######## block 1 ########
Block 1, met1 routing:
Supply wires on this layer in grey.
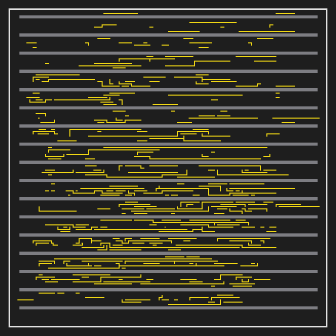

==> config.mk <==
export PLATFORM = sky130hd
export DESIGN_NAME = gray_counter
export DESIGN_NICKNAME = d
export VERILOG_FILES = /design/src/rtl/gray_counter.sv
export SDC_FILE = /design/constraint.sdc
export NUM_CORES = 1
export LEC_CHECK = 0
export CORE_UTILIZATION = 53
export CTS_CLUSTER_SIZE = 28
export DETAILED_ROUTE_END_ITERATION = 6
export GPL_ROUTABILITY_DRIVEN = 0
export GPL_TIMING_DRIVEN = 1
export PLACE_DENSITY_LB_ADDON = 0.05
export SETUP_SLACK_MARGIN = 0.2
export SLEW_MARGIN = 10
export SYNTH_ARGS = -nofsm -noshare
export SYNTH_HDL_FRONTEND = slang
export SYNTH_SLANG_ARGS = --single-unit
==> constraint.sdc <==
create_clock -name clk -period 6 [get_ports clk]
set_clock_uncertainty 0.05 [all_clocks]
set_input_delay 1.2 -clock clk [delete_from_list [all_inputs] [get_ports clk]]
set_output_delay 1.2 -clock clk [all_outputs]
set_load 0.02 [all_outputs]
==> src/rtl/gray_counter.sv <==
// Up/down binary counter with a registered Gray-coded output, terminal-count pulse and
// optional sticky Gray-step checker (enable with `define GRAY_COUNTER_ERRCHK_EN).
module gray_counter #(
  parameter int WIDTH    = 8,
  parameter int SATURATE = 0
) (
  input  logic             clk,
  input  logic             rst_n,
  input  logic             clr,
  input  logic             load,
  input  logic [WIDTH-1:0] load_val,
  input  logic             en,
  input  logic             up_dn,
  output logic [WIDTH-1:0] gray,
  output logic             tc,
  output logic             err
);

  localparam bit SAT = (SATURATE != 0);

  function automatic logic [WIDTH-1:0] to_gray(input logic [WIDTH-1:0] b);
    return b ^ (b >> 1);
  endfunction

  function automatic logic at_terminal(input logic [WIDTH-1:0] c, input logic up);
    return up ? (&c) : ~(|c);
  endfunction

  logic [WIDTH-1:0] count_q, count_d;
  logic [WIDTH-1:0] gray_q, gray_d;
  logic             tc_q, tc_d;
  logic             term;

  assign term = at_terminal(count_q, up_dn);

  always_comb begin
    count_d = count_q;
    tc_d    = 1'b0;
    if (clr) begin
      count_d = '0;
    end else if (load) begin
      count_d = load_val;
    end else if (en) begin
      tc_d = term;
      // A saturated boundary attempt still pulses tc but leaves the count alone.
      if (!(term && SAT)) begin
        count_d = up_dn ? count_q + 1'b1 : count_q - 1'b1;
      end
    end
    gray_d = to_gray(count_d);
  end

  always_ff @(posedge clk or negedge rst_n) begin
    if (!rst_n) begin
      count_q <= '0;
      gray_q  <= '0;
      tc_q    <= 1'b0;
    end else begin
      count_q <= count_d;
      gray_q  <= gray_d;
      tc_q    <= tc_d;
    end
  end

  assign gray = gray_q;
  assign tc   = tc_q;

`ifdef GRAY_COUNTER_ERRCHK_EN
  function automatic logic is_onehot(input logic [WIDTH-1:0] x);
    return (x != '0) && ((x & (x - 1'b1)) == '0);
  endfunction

  logic             step;
  logic             chk_q;
  logic [WIDTH-1:0] prev_q;
  logic             err_q;

  // Only enabled steps that actually move the count are checked.
  assign step = en && !clr && !load && !(term && SAT);

  always_ff @(posedge clk or negedge rst_n) begin
    if (!rst_n) begin
      chk_q  <= 1'b0;
      prev_q <= '0;
      err_q  <= 1'b0;
    end else begin
      chk_q  <= step;
      prev_q <= gray_q;
      if (clr) begin
        err_q <= 1'b0;
      end else if (chk_q && !is_onehot(gray_q ^ prev_q)) begin
        err_q <= 1'b1;
      end
    end
  end

  assign err = err_q;
`else
  assign err = 1'b0;
`endif

endmodule

######## block 2 ########
<file path="src/rtl/cache_pkg.sv">
// Shared data-cache types: line geometry, line container and
// the states of the line-transfer engine.
package cache_pkg;

  localparam int WORDS_PER_LINE = 4;

  typedef logic [31:0] line_t [WORDS_PER_LINE];

  typedef enum logic [1:0] {
    IDLE,
    WB,
    FILL,
    DONE
  } xfer_state_t;

endpackage

</file>
<file path="src/rtl/dcache_line_xfer.sv">
// Miss line-transfer engine: optional dirty write-back, then a
// word-by-word fill over a single-outstanding req/ack port.
module dcache_line_xfer
  import cache_pkg::*;
#(
  parameter int WORDS = WORDS_PER_LINE
) (
  input  logic        clk,
  input  logic        rst_n,
  input  logic        req_valid,
  output logic        req_ready,
  input  logic [31:0] req_addr,
  input  logic        wb_needed,
  input  logic [31:0] wb_addr,
  input  logic [31:0] wb_words [WORDS],
  output logic [31:0] fill_words [WORDS],
  output logic        fill_valid,
  output logic        busy,
  output logic [31:0] mem_addr,
  output logic        mem_re,
  output logic        mem_we,
  output logic [31:0] mem_wdata,
  input  logic [31:0] mem_rdata,
  input  logic        mem_ack
);

  localparam int CW    = $clog2(WORDS);
  localparam int OFF_W = CW + 2;

  xfer_state_t   state_q, state_d;
  logic [CW-1:0] cnt_q, cnt_d;
  logic [31:0]   fbase_q, wbase_q;
  logic [31:0]   wbw_q [WORDS];
  logic [31:0]   fw_q  [WORDS];

  logic          accept;
  logic          last;
  logic [31:0]   off;

  function automatic logic [31:0] line_base(
    input logic [31:0] a
  );
    return {a[31:OFF_W], {OFF_W{1'b0}}};
  endfunction

  assign accept     = req_valid & req_ready;
  assign last       = (cnt_q == CW'(WORDS - 1));
  // Offset is ORed into an aligned base, so beats never leave the line
  assign off        = {{(32-OFF_W){1'b0}}, cnt_q, 2'b00};

  assign req_ready  = (state_q == IDLE);
  assign busy       = (state_q != IDLE) | req_valid;
  assign fill_valid = (state_q == DONE);
  assign mem_we     = (state_q == WB);
  assign mem_re     = (state_q == FILL);
  assign mem_addr   = mem_we ? (wbase_q | off) :
                      mem_re ? (fbase_q | off) : '0;
  assign mem_wdata  = mem_we ? wbw_q[cnt_q] : '0;
  assign fill_words = fw_q;

  always_comb begin
    state_d = state_q;
    cnt_d   = cnt_q;
    unique case (state_q)
      IDLE: begin
        if (accept) begin
          cnt_d   = '0;
          state_d = wb_needed ? WB : FILL;
        end
      end
      WB: begin
        if (mem_ack) begin
          cnt_d = cnt_q + CW'(1);
          if (last) begin
            cnt_d   = '0;
            state_d = FILL;
          end
        end
      end
      FILL: begin
        if (mem_ack) begin
          cnt_d = cnt_q + CW'(1);
          if (last) begin
            cnt_d   = '0;
            state_d = DONE;
          end
        end
      end
      DONE: begin
        state_d = IDLE;
      end
      default: begin
        state_d = IDLE;
      end
    endcase
  end

  always_ff @(posedge clk or negedge rst_n) begin
    if (!rst_n) begin
      state_q <= IDLE;
      cnt_q   <= '0;
      fbase_q <= '0;
      wbase_q <= '0;
      for (int i = 0; i < WORDS; i++) begin
        wbw_q[i] <= '0;
        fw_q[i]  <= '0;
      end
    end else begin
      state_q <= state_d;
      cnt_q   <= cnt_d;
      if (accept) begin
        fbase_q <= line_base(req_addr);
        wbase_q <= line_base(wb_addr);
        for (int i = 0; i < WORDS; i++) begin
          wbw_q[i] <= wb_words[i];
        end
      end
      if (mem_re && mem_ack) begin
        fw_q[cnt_q] <= mem_rdata;
      end
    end
  end

endmodule

</file>
<file path="config.mk">
export PLATFORM = sky130hd
export DESIGN_NAME = dcache_line_xfer
export DESIGN_NICKNAME = d
export VERILOG_FILES = /design/src/rtl/cache_pkg.sv /design/src/rtl/dcache_line_xfer.sv
export SDC_FILE = /design/constraint.sdc
export NUM_CORES = 1
export LEC_CHECK = 0
export CORE_MARGIN = 5
export CORE_UTILIZATION = 50
export CTS_CLUSTER_DIAMETER = 50
export DETAILED_ROUTE_END_ITERATION = 6
export PLACE_DENSITY_LB_ADDON = 0.15
export SYNTH_ARGS = -nofsm -noshare
export SYNTH_HDL_FRONTEND = slang
export SYNTH_SLANG_ARGS = --single-unit
</file>
<file path="constraint.sdc">
create_clock -name clk -period 2.7 [get_ports clk]
set_input_delay 0.27 -clock clk [delete_from_list [all_inputs] [get_ports clk]]
set_output_delay 0.27 -clock clk [all_outputs]
set_load 0.01 [all_outputs]
</file>
######## block 3 ########
`config.mk`:
```
export PLATFORM = sky130hd
export DESIGN_NAME = seg7_scan_driver
export DESIGN_NICKNAME = d
export VERILOG_FILES = /design/src/rtl/seg7_scan_driver.sv
export SDC_FILE = /design/constraint.sdc
export NUM_CORES = 1
export LEC_CHECK = 0
export ABC_AREA = 1
export ABC_CLOCK_PERIOD_IN_PS = 3400
export CORE_UTILIZATION = 32
export DETAILED_ROUTE_END_ITERATION = 7
export HOLD_SLACK_MARGIN = 0.1
export PLACE_DENSITY = 0.53
export SYNTH_ARGS = -nofsm -noshare
export SYNTH_HDL_FRONTEND = slang
export SYNTH_SLANG_ARGS = --single-unit
```
`constraint.sdc`:
```
create_clock -name clk -period 3.4 [get_ports clk]
set_input_delay 0.68 -clock clk [delete_from_list [all_inputs] [get_ports clk]]
set_output_delay 0.68 -clock clk [all_outputs]
set_load 0.05 [all_outputs]
```
`src/rtl/seg7_scan_driver.sv`:
```
// Self-timed 4-digit 7-segment scan driver with frame-coherent latching, blink and dp masks.
// Optional leading-zero suppression is enabled by defining LEADING_ZERO_BLANK_EN.
module seg7_scan_driver #(
  parameter int SCAN_DIV       = 100000,
  parameter int BLINK_DIV      = 25000000,
  parameter bit SEG_ACTIVE_LOW = 1'b1
) (
  input  logic        clk,
  input  logic        resetn,
  input  logic        en,
  input  logic [15:0] num,
  input  logic [3:0]  blink_mask,
  input  logic [3:0]  dp_mask,
  output logic [3:0]  anode,
  output logic [7:0]  eSeg,
  output logic        frame_tick
);

  localparam int SCAN_W  = (SCAN_DIV  > 1) ? $clog2(SCAN_DIV)  : 1;
  localparam int BLINK_W = (BLINK_DIV > 1) ? $clog2(BLINK_DIV) : 1;
  localparam logic [7:0] SEG_OFF = SEG_ACTIVE_LOW ? 8'hFF : 8'h00;

  logic [SCAN_W-1:0]  scan_cnt;
  logic [BLINK_W-1:0] blink_cnt;
  logic [1:0]         idx;
  logic [15:0]        frame;
  logic               blink_phase;
  logic               load_pending;

  logic               scan_tc;
  logic               blink_tc;
  logic               load;
  logic [3:0]         cur_digit;
  logic [6:0]         pattern;
  logic [7:0]         seg_on;
  logic [7:0]         eseg_next;
  logic               lz_blank;
  logic               blank;
  logic [3:0]         anode_next;

  assign scan_tc  = (scan_cnt == SCAN_W'(SCAN_DIV - 1));
  assign blink_tc = (blink_cnt == BLINK_W'(BLINK_DIV - 1));
  // A new frame is taken only at the end of digit 3 so a digit never shows a half-updated value
  assign load     = (scan_tc && (idx == 2'd3)) || load_pending;

  always_ff @(posedge clk) begin
    if (!resetn) begin
      scan_cnt     <= '0;
      idx          <= '0;
      blink_cnt    <= '0;
      blink_phase  <= 1'b0;
      frame        <= '0;
      load_pending <= 1'b1;
      frame_tick   <= 1'b0;
    end else begin
      scan_cnt     <= scan_tc ? '0 : scan_cnt + SCAN_W'(1);
      blink_cnt    <= blink_tc ? '0 : blink_cnt + BLINK_W'(1);
      if (scan_tc)
        idx <= idx + 2'd1;
      if (blink_tc)
        blink_phase <= ~blink_phase;
      if (load) begin
        frame        <= num;
        load_pending <= 1'b0;
      end
      frame_tick <= load;
    end
  end

  always_comb begin
    cur_digit = frame[{idx, 2'b00} +: 4];
    pattern   = 7'b0000000;
    case (cur_digit)
      4'd0:    pattern = 7'b0111111;
      4'd1:    pattern = 7'b0000110;
      4'd2:    pattern = 7'b1011011;
      4'd3:    pattern = 7'b1001111;
      4'd4:    pattern = 7'b1100110;
      4'd5:    pattern = 7'b1101101;
      4'd6:    pattern = 7'b1111101;
      4'd7:    pattern = 7'b0000111;
      4'd8:    pattern = 7'b1111111;
      4'd9:    pattern = 7'b1101111;
      default: pattern = 7'b0000000;
    endcase
    seg_on    = {dp_mask[idx], pattern};
    eseg_next = SEG_ACTIVE_LOW ? ~seg_on : seg_on;
  end

  always_comb begin
    lz_blank = 1'b0;
`ifdef LEADING_ZERO_BLANK_EN
    case (idx)
      2'd3:    lz_blank = (frame[15:12] == 4'h0);
      2'd2:    lz_blank = (frame[15:8]  == 8'h00);
      2'd1:    lz_blank = (frame[15:4]  == 12'h000);
      default: lz_blank = 1'b0;
    endcase
`endif
    blank      = !en || (blink_mask[idx] && blink_phase) || lz_blank;
    anode_next = blank ? 4'b1111 : ~(4'b0001 << idx);
  end

  // Registered outputs keep the anode one-hot-low (or all high) with no decode glitches
  always_ff @(posedge clk) begin
    if (!resetn) begin
      anode <= 4'b1111;
      eSeg  <= SEG_OFF;
    end else begin
      anode <= anode_next;
      eSeg  <= eseg_next;
    end
  end

endmodule
```
######## block 4 ########
[config.mk]
export PLATFORM = sky130hd
export DESIGN_NAME = heaa_err_monitor
export DESIGN_NICKNAME = d
export VERILOG_FILES = /design/src/rtl/heaa_err_monitor.sv
export SDC_FILE = /design/constraint.sdc
export NUM_CORES = 1
export LEC_CHECK = 0
export ABC_AREA = 1
export CAP_MARGIN = 40
export CORE_MARGIN = 3
export CORE_UTILIZATION = 32
export CTS_CLUSTER_DIAMETER = 30
export DETAILED_ROUTE_END_ITERATION = 8
export SLEW_MARGIN = 15
export SYNTH_ARGS = -nofsm -noshare
export SYNTH_HDL_FRONTEND = slang
export SYNTH_SLANG_ARGS = --single-unit
[constraint.sdc]
create_clock -name clk -period 3.05 [get_ports clk]
set_input_delay 0.305 -clock clk [delete_from_list [all_inputs] [get_ports clk]]
set_output_delay 0.305 -clock clk [all_outputs]
set_load 0.05 [all_outputs]
[src/rtl/heaa_err_monitor.sv]
// Streaming error monitor for the 12-bit HEAA approximate adder: per-window ED sum, max and count.
// Optional ED^2 accumulation is built when HEAA_MON_MSE_EN is defined.
module heaa_err_monitor #(
  parameter int WINDOW = 256,
  parameter int ACC_W  = 32
) (
  input  logic             clk,
  input  logic             rst_n,
  input  logic             start,
  input  logic             in_valid,
  output logic             in_ready,
  input  logic [11:0]      a,
  input  logic [11:0]      b,
  input  logic [12:0]      approx_sum,
  output logic             out_valid,
  input  logic             out_ready,
  output logic [ACC_W-1:0] err_sum,
  output logic [12:0]      err_max,
  output logic [15:0]      err_cnt,
  output logic             busy,
`ifdef HEAA_MON_MSE_EN
  output logic [47:0]      err_sq_sum,
`endif
  output logic [1:0]       dbg_state
);

  // Handshakes: a sample transfers on a rising edge where in_valid & in_ready are both high;
  // a result transfers on a rising edge where out_valid & out_ready are both high.
  typedef enum logic [1:0] {
    S_IDLE   = 2'd0,
    S_ACCUM  = 2'd1,
    S_DRAIN  = 2'd2,
    S_REPORT = 2'd3
  } state_t;

  localparam logic [15:0] WIN16 = 16'(WINDOW);

  state_t      state_q, state_d;
  logic [15:0] cnt_q;
  logic        accept;
  logic        clear;
  logic        s1_valid_q;
  logic [12:0] ed_q;
  logic [12:0] exact;
  logic [12:0] ed_d;
  logic [ACC_W:0] sum_ext;

  assign in_ready  = (state_q == S_ACCUM) && (cnt_q < WIN16);
  assign accept    = in_valid & in_ready;
  assign clear     = (state_q == S_IDLE) && start;
  assign out_valid = (state_q == S_REPORT);
  assign busy      = (state_q != S_IDLE);
  assign dbg_state = state_q;

  always_comb begin
    state_d = state_q;
    case (state_q)
      S_IDLE:   if (start) state_d = S_ACCUM;
      S_ACCUM:  if (accept && (cnt_q == WIN16 - 16'd1)) state_d = S_DRAIN;
      S_DRAIN:  state_d = S_REPORT;
      S_REPORT: if (out_ready) state_d = S_IDLE;
      default:  state_d = S_IDLE;
    endcase
  end

  always_ff @(posedge clk or negedge rst_n) begin
    if (!rst_n) state_q <= S_IDLE;
    else        state_q <= state_d;
  end

  always_ff @(posedge clk or negedge rst_n) begin
    if (!rst_n)      cnt_q <= '0;
    else if (clear)  cnt_q <= '0;
    else if (accept) cnt_q <= cnt_q + 16'd1;
  end

  // Stage 1: exact sum and absolute error distance
  assign exact = {1'b0, a} + {1'b0, b};
  assign ed_d  = (exact >= approx_sum) ? (exact - approx_sum) : (approx_sum - exact);

  always_ff @(posedge clk or negedge rst_n) begin
    if (!rst_n) begin
      s1_valid_q <= 1'b0;
      ed_q       <= '0;
    end else begin
      s1_valid_q <= accept;
      if (accept) ed_q <= ed_d;
    end
  end

  // Stage 2: saturating accumulation
  assign sum_ext = {1'b0, err_sum} + (ACC_W+1)'(ed_q);

  always_ff @(posedge clk or negedge rst_n) begin
    if (!rst_n) begin
      err_sum <= '0;
      err_max <= '0;
      err_cnt <= '0;
    end else if (clear) begin
      err_sum <= '0;
      err_max <= '0;
      err_cnt <= '0;
    end else if (s1_valid_q) begin
      err_sum <= sum_ext[ACC_W] ? {ACC_W{1'b1}} : sum_ext[ACC_W-1:0];
      if (ed_q > err_max) err_max <= ed_q;
      if ((ed_q != 13'd0) && (err_cnt != 16'hFFFF)) err_cnt <= err_cnt + 16'd1;
    end
  end

`ifdef HEAA_MON_MSE_EN
  // Squaring is combinational in stage 2, so DRAIN stays a single cycle.
  logic [25:0] ed_sq;
  logic [48:0] sq_ext;
  assign ed_sq  = {13'd0, ed_q} * {13'd0, ed_q};
  assign sq_ext = {1'b0, err_sq_sum} + {23'd0, ed_sq};

  always_ff @(posedge clk or negedge rst_n) begin
    if (!rst_n)          err_sq_sum <= '0;
    else if (clear)      err_sq_sum <= '0;
    else if (s1_valid_q) err_sq_sum <= sq_ext[48] ? {48{1'b1}} : sq_ext[47:0];
  end
`endif

endmodule

######## block 5 ########
<file path="config.mk">
export PLATFORM = sky130hd
export DESIGN_NAME = inst_fetch
export DESIGN_NICKNAME = d
export VERILOG_FILES = /design/src/rtl/tinyrv_pkg.sv /design/src/rtl/fetch_fifo.sv /design/src/rtl/inst_fetch.sv
export SDC_FILE = /design/constraint.sdc
export NUM_CORES = 1
export LEC_CHECK = 0
export ABC_AREA = 1
export CAP_MARGIN = 20
export CELL_PAD_IN_SITES_DETAIL_PLACEMENT = 0
export CELL_PAD_IN_SITES_GLOBAL_PLACEMENT = 1
export CORE_ASPECT_RATIO = 1.75
export CORE_MARGIN = 1.5
export CORE_UTILIZATION = 44
export DETAILED_ROUTE_END_ITERATION = 10
export PLACE_DENSITY = 0.84
export SKIP_CTS_REPAIR_TIMING = 1
export SYNTH_ARGS = -nofsm -noshare
export SYNTH_HDL_FRONTEND = slang
export SYNTH_HIERARCHICAL = 1
export SYNTH_SLANG_ARGS = --single-unit
</file>
<file path="constraint.sdc">
create_clock -name clk -period 15.55 [get_ports clk]
set_input_delay 1.555 -clock clk [delete_from_list [all_inputs] [get_ports clk]]
set_output_delay 1.555 -clock clk [all_outputs]
set_load 0.005 [all_outputs]
</file>
<file path="src/rtl/tinyrv_pkg.sv">
// ==== tinyrv_pkg : shared widths, fetch state encoding and helpers ==== rev 1.0
// Imported by inst_fetch and fetch_fifo.
`default_nettype none

package tinyrv_pkg;

  localparam int XLEN   = 32;
  localparam int ILEN   = 32;
  localparam int DROP_W = 16;
  localparam logic [ILEN-1:0] NOP_WORD = 32'h0000_0013;

  typedef enum logic [0:0] {
    ST_RUN  = 1'b0,
    ST_HALT = 1'b1
  } fetch_state_e;

  function automatic logic [XLEN-1:0] word_align(input logic [XLEN-1:0] a);
    return a & ~XLEN'(3);
  endfunction

endpackage

`default_nettype wire

</file>
<file path="src/rtl/fetch_fifo.sv">
// ==== fetch_fifo : synchronous prefetch FIFO with flush, simultaneous push/pop ==== rev 1.0
// Read data is the registered head entry; count/full/empty are registered.
`default_nettype none

module fetch_fifo
  import tinyrv_pkg::*;
#(
  parameter int DEPTH = 2,
  parameter int WIDTH = 65
) (
  input  logic                     clk,
  input  logic                     rst_n,
  input  logic                     flush,
  input  logic                     push,
  input  logic [WIDTH-1:0]         push_data,
  input  logic                     pop,
  output logic [WIDTH-1:0]         pop_data,
  output logic [$clog2(DEPTH):0]   count,
  output logic                     full,
  output logic                     empty
);

  localparam int AW = $clog2(DEPTH);
  localparam int CW = AW + 1;
  localparam logic [CW-1:0] DEPTH_C = CW'(DEPTH);

  logic [WIDTH-1:0] mem [DEPTH];
  logic [AW-1:0]    wr_ptr;
  logic [AW-1:0]    rd_ptr;
  logic             do_push;
  logic             do_pop;

  assign empty   = (count == '0);
  assign full    = (count == DEPTH_C);
  assign do_pop  = pop && !empty;
  // A full FIFO still accepts a push when the head leaves in the same cycle.
  assign do_push = push && (!full || do_pop);

  always_ff @(posedge clk or negedge rst_n) begin
    if (!rst_n) begin
      wr_ptr <= '0;
      rd_ptr <= '0;
      count  <= '0;
    end else if (flush) begin
      wr_ptr <= '0;
      rd_ptr <= '0;
      count  <= '0;
    end else begin
      if (do_push) wr_ptr <= wr_ptr + 1'b1;
      if (do_pop)  rd_ptr <= rd_ptr + 1'b1;
      count <= count + CW'(do_push) - CW'(do_pop);
    end
  end

  always_ff @(posedge clk) begin
    if (do_push) mem[wr_ptr] <= push_data;
  end

  assign pop_data = mem[rd_ptr];

endmodule

`default_nettype wire

</file>
<file path="src/rtl/inst_fetch.sv">
// ==== inst_fetch : instruction fetch stage (PC, request credit, redirect flush, prefetch FIFO) ==== rev 1.0
// Optional macro FETCH_MISALIGN_CHECK_EN adds fetch_misalign and halts on unaligned redirect targets.
`default_nettype none

module inst_fetch
  import tinyrv_pkg::*;
#(
  parameter logic [XLEN-1:0] RESET_PC   = 32'h0000_0000,
  parameter int              FIFO_DEPTH = 2
) (
  input  logic            clk,
  input  logic            rst_n,
  output logic            imem_req_valid,
  input  logic            imem_req_ready,
  output logic [XLEN-1:0] imem_req_addr,
  input  logic            imem_rsp_valid,
  input  logic [ILEN-1:0] imem_rsp_data,
  input  logic            imem_rsp_err,
  input  logic            redirect_valid,
  input  logic [XLEN-1:0] redirect_pc,
  output logic            inst_valid,
  input  logic            inst_ready,
  output logic [ILEN-1:0] inst,
  output logic [XLEN-1:0] inst_pc,
`ifdef FETCH_MISALIGN_CHECK_EN
  output logic            fetch_misalign,
`endif
  output logic            inst_err
);

  localparam int CW = $clog2(FIFO_DEPTH) + 1;
  localparam int EW = XLEN + ILEN + 1;
  localparam logic [CW:0] CREDIT_MAX = (CW+1)'(FIFO_DEPTH);

  fetch_state_e    state;
  fetch_state_e    state_nxt;
  logic [XLEN-1:0] pc;
  logic [XLEN-1:0] rsp_pc;
  logic [XLEN-1:0] redir_target;
  logic            redir_bad;
  logic [CW-1:0]   outstanding;
  logic [CW-1:0]   fifo_count;
  logic [DROP_W-1:0] drop_cnt;
  logic            req_hs;
  logic            rsp_accept;
  logic            rsp_keep;
  logic [ILEN-1:0] rsp_word;
  logic [EW-1:0]   push_data;
  logic [EW-1:0]   head;
  logic            fifo_full;
  logic            fifo_empty;
  logic            fifo_push;

`ifdef FETCH_MISALIGN_CHECK_EN
  assign redir_target = redirect_pc;
  assign redir_bad    = (redirect_pc[1:0] != 2'b00);
`else
  assign redir_target = word_align(redirect_pc);
  assign redir_bad    = 1'b0;
`endif

  // Credit counts FIFO occupancy plus in-flight kept requests, so every response finds a slot.
  assign imem_req_valid = rst_n && (state == ST_RUN) && !redirect_valid &&
                          (({1'b0, outstanding} + {1'b0, fifo_count}) < CREDIT_MAX);
  assign imem_req_addr  = word_align(pc);
  assign req_hs         = imem_req_valid && imem_req_ready;

  // Responses owed to a flushed stream are consumed by drop_cnt before any count as kept.
  assign rsp_accept = imem_rsp_valid && (drop_cnt == '0) && !redirect_valid;
  assign rsp_keep   = rsp_accept && (state == ST_RUN);
  assign rsp_word   = imem_rsp_err ? '0 : imem_rsp_data;
  assign push_data  = {rsp_pc, rsp_word, imem_rsp_err};
  assign fifo_push  = rsp_keep && !fifo_full;

  always_ff @(posedge clk or negedge rst_n) begin
    if (!rst_n) begin
      state <= ST_RUN;
    end else begin
      state <= state_nxt;
    end
  end

  always_comb begin
    state_nxt = state;
    if (redirect_valid) begin
      state_nxt = redir_bad ? ST_HALT : ST_RUN;
    end else if (rsp_keep && imem_rsp_err) begin
      state_nxt = ST_HALT;
    end
  end

  always_ff @(posedge clk or negedge rst_n) begin
    if (!rst_n) begin
      pc          <= RESET_PC;
      rsp_pc      <= RESET_PC;
      outstanding <= '0;
      drop_cnt    <= '0;
    end else if (redirect_valid) begin
      pc          <= redir_target;
      rsp_pc      <= redir_target;
      outstanding <= '0;
      // Everything still owed by memory is discarded; a response landing now is dropped here.
      drop_cnt    <= drop_cnt + DROP_W'(outstanding) + DROP_W'(req_hs)
                     - DROP_W'(imem_rsp_valid);
    end else begin
      if (req_hs)   pc     <= pc + XLEN'(4);
      if (rsp_keep) rsp_pc <= rsp_pc + XLEN'(4);
      if (imem_rsp_valid && (drop_cnt != '0)) drop_cnt <= drop_cnt - 1'b1;
      outstanding <= outstanding + CW'(req_hs) - CW'(rsp_accept);
    end
  end

`ifdef FETCH_MISALIGN_CHECK_EN
  always_ff @(posedge clk or negedge rst_n) begin
    if (!rst_n) begin
      fetch_misalign <= 1'b0;
    end else begin
      fetch_misalign <= redirect_valid && redir_bad;
    end
  end
`endif

  fetch_fifo #(
    .DEPTH (FIFO_DEPTH),
    .WIDTH (EW)
  ) u_fifo (
    .clk       (clk),
    .rst_n     (rst_n),
    .flush     (redirect_valid),
    .push      (fifo_push),
    .push_data (push_data),
    .pop       (inst_ready),
    .pop_data  (head),
    .count     (fifo_count),
    .full      (fifo_full),
    .empty     (fifo_empty)
  );

  assign inst_valid = !fifo_empty;
  assign inst_pc    = fifo_empty ? '0 : head[EW-1 -: XLEN];
  assign inst       = fifo_empty ? '0 : head[ILEN:1];
  assign inst_err   = !fifo_empty && head[0];

endmodule

`default_nettype wire

</file>
Block 5, close-up of the layout:
The bar under the picture is 10 µm long. Region (49, 96) to (79, 126) µm. Cells in grey, sequential cells in the stronger grey; small squares are vias.
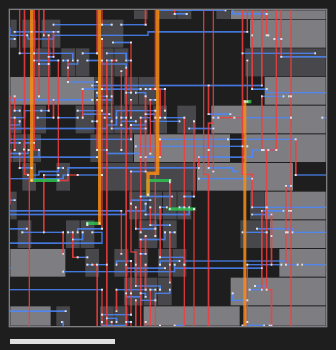
- green: met3
- orange: met4
- blue: met1
- red: met2
- netlist names of flops here include: `u_fifo/mem` (7), `rsp_pc` (5)
- sequential cells in the window: 12
- cells with their middle in the window: 60
- most frequent: nand2_1 (13), nor2_1 (11)

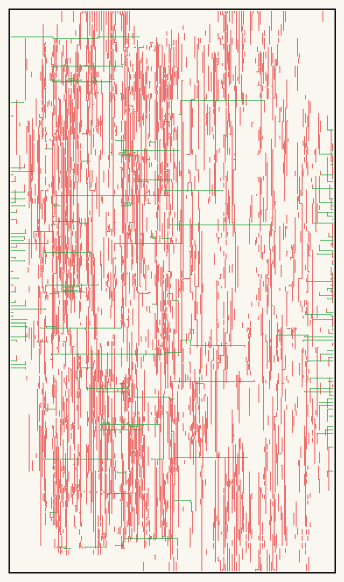
Block 5: metal layers overlaid
Only two layers are drawn.
- green: met3 (wire length 1,250 µm)
- red: met2 (wire length 16,000 µm)
final wirelength: 30,600 µm
GRT Total Usage: 0.219
Vias: 10.0k

==> notes.md, block 5 <==
For the number of antenna repair diodes, the log shows 0. For the met2 track demand over resource in global routing, the log shows 0.402. Setup repair after global routing left no endpoint under its margin. Cell occurring most often along the worst timing path: sky130_fd_sc_hd__nand2_1. The run finished with clean final reports. Maximum frequency from static timing analysis: 200 MHz. Yosys attributes the largest share of cell area to sky130_fd_sc_hd__edfxtp_1 32%, sky130_fd_sc_hd__dfrtp_1 17%, sky130_fd_sc_hd__nand2_1 15%, sky130_fd_sc_hd__inv_1 7.2%, sky130_fd_sc_hd__nor2_1 6.1%. For hold timing, the worst endpoint is drop_cnt[15]. The cell area after placement is 0.0140 mm², and the fraction of area in clock buffers and inverters is 0.0475. The capture point of the worst register-to-register path is recorded as u_fifo/mem[1][26].

Entering global routing, the biggest net connects 69 pins. The non-clock inverter instance count of the final layout is 237. The xor and xnor fraction of the mapped netlist area was 0.0291.

The flop share of the area came out at 0.408. The worst setup path is launched from an input port. The first global-routing pass estimated 49,500 µm of wire.

The tools report the weighted congestion reported at the end of routability-driven placement as 0.867. The area taken by multi-input logic gates came out at 0.00495 mm². There are 213 flip-flops and latches.
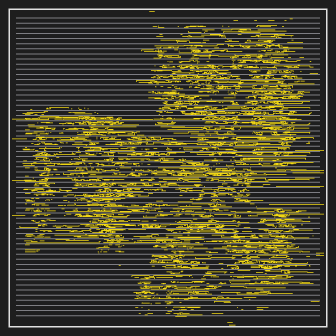
Block 4: met1 routing
Supply wires on this layer in grey.
- share of all routed wire: 48%
- longest straight run: 48.3 µm
- wire length on this layer: 10,700 µm
- nets with wire on the layer: 1,430
- main direction: horizontal
Vias: 8,295
GR met1 Demand/Resource: 0.210
final wirelength: 22,500 µm

==> notes.md, block 4 <==
The run finished with clean final reports. Looking at the max-slew report, the worst-margin pin has a slew of 0.601 ns. Per the synth stats, the flop cell with the highest instance count is sky130_fd_sc_hd__dfrtp_1.

The number of fill cells is 2,695, and the insertion delay to the later sink of the worst-skew pair is 0.36 ns. In this run, power in combinational logic comes to 0.00443 W. The multi-input combinational cells in the finished layout cover a total of 0.00530 mm². The count of final hold-check violations is 0.

For reference, the critical path cell chain is clkdlybuf4s50_1 > ha_2 > fa_2 > nand3_1 > nand3_2 > a21oi_1 > o21bai_1 > ha_1 > inv_1 > nor3_2 > buf_4 > a21oi_2 > nand3_4 > buf_4 > nand2_1 > nand2_1 > nand2_1 > nand2_1. Of all power groups, the one with the highest power is combinational cells. The area share of the largest cell type after synthesis came out at 0.279.

Yosys-reported design area after synthesis: 0.00834 mm². Most repeated cell in the gate-level netlist after synthesis: sky130_fd_sc_hd__nand2_1. The area share of fa/ha/maj cells after synthesis is 0.115, and the number of antenna violations at the first check in global routing is 0. The number of warnings the tools reported is 42.

The launch point of the worst register-to-register path is recorded as ed_q[0]. The run gives 12 for the depth of the worst register-to-register path. The number of placed I/O pins came out at 108.
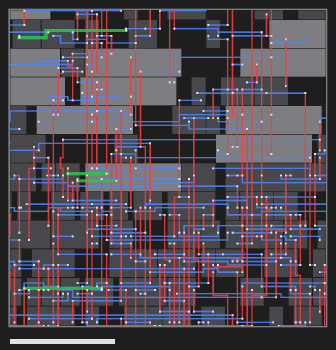
Block 1: close-up of the layout
The bar under the picture is 10 µm long. Region (9, 9) to (39, 39) µm. Cells in grey, sequential cells in the stronger grey; small squares are vias.
- red: met2
- blue: met1
- green: met3
- netlist names of flops here include: `count_q` (7), `gray` (3)
- sequential cells in the window: 10
- cells with their middle in the window: 70
- most frequent: dfrtp_1 (10), nor2_1 (8)

Notes on 'met1 routing' of block 1 above:
- wire length on this layer: 1,060 µm
- nets with wire on the layer: 139
- main direction: horizontal
- share of all routed wire: 47%
- longest straight run: 24.4 µm
GR met1 Demand/Resource: 0.334
final wirelength: 2270 µm
Vias: 889

==> notes.md, block 1 <==
Final setup violation count: 0. For reference, the critical path is captured by gray[4]. The post-CTS hold buffer count recorded in the log is 0. Critical register-to-register path endpoint: gray[4].

During placement, the flow inserted port buffers numbering 22. In the final layout, excluding clock inverters the inverter count is 6. The clock network power share was 0.183.

After the first detailed-routing iteration, the DRC count stood at 19. The core occupancy in the finished layout is 0.686, and the power in combinational cells is 0.000109 W. The fraction of area in clock buffers and inverters was 0.0169. The run gives 116 for the count of mapped cells out of synthesis. Flop share of the area: 0.300. The tools report the yosys-reported design area after synthesis as 0.00109 mm².

The run finished with clean final reports.
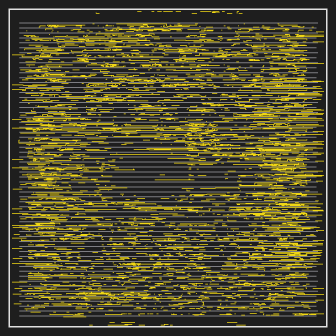
Block 2: met1 routing
Supply wires on this layer in grey.
- wire length on this layer: 13,600 µm
- nets with wire on the layer: 1,303
- longest straight run: 46.0 µm
Vias: 8,657
final wirelength: 35,000 µm
GR met1 Demand/Resource: 0.269

==> notes.md, block 2 <==
TritonCTS built the clock tree. In the finished design the tool counted flip-flops and latches totalling 316. The tools report the data arrival time of the critical path as 2.34 ns. Leaving out buffers and inverters, the combinational logic in the layout accounts for 0.00504 mm². In the post-synthesis netlist, the biggest area contributors are sky130_fd_sc_hd__dfrtp_1 59%, sky130_fd_sc_hd__mux2_2 26%, sky130_fd_sc_hd__mux4_2 4.7%, sky130_fd_sc_hd__a22o_1 1.8%, sky130_fd_sc_hd__and2_1 1.5%.

The run finished with clean final reports. For the maximum number of pins on one net before global-route repair, the log shows 79. Per report_power, the Sequential row totals 0.00836 W. Count of maximum capacitance violations: 0. The cell sequence reported for the critical path is inv_2 > ha_1 > nor2b_4 > buf_6 > a22o_1 > clkdlybuf4s50_1.

The multi-input combinational cell count was 445. The layout has 453 buffers outside the clock class. For the worst slack at placement, the log shows 0.345 ns.

The area used by sequential logic in the layout is 0.00792 mm². The peak supply drop was 689 µV. The final cycle utilization of the critical path is 0.968, and the initial core utilization is 0.509. Power group with the highest consumption: combinational cells. After synthesis the cells add up to 0.0133 mm². The longest incremental delay of any stage on the critical path is reported as 0.54 ns. Once routing completed, OpenROAD measured the worst setup slack at 0.0860 ns.
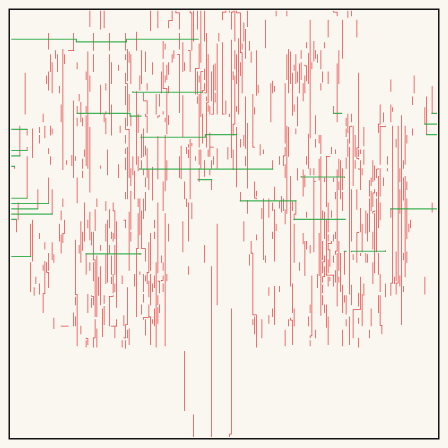
Block 3: metal layers overlaid
Only two layers are drawn.
- red: met2 (wire length 3,660 µm)
- green: met3 (wire length 276 µm)
final wirelength: 7900 µm
wire length per cell after detailed routing: 11.3 µm
GRT Total Usage: 0.144

==> notes.md, block 3 <==
The flow ran to the end, and the final reports show no timing, DRC or antenna violations. Most repeated cell in the gate-level netlist after synthesis: sky130_fd_sc_hd__nand2_1. The floorplan step defined a core boundary enclosing 0.0114 mm². With the layout sequential cell count at 75, the die area is 0.0121 mm². The number of detailed-routing iterations run before antenna repair was 4; the register-to-register setup slack was 1.29 ns. Per the OpenROAD floorplan log, the height of the die is 110 µm. The slowest stage of the critical path is the sky130_fd_sc_hd__clkdlybuf4s50_1 cell. The largest stage delay on the critical path is 0.80 ns.

The group that draws the most power in this run is registers. STA lists the startpoint of the worst register-to-register path as idx[0]. For the worst min-delay path, the startpoint reported by OpenROAD is blink_cnt[0].

The detailed-route vias per instance is 4.50, and the cell count listed in synth_stat.txt is 516. In the final layout, the registers with the most flip-flops are blink_cnt x25, scan_cnt x17, frame x16. In the post-route analysis, the smallest setup slack over all paths is 1.26 ns.

==> notes/layouts.md <==
Pictures saved along the way, in no particular order.

Clock routing.
Plate I
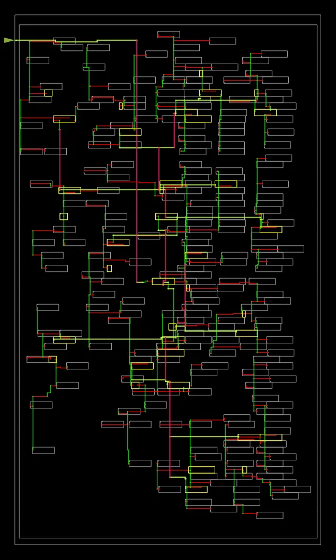
Plate II
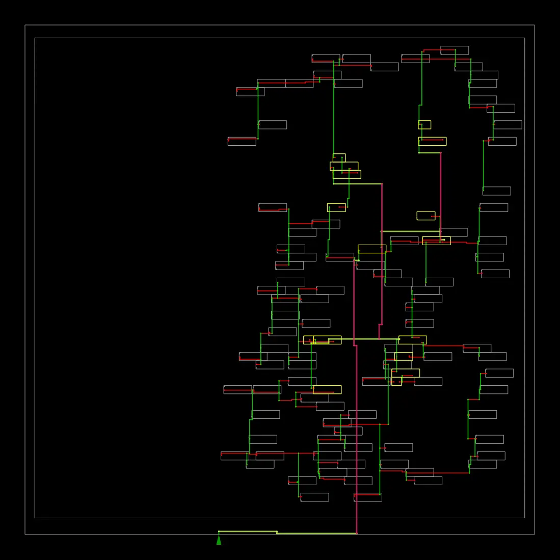
Plate III
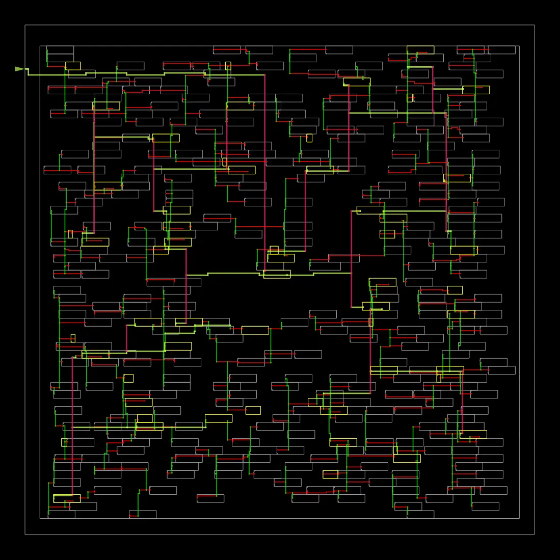
Plate IV
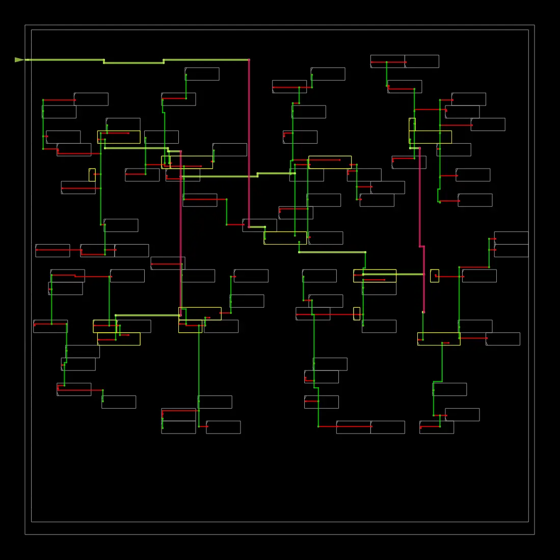
Plate V
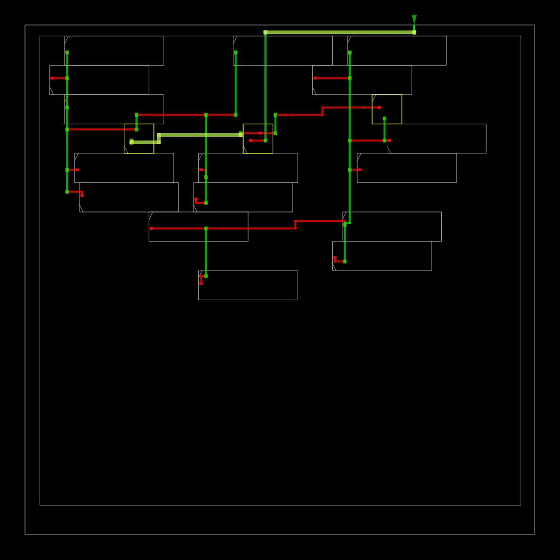
- Plate III = block 2
- Plate V = block 1
- Plate IV = block 3
- Plate I = block 5
- Plate II = block 4
The one with the most clock buffers is Plate III.
The one with the fewest clock buffers is Plate V.


######## block 6 ########
Block 6, met1 routing:
Supply wires on this layer in grey.
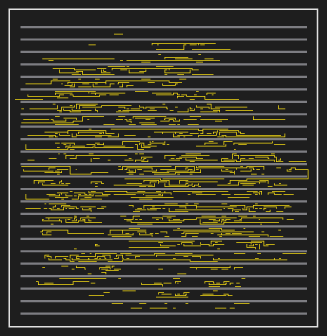

==> config.mk <==
export PLATFORM = sky130hd
export DESIGN_NAME = dop_lock_monitor
export DESIGN_NICKNAME = d
export VERILOG_FILES = /design/src/rtl/dop_pkg.sv /design/src/rtl/dop_frame_counter.sv /design/src/rtl/dop_lock_monitor.sv
export SDC_FILE = /design/constraint.sdc
export NUM_CORES = 1
export LEC_CHECK = 0
export ABC_AREA = 1
export CAP_MARGIN = 30
export CORE_AREA = 2 2 65 67
export CTS_CLUSTER_DIAMETER = 150
export DETAILED_ROUTE_END_ITERATION = 10
export DIE_AREA = 0 0 67 69
export PLACE_DENSITY = 0.75
export SETUP_SLACK_MARGIN = 0.4
export SYNTH_ARGS = -nofsm -noshare
export SYNTH_HDL_FRONTEND = slang
export SYNTH_SLANG_ARGS = --single-unit
==> constraint.sdc <==
create_clock -name clk -period 6.6 [get_ports clk]
set_input_delay 1.32 -clock clk [delete_from_list [all_inputs] [get_ports clk]]
set_output_delay 1.32 -clock clk [all_outputs]
set_load 0.1 [all_outputs]
==> src/rtl/dop_pkg.sv <==
// Shared definitions for the DoP lock monitor.
// Holds the standard DoP marker bytes, the lock state encoding and a helper
// that pulls the marker byte out of a stream word of any supported width.
package dop_pkg;

  localparam logic [7:0] DOP_MARKER_0 = 8'h05;
  localparam logic [7:0] DOP_MARKER_1 = 8'hFA;

  typedef enum logic [1:0] {
    HUNT    = 2'd0,
    ACQUIRE = 2'd1,
    LOCKED  = 2'd2
  } dop_state_t;

  // Marker byte is the top byte of the word. The word is passed zero-extended
  // to 64 bits so one helper serves every DATA_W from 8 to 64.
  function automatic logic [7:0] marker_byte(input logic [63:0] word, input int width);
    return 8'(word >> (width - 8));
  endfunction

endpackage

==> src/rtl/dop_frame_counter.sv <==
// Word / channel position counter for one DoP frame.
// Counts valid words only; word index wraps at WORDS_PER_SAMPLE and carries
// into the channel index, which wraps at CHANNELS. The wrap of both ends the
// frame.
// Ports:
//   clk, rst_n   clock, synchronous active-low reset
//   clear        load both indices to zero; if advance is also high the word
//                is counted as position 0 of a fresh frame
//   advance      count one word
//   marker_word  current (registered) word index is 0 -> marker word
//   first_word   current (registered) position is word 0 of channel 0
//   frame_end    this advance completes a frame
module dop_frame_counter #(
  parameter int CHANNELS         = 2,
  parameter int WORDS_PER_SAMPLE = 2
) (
  input  logic clk,
  input  logic rst_n,
  input  logic clear,
  input  logic advance,
  output logic marker_word,
  output logic first_word,
  output logic frame_end
);

  localparam int WW = (WORDS_PER_SAMPLE > 1) ? $clog2(WORDS_PER_SAMPLE) : 1;
  localparam int CW = (CHANNELS > 1) ? $clog2(CHANNELS) : 1;
  localparam logic [WW-1:0] WORD_LAST = WW'(WORDS_PER_SAMPLE - 1);
  localparam logic [CW-1:0] CH_LAST   = CW'(CHANNELS - 1);

  logic [WW-1:0] word_q;
  logic [CW-1:0] ch_q;
  logic [WW-1:0] word_base;
  logic [CW-1:0] ch_base;
  logic          word_wrap;

  // A clear collapses the position to zero before this cycle's advance.
  assign word_base = clear ? '0 : word_q;
  assign ch_base   = clear ? '0 : ch_q;
  assign word_wrap = (word_base == WORD_LAST);

  assign marker_word = (word_q == '0);
  assign first_word  = (word_q == '0) && (ch_q == '0);
  assign frame_end   = advance && word_wrap && (ch_base == CH_LAST);

  always_ff @(posedge clk) begin
    if (!rst_n) begin
      word_q <= '0;
      ch_q   <= '0;
    end else if (advance) begin
      word_q <= word_wrap ? '0 : word_base + 1'b1;
      if (word_wrap) begin
        ch_q <= (ch_base == CH_LAST) ? '0 : ch_base + 1'b1;
      end else begin
        ch_q <= ch_base;
      end
    end else if (clear) begin
      word_q <= '0;
      ch_q   <= '0;
    end
  end

endmodule

==> src/rtl/dop_lock_monitor.sv <==
// DoP lock monitor: finds alternating DoP marker framing in the interleaved
// PCM word stream, acquires lock after ACQ_COUNT good frames, holds it with a
// flywheel phase and LOSS_COUNT bad-frame hysteresis, and drops it on its own.
// Ports:
//   clk, rst_n     clock, synchronous active-low reset
//   data           stream word, marker in the top byte
//   data_valid     word qualifier
//   resync_n       synchronous active-low forced re-hunt
//   locked         DoP lock status (selects the DSD path)
//   lock_event     one-cycle pulse on the rise of locked
//   unlock_event   one-cycle pulse on the fall of locked
//   marker_phase   expected marker of the current frame while locked, else 0
//   frame_start    pulse after the first word of a frame is taken while locked
//   err_cnt        saturating bad-frame count since the last lock
module dop_lock_monitor
  import dop_pkg::*;
#(
  parameter int         DATA_W           = 16,
  parameter int         CHANNELS         = 2,
  parameter int         WORDS_PER_SAMPLE = 2,
  parameter logic [7:0] MARKER_0         = DOP_MARKER_0,
  parameter logic [7:0] MARKER_1         = DOP_MARKER_1,
  parameter int         ACQ_COUNT        = 16,
  parameter int         LOSS_COUNT       = 4,
  parameter int         CNT_W            = 5
) (
  input  logic              clk,
  input  logic              rst_n,
  input  logic [DATA_W-1:0] data,
  input  logic              data_valid,
  input  logic              resync_n,
  output logic              locked,
  output logic              lock_event,
  output logic              unlock_event,
  output logic              marker_phase,
  output logic              frame_start,
  output logic [7:0]        err_cnt
);

  function automatic logic [7:0] sat_inc8(input logic [7:0] v);
    return (v == 8'hFF) ? v : v + 8'd1;
  endfunction

  dop_state_t       state_q, state_d;
  logic             phase_q, phase_d;
  logic [CNT_W-1:0] acq_q, acq_d;
  logic [CNT_W-1:0] loss_q, loss_d;
  logic             bad_q, bad_d;
  logic [7:0]       err_q, err_d;
  logic             locked_q, locked_d;
  logic             lock_ev_q, lock_ev_d;
  logic             unlock_ev_q, unlock_ev_d;
  logic             fs_q, fs_d;

  logic [7:0] marker;
  logic       hit_0, hit_1, hit_any;
  logic [7:0] expected;
  logic       mw_mismatch;
  logic       restart;
  logic       cnt_clear, cnt_adv;
  logic       marker_word, first_word, frame_end;
  logic       frame_bad;

  assign marker      = marker_byte(64'(data), DATA_W);
  assign hit_0       = (marker == MARKER_0);
  assign hit_1       = (marker == MARKER_1);
  assign hit_any     = hit_0 || hit_1;
  assign expected    = phase_q ? MARKER_1 : MARKER_0;
  assign mw_mismatch = marker_word && (marker != expected);

  // In HUNT every valid word is a candidate; in ACQUIRE a mismatching marker
  // word throws away the partial frame and becomes the candidate itself.
  assign restart = (state_q == HUNT) || ((state_q == ACQUIRE) && mw_mismatch);

  // Counter controls are derived outside the FSM process so that frame_end,
  // which depends on them, can feed the FSM without a combinational loop.
  assign cnt_clear = !resync_n || (data_valid && restart);
  assign cnt_adv   = resync_n && data_valid &&
                     ((state_q == LOCKED) ||
                      ((state_q == ACQUIRE) && !mw_mismatch) ||
                      hit_any);

  dop_frame_counter #(
    .CHANNELS         (CHANNELS),
    .WORDS_PER_SAMPLE (WORDS_PER_SAMPLE)
  ) u_frame_counter (
    .clk         (clk),
    .rst_n       (rst_n),
    .clear       (cnt_clear),
    .advance     (cnt_adv),
    .marker_word (marker_word),
    .first_word  (first_word),
    .frame_end   (frame_end)
  );

  always_comb begin
    state_d     = state_q;
    phase_d     = phase_q;
    acq_d       = acq_q;
    loss_d      = loss_q;
    bad_d       = bad_q;
    err_d       = err_q;
    locked_d    = locked_q;
    lock_ev_d   = 1'b0;
    unlock_ev_d = 1'b0;
    fs_d        = 1'b0;
    frame_bad   = 1'b0;

    if (!resync_n) begin
      state_d     = HUNT;
      phase_d     = 1'b0;
      acq_d       = '0;
      loss_d      = '0;
      bad_d       = 1'b0;
      locked_d    = 1'b0;
      unlock_ev_d = locked_q;
    end else if (data_valid) begin
      if (state_q != LOCKED) begin
        if (restart) begin
          acq_d   = '0;
          state_d = HUNT;
          phase_d = 1'b0;
          if (hit_any) begin
            state_d = ACQUIRE;
            phase_d = hit_1;
          end
        end
        // Covers both a running ACQUIRE frame and a candidate word that is
        // itself a whole frame (single-word frames).
        if (frame_end) begin
          phase_d = !phase_d;
          if (acq_d == CNT_W'(ACQ_COUNT - 1)) begin
            state_d   = LOCKED;
            locked_d  = 1'b1;
            lock_ev_d = 1'b1;
            err_d     = 8'd0;
            acq_d     = '0;
            loss_d    = '0;
            bad_d     = 1'b0;
          end else begin
            acq_d = acq_d + 1'b1;
          end
        end
      end else begin
        fs_d      = first_word;
        frame_bad = bad_q || mw_mismatch;
        bad_d     = frame_bad;
        if (frame_end) begin
          bad_d   = 1'b0;
          phase_d = !phase_q;
          if (frame_bad) begin
            err_d = sat_inc8(err_q);
            if (loss_q == CNT_W'(LOSS_COUNT - 1)) begin
              state_d     = HUNT;
              locked_d    = 1'b0;
              unlock_ev_d = 1'b1;
              loss_d      = '0;
              phase_d     = 1'b0;
            end else begin
              loss_d = loss_q + 1'b1;
            end
          end else begin
            loss_d = '0;
          end
        end
      end
    end
  end

  always_ff @(posedge clk) begin
    if (!rst_n) begin
      state_q     <= HUNT;
      phase_q     <= 1'b0;
      acq_q       <= '0;
      loss_q      <= '0;
      bad_q       <= 1'b0;
      err_q       <= 8'd0;
      locked_q    <= 1'b0;
      lock_ev_q   <= 1'b0;
      unlock_ev_q <= 1'b0;
      fs_q        <= 1'b0;
    end else begin
      state_q     <= state_d;
      phase_q     <= phase_d;
      acq_q       <= acq_d;
      loss_q      <= loss_d;
      bad_q       <= bad_d;
      err_q       <= err_d;
      locked_q    <= locked_d;
      lock_ev_q   <= lock_ev_d;
      unlock_ev_q <= unlock_ev_d;
      fs_q        <= fs_d;
    end
  end

  assign locked       = locked_q;
  assign lock_event   = lock_ev_q;
  assign unlock_event = unlock_ev_q;
  assign marker_phase = locked_q & phase_q;
  assign frame_start  = fs_q;
  assign err_cnt      = err_q;

endmodule

######## block 7 ########
**src/rtl/jogo_rodadas_unidade_controle.sv**
```systemverilog
// Round-based memory game control unit (Moore FSM).
// Each round N asks the player to repeat memory positions 0..N. The game ends
// on a mismatch, on completing the last round, or on a per-play timeout.
// Optional feature: define JOGO_TIMEOUT_EN to build the play timer and the
// fim_timeout end state; otherwise espera waits indefinitely and timeout = 0.
module jogo_rodadas_unidade_controle #(
  parameter int unsigned TIMEOUT_CICLOS = 5000,
  parameter int unsigned TIMER_W        = $clog2(TIMEOUT_CICLOS)
) (
  input  logic       clock,
  input  logic       reset,
  input  logic       iniciar,
  input  logic       jogada,
  input  logic       igual,
  input  logic       fim_endereco,
  input  logic       fim_rodada,
  output logic       zera_endereco,
  output logic       conta_endereco,
  output logic       zera_rodada,
  output logic       conta_rodada,
  output logic       zera_registro,
  output logic       registra,
  output logic       acertou,
  output logic       errou,
  output logic       timeout,
  output logic       pronto,
  output logic       vez_jogador,
  output logic [3:0] db_estado
);

  // Parameter sanity: the window needs at least two cycles and must fit the timer.
  if (TIMEOUT_CICLOS < 2) begin : g_timeout_invalido
    $error("TIMEOUT_CICLOS must be at least 2");
  end
  if ((64'(1) << TIMER_W) < 64'(TIMEOUT_CICLOS)) begin : g_timer_estreito
    $error("TIMER_W too narrow for TIMEOUT_CICLOS");
  end

  typedef enum logic [3:0] {
    INICIAL        = 4'h0,
    PREPARACAO     = 4'h1,
    INICIA_RODADA  = 4'h2,
    ESPERA         = 4'h3,
    REGISTRA       = 4'h4,
    COMPARACAO     = 4'h5,
    PROXIMO        = 4'h6,
    PROXIMA_RODADA = 4'h7,
    FIM_ACERTO     = 4'hA,
`ifdef JOGO_TIMEOUT_EN
    FIM_TIMEOUT    = 4'hD,
`endif
    FIM_ERRO       = 4'hE
  } estado_t;

  estado_t estado;
  estado_t proximo_estado;

  // State register; reset returns to inicial immediately.
  always_ff @(posedge clock or posedge reset) begin
    if (reset) estado <= INICIAL;
    else       estado <= proximo_estado;
  end

`ifdef JOGO_TIMEOUT_EN
  localparam logic [TIMER_W-1:0] LIMITE = TIMER_W'(TIMEOUT_CICLOS - 1);

  logic [TIMER_W-1:0] timer;
  logic               expirou;

  // Play timer: counts cycles spent in espera, cleared in every other state.
  always_ff @(posedge clock or posedge reset) begin
    if (reset)                 timer <= '0;
    else if (estado == ESPERA) timer <= timer + TIMER_W'(1);
    else                       timer <= '0;
  end

  assign expirou = (timer == LIMITE);
`endif

  // Next-state and Moore output decode from the registered state only.
  always_comb begin
    proximo_estado = INICIAL;
    zera_endereco  = 1'b0;
    conta_endereco = 1'b0;
    zera_rodada    = 1'b0;
    conta_rodada   = 1'b0;
    zera_registro  = 1'b0;
    registra       = 1'b0;
    acertou        = 1'b0;
    errou          = 1'b0;
    timeout        = 1'b0;
    pronto         = 1'b0;
    vez_jogador    = 1'b0;
    db_estado      = 4'hF;
    case (estado)
      INICIAL: begin
        db_estado      = 4'h0;
        zera_endereco  = 1'b1;
        zera_rodada    = 1'b1;
        zera_registro  = 1'b1;
        proximo_estado = iniciar ? PREPARACAO : INICIAL;
      end
      PREPARACAO: begin
        db_estado      = 4'h1;
        zera_endereco  = 1'b1;
        zera_rodada    = 1'b1;
        zera_registro  = 1'b1;
        proximo_estado = INICIA_RODADA;
      end
      INICIA_RODADA: begin
        db_estado      = 4'h2;
        zera_endereco  = 1'b1;
        proximo_estado = ESPERA;
      end
      ESPERA: begin
        db_estado      = 4'h3;
        vez_jogador    = 1'b1;
        proximo_estado = ESPERA;
        // A play arriving on the last window cycle beats the timeout.
        if (jogada) proximo_estado = REGISTRA;
`ifdef JOGO_TIMEOUT_EN
        else if (expirou) proximo_estado = FIM_TIMEOUT;
`endif
      end
      REGISTRA: begin
        db_estado      = 4'h4;
        registra       = 1'b1;
        proximo_estado = COMPARACAO;
      end
      COMPARACAO: begin
        db_estado = 4'h5;
        if (!igual)             proximo_estado = FIM_ERRO;
        else if (!fim_endereco) proximo_estado = PROXIMO;
        else if (!fim_rodada)   proximo_estado = PROXIMA_RODADA;
        else                    proximo_estado = FIM_ACERTO;
      end
      PROXIMO: begin
        db_estado      = 4'h6;
        conta_endereco = 1'b1;
        proximo_estado = ESPERA;
      end
      PROXIMA_RODADA: begin
        db_estado      = 4'h7;
        conta_rodada   = 1'b1;
        proximo_estado = INICIA_RODADA;
      end
      FIM_ACERTO: begin
        db_estado      = 4'hA;
        acertou        = 1'b1;
        pronto         = 1'b1;
        proximo_estado = iniciar ? PREPARACAO : FIM_ACERTO;
      end
      FIM_ERRO: begin
        db_estado      = 4'hE;
        errou          = 1'b1;
        pronto         = 1'b1;
        proximo_estado = iniciar ? PREPARACAO : FIM_ERRO;
      end
`ifdef JOGO_TIMEOUT_EN
      FIM_TIMEOUT: begin
        db_estado      = 4'hD;
        timeout        = 1'b1;
        pronto         = 1'b1;
        proximo_estado = iniciar ? PREPARACAO : FIM_TIMEOUT;
      end
`endif
      default: begin
        db_estado      = 4'hF;
        proximo_estado = INICIAL;
      end
    endcase
  end

endmodule

```
**config.mk**
```make
export PLATFORM = sky130hd
export DESIGN_NAME = jogo_rodadas_unidade_controle
export DESIGN_NICKNAME = d
export VERILOG_FILES = /design/src/rtl/jogo_rodadas_unidade_controle.sv
export SDC_FILE = /design/constraint.sdc
export NUM_CORES = 1
export LEC_CHECK = 0
export ABC_AREA = 1
export CAP_MARGIN = 10
export CORE_AREA = 3 3 40 42
export CTS_BUF_LIST = sky130_fd_sc_hd__clkbuf_8
export DETAILED_ROUTE_END_ITERATION = 8
export DIE_AREA = 0 0 43 45
export PLACE_DENSITY = 0.69
export SYNTH_ARGS = -nofsm -noshare
export SYNTH_HDL_FRONTEND = slang
export SYNTH_SLANG_ARGS = --single-unit
export TNS_END_PERCENT = 5
```
**constraint.sdc**
```tcl
create_clock -name clock -period 1.3 [get_ports clock]
set_input_delay 0.195 -clock clock [delete_from_list [all_inputs] [get_ports clock]]
set_output_delay 0.195 -clock clock [all_outputs]
set_load 0.02 [all_outputs]
```
######## block 8 ########
--- config.mk ---
export PLATFORM = sky130hd
export DESIGN_NAME = weighted_rr_arbiter
export DESIGN_NICKNAME = d
export VERILOG_FILES = /design/src/rtl/weighted_rr_arbiter.sv
export SDC_FILE = /design/constraint.sdc
export NUM_CORES = 1
export LEC_CHECK = 0
export CORE_AREA = 2 2 47 49
export DETAILED_ROUTE_END_ITERATION = 16
export DIE_AREA = 0 0 49 51
export PLACE_DENSITY = 0.75
export SLEW_MARGIN = 25
export SYNTH_ARGS = -nofsm -noshare
export SYNTH_HDL_FRONTEND = slang
export SYNTH_SLANG_ARGS = --single-unit
--- constraint.sdc ---
create_clock -name clk -period 7.45 [get_ports clk]
set_clock_uncertainty 0.05 [all_clocks]
set_input_delay 1.49 -clock clk [delete_from_list [all_inputs] [get_ports clk]]
set_output_delay 1.49 -clock clk [all_outputs]
set_load 0.02 [all_outputs]
--- src/rtl/weighted_rr_arbiter.sv ---
// Weighted round-robin arbiter: each requester keeps the grant for up to its
// effective weight in consecutive cycles, then priority rotates past it.
module weighted_rr_arbiter #(
    parameter int N        = 4,
    parameter int WEIGHT_W = 4,
    localparam int IDX_W   = (N > 1) ? $clog2(N) : 1
) (
    input  logic                  clk,
    input  logic                  rst,
    input  logic [N-1:0]          req_sigs,
    input  logic [N*WEIGHT_W-1:0] weights,
    output logic [N-1:0]          grant_sigs,
    output logic                  grant_valid,
    output logic [IDX_W-1:0]      grant_idx
);

    typedef enum logic {IDLE, BUSY} state_t;

    state_t              state_reg, state_next;
    logic [IDX_W-1:0]    owner_reg, owner_next;
    logic [WEIGHT_W-1:0] credit_reg, credit_next;
    logic [IDX_W-1:0]    ptr_reg, ptr_next;

    logic [WEIGHT_W-1:0] w_eff [N];
    logic [IDX_W-1:0]    owner_inc;
    logic [IDX_W-1:0]    cand;

    // A zero weight is promoted to one so no requester can be starved.
    for (genvar gi = 0; gi < N; gi++) begin : g_weff
        assign w_eff[gi] = (weights[gi*WEIGHT_W +: WEIGHT_W] == '0)
                         ? WEIGHT_W'(1) : weights[gi*WEIGHT_W +: WEIGHT_W];
    end

    // First set bit of v, scanning upward from p and wrapping mod N.
    function automatic logic [IDX_W-1:0] sel(input logic [N-1:0] v,
                                             input logic [IDX_W-1:0] p);
        logic [IDX_W-1:0] r;
        int               idx;
        r = '0;
        for (int k = N - 1; k >= 0; k--) begin
            idx = int'(p) + k;
            if (idx >= N) idx = idx - N;
            if (v[idx]) r = IDX_W'(idx);
        end
        return r;
    endfunction

    assign owner_inc = (owner_reg == IDX_W'(N - 1)) ? '0 : owner_reg + IDX_W'(1);
    assign cand      = sel(req_sigs, (state_reg == IDLE) ? ptr_reg : owner_inc);

    always_ff @(posedge clk or negedge rst) begin
        if (!rst) begin
            state_reg  <= IDLE;
            owner_reg  <= '0;
            credit_reg <= '0;
            ptr_reg    <= '0;
        end else begin
            state_reg  <= state_next;
            owner_reg  <= owner_next;
            credit_reg <= credit_next;
            ptr_reg    <= ptr_next;
        end
    end

    always_comb begin
        state_next  = state_reg;
        owner_next  = owner_reg;
        credit_next = credit_reg;
        ptr_next    = ptr_reg;
        case (state_reg)
            IDLE: begin
                if (|req_sigs) begin
                    owner_next  = cand;
                    credit_next = w_eff[cand] - WEIGHT_W'(1);
                    state_next  = BUSY;
                end
            end
            BUSY: begin
                if (req_sigs[owner_reg] && (credit_reg != '0)) begin
                    credit_next = credit_reg - WEIGHT_W'(1);
                end else begin
                    // Hand over without an idle bubble; leftover credit is discarded.
                    ptr_next = owner_inc;
                    if (|req_sigs) begin
                        owner_next  = cand;
                        credit_next = w_eff[cand] - WEIGHT_W'(1);
                    end else begin
                        state_next = IDLE;
                    end
                end
            end
            default: state_next = IDLE;
        endcase
    end

    assign grant_valid = (state_reg == BUSY);
    assign grant_sigs  = grant_valid ? ({{(N-1){1'b0}}, 1'b1} << owner_reg) : '0;
    assign grant_idx   = grant_valid ? owner_reg : '0;

endmodule

######## block 9 ########
[config.mk]
export PLATFORM = sky130hd
export DESIGN_NAME = edu_token_scheduler
export DESIGN_NICKNAME = d
export VERILOG_FILES = /design/src/rtl/edu_token_scheduler.sv
export SDC_FILE = /design/constraint.sdc
export NUM_CORES = 1
export LEC_CHECK = 0
export CORE_MARGIN = 1.5
export CORE_UTILIZATION = 46
export CTS_BUF_LIST = sky130_fd_sc_hd__clkbuf_2
export CTS_CLUSTER_DIAMETER = 120
export DETAILED_ROUTE_END_ITERATION = 8
export PLACE_DENSITY = 0.81
export SLEW_MARGIN = 20
export SYNTH_ARGS = -nofsm -noshare
export SYNTH_HDL_FRONTEND = slang
export SYNTH_SLANG_ARGS = --single-unit
[constraint.sdc]
create_clock -name clk -period 2.3 [get_ports clk]
set_input_delay 0.23 -clock clk [delete_from_list [all_inputs] [get_ports clk]]
set_output_delay 0.23 -clock clk [all_outputs]
set_load 0.02 [all_outputs]
[src/rtl/edu_token_scheduler.sv]
// edu_token_scheduler: latches a token-row occupancy vector and drains the
// occupied rows lowest-index-first over a valid/ready handshake, pulsing
// done for one cycle after the last row has been accepted.
module edu_token_scheduler #(
    parameter int NUM_AQROW    = 4,
    parameter int NUM_AQCOL    = 4,
    parameter int TKROWADDR_BW = 3
) (
    input  logic                              clk,
    input  logic                              rst,
    input  logic                              load_valid,
    output logic                              load_ready,
    input  logic [NUM_AQROW+NUM_AQCOL-2:0]    load_rows,
    input  logic                              flush,
    output logic                              tk_valid,
    input  logic                              tk_ready,
    output logic [TKROWADDR_BW-1:0]           tk_row,
    output logic [NUM_AQROW+NUM_AQCOL-2:0]    tk_onehot,
    output logic                              done,
    output logic                              busy,
    output logic [TKROWADDR_BW:0]             tk_cnt
);

    localparam int W     = NUM_AQROW + NUM_AQCOL - 1;
    localparam int CNT_W = TKROWADDR_BW + 1;

    typedef enum logic [1:0] {
        IDLE  = 2'd0,
        ISSUE = 2'd1,
        DONE  = 2'd2
    } state_t;

    state_t               state_q, state_d;
    logic [W-1:0]         pending_q, pending_d;
    logic [CNT_W-1:0]     cnt_q, cnt_d;

    logic [TKROWADDR_BW-1:0] enc_row;
    logic [W-1:0]            enc_onehot;
    logic                    enc_found;
    logic [W-1:0]            pending_cleared;

    // Lowest-index priority encode of the registered pending set only,
    // so tk_row has no combinational dependency on tk_ready.
    always_comb begin
        enc_row    = '0;
        enc_onehot = '0;
        enc_found  = 1'b0;
        for (int i = 0; i < W; i++) begin
            if (!enc_found && pending_q[i]) begin
                enc_found     = 1'b1;
                enc_row       = TKROWADDR_BW'(i);
                enc_onehot[i] = 1'b1;
            end
        end
    end

    assign pending_cleared = pending_q & ~enc_onehot;

    // Next-state logic: flush wins over load and handshake, and a
    // handshake coinciding with flush is neither cleared nor counted.
    always_comb begin
        state_d   = state_q;
        pending_d = pending_q;
        cnt_d     = cnt_q;
        if (flush) begin
            state_d   = IDLE;
            pending_d = '0;
        end else begin
            case (state_q)
                IDLE: begin
                    if (load_valid) begin
                        pending_d = load_rows;
                        cnt_d     = '0;
                        state_d   = (load_rows != '0) ? ISSUE : DONE;
                    end
                end
                ISSUE: begin
                    if (tk_ready) begin
                        pending_d = pending_cleared;
                        cnt_d     = cnt_q + CNT_W'(1);
                        if (pending_cleared == '0) begin
                            state_d = DONE;
                        end
                    end
                end
                DONE: begin
                    state_d = IDLE;
                end
                default: begin
                    state_d   = IDLE;
                    pending_d = '0;
                end
            endcase
        end
    end

    // State, pending set and issue counter registers with synchronous reset.
    always_ff @(posedge clk) begin
        if (rst) begin
            state_q   <= IDLE;
            pending_q <= '0;
            cnt_q     <= '0;
        end else begin
            state_q   <= state_d;
            pending_q <= pending_d;
            cnt_q     <= cnt_d;
        end
    end

    assign load_ready = (state_q == IDLE);
    assign tk_valid   = (state_q == ISSUE);
    assign tk_row     = (state_q == ISSUE) ? enc_row : '0;
    assign tk_onehot  = (state_q == ISSUE) ? enc_onehot : '0;
    assign done       = (state_q == DONE);
    assign busy       = (state_q == ISSUE) || (state_q == DONE);
    assign tk_cnt     = cnt_q;

endmodule

Block 6, close-up of the layout:
The bar under the picture is 10 µm long. Region (18, 20) to (48, 50) µm. Cells in grey, sequential cells in the stronger grey; small squares are vias.
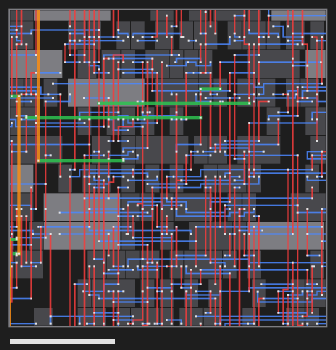
- red: met2
- blue: met1
- green: met3
- orange: met4
- cells with their middle in the window: 105
- most frequent: nand2_1 (25), nor2_1 (20), inv_1 (15)
- netlist names of flops here include: `state_q` (2)
- sequential cells in the window: 5

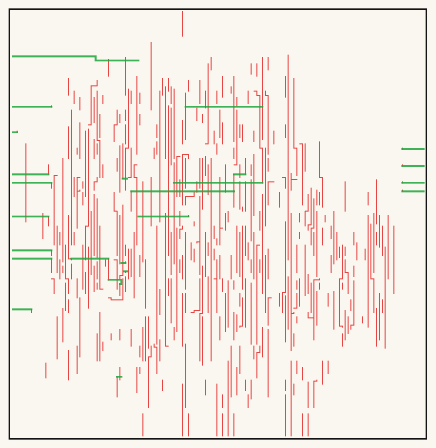
Block 6: metal layers overlaid
Only two layers are drawn.
- red: met2 (wire length 1,960 µm)
- green: met3 (wire length 139 µm)
wire length per cell after detailed routing: 11.3 µm
Vias: 1,821
GRT Total Usage: 0.189
final wirelength: 4090 µm

## Picture notes: 'met1 routing' of block 6
- wire length on this layer: 1,930 µm
- nets with wire on the layer: 295
- main direction: horizontal
- longest straight run: 20.2 µm
GR met1 Demand/Resource: 0.248

==> notes.md, block 6 <==
The fraction of area in clock buffers and inverters was 0.0325. The final setup skew was 0.00733 ns; the first-pass GRT wire length was 7100 µm. In the Yosys stats the netlist draws on 30 distinct library cells.

Once routing completed, OpenROAD measured the worst setup slack at 2.86 ns. Yosys shows that the main logic family after synthesis is simple AND/OR/NAND/NOR gates. Buffer share of cell area: 0.110. The part of the total power dissipated in combinational logic is 0.064. The most frequent logic cell in the layout is sky130_fd_sc_hd__nand2_1. For the number of routed nets with antenna violations, the log shows 0. Overall power consumption after layout is estimated at 0.000327 W. The initial core utilization was 0.478; the buffer depth of the longest clock path was 2. For this design the total switching power over the nets is 0.0000673 W. The OpenROAD report gives the critical path a required time of 6.78 ns. With the number of setup buffers added after CTS at 0, the logic share of the area is 0.497. The run gives 2 for the number of cells on the worst hold path. For the maximum number of pins on one net before global-route repair, the log shows 17.

Number of antenna violations at the first check in global routing: 0. The worst hold path startpoint is acq_q[4]. Note, the detailed placer reported a final HPWL of 3110 µm.

TritonCTS built the clock tree. The number of enable flip-flop cells came out at 0. The tools report the clock sink count as 28. In this run the static leakage power is 1.01 nW.

The tightest slew margin relative to the limit came out at 0.355. The run finished with clean final reports. The detailed-route vias per instance is 5.03. After synthesis, the mean cell area works out to 6.43 µm².
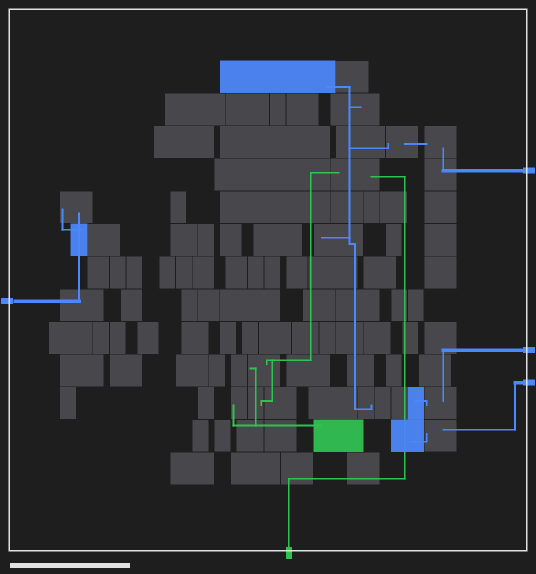
Block 7: nets reached from selected ports
The bar under the picture is 10 µm long.
- blue: `db_estado` (bits 4; direction output; edge 3 east, 1 west; end cells 4; buffers 5; wire 88.8 µm)
- green: `pronto` (bits 1; direction output; edge south; end cells 1; buffers 2; wire 84.1 µm)
PortBufs: 20
boundary pin count: 22

==> notes.md, block 7 <==
The run gives 0.480 for the simple-gate area share of the yosys netlist. The tools report the net switching power of the design as 0.000744 W. For the reported clock group power, the log shows 0.000254 W. For this run, the final setup violation count is recorded as 4. The worst setup path is launched from a register. Total power for the finished layout comes to 0.00166 W. Endpoint of the worst setup timing path: acertou.

Critical path endpoint category: an output pin. Counting every net in the synthesized netlist gives 73. The kind of cell with the highest combined delay along the critical path is flip-flops. The run finished, with violations left. The setup slack after layout was -0.0331 ns. The checks that failed: negative setup slack. The TritonCTS buffer count was 3. The register with the most flip-flops is estado.
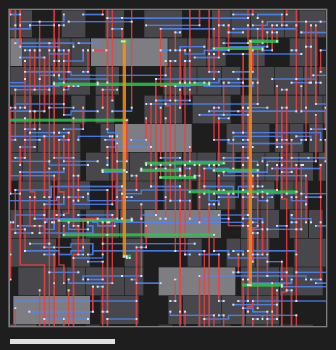
Block 9: close-up of the layout
The bar under the picture is 10 µm long. Region (8, 8) to (38, 38) µm. Cells in grey, sequential cells in the stronger grey; small squares are vias.
- blue: met1
- green: met3
- red: met2
- orange: met4
- cells with their middle in the window: 105
- netlist names of flops here include: `pending_q` (3)
- sequential cells in the window: 5
- most frequent: nor2_1 (16), nand2_1 (10)

==> notes.md, block 9 <==
The flow ran to the end, and the final reports show no timing, DRC or antenna violations. The tools report the multi-input combinational cell count as 91. Among the non-sequential cells, simple AND/OR/NAND/NOR gates take the most area.

The most common cell in the synthesized netlist is sky130_fd_sc_hd__nor2_1. With the data arrival time of the critical path at 1.90 ns, the ratio of total power to cell area is 448 mW/mm². The number of warnings the tools reported was 28; the number of levels in the clock H-tree was 1. The met3 track demand over resource is 0.0235. For this run, the script counts the antenna cells in the layout as 0.

The run gives 0.317 as the part of the total power dissipated in combinational logic. The switching share of power is 0.328, and the number of non-clock buffers in the layout is 31. Clock-pin slew was measured on the worst setup and hold paths at 0.12 ns. The largest stage delay on the critical path is 0.60 ns.

Before CTS, the worst setup slack after placement is 0.237 ns. The HPWL after detailed placement is 1630 µm.
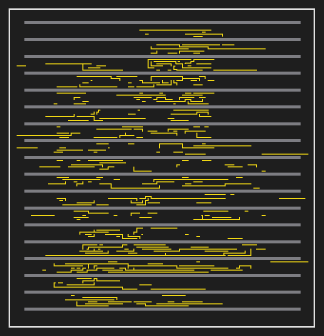
Block 8: met1 routing
Supply wires on this layer in grey.
- wire length on this layer: 879 µm
- longest straight run: 29.0 µm
- share of all routed wire: 45%
- main direction: horizontal
- nets with wire on the layer: 131
GR met1 Demand/Resource: 0.190
final wirelength: 1940 µm
Vias: 841

==> notes.md, block 8 <==
The flow ran to the end, and the final reports show no timing, DRC or antenna violations. With the first-pass GRT wire length at 3400 µm, the final setup violation count is 0. TritonCTS built the clock tree. The floorplan has 17 rows. The smallest clock period supported by the final layout is computed as 3.81 ns. According to the floorplan report, the placeable core area is 0.00206 mm². During synthesis, Yosys emitted a total of 0 warnings. The run gives 0 as the number of antenna violations at the first check in global routing. The final tally of max-slew violations is 0.

The detailed-route vias per instance is 5.46. By area, the class that comes first in the final layout consists of logic gates. The internal portion of the total power is 0.000257 W. STA classifies the critical path endpoint as a register.

The run gives 0.0826 for the area share of fa/ha/maj cells after synthesis. Critical register-to-register path endpoint: credit_reg[1]. For this run, the script counts the antenna cells in the layout as 0. STA puts the critical path data required time at 7.54 ns. The peak supply drop was 180 µV. The kind of cell adding the most delay to the critical path is simple AND/OR/NAND/NOR gates. With the number of levels in the clock H-tree at 1, the multi-input combinational cell count is 77. For the clock group, total power comes out at 0.0000365 W. By count the netlist is led by 9 x sky130_fd_sc_hd__dfrtp_1, 8 x sky130_fd_sc_hd__and2_1, 8 x sky130_fd_sc_hd__inv_1, 8 x sky130_fd_sc_hd__nor2_1, 7 x sky130_fd_sc_hd__nor3_1. In this run the full chip footprint comes out at 0.00250 mm².

Signal routing reaches up to met4.

######## block 10 ########
Block 10, close-up of the layout:
The bar under the picture is 10 µm long. Region (90, 100) to (120, 130) µm. Cells in grey, sequential cells in the stronger grey; small squares are vias.
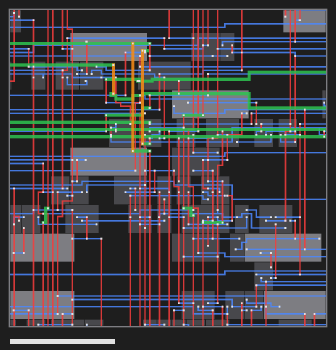

==> src/rtl/c16_snd.sv <==
// Sound unit: voice register bank written by the core, NUM_VOICES square-wave tone
// generators advanced on a shared sample tick, and a registered unsigned mix.
module c16_snd #(
    parameter int unsigned NUM_VOICES = 4,
    parameter int unsigned TICK_DIV   = 1024
) (
    input  logic        clk,
    input  logic        resetn,
    input  logic        snd_wen,
    input  logic [1:0]  w_param,
    input  logic [10:0] w_index,
    input  logic [15:0] w_val,
    output logic [7:0]  sample,
    output logic        sample_valid,
    output logic [3:0]  voice_active
);

    localparam int unsigned DIV_W = $clog2(TICK_DIV);
    localparam int unsigned SUM_W = 6;

    logic [DIV_W-1:0] div_q;
    logic             tick_c;

    logic [15:0] period_q [NUM_VOICES];
    logic [15:0] period_n [NUM_VOICES];
    logic [15:0] cnt_q    [NUM_VOICES];
    logic [15:0] cnt_n    [NUM_VOICES];
    logic [15:0] dur_q    [NUM_VOICES];
    logic [15:0] dur_n    [NUM_VOICES];
    logic [3:0]  vol_q    [NUM_VOICES];
    logic [3:0]  vol_n    [NUM_VOICES];
    logic [1:0]  step_q   [NUM_VOICES];
    logic [1:0]  step_n   [NUM_VOICES];
    logic [NUM_VOICES-1:0] en_q, en_n;
    logic [NUM_VOICES-1:0] duty_q, duty_n;
    logic [SUM_W-1:0]      sum_c;

    assign tick_c = (div_q == DIV_W'(TICK_DIV - 1));

    // Next voice state: tick update first, then a same-cycle write overrides its fields.
    always_comb begin
        period_n = period_q;
        cnt_n    = cnt_q;
        dur_n    = dur_q;
        vol_n    = vol_q;
        step_n   = step_q;
        en_n     = en_q;
        duty_n   = duty_q;
        for (int v = 0; v < NUM_VOICES; v++) begin
            if (tick_c && en_q[v]) begin
                if (period_q[v] != 16'd0) begin
                    if (cnt_q[v] == period_q[v] - 16'd1) begin
                        cnt_n[v]  = 16'd0;
                        step_n[v] = step_q[v] + 2'd1;
                    end else begin
                        cnt_n[v] = cnt_q[v] + 16'd1;
                    end
                end
                if (dur_q[v] != 16'd0) begin
                    dur_n[v] = dur_q[v] - 16'd1;
                    if (dur_q[v] == 16'd1) begin
                        en_n[v] = 1'b0;
                    end
                end
            end
            if (snd_wen && (w_index == 11'(v))) begin
                case (w_param)
                    2'd0: begin
                        period_n[v] = w_val;
                        cnt_n[v]    = 16'd0;
                    end
                    2'd1: vol_n[v] = w_val[3:0];
                    2'd2: begin
                        en_n[v]   = w_val[0];
                        duty_n[v] = w_val[1];
                        if (w_val[0]) begin
                            cnt_n[v]  = 16'd0;
                            step_n[v] = 2'd0;
                        end
                    end
                    default: dur_n[v] = w_val;
                endcase
            end
        end
    end

    // Mix of current (pre-tick) voice amplitudes.
    always_comb begin
        sum_c = '0;
        for (int v = 0; v < NUM_VOICES; v++) begin
            if (en_q[v] && (period_q[v] != 16'd0) &&
                (duty_q[v] ? (step_q[v] == 2'd0) : !step_q[v][1])) begin
                sum_c = sum_c + SUM_W'(vol_q[v]);
            end
        end
    end

    always_comb begin
        voice_active = '0;
        voice_active[NUM_VOICES-1:0] = en_q;
    end

    always_ff @(posedge clk) begin
        if (!resetn) begin
            div_q        <= '0;
            sample       <= '0;
            sample_valid <= 1'b0;
            period_q     <= '{default: '0};
            cnt_q        <= '{default: '0};
            dur_q        <= '{default: '0};
            vol_q        <= '{default: '0};
            step_q       <= '{default: '0};
            en_q         <= '0;
            duty_q       <= '0;
        end else begin
            div_q        <= tick_c ? '0 : div_q + DIV_W'(1);
            sample_valid <= tick_c;
            if (tick_c) begin
                sample <= {sum_c, 2'b00};
            end
            period_q <= period_n;
            cnt_q    <= cnt_n;
            dur_q    <= dur_n;
            vol_q    <= vol_n;
            step_q   <= step_n;
            en_q     <= en_n;
            duty_q   <= duty_n;
        end
    end

endmodule
==> config.mk <==
export PLATFORM = sky130hd
export DESIGN_NAME = c16_snd
export DESIGN_NICKNAME = d
export VERILOG_FILES = /design/src/rtl/c16_snd.sv
export SDC_FILE = /design/constraint.sdc
export NUM_CORES = 1
export LEC_CHECK = 0
export CAP_MARGIN = 10
export CORE_ASPECT_RATIO = 1.1
export CORE_MARGIN = 2
export CORE_UTILIZATION = 30
export CTS_BUF_LIST = sky130_fd_sc_hd__clkbuf_2 sky130_fd_sc_hd__clkbuf_4 sky130_fd_sc_hd__clkbuf_8
export DETAILED_ROUTE_END_ITERATION = 7
export DONT_BUFFER_PORTS = 1
export PLACE_DENSITY_LB_ADDON = 0.08
export SLEW_MARGIN = 15
export SYNTH_ARGS = -nofsm -noshare
export SYNTH_HDL_FRONTEND = slang
export SYNTH_SLANG_ARGS = --single-unit
==> constraint.sdc <==
create_clock -name clk -period 11.65 [get_ports clk]
set_input_delay 3.495 -clock clk [delete_from_list [all_inputs] [get_ports clk]]
set_output_delay 3.495 -clock clk [all_outputs]
set_load 0.02 [all_outputs]
######## block 11 ########
## src/rtl/fifo_pkg.sv

```systemverilog
// Shared types and width helpers for the FIFO burst reader.
package fifo_pkg;

  typedef enum logic {
    IDLE  = 1'b0,
    BURST = 1'b1
  } state_t;

  // Width of a counter that must hold 0..burst_len inclusive.
  function automatic int len_width(input int burst_len);
    return $clog2(burst_len + 1);
  endfunction

  function automatic int tmo_width(input int timeout);
    return $clog2(timeout + 1);
  endfunction

endpackage

```

## src/rtl/fifo_burst_reader.sv

```systemverilog
// Drains a first-word-fall-through FIFO in bursts of up to BURST_LEN beats,
// flushing a partial burst after TIMEOUT idle cycles.
module fifo_burst_reader
  import fifo_pkg::*;
#(
  parameter  int DATA_WIDTH = 32,
  parameter  int FIFO_DEPTH = 32,
  parameter  int BURST_LEN  = 8,
  parameter  int TIMEOUT    = 64,
  localparam int ADDR_WIDTH = $clog2(FIFO_DEPTH)
) (
  input  logic                            clk,
  input  logic                            rst,
  input  logic [DATA_WIDTH-1:0]           fifo_data_i,
  input  logic                            fifo_empty_i,
  input  logic [ADDR_WIDTH:0]             fifo_counter_i,
  output logic                            fifo_rd_valid_o,
  output logic [DATA_WIDTH-1:0]           m_data_o,
  output logic                            m_valid_o,
  input  logic                            m_ready_i,
  output logic                            m_last_o,
  output logic [len_width(BURST_LEN)-1:0] m_len_o,
  output logic                            busy_o
);

  localparam int CNT_W = ADDR_WIDTH + 1;
  localparam int LEN_W = len_width(BURST_LEN);
  localparam int TMO_W = tmo_width(TIMEOUT);

  localparam logic [CNT_W-1:0] FULL_LVL = CNT_W'(BURST_LEN);
  localparam logic [LEN_W-1:0] LEN_FULL = LEN_W'(BURST_LEN);
  localparam logic [TMO_W-1:0] TMO_LAST = TMO_W'(TIMEOUT - 1);

  state_t                  r_state;
  logic [LEN_W-1:0]        r_beats_rem;
  logic [LEN_W-1:0]        r_len;
  logic [TMO_W-1:0]        r_tmo_cnt;
  logic [DATA_WIDTH-1:0]   r_data;
  logic                    r_valid;
  logic                    r_last;

  logic w_full;
  logic w_partial;
  logic w_tmo_hit;
  logic w_pop;
  logic w_hs;

  assign w_full    = (fifo_counter_i >= FULL_LVL);
  assign w_partial = ~fifo_empty_i && (fifo_counter_i != '0);
  assign w_tmo_hit = w_partial && (r_tmo_cnt == TMO_LAST);
  assign w_hs      = r_valid && m_ready_i;

  // Gated by rst so a reset landing mid-burst never takes another word.
  assign w_pop = ~rst && (r_state == BURST) && (r_beats_rem != '0) &&
                 ~fifo_empty_i && (~r_valid || m_ready_i);

  assign fifo_rd_valid_o = w_pop;
  assign m_data_o        = r_data;
  assign m_valid_o       = r_valid;
  assign m_last_o        = r_last;
  assign m_len_o         = r_len;
  assign busy_o          = (r_state == BURST);

  // NOTE: all state uses non-blocking assignments so every register sees
  // pre-edge values; the datapath registers are reset as well because the
  // outputs must read zero while rst is held.
  always_ff @(posedge clk) begin
    if (rst) begin
      r_state     <= IDLE;
      r_beats_rem <= '0;
      r_len       <= '0;
      r_tmo_cnt   <= '0;
      r_data      <= '0;
      r_valid     <= 1'b0;
      r_last      <= 1'b0;
    end else begin
      case (r_state)
        IDLE: begin
          if (w_full) begin
            r_state     <= BURST;
            r_len       <= LEN_FULL;
            r_beats_rem <= LEN_FULL;
            r_tmo_cnt   <= '0;
          end else if (w_tmo_hit) begin
            r_state     <= BURST;
            r_len       <= LEN_W'(fifo_counter_i);
            r_beats_rem <= LEN_W'(fifo_counter_i);
            r_tmo_cnt   <= '0;
          end else if (!w_partial) begin
            r_tmo_cnt   <= '0;
          end else begin
            // Stops at TMO_LAST: reaching it always fires the flush above.
            r_tmo_cnt   <= r_tmo_cnt + 1'b1;
          end
        end

        BURST: begin
          if (w_pop) begin
            r_data      <= fifo_data_i;
            r_valid     <= 1'b1;
            r_last      <= (r_beats_rem == LEN_W'(1));
            r_beats_rem <= r_beats_rem - 1'b1;
          end else if (w_hs) begin
            r_valid     <= 1'b0;
          end
          if (w_hs && r_last) begin
            r_state <= IDLE;
          end
        end

        default: r_state <= IDLE;
      endcase
    end
  end

endmodule

```

## config.mk

```make
export PLATFORM = sky130hd
export DESIGN_NAME = fifo_burst_reader
export DESIGN_NICKNAME = d
export VERILOG_FILES = /design/src/rtl/fifo_pkg.sv /design/src/rtl/fifo_burst_reader.sv
export SDC_FILE = /design/constraint.sdc
export NUM_CORES = 1
export LEC_CHECK = 0
export CAP_MARGIN = 20
export CORE_MARGIN = 2
export CORE_UTILIZATION = 44
export CTS_CLUSTER_DIAMETER = 150
export CTS_CLUSTER_SIZE = 10
export DETAILED_ROUTE_END_ITERATION = 6
export GPL_ROUTABILITY_DRIVEN = 0
export PLACE_DENSITY = 0.8
export RECOVER_POWER = 50
export SKIP_LAST_GASP = 1
export SLEW_MARGIN = 10
export SYNTH_ARGS = -nofsm -noshare
export SYNTH_HDL_FRONTEND = slang
export SYNTH_SLANG_ARGS = --single-unit
```

## constraint.sdc

```tcl
create_clock -name clk -period 2.4 [get_ports clk]
set_input_delay 0.48 -clock clk [delete_from_list [all_inputs] [get_ports clk]]
set_output_delay 0.48 -clock clk [all_outputs]
set_load 0.02 [all_outputs]
```

######## block 12 ########
File: src/rtl/snow64_mem_access_arbiter_if.sv
// ============================================================================
// Module      : snow64_mem_access_arbiter_if
// Description : Bundle of icache, dcache and memory-port signals for the
//               shared memory-access arbiter.
// Revision    : 1.0 - initial release
// ============================================================================
`default_nettype none

interface snow64_mem_access_arbiter_if #(
  parameter int WIDTH__ADDR      = 64,
  parameter int WIDTH__LINE_DATA = 256
);
  logic                        in_icache_req;
  logic [WIDTH__ADDR-1:0]      in_icache_addr;
  logic                        out_icache_valid;
  logic [WIDTH__LINE_DATA-1:0] out_icache_data;

  logic                        in_dcache_req;
  logic                        in_dcache_write;
  logic [WIDTH__ADDR-1:0]      in_dcache_addr;
  logic [WIDTH__LINE_DATA-1:0] in_dcache_data;
  logic                        out_dcache_valid;
  logic [WIDTH__LINE_DATA-1:0] out_dcache_data;

  logic                        out_mem_req;
  logic                        out_mem_write;
  logic [WIDTH__ADDR-1:0]      out_mem_addr;
  logic [WIDTH__LINE_DATA-1:0] out_mem_data;
  logic                        in_mem_valid;
  logic [WIDTH__LINE_DATA-1:0] in_mem_data;

  logic                        out_busy;

  // Arbiter side
  modport slave (
    input  in_icache_req, in_icache_addr,
    input  in_dcache_req, in_dcache_write, in_dcache_addr, in_dcache_data,
    input  in_mem_valid, in_mem_data,
    output out_icache_valid, out_icache_data,
    output out_dcache_valid, out_dcache_data,
    output out_mem_req, out_mem_write, out_mem_addr, out_mem_data,
    output out_busy
  );

  // Caches/memory side
  modport master (
    output in_icache_req, in_icache_addr,
    output in_dcache_req, in_dcache_write, in_dcache_addr, in_dcache_data,
    output in_mem_valid, in_mem_data,
    input  out_icache_valid, out_icache_data,
    input  out_dcache_valid, out_dcache_data,
    input  out_mem_req, out_mem_write, out_mem_addr, out_mem_data,
    input  out_busy
  );
endinterface

`default_nettype wire

File: src/rtl/snow64_mem_access_arbiter.sv
// ============================================================================
// Module      : snow64_mem_access_arbiter
// Description : Arbitrates the single memory port between icache line reads
//               and dcache reads/writebacks. Tie policy selected by the
//               SNOW64_MEM_ARB_ROUND_ROBIN_EN macro (default: dcache wins).
// Revision    : 1.0 - initial release
// ============================================================================
`default_nettype none

module snow64_mem_access_arbiter #(
  parameter int WIDTH__ADDR      = 64,
  parameter int WIDTH__LINE_DATA = 256
) (
  input  wire logic                       clk,
  input  wire logic                       rst,
  snow64_mem_access_arbiter_if.slave      bus
);

  typedef enum logic [0:0] {
    StIdle       = 1'b0,
    StWaitForMem = 1'b1
  } state_t;

  localparam logic c_client_icache = 1'b0;
  localparam logic c_client_dcache = 1'b1;

  state_t                      state_q, state_d;
  logic                        owner_q, owner_d;

  logic                        ic_pend_q, ic_pend_d;
  logic [WIDTH__ADDR-1:0]      ic_addr_q, ic_addr_d;
  logic                        dc_pend_q, dc_pend_d;
  logic                        dc_write_q, dc_write_d;
  logic [WIDTH__ADDR-1:0]      dc_addr_q, dc_addr_d;
  logic [WIDTH__LINE_DATA-1:0] dc_data_q, dc_data_d;

  logic                        mem_req_q, mem_req_d;
  logic                        mem_write_q, mem_write_d;
  logic [WIDTH__ADDR-1:0]      mem_addr_q, mem_addr_d;
  logic [WIDTH__LINE_DATA-1:0] mem_data_q, mem_data_d;
  logic                        icache_valid_q, icache_valid_d;
  logic [WIDTH__LINE_DATA-1:0] icache_data_q, icache_data_d;
  logic                        dcache_valid_q, dcache_valid_d;
  logic [WIDTH__LINE_DATA-1:0] dcache_data_q, dcache_data_d;
  logic                        busy_q, busy_d;

  logic                        w_ic_accept, w_dc_accept;
  logic                        w_ic_cand, w_dc_cand;
  logic                        w_tie_pick_dc, w_grant_dc;

`ifdef SNOW64_MEM_ARB_ROUND_ROBIN_EN
  // Holds the client granted most recently; the other one wins the next tie
  logic                        rr_last_q, rr_last_d;
  assign w_tie_pick_dc = (rr_last_q == c_client_icache);
`else
  assign w_tie_pick_dc = 1'b1;
`endif

  always_comb begin
    state_d        = state_q;
    owner_d        = owner_q;
    ic_pend_d      = ic_pend_q;
    ic_addr_d      = ic_addr_q;
    dc_pend_d      = dc_pend_q;
    dc_write_d     = dc_write_q;
    dc_addr_d      = dc_addr_q;
    dc_data_d      = dc_data_q;
    mem_req_d      = 1'b0;
    mem_write_d    = mem_write_q;
    mem_addr_d     = mem_addr_q;
    mem_data_d     = mem_data_q;
    icache_valid_d = 1'b0;
    icache_data_d  = icache_data_q;
    dcache_valid_d = 1'b0;
    dcache_data_d  = dcache_data_q;
`ifdef SNOW64_MEM_ARB_ROUND_ROBIN_EN
    rr_last_d      = rr_last_q;
`endif

    // Drop a request from a client that is already queued or being served
    w_ic_accept = bus.in_icache_req & ~ic_pend_q &
                  ~((state_q == StWaitForMem) && (owner_q == c_client_icache));
    w_dc_accept = bus.in_dcache_req & ~dc_pend_q &
                  ~((state_q == StWaitForMem) && (owner_q == c_client_dcache));

    if (w_ic_accept) begin
      ic_pend_d = 1'b1;
      ic_addr_d = bus.in_icache_addr;
    end
    if (w_dc_accept) begin
      dc_pend_d  = 1'b1;
      dc_write_d = bus.in_dcache_write;
      dc_addr_d  = bus.in_dcache_addr;
      dc_data_d  = bus.in_dcache_data;
    end

    w_ic_cand  = ic_pend_d;
    w_dc_cand  = dc_pend_d;
    w_grant_dc = w_dc_cand & (~w_ic_cand | w_tie_pick_dc);

    case (state_q)
      StIdle: begin
        if (w_ic_cand | w_dc_cand) begin
          mem_req_d = 1'b1;
          state_d   = StWaitForMem;
          if (w_grant_dc) begin
            dc_pend_d   = 1'b0;
            owner_d     = c_client_dcache;
            mem_write_d = dc_write_d;
            mem_addr_d  = dc_addr_d;
            mem_data_d  = dc_data_d;
          end else begin
            ic_pend_d   = 1'b0;
            owner_d     = c_client_icache;
            mem_write_d = 1'b0;
            mem_addr_d  = ic_addr_d;
            mem_data_d  = '0;
          end
`ifdef SNOW64_MEM_ARB_ROUND_ROBIN_EN
          rr_last_d = w_grant_dc ? c_client_dcache : c_client_icache;
`endif
        end
      end
      StWaitForMem: begin
        if (bus.in_mem_valid) begin
          state_d = StIdle;
          if (owner_q == c_client_dcache) begin
            dcache_valid_d = 1'b1;
            if (!mem_write_q) dcache_data_d = bus.in_mem_data;
          end else begin
            icache_valid_d = 1'b1;
            icache_data_d  = bus.in_mem_data;
          end
        end
      end
      default: state_d = StIdle;
    endcase

    busy_d = (state_d == StWaitForMem);
  end

  always_ff @(posedge clk) begin
    if (rst) begin
      state_q        <= StIdle;
      owner_q        <= c_client_icache;
      ic_pend_q      <= 1'b0;
      ic_addr_q      <= '0;
      dc_pend_q      <= 1'b0;
      dc_write_q     <= 1'b0;
      dc_addr_q      <= '0;
      dc_data_q      <= '0;
      mem_req_q      <= 1'b0;
      mem_write_q    <= 1'b0;
      mem_addr_q     <= '0;
      mem_data_q     <= '0;
      icache_valid_q <= 1'b0;
      icache_data_q  <= '0;
      dcache_valid_q <= 1'b0;
      dcache_data_q  <= '0;
      busy_q         <= 1'b0;
`ifdef SNOW64_MEM_ARB_ROUND_ROBIN_EN
      rr_last_q      <= c_client_icache;
`endif
    end else begin
      state_q        <= state_d;
      owner_q        <= owner_d;
      ic_pend_q      <= ic_pend_d;
      ic_addr_q      <= ic_addr_d;
      dc_pend_q      <= dc_pend_d;
      dc_write_q     <= dc_write_d;
      dc_addr_q      <= dc_addr_d;
      dc_data_q      <= dc_data_d;
      mem_req_q      <= mem_req_d;
      mem_write_q    <= mem_write_d;
      mem_addr_q     <= mem_addr_d;
      mem_data_q     <= mem_data_d;
      icache_valid_q <= icache_valid_d;
      icache_data_q  <= icache_data_d;
      dcache_valid_q <= dcache_valid_d;
      dcache_data_q  <= dcache_data_d;
      busy_q         <= busy_d;
`ifdef SNOW64_MEM_ARB_ROUND_ROBIN_EN
      rr_last_q      <= rr_last_d;
`endif
    end
  end

  assign bus.out_mem_req      = mem_req_q;
  assign bus.out_mem_write    = mem_write_q;
  assign bus.out_mem_addr     = mem_addr_q;
  assign bus.out_mem_data     = mem_data_q;
  assign bus.out_icache_valid = icache_valid_q;
  assign bus.out_icache_data  = icache_data_q;
  assign bus.out_dcache_valid = dcache_valid_q;
  assign bus.out_dcache_data  = dcache_data_q;
  assign bus.out_busy         = busy_q;

endmodule

`default_nettype wire

File: src/flat_wrapper.sv
// flat-port wrapper written by rule: the top's interface ports become plain ports
module snow64_mem_access_arbiter_flat 
#(
  parameter int WIDTH__ADDR      = 64,
  parameter int WIDTH__LINE_DATA = 256
)
  (clk, rst, bus_in_icache_req, bus_in_icache_addr, bus_in_dcache_req, bus_in_dcache_write, bus_in_dcache_addr, bus_in_dcache_data, bus_in_mem_valid, bus_in_mem_data, bus_out_icache_valid, bus_out_icache_data, bus_out_dcache_valid, bus_out_dcache_data, bus_out_mem_req, bus_out_mem_write, bus_out_mem_addr, bus_out_mem_data, bus_out_busy);
  snow64_mem_access_arbiter_if #(.WIDTH__ADDR(WIDTH__ADDR), .WIDTH__LINE_DATA(WIDTH__LINE_DATA)) bus_i ();
  input  wire logic clk;
  input  wire logic rst;
  input wire logic [$bits(bus_i.in_icache_req)-1:0] bus_in_icache_req;
  input wire logic [$bits(bus_i.in_icache_addr)-1:0] bus_in_icache_addr;
  input wire logic [$bits(bus_i.in_dcache_req)-1:0] bus_in_dcache_req;
  input wire logic [$bits(bus_i.in_dcache_write)-1:0] bus_in_dcache_write;
  input wire logic [$bits(bus_i.in_dcache_addr)-1:0] bus_in_dcache_addr;
  input wire logic [$bits(bus_i.in_dcache_data)-1:0] bus_in_dcache_data;
  input wire logic [$bits(bus_i.in_mem_valid)-1:0] bus_in_mem_valid;
  input wire logic [$bits(bus_i.in_mem_data)-1:0] bus_in_mem_data;
  output wire logic [$bits(bus_i.out_icache_valid)-1:0] bus_out_icache_valid;
  output wire logic [$bits(bus_i.out_icache_data)-1:0] bus_out_icache_data;
  output wire logic [$bits(bus_i.out_dcache_valid)-1:0] bus_out_dcache_valid;
  output wire logic [$bits(bus_i.out_dcache_data)-1:0] bus_out_dcache_data;
  output wire logic [$bits(bus_i.out_mem_req)-1:0] bus_out_mem_req;
  output wire logic [$bits(bus_i.out_mem_write)-1:0] bus_out_mem_write;
  output wire logic [$bits(bus_i.out_mem_addr)-1:0] bus_out_mem_addr;
  output wire logic [$bits(bus_i.out_mem_data)-1:0] bus_out_mem_data;
  output wire logic [$bits(bus_i.out_busy)-1:0] bus_out_busy;
  assign bus_i.in_icache_req = bus_in_icache_req;
  assign bus_i.in_icache_addr = bus_in_icache_addr;
  assign bus_i.in_dcache_req = bus_in_dcache_req;
  assign bus_i.in_dcache_write = bus_in_dcache_write;
  assign bus_i.in_dcache_addr = bus_in_dcache_addr;
  assign bus_i.in_dcache_data = bus_in_dcache_data;
  assign bus_i.in_mem_valid = bus_in_mem_valid;
  assign bus_i.in_mem_data = bus_in_mem_data;
  assign bus_out_icache_valid = bus_i.out_icache_valid;
  assign bus_out_icache_data = bus_i.out_icache_data;
  assign bus_out_dcache_valid = bus_i.out_dcache_valid;
  assign bus_out_dcache_data = bus_i.out_dcache_data;
  assign bus_out_mem_req = bus_i.out_mem_req;
  assign bus_out_mem_write = bus_i.out_mem_write;
  assign bus_out_mem_addr = bus_i.out_mem_addr;
  assign bus_out_mem_data = bus_i.out_mem_data;
  assign bus_out_busy = bus_i.out_busy;
  snow64_mem_access_arbiter #(.WIDTH__ADDR(WIDTH__ADDR), .WIDTH__LINE_DATA(WIDTH__LINE_DATA)) u_core (.clk(clk), .rst(rst), .bus(bus_i));
endmodule
File: config.mk
export PLATFORM = sky130hd
export DESIGN_NAME = snow64_mem_access_arbiter_flat
export DESIGN_NICKNAME = d
export VERILOG_FILES = /design/src/rtl/snow64_mem_access_arbiter_if.sv /design/src/rtl/snow64_mem_access_arbiter.sv /design/src/flat_wrapper.sv
export SDC_FILE = /design/constraint.sdc
export NUM_CORES = 2
export LEC_CHECK = 0
export ABC_AREA = 0
export CAP_MARGIN = 20
export CORE_AREA = 2 2 585 587
export DETAILED_ROUTE_END_ITERATION = 7
export DIE_AREA = 0 0 587 589
export HOLD_SLACK_MARGIN = 0.1
export PLACE_DENSITY = 0.31
export SYNTH_ARGS = -nofsm -noshare
export SYNTH_HDL_FRONTEND = slang
export SYNTH_SLANG_ARGS = --single-unit
File: constraint.sdc
create_clock -name clk -period 2.31 [get_ports clk]
set_input_delay 0.462 -clock clk [delete_from_list [all_inputs] [get_ports clk]]
set_output_delay 0.462 -clock clk [all_outputs]
set_load 0.03 [all_outputs]
######## block 13 ########
## src/rtl/hwag_pkg.sv

```systemverilog
// Shared types and constants for the angle-generator output scheduler.
// One revolution is 60 teeth of 64 sub-angles each, so the angle counter runs 0..3839.
package hwag_pkg;
  localparam int ACNT_WIDTH      = 24;
  localparam int ANGLE_PER_TOOTH = 64;
  localparam int TEETH_TOTAL     = 60;
  localparam int ACNT_TOP        = ANGLE_PER_TOOTH * TEETH_TOTAL - 1;

  typedef logic [ACNT_WIDTH-1:0] angle_t;

  typedef struct packed {
    angle_t set;
    angle_t rst_a;
  } ch_regs_t;

  // Range test rather than equality, so a reload or a skipped angle can never
  // leave a channel stuck high; set == reset disables the channel.
  function automatic logic in_window(angle_t a, angle_t s, angle_t r);
    if (s < r)      return (a >= s) && (a < r);
    else if (s > r) return (a >= s) || (a < r);
    else            return 1'b0;
  endfunction
endpackage

```

## src/rtl/hwag_out_window.sv

```systemverilog
// One output channel: active set/reset angles loaded from the shadow on commit,
// the wrapped window compare and the registered channel output.
module hwag_out_window
  import hwag_pkg::*;
(
  input  logic     clk,
  input  logic     rst,
  input  logic     hwag_start,
  input  angle_t   acnt,
  input  logic     ena,
  input  logic     commit,
  input  ch_regs_t shadow,
  output logic     ch_out
);

  ch_regs_t active;

  always_ff @(posedge clk) begin
    if (!rst) begin
      active <= '0;
      ch_out <= 1'b0;
    end else begin
      if (commit) active <= shadow;
      // Compare uses the pre-commit active values, so a commit shows on ch_out one clk later.
      ch_out <= hwag_start & ena & in_window(acnt, active.set, active.rst_a);
    end
  end

endmodule

```

## src/rtl/hwag_out_sched.sv

```systemverilog
// Angle-windowed output scheduler: double-buffered per-channel set/reset angles
// that commit only at the revolution wrap (or continuously while the generator is stopped).
module hwag_out_sched #(
  parameter int CH_NUM     = 4,
  parameter int ACNT_WIDTH = hwag_pkg::ACNT_WIDTH,
  parameter int ACNT_TOP   = hwag_pkg::ACNT_TOP
) (
  input  logic                      clk,
  input  logic                      rst,
  input  logic                      hwag_start,
  input  logic [ACNT_WIDTH-1:0]     acnt,
  input  logic [CH_NUM-1:0]         ch_ena,
  input  logic                      wr_en,
  input  logic [$clog2(CH_NUM):0]   wr_addr,
  input  logic [ACNT_WIDTH-1:0]     wr_data,
  output logic                      wr_err,
  output logic                      upd_pend,
  output logic [CH_NUM-1:0]         ch_out
);
  import hwag_pkg::*;

  localparam int CH_W = $clog2(CH_NUM);

  logic [ACNT_WIDTH-1:0] acnt_d;
  ch_regs_t              shadow [CH_NUM];
  logic [CH_W-1:0]       wr_ch;
  logic                  wr_sel;
  logic                  wr_ok;
  logic                  wrap;
  logic                  commit;

  assign wr_sel = wr_addr[0];
  assign wr_ch  = wr_addr[CH_W:1];
  assign wr_ok  = wr_en && (wr_data <= ACNT_WIDTH'(ACNT_TOP)) && (int'(wr_ch) < CH_NUM);
  assign wrap   = hwag_start && (acnt == '0) && (acnt_d == ACNT_WIDTH'(ACNT_TOP));
  assign commit = wrap || !hwag_start;

  // A write landing on a commit cycle stays pending: the commit takes the old shadow.
  always_ff @(posedge clk) begin
    if (!rst) begin
      acnt_d   <= '0;
      wr_err   <= 1'b0;
      upd_pend <= 1'b0;
      for (int i = 0; i < CH_NUM; i++) shadow[i] <= '0;
    end else begin
      acnt_d <= acnt;
      wr_err <= wr_en && !wr_ok;
      if (wr_ok) begin
        upd_pend <= 1'b1;
        if (wr_sel) shadow[wr_ch].rst_a <= angle_t'(wr_data);
        else        shadow[wr_ch].set   <= angle_t'(wr_data);
      end else if (commit) begin
        upd_pend <= 1'b0;
      end
    end
  end

  for (genvar g = 0; g < CH_NUM; g++) begin : g_ch
    hwag_out_window u_win (
      .clk        (clk),
      .rst        (rst),
      .hwag_start (hwag_start),
      .acnt       (angle_t'(acnt)),
      .ena        (ch_ena[g]),
      .commit     (commit),
      .shadow     (shadow[g]),
      .ch_out     (ch_out[g])
    );
  end

endmodule
```

## config.mk

```make
export PLATFORM = sky130hd
export DESIGN_NAME = hwag_out_sched
export DESIGN_NICKNAME = d
export VERILOG_FILES = /design/src/rtl/hwag_pkg.sv /design/src/rtl/hwag_out_window.sv /design/src/rtl/hwag_out_sched.sv
export SDC_FILE = /design/constraint.sdc
export NUM_CORES = 1
export LEC_CHECK = 0
export CORE_ASPECT_RATIO = 0.5
export CORE_UTILIZATION = 40
export CTS_BUF_LIST = sky130_fd_sc_hd__clkbuf_4
export DETAILED_ROUTE_END_ITERATION = 6
export PLACE_DENSITY = 0.57
export SYNTH_ARGS = -nofsm -noshare
export SYNTH_HDL_FRONTEND = slang
export SYNTH_SLANG_ARGS = --single-unit
```

## constraint.sdc

```tcl
create_clock -name clk -period 10.3 [get_ports clk]
set_input_delay 3.09 -clock clk [delete_from_list [all_inputs] [get_ports clk]]
set_output_delay 3.09 -clock clk [all_outputs]
set_load 0.02 [all_outputs]
```

Block 11, close-up of the layout:
The bar under the picture is 10 µm long. Region (22, 22) to (52, 52) µm. Cells in grey, sequential cells in the stronger grey; small squares are vias.
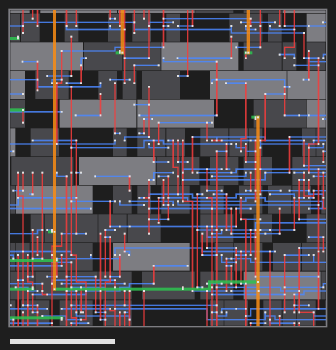
- red: met2
- blue: met1
- green: met3
- orange: met4
- cells with their middle in the window: 79
- most frequent: nand2_1 (15), dfxtp_1 (10), a21oi_1 (9)
- netlist names of flops here include: `m_data_o` (4), `r_tmo_cnt` (4), `r_beats_rem` (2)
- sequential cells in the window: 10

==> notes.md, block 11 <==
The run finished with clean final reports. Max-cap violations in this run came to 0. The first global-routing pass estimated 8380 µm of wire. Per the OpenROAD floorplan log, the height of the die is 73.9 µm. Per the post-synthesis stats, the area per cell is 8.20 µm². The number of placed I/O pins was 82; the xor and xnor fraction of the mapped netlist area was 0.00407.

Number of antenna repair diodes: 0. For the worst setup path, the data required time is 1.92 ns. The non-clock inverter instance count of the final layout was 4. Clock network power for this build is 0.000478 W.

The highest-utilization routing layer at the global route stage was met2. Non-clock buffers in the final layout number 97. With the final period demand of the worst path at 2.28 ns, the area share of the largest cell type after synthesis is 0.466. In this run the horizontal extent of the chip is 73.9 µm. CTS built an H-tree with a depth of 2.

The cell total after placement is 409. The fraction of area in clock buffers and inverters was 0.0267. The most used flip-flop cell after synthesis is sky130_fd_sc_hd__dfxtp_1.

The tools report the number of setup buffers added after CTS as 0. For this block, the initial DRC count from the detailed router was 133. The simple-gate area share of the yosys netlist was 0.258; the largest stage delay on the critical path was 0.53 ns.
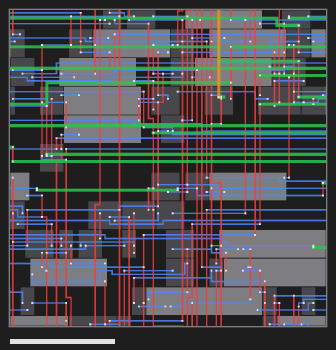
Block 13: close-up of the layout
The bar under the picture is 10 µm long. Region (149, 67) to (179, 97) µm. Cells in grey, sequential cells in the stronger grey; small squares are vias.
- blue: met1
- red: met2
- green: met3
- orange: met4
- netlist names of flops here include: `acnt_d` (8), `shadow` (3)
- sequential cells in the window: 12
- cells with their middle in the window: 46
- most frequent: and2_1 (10), dfxtp_1 (9)

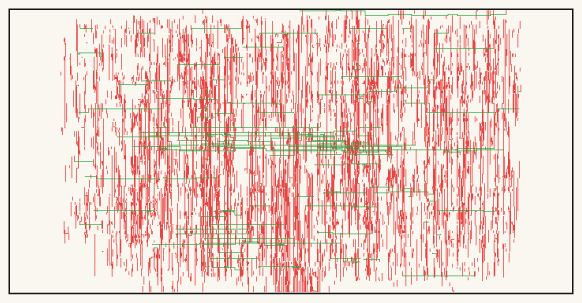
Block 13: metal layers overlaid
Only two layers are drawn.
- green: met3 (wire length 2,950 µm)
- red: met2 (wire length 25.3 mm)
GRT Total Usage: 0.201
final wirelength: 53,200 µm
Vias: 15.4k
wire length per cell after detailed routing: 17.0 µm

==> notes.md, block 13 <==
The run finished with clean final reports. The floorplan has 59 rows. Setup repair after global routing left no endpoint under its margin. The run gives 0.349 for the met2 track demand over resource in global routing. The area growth from synthesis to layout is 13.7%. The buffer share of cell area is 0.0351.

Reported clock group power: 0.00143 W. The run gives 0.148 for the simple-gate area share of the yosys netlist. The insertion delay to the later sink of the worst-skew pair was 0.82 ns. The flop share of the area came out at 0.424. The synthesized design contains 192 enable-type register cells.

The run gives 0.446 ns as the worst hold margin. Per the OpenROAD floorplan log, the width of the die is 328 µm. The non-clock inverter instance count of the final layout works out to 205. The power in combinational cells is 0.000493 W. The final cycle utilization of the critical path is 0.581.

The largest registers in the layout are g_ch.u_win.active x192, shadow x192, acnt_d x24. The share of final-layout standard cells stronger than drive strength 1 is 0.0851, and the ratio of total power to cell area is 157 mW/mm². In this run the cell area of the synthesized design comes to 0.0212 mm².
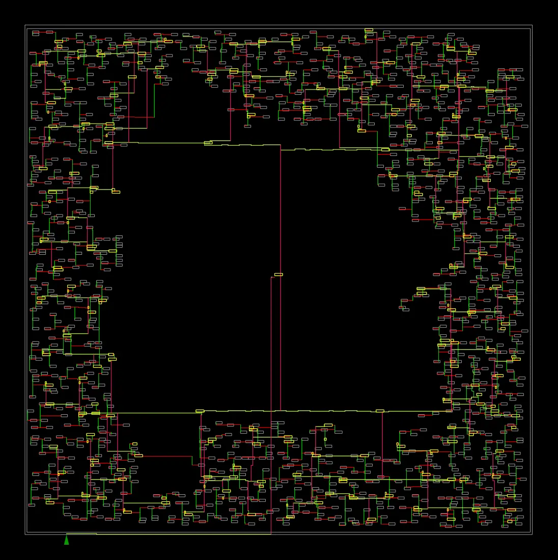
Block 12: clock routing
setup clock skew after layout: 0.0445 ns
clock insertion delay at the later pin of the skew report: 0.83 ns
number of CTS-inserted buffers: 165

==> notes.md, block 12 <==
The routed layout has 39.2k vias. Ranking logic cells in the layout by count gives the top entries 1,410 x sky130_fd_sc_hd__nand2_1, 1,219 x sky130_fd_sc_hd__dfxtp_1, 717 x sky130_fd_sc_hd__dlygate4sd2_1. The run finished with clean final reports. The run gives 28.0 nW as the leakage component of the power.

The number of cells reported by Yosys stat comes to 4,689. Yosys attributes the largest share of cell area to sky130_fd_sc_hd__dfxtp_1 59%, sky130_fd_sc_hd__nand2_1 13%, sky130_fd_sc_hd__mux2i_1 7.7%, sky130_fd_sc_hd__a21oi_1 7.0%, sky130_fd_sc_hd__o21ai_0 3.7%. The run gives 1 for the count of buffering cells on the critical path with inverters included. The post-cts repair resize count is 866.

The post-CTS clock slew at the launch and capture registers of the worst setup and hold paths was 0.06 ns. The xor and xnor fraction of the mapped netlist area works out to 0. The weighted congestion reported at the end of routability-driven placement was 0.800; the switching share of power was 0.282. The layout net count was 6,832. For the number of antenna repair diodes, the log shows 27. The number of non-clock buffers in the layout works out to 1,686. For the initial core utilization, the log shows 0.122.

In this run, power in the clock network comes to 0.0256 W. With the detailed-route vias per instance at 3.61, the ratio of total power to cell area is 835 mW/mm². The area share of the largest cell type after synthesis was 0.591. The run gives 0.0558 as the met3 track demand over resource. In the hold report, the worst path ends at u_core.dc_addr_q[43]. In this run the register-to-register setup slack is 0.32 ns. The run gives 4,536 for the well tap count. The logs give 0.456 for the clock network power share and 261,000 µm for the final wirelength. The flop share of the area was 0.365.

The report puts the cell count of the worst reg-to-reg path at 7. CTS root buffer: sky130_fd_sc_hd__clkbuf_16. The cell area after placement is 0.0627 mm².
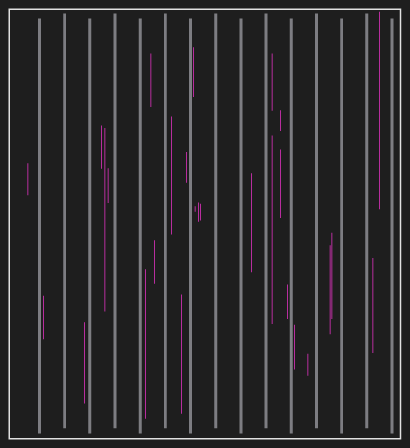
Block 10: met4 routing
Supply wires on this layer in grey.
- wire length on this layer: 1,080 µm
- share of all routed wire: 2.5%
Vias: 12.0k
final wirelength: 42,700 µm

About 'close-up of the layout' of block 10:
- red: met2
- blue: met1
- green: met3
- orange: met4
- sequential cells in the window: 8
- netlist names of flops here include: `dur_q` (6)
- cells with their middle in the window: 43
- most frequent: dfxtp_1 (8), o21ai_0 (7)

==> notes.md, block 10 <==
The run finished with clean final reports. The run gives 6.09 ns as the setup slack after layout. The critical path endpoint category was a register.

In this run the worst setup path begins at period_q[48]. The sequential area share after synthesis is 0.344. Setup repair after global routing left no endpoint under its margin.

The number of global-route vias before repair came out at 11.6k. Input and output buffers added on the ports amount to 0. The run gives 0.0223 for the multiplexer area fraction after synthesis. Sorting the synthesized cells by area gives the leading types as sky130_fd_sc_hd__dfxtp_1 34%, sky130_fd_sc_hd__xnor2_1 6.8%, sky130_fd_sc_hd__xor2_1 5.9%, sky130_fd_sc_hd__nand2_1 4.8%, sky130_fd_sc_hd__o21ai_0 3.9%. The logs give 595 for the well tap count and 0.430 for the share of total power in sequential cells. The mean cell area of the mapped netlist was 8.09 µm²; the post-CTS clock slew at the launch and capture registers of the worst setup and hold paths was 0.06 ns. Tightest slew margin relative to the limit: 0.185. Overall power consumption after layout is estimated at 0.00192 W. Global routing finished with a remaining overflow of 0. After legalization and detailed placement, the total HPWL measured 28,900 µm. The buffer depth of the longest clock path was 3. The number of placed instances, taps included, is 2,247.

The layout overhead on the synthesized area is 11.9%.

## Gallery

Met1 routing.
Supply wires on this layer in grey.
shot_01.png
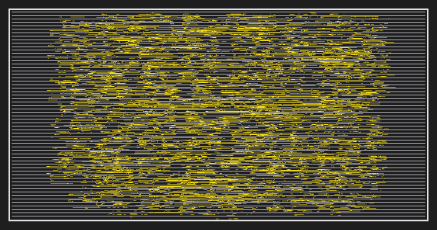
shot_02.png
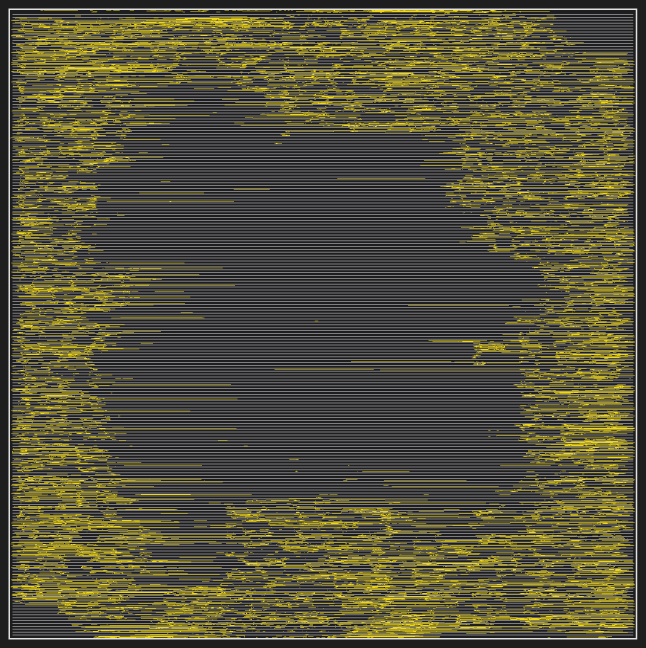
shot_03.png
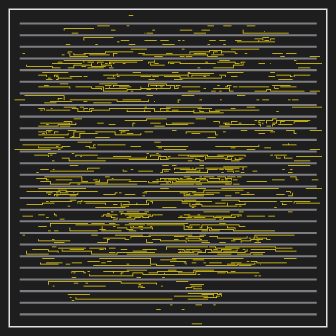
shot_04.png
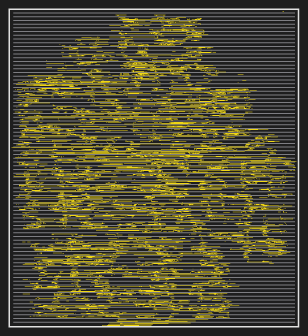
shot_04.png is block 10.
shot_02.png is block 12.
shot_01.png is block 13.
shot_03.png is block 11.

Key to shot_01.png:
- main direction: horizontal
- share of all routed wire: 45%
- nets with wire on the layer: 2,588
- wire length on this layer: 23.7 mm


######## block 14 ########
### src/rtl/loopyv_pipeline_controller.sv
// loopyv_pipeline_controller
// Hazard and sequencing controller for the 5-stage RV32IMC pipeline.
//   - per-stage stall (hold) and flush (bubble) controls, combinational
//   - DE->EX operand forwarding selects (00 regfile, 01 EX/MEM, 10 MEM/WB)
//   - multi-cycle sequencing for data memory and mul/div waits; a memory
//     wait lasting 2**TIMEOUT_W-1 cycles locks into ERROR with a sticky busError
// Ports:
//   clk, reset                     clock (rising), async active-high reset
//   de*/ex*/mem*/wb* inputs        hazard sources from each pipeline register
//   mulDivDone, dmemRvalid         completion strobes of the multi-cycle units
//   stall{IF,DE,EX,MEM}            hold controls
//   flush{DE,EX,MEM}               load-bubble controls
//   fwdASelect, fwdBSelect         operand forwarding selects
//   busError                       sticky memory timeout flag
//   ctrlState                      FSM state (debug)
module loopyv_pipeline_controller #(
  parameter int TIMEOUT_W = 8
) (
  input  logic       clk,
  input  logic       reset,
  input  logic [4:0] deRs1Addr,
  input  logic [4:0] deRs2Addr,
  input  logic       deUsesRs1,
  input  logic       deUsesRs2,
  input  logic [4:0] exRdAddr,
  input  logic       exRdWriteEn,
  input  logic       exLoadSignal,
  input  logic       exBranchTaken,
  input  logic       exMulDivStart,
  input  logic       mulDivDone,
  input  logic [4:0] memRdAddr,
  input  logic       memRdWriteEn,
  input  logic       memAccess,
  input  logic       dmemRvalid,
  input  logic [4:0] wbRdAddr,
  input  logic       wbRdWriteEn,
  output logic       stallIF,
  output logic       stallDE,
  output logic       stallEX,
  output logic       stallMEM,
  output logic       flushDE,
  output logic       flushEX,
  output logic       flushMEM,
  output logic [1:0] fwdASelect,
  output logic [1:0] fwdBSelect,
  output logic       busError,
  output logic [1:0] ctrlState
);

  typedef enum logic [1:0] {
    RUN         = 2'b00,
    MEM_WAIT    = 2'b01,
    MULDIV_WAIT = 2'b10,
    ERROR       = 2'b11
  } state_t;

  state_t               state, stateNext;
  logic [TIMEOUT_W-1:0] cnt, cntNext;

  // Stall/flush bundle: {IF, DE, EX, MEM} stalls and {DE, EX, MEM} flushes.
  typedef struct packed {
    logic sIF, sDE, sEX, sMEM;
    logic fDE, fEX, fMEM;
  } ctl_t;

  localparam ctl_t CTL_NONE   = '0;
  localparam ctl_t CTL_FREEZE = '{sIF: 1'b1, sDE: 1'b1, sEX: 1'b1, sMEM: 1'b1,
                                   fDE: 1'b0, fEX: 1'b0, fMEM: 1'b0};
  localparam ctl_t CTL_MULDIV = '{sIF: 1'b1, sDE: 1'b1, sEX: 1'b1, sMEM: 1'b0,
                                   fDE: 1'b0, fEX: 1'b0, fMEM: 1'b1};

  ctl_t runCtl, ctl;
  logic runMulDiv;
  logic memStall, loadUse;

  function automatic logic [1:0] fwdSel(
    input logic [4:0] src,
    input logic [4:0] mAddr, input logic mWe,
    input logic [4:0] wAddr, input logic wWe
  );
    if (src != 5'd0 && mWe && src == mAddr)      fwdSel = 2'b01;
    else if (src != 5'd0 && wWe && src == wAddr) fwdSel = 2'b10;
    else                                         fwdSel = 2'b00;
  endfunction

  assign memStall = memAccess & ~dmemRvalid;
  assign loadUse  = exLoadSignal & exRdWriteEn & (exRdAddr != 5'd0) &
                    ((deUsesRs1 & (deRs1Addr == exRdAddr)) |
                     (deUsesRs2 & (deRs2Addr == exRdAddr)));

  // Branch / mul-div / load-use priority, shared by RUN and the MEM_WAIT
  // release cycle. A taken branch squashes the DE instruction, so any
  // load-use or mul-div it would have caused is moot.
  always_comb begin
    runCtl    = CTL_NONE;
    runMulDiv = 1'b0;
    if (exBranchTaken) begin
      runCtl.fDE = 1'b1;
      runCtl.fEX = 1'b1;
    end else if (exMulDivStart & ~mulDivDone) begin
      runCtl    = CTL_MULDIV;
      runMulDiv = 1'b1;
    end else if (loadUse) begin
      runCtl.sIF = 1'b1;
      runCtl.sDE = 1'b1;
      runCtl.fEX = 1'b1;
    end
  end

  always_comb begin
    ctl       = CTL_NONE;
    stateNext = state;
    cntNext   = cnt;
    case (state)
      RUN: begin
        if (memStall) begin
          ctl       = CTL_FREEZE;
          stateNext = MEM_WAIT;
          cntNext   = TIMEOUT_W'(1);
        end else begin
          ctl = runCtl;
          if (runMulDiv) stateNext = MULDIV_WAIT;
        end
      end
      MEM_WAIT: begin
        if (dmemRvalid) begin
          ctl       = runCtl;
          stateNext = RUN;
          cntNext   = '0;
        end else begin
          ctl     = CTL_FREEZE;
          cntNext = cnt + TIMEOUT_W'(1);
          if (cntNext == '1) stateNext = ERROR;
        end
      end
      MULDIV_WAIT: begin
        if (mulDivDone) stateNext = RUN;
        else            ctl       = CTL_MULDIV;
      end
      ERROR: ctl = CTL_FREEZE;
      default: stateNext = RUN;
    endcase
  end

  always_ff @(posedge clk or posedge reset) begin
    if (reset) begin
      state    <= RUN;
      cnt      <= '0;
      busError <= 1'b0;
    end else begin
      state    <= stateNext;
      cnt      <= cntNext;
      busError <= busError | (stateNext == ERROR);
    end
  end

  // Reset forces bubbles into every stage while holding nothing.
  always_comb begin
    {stallIF, stallDE, stallEX, stallMEM} = {ctl.sIF, ctl.sDE, ctl.sEX, ctl.sMEM};
    {flushDE, flushEX, flushMEM}          = {ctl.fDE, ctl.fEX, ctl.fMEM};
    fwdASelect = fwdSel(deRs1Addr, memRdAddr, memRdWriteEn, wbRdAddr, wbRdWriteEn);
    fwdBSelect = fwdSel(deRs2Addr, memRdAddr, memRdWriteEn, wbRdAddr, wbRdWriteEn);
    if (reset) begin
      {stallIF, stallDE, stallEX, stallMEM} = 4'b0000;
      {flushDE, flushEX, flushMEM}          = 3'b111;
      fwdASelect = 2'b00;
      fwdBSelect = 2'b00;
    end
  end

  assign ctrlState = state;

endmodule

### config.mk
export PLATFORM = sky130hd
export DESIGN_NAME = loopyv_pipeline_controller
export DESIGN_NICKNAME = d
export VERILOG_FILES = /design/src/rtl/loopyv_pipeline_controller.sv
export SDC_FILE = /design/constraint.sdc
export NUM_CORES = 1
export LEC_CHECK = 0
export CAP_MARGIN = 20
export CORE_ASPECT_RATIO = 2
export CORE_MARGIN = 2
export CORE_UTILIZATION = 39
export CTS_BUF_LIST = sky130_fd_sc_hd__clkbuf_2
export DETAILED_ROUTE_END_ITERATION = 10
export PLACE_DENSITY_LB_ADDON = 0.05
export SYNTH_ARGS = -nofsm -noshare
export SYNTH_HDL_FRONTEND = slang
export SYNTH_SLANG_ARGS = --single-unit
### constraint.sdc
create_clock -name clk -period 1.4 [get_ports clk]
set_input_delay 0.14 -clock clk [delete_from_list [all_inputs] [get_ports clk]]
set_output_delay 0.14 -clock clk [all_outputs]
set_load 0.05 [all_outputs]
######## block 15 ########
File: config.mk
export PLATFORM = sky130hd
export DESIGN_NAME = rv32i_lsu
export DESIGN_NICKNAME = d
export VERILOG_FILES = /design/src/rtl/rv32i_lsu.sv
export SDC_FILE = /design/constraint.sdc
export NUM_CORES = 1
export LEC_CHECK = 0
export CAP_MARGIN = 20
export CORE_MARGIN = 2
export CORE_UTILIZATION = 45
export DETAILED_ROUTE_END_ITERATION = 8
export PLACE_DENSITY_LB_ADDON = 0.3
export SLEW_MARGIN = 20
export SYNTH_ARGS = -nofsm -noshare
export SYNTH_HDL_FRONTEND = slang
export SYNTH_SLANG_ARGS = --single-unit
File: constraint.sdc
create_clock -name clk -period 5.45 [get_ports clk]
set_clock_uncertainty 0.15 [all_clocks]
set_input_delay 1.09 -clock clk [delete_from_list [all_inputs] [get_ports clk]]
set_output_delay 1.09 -clock clk [all_outputs]
set_load 0.05 [all_outputs]
File: src/rtl/rv32i_lsu.sv
// RV32I load/store unit: one memory access per handshake, load alignment
// and extension, register file writeback, error and timeout reporting.
module rv32i_lsu #(
  parameter int unsigned TIMEOUT_CYCLES = 255
) (
  input  logic        clk,
  input  logic        rst,
  input  logic        req_valid,
  output logic        req_ready,
  input  logic        req_we,
  input  logic [2:0]  req_funct3,
  input  logic [31:0] req_addr,
  input  logic [31:0] req_wdata,
  input  logic [4:0]  req_rd,
  output logic        mem_req,
  output logic        mem_we,
  output logic [31:0] mem_addr,
  output logic [3:0]  mem_wstrb,
  output logic [31:0] mem_wdata,
  input  logic        mem_ack,
  input  logic [31:0] mem_rdata,
  output logic        rf_we,
  output logic [4:0]  rf_rd,
  output logic [31:0] rf_wd,
  output logic        err_misalign,
  output logic        err_illegal,
  output logic        err_timeout
);

  typedef enum logic [1:0] {
    IDLE,
    REQ,
    WB
  } state_t;

  localparam logic [7:0] TO_LAST = 8'(TIMEOUT_CYCLES - 1);

  state_t      state_q, state_d;
  logic [7:0]  cnt_q, cnt_d;
  logic        mem_req_q, mem_req_d;
  logic        mem_we_q, mem_we_d;
  logic [31:0] mem_addr_q, mem_addr_d;
  logic [3:0]  mem_wstrb_q, mem_wstrb_d;
  logic [31:0] mem_wdata_q, mem_wdata_d;
  logic [2:0]  f3_q, f3_d;
  logic [1:0]  lane_q, lane_d;
  logic [4:0]  rd_q, rd_d;
  logic        rf_we_q, rf_we_d;
  logic [4:0]  rf_rd_q, rf_rd_d;
  logic [31:0] rf_wd_q, rf_wd_d;
  logic        mis_q, mis_d;
  logic        ill_q, ill_d;
  logic        to_q, to_d;

  logic        accept;
  logic        is_ill;
  logic        is_mis;
  logic [3:0]  st_strb;
  logic [31:0] st_data;
  logic [7:0]  ld_b;
  logic [15:0] ld_h;
  logic [31:0] ld_data;

  assign accept = req_valid && (state_q == IDLE);

  always_comb begin
    is_ill = req_we ? (req_funct3 > 3'd2)
                    : (req_funct3 == 3'd3 ||
                       req_funct3 == 3'd6 ||
                       req_funct3 == 3'd7);
    is_mis = (req_funct3[1:0] == 2'b01 && req_addr[0]) ||
             (req_funct3[1:0] == 2'b10 && req_addr[1:0] != 2'b00);
  end

  always_comb begin
    st_strb = 4'b1111;
    st_data = req_wdata;
    unique case (1'b1)
      req_funct3[1:0] == 2'b00: begin
        st_strb = 4'b0001 << req_addr[1:0];
        st_data = {4{req_wdata[7:0]}};
      end
      req_funct3[1:0] == 2'b01: begin
        st_strb = req_addr[1] ? 4'b1100 : 4'b0011;
        st_data = {2{req_wdata[15:0]}};
      end
      default: ;
    endcase
  end

  always_comb begin
    ld_b = mem_rdata[7:0];
    unique case (lane_q)
      2'd1:    ld_b = mem_rdata[15:8];
      2'd2:    ld_b = mem_rdata[23:16];
      2'd3:    ld_b = mem_rdata[31:24];
      default: ld_b = mem_rdata[7:0];
    endcase
    ld_h = lane_q[1] ? mem_rdata[31:16] : mem_rdata[15:0];
    unique case (f3_q)
      3'd0:    ld_data = {{24{ld_b[7]}}, ld_b};
      3'd1:    ld_data = {{16{ld_h[15]}}, ld_h};
      3'd4:    ld_data = {24'd0, ld_b};
      3'd5:    ld_data = {16'd0, ld_h};
      default: ld_data = mem_rdata;
    endcase
  end

  always_comb begin
    state_d     = state_q;
    cnt_d       = cnt_q;
    mem_req_d   = mem_req_q;
    mem_we_d    = mem_we_q;
    mem_addr_d  = mem_addr_q;
    mem_wstrb_d = mem_wstrb_q;
    mem_wdata_d = mem_wdata_q;
    f3_d        = f3_q;
    lane_d      = lane_q;
    rd_d        = rd_q;
    rf_we_d     = 1'b0;
    rf_rd_d     = rf_rd_q;
    rf_wd_d     = rf_wd_q;
    mis_d       = 1'b0;
    ill_d       = 1'b0;
    to_d        = 1'b0;
    unique case (state_q)
      IDLE: begin
        if (accept) begin
          if (is_ill) begin
            ill_d = 1'b1;
          end else if (is_mis) begin
            mis_d = 1'b1;
          end else begin
            state_d     = REQ;
            cnt_d       = 8'd0;
            mem_req_d   = 1'b1;
            mem_we_d    = req_we;
            mem_addr_d  = {req_addr[31:2], 2'b00};
            mem_wstrb_d = req_we ? st_strb : 4'b0000;
            mem_wdata_d = req_we ? st_data : 32'd0;
            f3_d        = req_funct3;
            lane_d      = req_addr[1:0];
            rd_d        = req_rd;
          end
        end
      end
      REQ: begin
        if (mem_ack) begin
          mem_req_d   = 1'b0;
          mem_we_d    = 1'b0;
          mem_wstrb_d = 4'b0000;
          cnt_d       = 8'd0;
          if (mem_we_q) begin
            state_d = IDLE;
          end else begin
            state_d = WB;
            rf_we_d = (rd_q != 5'd0);
            rf_rd_d = rd_q;
            rf_wd_d = ld_data;
          end
        end else if (cnt_q == TO_LAST) begin
          // Ack is checked first so a late ack still completes the access.
          mem_req_d   = 1'b0;
          mem_we_d    = 1'b0;
          mem_wstrb_d = 4'b0000;
          cnt_d       = 8'd0;
          to_d        = 1'b1;
          state_d     = IDLE;
        end else begin
          cnt_d = cnt_q + 8'd1;
        end
      end
      WB: begin
        state_d = IDLE;
      end
      default: begin
        state_d = IDLE;
      end
    endcase
  end

  always_ff @(posedge clk or posedge rst) begin
    if (rst) begin
      state_q     <= IDLE;
      cnt_q       <= 8'd0;
      mem_req_q   <= 1'b0;
      mem_we_q    <= 1'b0;
      mem_addr_q  <= 32'd0;
      mem_wstrb_q <= 4'b0000;
      mem_wdata_q <= 32'd0;
      f3_q        <= 3'd0;
      lane_q      <= 2'd0;
      rd_q        <= 5'd0;
      rf_we_q     <= 1'b0;
      rf_rd_q     <= 5'd0;
      rf_wd_q     <= 32'd0;
      mis_q       <= 1'b0;
      ill_q       <= 1'b0;
      to_q        <= 1'b0;
    end else begin
      state_q     <= state_d;
      cnt_q       <= cnt_d;
      mem_req_q   <= mem_req_d;
      mem_we_q    <= mem_we_d;
      mem_addr_q  <= mem_addr_d;
      mem_wstrb_q <= mem_wstrb_d;
      mem_wdata_q <= mem_wdata_d;
      f3_q        <= f3_d;
      lane_q      <= lane_d;
      rd_q        <= rd_d;
      rf_we_q     <= rf_we_d;
      rf_rd_q     <= rf_rd_d;
      rf_wd_q     <= rf_wd_d;
      mis_q       <= mis_d;
      ill_q       <= ill_d;
      to_q        <= to_d;
    end
  end

  assign req_ready    = (state_q == IDLE);
  assign mem_req      = mem_req_q;
  assign mem_we       = mem_we_q;
  assign mem_addr     = mem_addr_q;
  assign mem_wstrb    = mem_wstrb_q;
  assign mem_wdata    = mem_wdata_q;
  assign rf_we        = rf_we_q;
  assign rf_rd        = rf_rd_q;
  assign rf_wd        = rf_wd_q;
  assign err_misalign = mis_q;
  assign err_illegal  = ill_q;
  assign err_timeout  = to_q;

endmodule

######## block 16 ########
File: src/rtl/block_map_wr_arbiter.sv
// rtl/block_map_wr_arbiter.sv - block map RAM write-port arbiter with full-map clear sweep.
// Define BMW_FIXED_PRIO_EN for fixed lowest-index priority instead of round-robin.
module block_map_wr_arbiter #(
   parameter int                N_REQ     = 4,
   parameter int                ADDR_W    = 10,
   parameter int                DATA_W    = 1,
   parameter int                MAP_DEPTH = 891,
   parameter logic [DATA_W-1:0] CLR_DATA  = '0
) (
   input  logic                      clk_i,
   input  logic                      reset_i,
   input  logic [N_REQ-1:0]          req_i,
   input  logic [N_REQ*ADDR_W-1:0]   addr_in_i,
   input  logic [N_REQ*DATA_W-1:0]   data_in_i,
   input  logic                      clear_start_i,
   input  logic                      gameover_i,
   output logic [ADDR_W-1:0]         block_w_addr_o,
   output logic [DATA_W-1:0]         block_w_data_o,
   output logic                      block_we_o,
   output logic [N_REQ-1:0]          ack_o,
   output logic                      err_o,
   output logic                      clear_busy_o
);

   localparam logic [ADDR_W-1:0] LAST_ADDR  = ADDR_W'(MAP_DEPTH - 1);
   localparam logic [ADDR_W:0]   DEPTH_WIDE = (ADDR_W + 1)'(MAP_DEPTH);

   typedef enum logic {
      ST_IDLE,
      ST_CLEAR
   } state_t;

   state_t              state_q, state_d;
   logic [ADDR_W-1:0]   cnt_q, cnt_d;
   logic                we_q, we_d;
   logic [ADDR_W-1:0]   addr_q, addr_d;
   logic [DATA_W-1:0]   data_q, data_d;
   logic [N_REQ-1:0]    ack_q, ack_d;
   logic                err_q, err_d;
   logic                busy_q, busy_d;

   logic [N_REQ-1:0]    eligible;
   logic                found;
   logic [N_REQ-1:0]    win_onehot;
   logic [ADDR_W-1:0]   win_addr;
   logic [DATA_W-1:0]   win_data;
   logic                in_range;

`ifndef BMW_FIXED_PRIO_EN
   localparam int RR_W = (N_REQ > 1) ? $clog2(N_REQ) : 1;
   logic [RR_W-1:0]     rr_q, rr_d;
   logic [RR_W-1:0]     win_idx;
   int                  cand;
`endif

   // A requester whose ack is currently showing must not be granted again this cycle.
   assign eligible = req_i & ~ack_q & {N_REQ{~gameover_i}};

`ifdef BMW_FIXED_PRIO_EN
   always_comb begin
      found      = 1'b0;
      win_onehot = '0;
      win_addr   = '0;
      win_data   = '0;
      for (int i = N_REQ - 1; i >= 0; i--) begin
         if (eligible[i]) begin
            found         = 1'b1;
            win_onehot    = '0;
            win_onehot[i] = 1'b1;
            win_addr      = addr_in_i[i*ADDR_W +: ADDR_W];
            win_data      = data_in_i[i*DATA_W +: DATA_W];
         end
      end
   end
`else
   always_comb begin
      found      = 1'b0;
      win_onehot = '0;
      win_addr   = '0;
      win_data   = '0;
      win_idx    = '0;
      cand       = 0;
      // Search starts just above the last winner and wraps.
      for (int k = 1; k <= N_REQ; k++) begin
         cand = int'(rr_q) + k;
         if (cand >= N_REQ) begin
            cand = cand - N_REQ;
         end
         if (!found && eligible[cand]) begin
            found            = 1'b1;
            win_onehot[cand] = 1'b1;
            win_addr         = addr_in_i[cand*ADDR_W +: ADDR_W];
            win_data         = data_in_i[cand*DATA_W +: DATA_W];
            win_idx          = RR_W'(cand);
         end
      end
   end
`endif

   assign in_range = ({1'b0, win_addr} < DEPTH_WIDE);

   always_comb begin
      state_d = state_q;
      cnt_d   = cnt_q;
      we_d    = 1'b0;
      addr_d  = addr_q;
      data_d  = data_q;
      ack_d   = '0;
      err_d   = 1'b0;
      busy_d  = 1'b0;
`ifndef BMW_FIXED_PRIO_EN
      rr_d    = rr_q;
`endif
      case (state_q)
         ST_IDLE: begin
            if (clear_start_i) begin
               state_d = ST_CLEAR;
               cnt_d   = '0;
               we_d    = 1'b1;
               addr_d  = '0;
               data_d  = CLR_DATA;
               busy_d  = 1'b1;
            end else if (found) begin
               ack_d  = win_onehot;
               addr_d = win_addr;
               data_d = win_data;
               we_d   = in_range;
               err_d  = ~in_range;
`ifndef BMW_FIXED_PRIO_EN
               rr_d   = win_idx;
`endif
            end
         end
         ST_CLEAR: begin
            // cnt_q is the address currently on the write port.
            if (cnt_q == LAST_ADDR) begin
               state_d = ST_IDLE;
            end else begin
               cnt_d  = cnt_q + ADDR_W'(1);
               we_d   = 1'b1;
               addr_d = cnt_q + ADDR_W'(1);
               data_d = CLR_DATA;
               busy_d = 1'b1;
            end
         end
      endcase
   end

   always_ff @(posedge clk_i) begin
      if (reset_i) begin
         state_q <= ST_IDLE;
         cnt_q   <= '0;
         we_q    <= 1'b0;
         addr_q  <= '0;
         data_q  <= '0;
         ack_q   <= '0;
         err_q   <= 1'b0;
         busy_q  <= 1'b0;
`ifndef BMW_FIXED_PRIO_EN
         rr_q    <= RR_W'(N_REQ - 1);
`endif
      end else begin
         state_q <= state_d;
         cnt_q   <= cnt_d;
         we_q    <= we_d;
         addr_q  <= addr_d;
         data_q  <= data_d;
         ack_q   <= ack_d;
         err_q   <= err_d;
         busy_q  <= busy_d;
`ifndef BMW_FIXED_PRIO_EN
         rr_q    <= rr_d;
`endif
      end
   end

   assign block_w_addr_o = addr_q;
   assign block_w_data_o = data_q;
   assign block_we_o     = we_q;
   assign ack_o          = ack_q;
   assign err_o          = err_q;
   assign clear_busy_o   = busy_q;

endmodule

File: config.mk
export PLATFORM = sky130hd
export DESIGN_NAME = block_map_wr_arbiter
export DESIGN_NICKNAME = d
export VERILOG_FILES = /design/src/rtl/block_map_wr_arbiter.sv
export SDC_FILE = /design/constraint.sdc
export NUM_CORES = 1
export LEC_CHECK = 0
export CORE_ASPECT_RATIO = 1.1
export CORE_UTILIZATION = 58
export CTS_CLUSTER_DIAMETER = 120
export DETAILED_ROUTE_END_ITERATION = 7
export PLACE_DENSITY_LB_ADDON = 0.15
export RECOVER_POWER = 25
export SLEW_MARGIN = 20
export SYNTH_ARGS = -nofsm -noshare
export SYNTH_HDL_FRONTEND = slang
export SYNTH_SLANG_ARGS = --single-unit
File: constraint.sdc
create_clock -name clk_i -period 6.7 [get_ports clk_i]
set_clock_uncertainty 0.1 [all_clocks]
set_input_delay 2.01 -clock clk_i [delete_from_list [all_inputs] [get_ports clk_i]]
set_output_delay 2.01 -clock clk_i [all_outputs]
set_load 0.05 [all_outputs]
######## block 17 ########
===== config.mk =====
export PLATFORM = sky130hd
export DESIGN_NAME = agc_mem_scheduler
export DESIGN_NICKNAME = d
export VERILOG_FILES = /design/src/rtl/agc_mem_scheduler.sv
export SDC_FILE = /design/constraint.sdc
export NUM_CORES = 1
export LEC_CHECK = 0
export ABC_AREA = 0
export CORE_ASPECT_RATIO = 0.75
export CORE_MARGIN = 10
export CORE_UTILIZATION = 40
export CTS_CLUSTER_SIZE = 20
export DETAILED_ROUTE_END_ITERATION = 12
export GPL_TIMING_DRIVEN = 0
export PLACE_DENSITY = 0.83
export SYNTH_ARGS = -nofsm -noshare
export SYNTH_HDL_FRONTEND = slang
export SYNTH_SLANG_ARGS = --single-unit
export TNS_END_PERCENT = 20

===== constraint.sdc =====
create_clock -name clk -period 3.1 [get_ports clk]
set_clock_uncertainty 0.15 [all_clocks]
set_input_delay 0.465 -clock clk [delete_from_list [all_inputs] [get_ports clk]]
set_output_delay 0.465 -clock clk [all_outputs]
set_load 0.02 [all_outputs]

===== src/rtl/agc_mem_scheduler.sv =====
// Scheduler in front of the single-port AGC memory: arbitrates counter RMW,
// CPU and downlink accesses and drives the memory bank/address/data/WE lines.
module agc_mem_scheduler #(
    parameter int STARVE_LIMIT = 4
) (
    input  logic        clk,
    input  logic        rst_n,
    input  logic        ctr_req,
    input  logic [9:0]  ctr_addr,
    input  logic        ctr_dec,
    output logic        ctr_ack,
    output logic        ctr_ovf,
    input  logic        cpu_req,
    input  logic        cpu_we,
    input  logic [2:0]  cpu_ebank,
    input  logic [4:0]  cpu_fbank,
    input  logic        cpu_sbank,
    input  logic [11:0] cpu_addr,
    input  logic [15:0] cpu_wdata,
    output logic        cpu_ack,
    output logic [15:0] cpu_rdata,
    output logic        cpu_wprot,
    input  logic        dnl_req,
    input  logic [2:0]  dnl_ebank,
    input  logic [11:0] dnl_addr,
    output logic        dnl_ack,
    output logic [15:0] dnl_rdata,
    output logic [2:0]  mem_ebank,
    output logic [4:0]  mem_fbank,
    output logic        mem_sbank,
    output logic [11:0] mem_addr,
    output logic [15:0] mem_wdata,
    output logic        mem_we,
    input  logic [15:0] mem_rdata
);
    localparam logic [2:0] S_IDLE   = 3'd0;
    localparam logic [2:0] S_CPU    = 3'd1;
    localparam logic [2:0] S_DNL    = 3'd2;
    localparam logic [2:0] S_CTR_RD = 3'd3;
    localparam logic [2:0] S_CTR_WR = 3'd4;

    localparam logic [1:0] G_NONE = 2'd0;
    localparam logic [1:0] G_CTR  = 2'd1;
    localparam logic [1:0] G_CPU  = 2'd2;
    localparam logic [1:0] G_DNL  = 2'd3;

    localparam int SW = (STARVE_LIMIT < 1) ? 1 : $clog2(STARVE_LIMIT + 1);
    localparam logic [SW-1:0] LIMIT = SW'(STARVE_LIMIT);

    logic [2:0]    state;
    logic [1:0]    grant;
    logic [SW-1:0] starve_cnt;
    logic          dnl_forced;

    logic [2:0]  cap_ebank;
    logic [4:0]  cap_fbank;
    logic        cap_sbank;
    logic [11:0] cap_addr;
    logic [15:0] cap_wdata;
    logic        cap_we;
    logic        cap_dec;
    logic [15:0] ctr_word;

    logic        cpu_prot;
    logic        ctr_prot;
    logic        ctr_wrap;
    logic [15:0] ctr_result;

    assign dnl_forced = (starve_cnt >= LIMIT);
    assign cpu_prot   = cap_we && ((cap_addr <= 12'h010) || (cap_addr >= 12'h400));
    assign ctr_prot   = (cap_addr[9:0] <= 10'h010);

    always_comb begin
        ctr_wrap   = cap_dec ? (ctr_word == 16'h0000) : (ctr_word == 16'h7FFF);
        ctr_result = 16'h0000;
        if (cap_dec) ctr_result = ctr_wrap ? 16'h7FFF : 16'(ctr_word - 16'd1);
        else         ctr_result = ctr_wrap ? 16'h0000 : 16'(ctr_word + 16'd1);
    end

    // A CPU request still held through its own ack is not regranted, but it
    // keeps DNL out, so only the starvation limit lets DNL past a busy CPU.
    always_comb begin
        grant = G_NONE;
        if (state == S_IDLE) begin
            if (ctr_req && !ctr_ack)                      grant = G_CTR;
            else if (dnl_forced && dnl_req && !dnl_ack)   grant = G_DNL;
            else if (cpu_req)                             grant = cpu_ack ? G_NONE : G_CPU;
            else if (dnl_req && !dnl_ack)                 grant = G_DNL;
        end
    end

    always_comb begin
        mem_ebank = 3'd0;
        mem_fbank = 5'd0;
        mem_sbank = 1'b0;
        mem_addr  = 12'd0;
        mem_wdata = 16'd0;
        mem_we    = 1'b0;
        case (state)
            S_CPU: begin
                mem_ebank = cap_ebank;
                mem_fbank = cap_fbank;
                mem_sbank = cap_sbank;
                mem_addr  = cap_addr;
                mem_wdata = cap_wdata;
                mem_we    = cap_we && !cpu_prot;
            end
            S_DNL: begin
                mem_ebank = cap_ebank;
                mem_addr  = cap_addr;
            end
            S_CTR_RD: mem_addr = cap_addr;
            S_CTR_WR: begin
                mem_addr  = cap_addr;
                mem_wdata = ctr_result;
                mem_we    = !ctr_prot;
            end
            default: ;
        endcase
    end

    always_ff @(posedge clk or negedge rst_n) begin
        if (!rst_n) begin
            state      <= S_IDLE;
            starve_cnt <= '0;
            ctr_ack    <= 1'b0;
            ctr_ovf    <= 1'b0;
            cpu_ack    <= 1'b0;
            cpu_wprot  <= 1'b0;
            cpu_rdata  <= 16'd0;
            dnl_ack    <= 1'b0;
            dnl_rdata  <= 16'd0;
            cap_ebank  <= 3'd0;
            cap_fbank  <= 5'd0;
            cap_sbank  <= 1'b0;
            cap_addr   <= 12'd0;
            cap_wdata  <= 16'd0;
            cap_we     <= 1'b0;
            cap_dec    <= 1'b0;
            ctr_word   <= 16'd0;
        end else begin
            ctr_ack   <= 1'b0;
            ctr_ovf   <= 1'b0;
            cpu_ack   <= 1'b0;
            cpu_wprot <= 1'b0;
            dnl_ack   <= 1'b0;
            case (state)
                S_IDLE: begin
                    case (grant)
                        G_CTR: begin
                            state     <= S_CTR_RD;
                            cap_ebank <= 3'd0;
                            cap_fbank <= 5'd0;
                            cap_sbank <= 1'b0;
                            cap_addr  <= {2'b00, ctr_addr};
                            cap_we    <= 1'b0;
                            cap_dec   <= ctr_dec;
                        end
                        G_CPU: begin
                            state     <= S_CPU;
                            cap_ebank <= cpu_ebank;
                            cap_fbank <= cpu_fbank;
                            cap_sbank <= cpu_sbank;
                            cap_addr  <= cpu_addr;
                            cap_wdata <= cpu_wdata;
                            cap_we    <= cpu_we;
                            if (dnl_req && !dnl_forced) starve_cnt <= starve_cnt + SW'(1);
                        end
                        G_DNL: begin
                            state      <= S_DNL;
                            cap_ebank  <= dnl_ebank;
                            cap_fbank  <= 5'd0;
                            cap_sbank  <= 1'b0;
                            cap_addr   <= dnl_addr;
                            cap_we     <= 1'b0;
                            starve_cnt <= '0;
                        end
                        default: ;
                    endcase
                end
                S_CPU: begin
                    state     <= S_IDLE;
                    cpu_ack   <= 1'b1;
                    cpu_wprot <= cpu_prot;
                    if (!cap_we) cpu_rdata <= mem_rdata;
                end
                S_DNL: begin
                    state     <= S_IDLE;
                    dnl_ack   <= 1'b1;
                    dnl_rdata <= mem_rdata;
                end
                S_CTR_RD: begin
                    state    <= S_CTR_WR;
                    ctr_word <= mem_rdata;
                end
                S_CTR_WR: begin
                    state   <= S_IDLE;
                    ctr_ack <= 1'b1;
                    ctr_ovf <= ctr_wrap && !ctr_prot;
                end
                default: state <= S_IDLE;
            endcase
        end
    end
endmodule



==> gallery <==
Met1 routing.
Supply wires on this layer in grey.
(a)
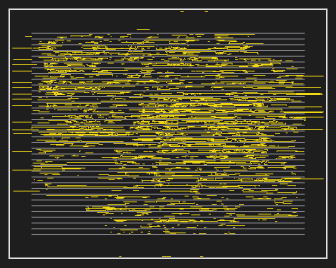
(b)
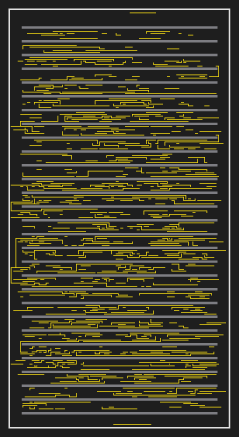
(c)
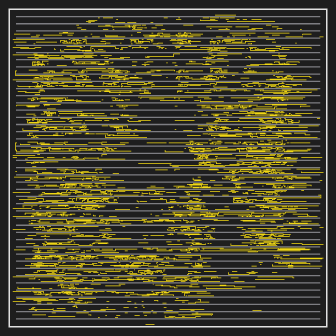
(d)
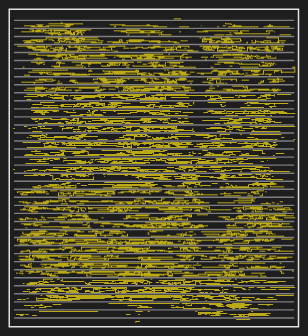
(c): block 15
(a): block 17
(d): block 16
(b): block 14

Block 17, clock routing:
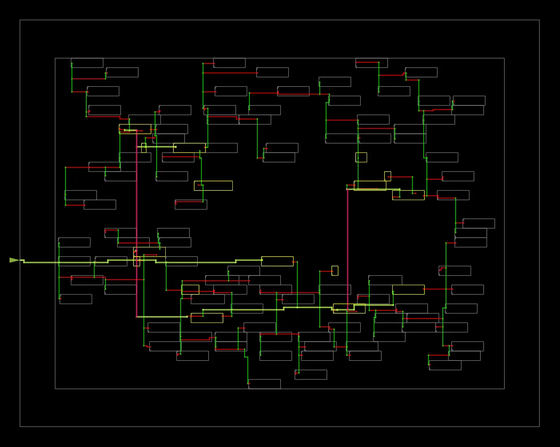
clock group power: 0.00112 W
number of clock buffer instances in the layout: 11
Sinks on Clock Net: 98
FFs & Latches: 98
clock insertion delay at the later pin of the skew report: 0.35 ns

==> notes.md, block 17 <==
The flow ran to the end, and the final reports show no timing, DRC or antenna violations. The internal power component was 0.00454 W. The logic share of the area is 0.337.

Per the detail_route log, met2 wirelength is 7600 µm. For the area used by sequential logic in the layout, the log shows 0.00246 mm². The transition time at the pin with the least slew margin works out to 0.869 ns.

Most common flop cell mapped by yosys: sky130_fd_sc_hd__dfrtp_1. At the end of the flow, the number of nets in the layout was 758. Well tap count: 166. The power report puts the net switching power at 0.00315 W.

The share of final-layout standard cells stronger than drive strength 1 is 0.227, and the total negative slack is 0 ns. The cell kind with the greatest summed area was logic gates. The run gives 0.00996 for the area share of fa/ha/maj cells after synthesis.

The multiplexer area fraction after synthesis came out at 0.118. Per the CTS log, the buffer count on the longest clock path is 2. The finished layout cell area was 0.00743 mm².

The synthesis report lists the most area-consuming cells as sky130_fd_sc_hd__dfrtp_1 49%, sky130_fd_sc_hd__mux2_2 12%, sky130_fd_sc_hd__nand2_1 5.6%, sky130_fd_sc_hd__a222oi_1 3.0%, sky130_fd_sc_hd__and2_1 2.5%. The run gives 10.4 µm² for the mean cell area of the mapped netlist. The met3 routed wirelength is 1310 µm, and the tightest slew margin relative to the limit is 0.416. Buffers added to address setup during post-CTS repair amount to 7.

Max-cap violations in this run came to 0. The number of non-clock buffers in the layout is 207.
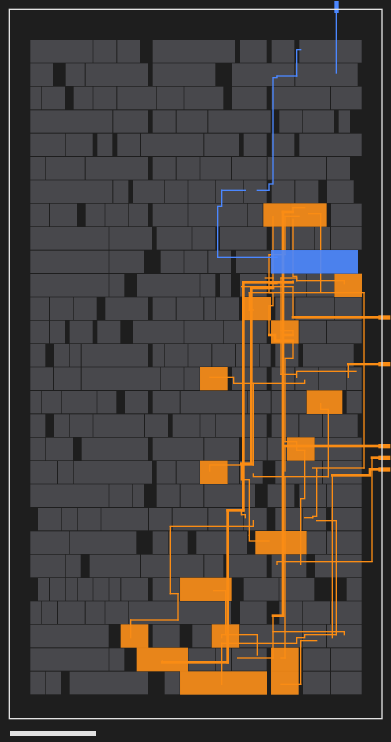
Block 14: nets reached from selected ports
The bar under the picture is 10 µm long.
- orange: `deRs1Addr` (bits 5; direction input; edge east; end cells 17; buffers 12; wire 568 µm)
- blue: `stallIF` (bits 1; direction output; edge north; end cells 1; buffers 2; wire 46.3 µm)
boundary pin count: 52
PortBufs: 51

==> notes.md, block 14 <==
Setup total negative slack on the finished layout was measured at -5.53 ns. The run gives 0.230 for the area share of the largest cell type after synthesis. By count the netlist is led by 18 x sky130_fd_sc_hd__xnor2_1, 14 x sky130_fd_sc_hd__xor2_1, 12 x sky130_fd_sc_hd__o21ai_0, 11 x sky130_fd_sc_hd__dfrtp_1, 9 x sky130_fd_sc_hd__nand2_1. The run finished, with violations left. The beginning of the critical path is ctrlState[0]. The arrival time of data at the worst endpoint is listed as 1.72 ns. The checks that failed: negative setup slack. The design received a total of 30 well taps at floorplan.

The net count entering floorplan is 187. In this run the power spent charging and discharging nets is 0.000874 W. The run gives 0.930 as the weighted congestion reported at the end of routability-driven placement. The library cells used most frequently in the layout, excluding fill and tap cells, are 54 x sky130_fd_sc_hd__buf_4, 18 x sky130_fd_sc_hd__buf_6, 13 x sky130_fd_sc_hd__buf_12. The data required time reported for the critical path is 1.26 ns.

The final layout report lists a non-clock inverter count of 7. The cell family contributing the most delay on the critical path is AND-OR/OR-AND gates. Class of the most critical hold timing path: input port to async pin. The run gives -0.464 ns for the setup slack after layout. The last timing report of the flow puts the setup violation total at 20.

Power spread over the standard cell area amounts to 721 mW/mm². Switching share of power: 0.437.
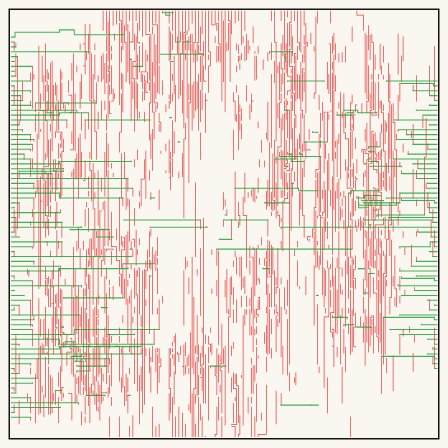
Block 15: metal layers overlaid
Only two layers are drawn.
- green: met3 (wire length 1,740 µm)
- red: met2 (wire length 8,850 µm)
wire length per cell after detailed routing: 17.4 µm
GRT Total Usage: 0.258
final wirelength: 18,300 µm
Vias: 5,699

==> notes.md, block 15 <==
The warning tally printed by Yosys for this design is 0. Setup repair after global routing left no endpoint under its margin. The number of levels in the clock H-tree was 4; the fraction of area in clock buffers and inverters was 0.0679. The run gives 0.00829 mm² as the cell area after placement. The cell occurring most often along the worst timing path was sky130_fd_sc_hd__buf_4. The tools report the number of distinct library cell variants in the gate-level netlist after synthesis as 49.

The tightest slew margin relative to the limit was 0.306. Port buffering added 218 buffers. A synthesized cell averages 9.16 µm². The kind of cell adding the most delay to the critical path is buffers and inverters.

After routing the design area is 0.00893 mm². The flow ran to the end, and the final reports show no timing, DRC or antenna violations. At the end of routability-driven placement, the weighted congestion stood at 0.896. The most frequent logic cell in the layout was sky130_fd_sc_hd__nand2_1. The script computed a power per unit cell area of 536 mW/mm². The main logic family after synthesis was simple AND/OR/NAND/NOR gates. The die height was 119 µm; the routed length on met1 was 7140 µm. Leaving out the clock tree, the finished layout contains an inverter count of 9. With the worst hold margin at 0.325 ns, the transition time at the pin with the least slew margin is 1.03 ns.
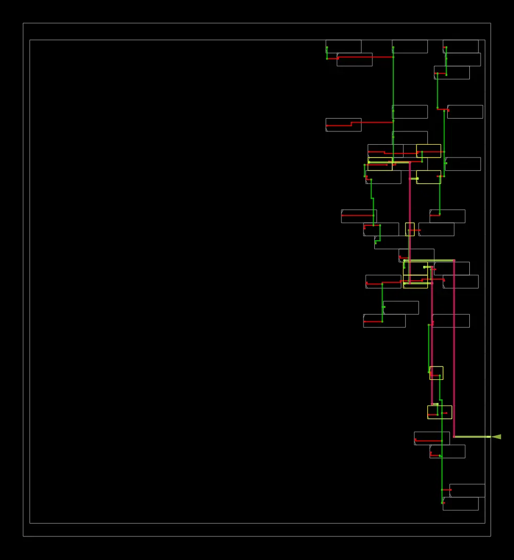
Block 16: clock routing
clock insertion delay at the later pin of the skew report: 0.29 ns
FFs & Latches: 30
clock group power: 0.000154 W

==> notes.md, block 16 <==
The global router reports that the layer with the highest usage is met2. Total of flip-flops plus latches after synthesis: 30. Detailed routing placed a total of 2020 µm of wire on met3.

The tools report the share of total power in sequential cells as 0.191. For the internal power component, the log shows 0.000565 W. The multiplexer area fraction after synthesis was 0.312; the amount of wire on met2 after detailed routing was 10000 µm. For the number of placed I/O pins, the log shows 70.

The ratio of total power to cell area works out to 163 mW/mm². Worst-path cell with the longest stage delay: sky130_fd_sc_hd__dfxtp_4. The tools report the cell count listed in synth_stat.txt as 727. The type recorded for the worst min-delay path is register to register.

Subtracting the final worst setup slack from the clock period gives 5.29 ns. The post-CTS clock slew at the launch and capture registers of the worst setup and hold paths is 0.07 ns. Number of cells on the worst hold path: 2.

The run gives 6.83 ns as the required time of the critical path. Routability-driven placement finished with a final weighted congestion of 1.09. The floorplan report lists the tap cell count as 117. The tools report the routed via count as 6,544.

Uppermost metal layer occupied by signal nets: met4. The tightest slew margin relative to the limit was 0.319. The run gives 0.0181 for the xor and xnor fraction of the mapped netlist area. The run finished with clean final reports. The count of final hold-check violations is 0. The power group with the highest consumption is combinational cells.

For the number of detailed-routing iterations run before antenna repair, the log shows 7.


==> layout pictures side by side <==
Metal layers overlaid.
Only two layers are drawn.
picture 1
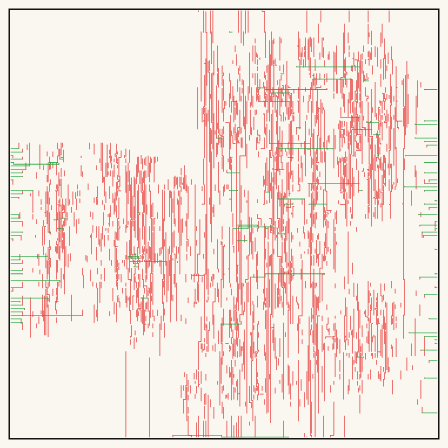
picture 2
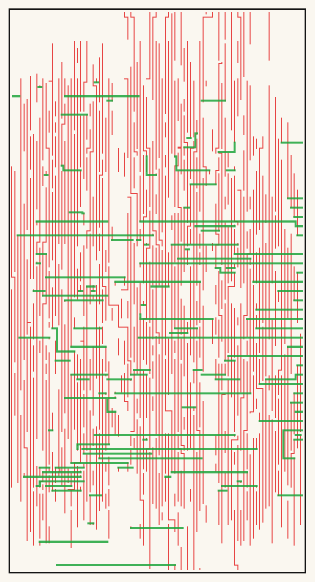
picture 3
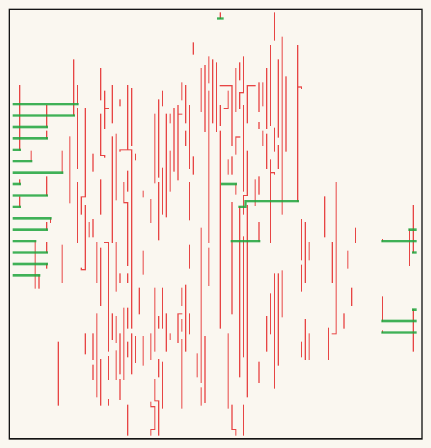
picture 4
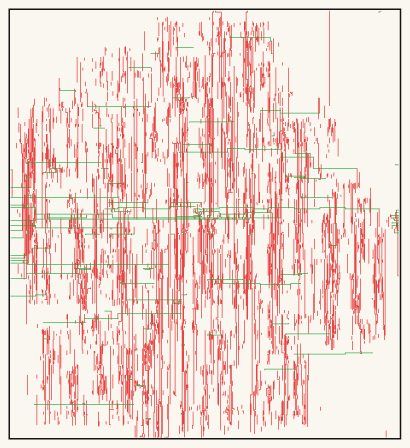
picture 5
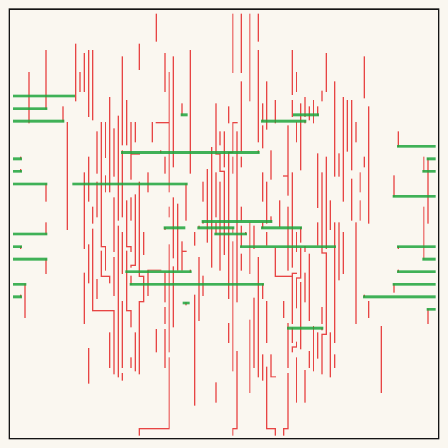
picture 6
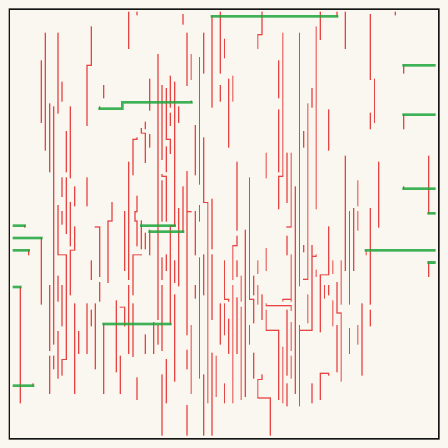
For block 8, see picture 3.
For block 1, see picture 6.
For block 9, see picture 5.
For block 14, see picture 2.
For block 4, see picture 1.
For block 10, see picture 4.
- most wire: picture 4


==> screenshots <==
Metal layers overlaid.
Only two layers are drawn.
image #1
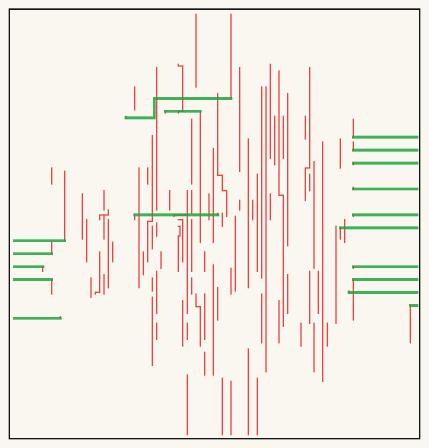
image #2
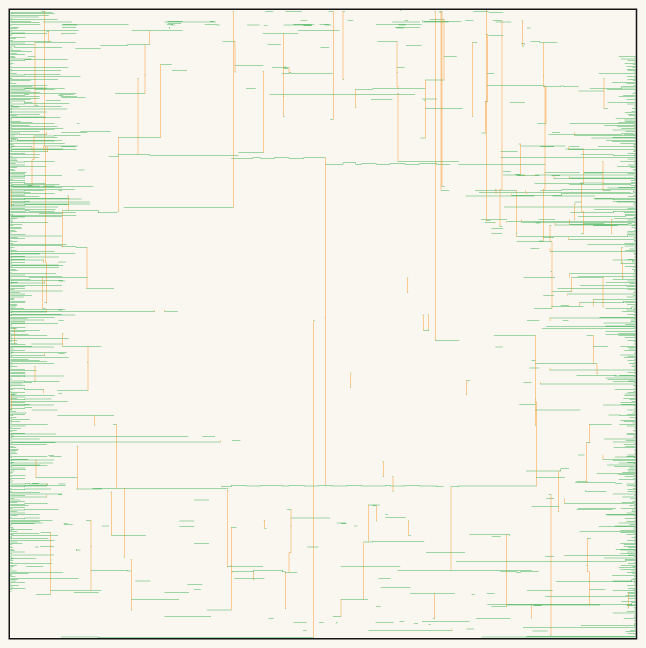
image #3
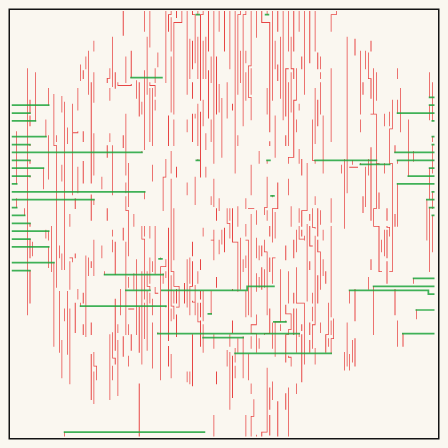
image #4
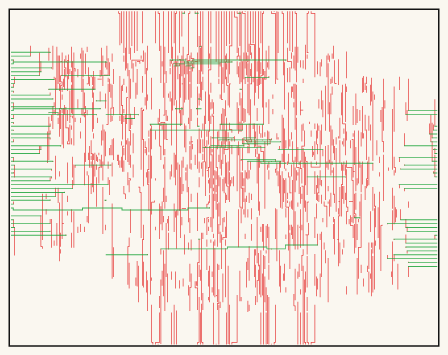
image #5
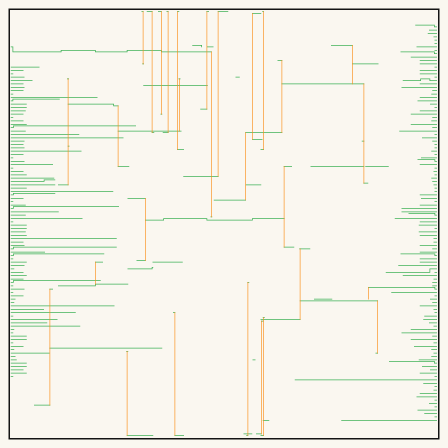
image #6
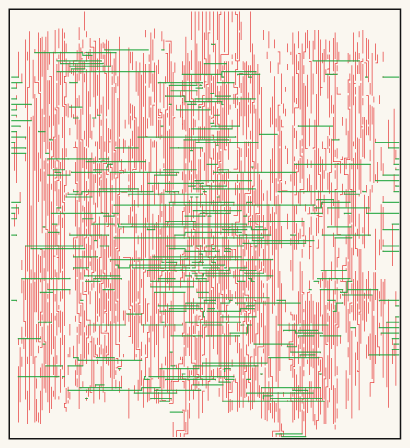
block 2 -> image #5
block 17 -> image #4
block 11 -> image #3
block 16 -> image #6
block 12 -> image #2
block 7 -> image #1
The one with the most wire is image #2.

Key to image #4:
- red: met2 (wire length 7,600 µm)
- green: met3 (wire length 1,310 µm)

Power is estimated from default activity; no workload was simulated.
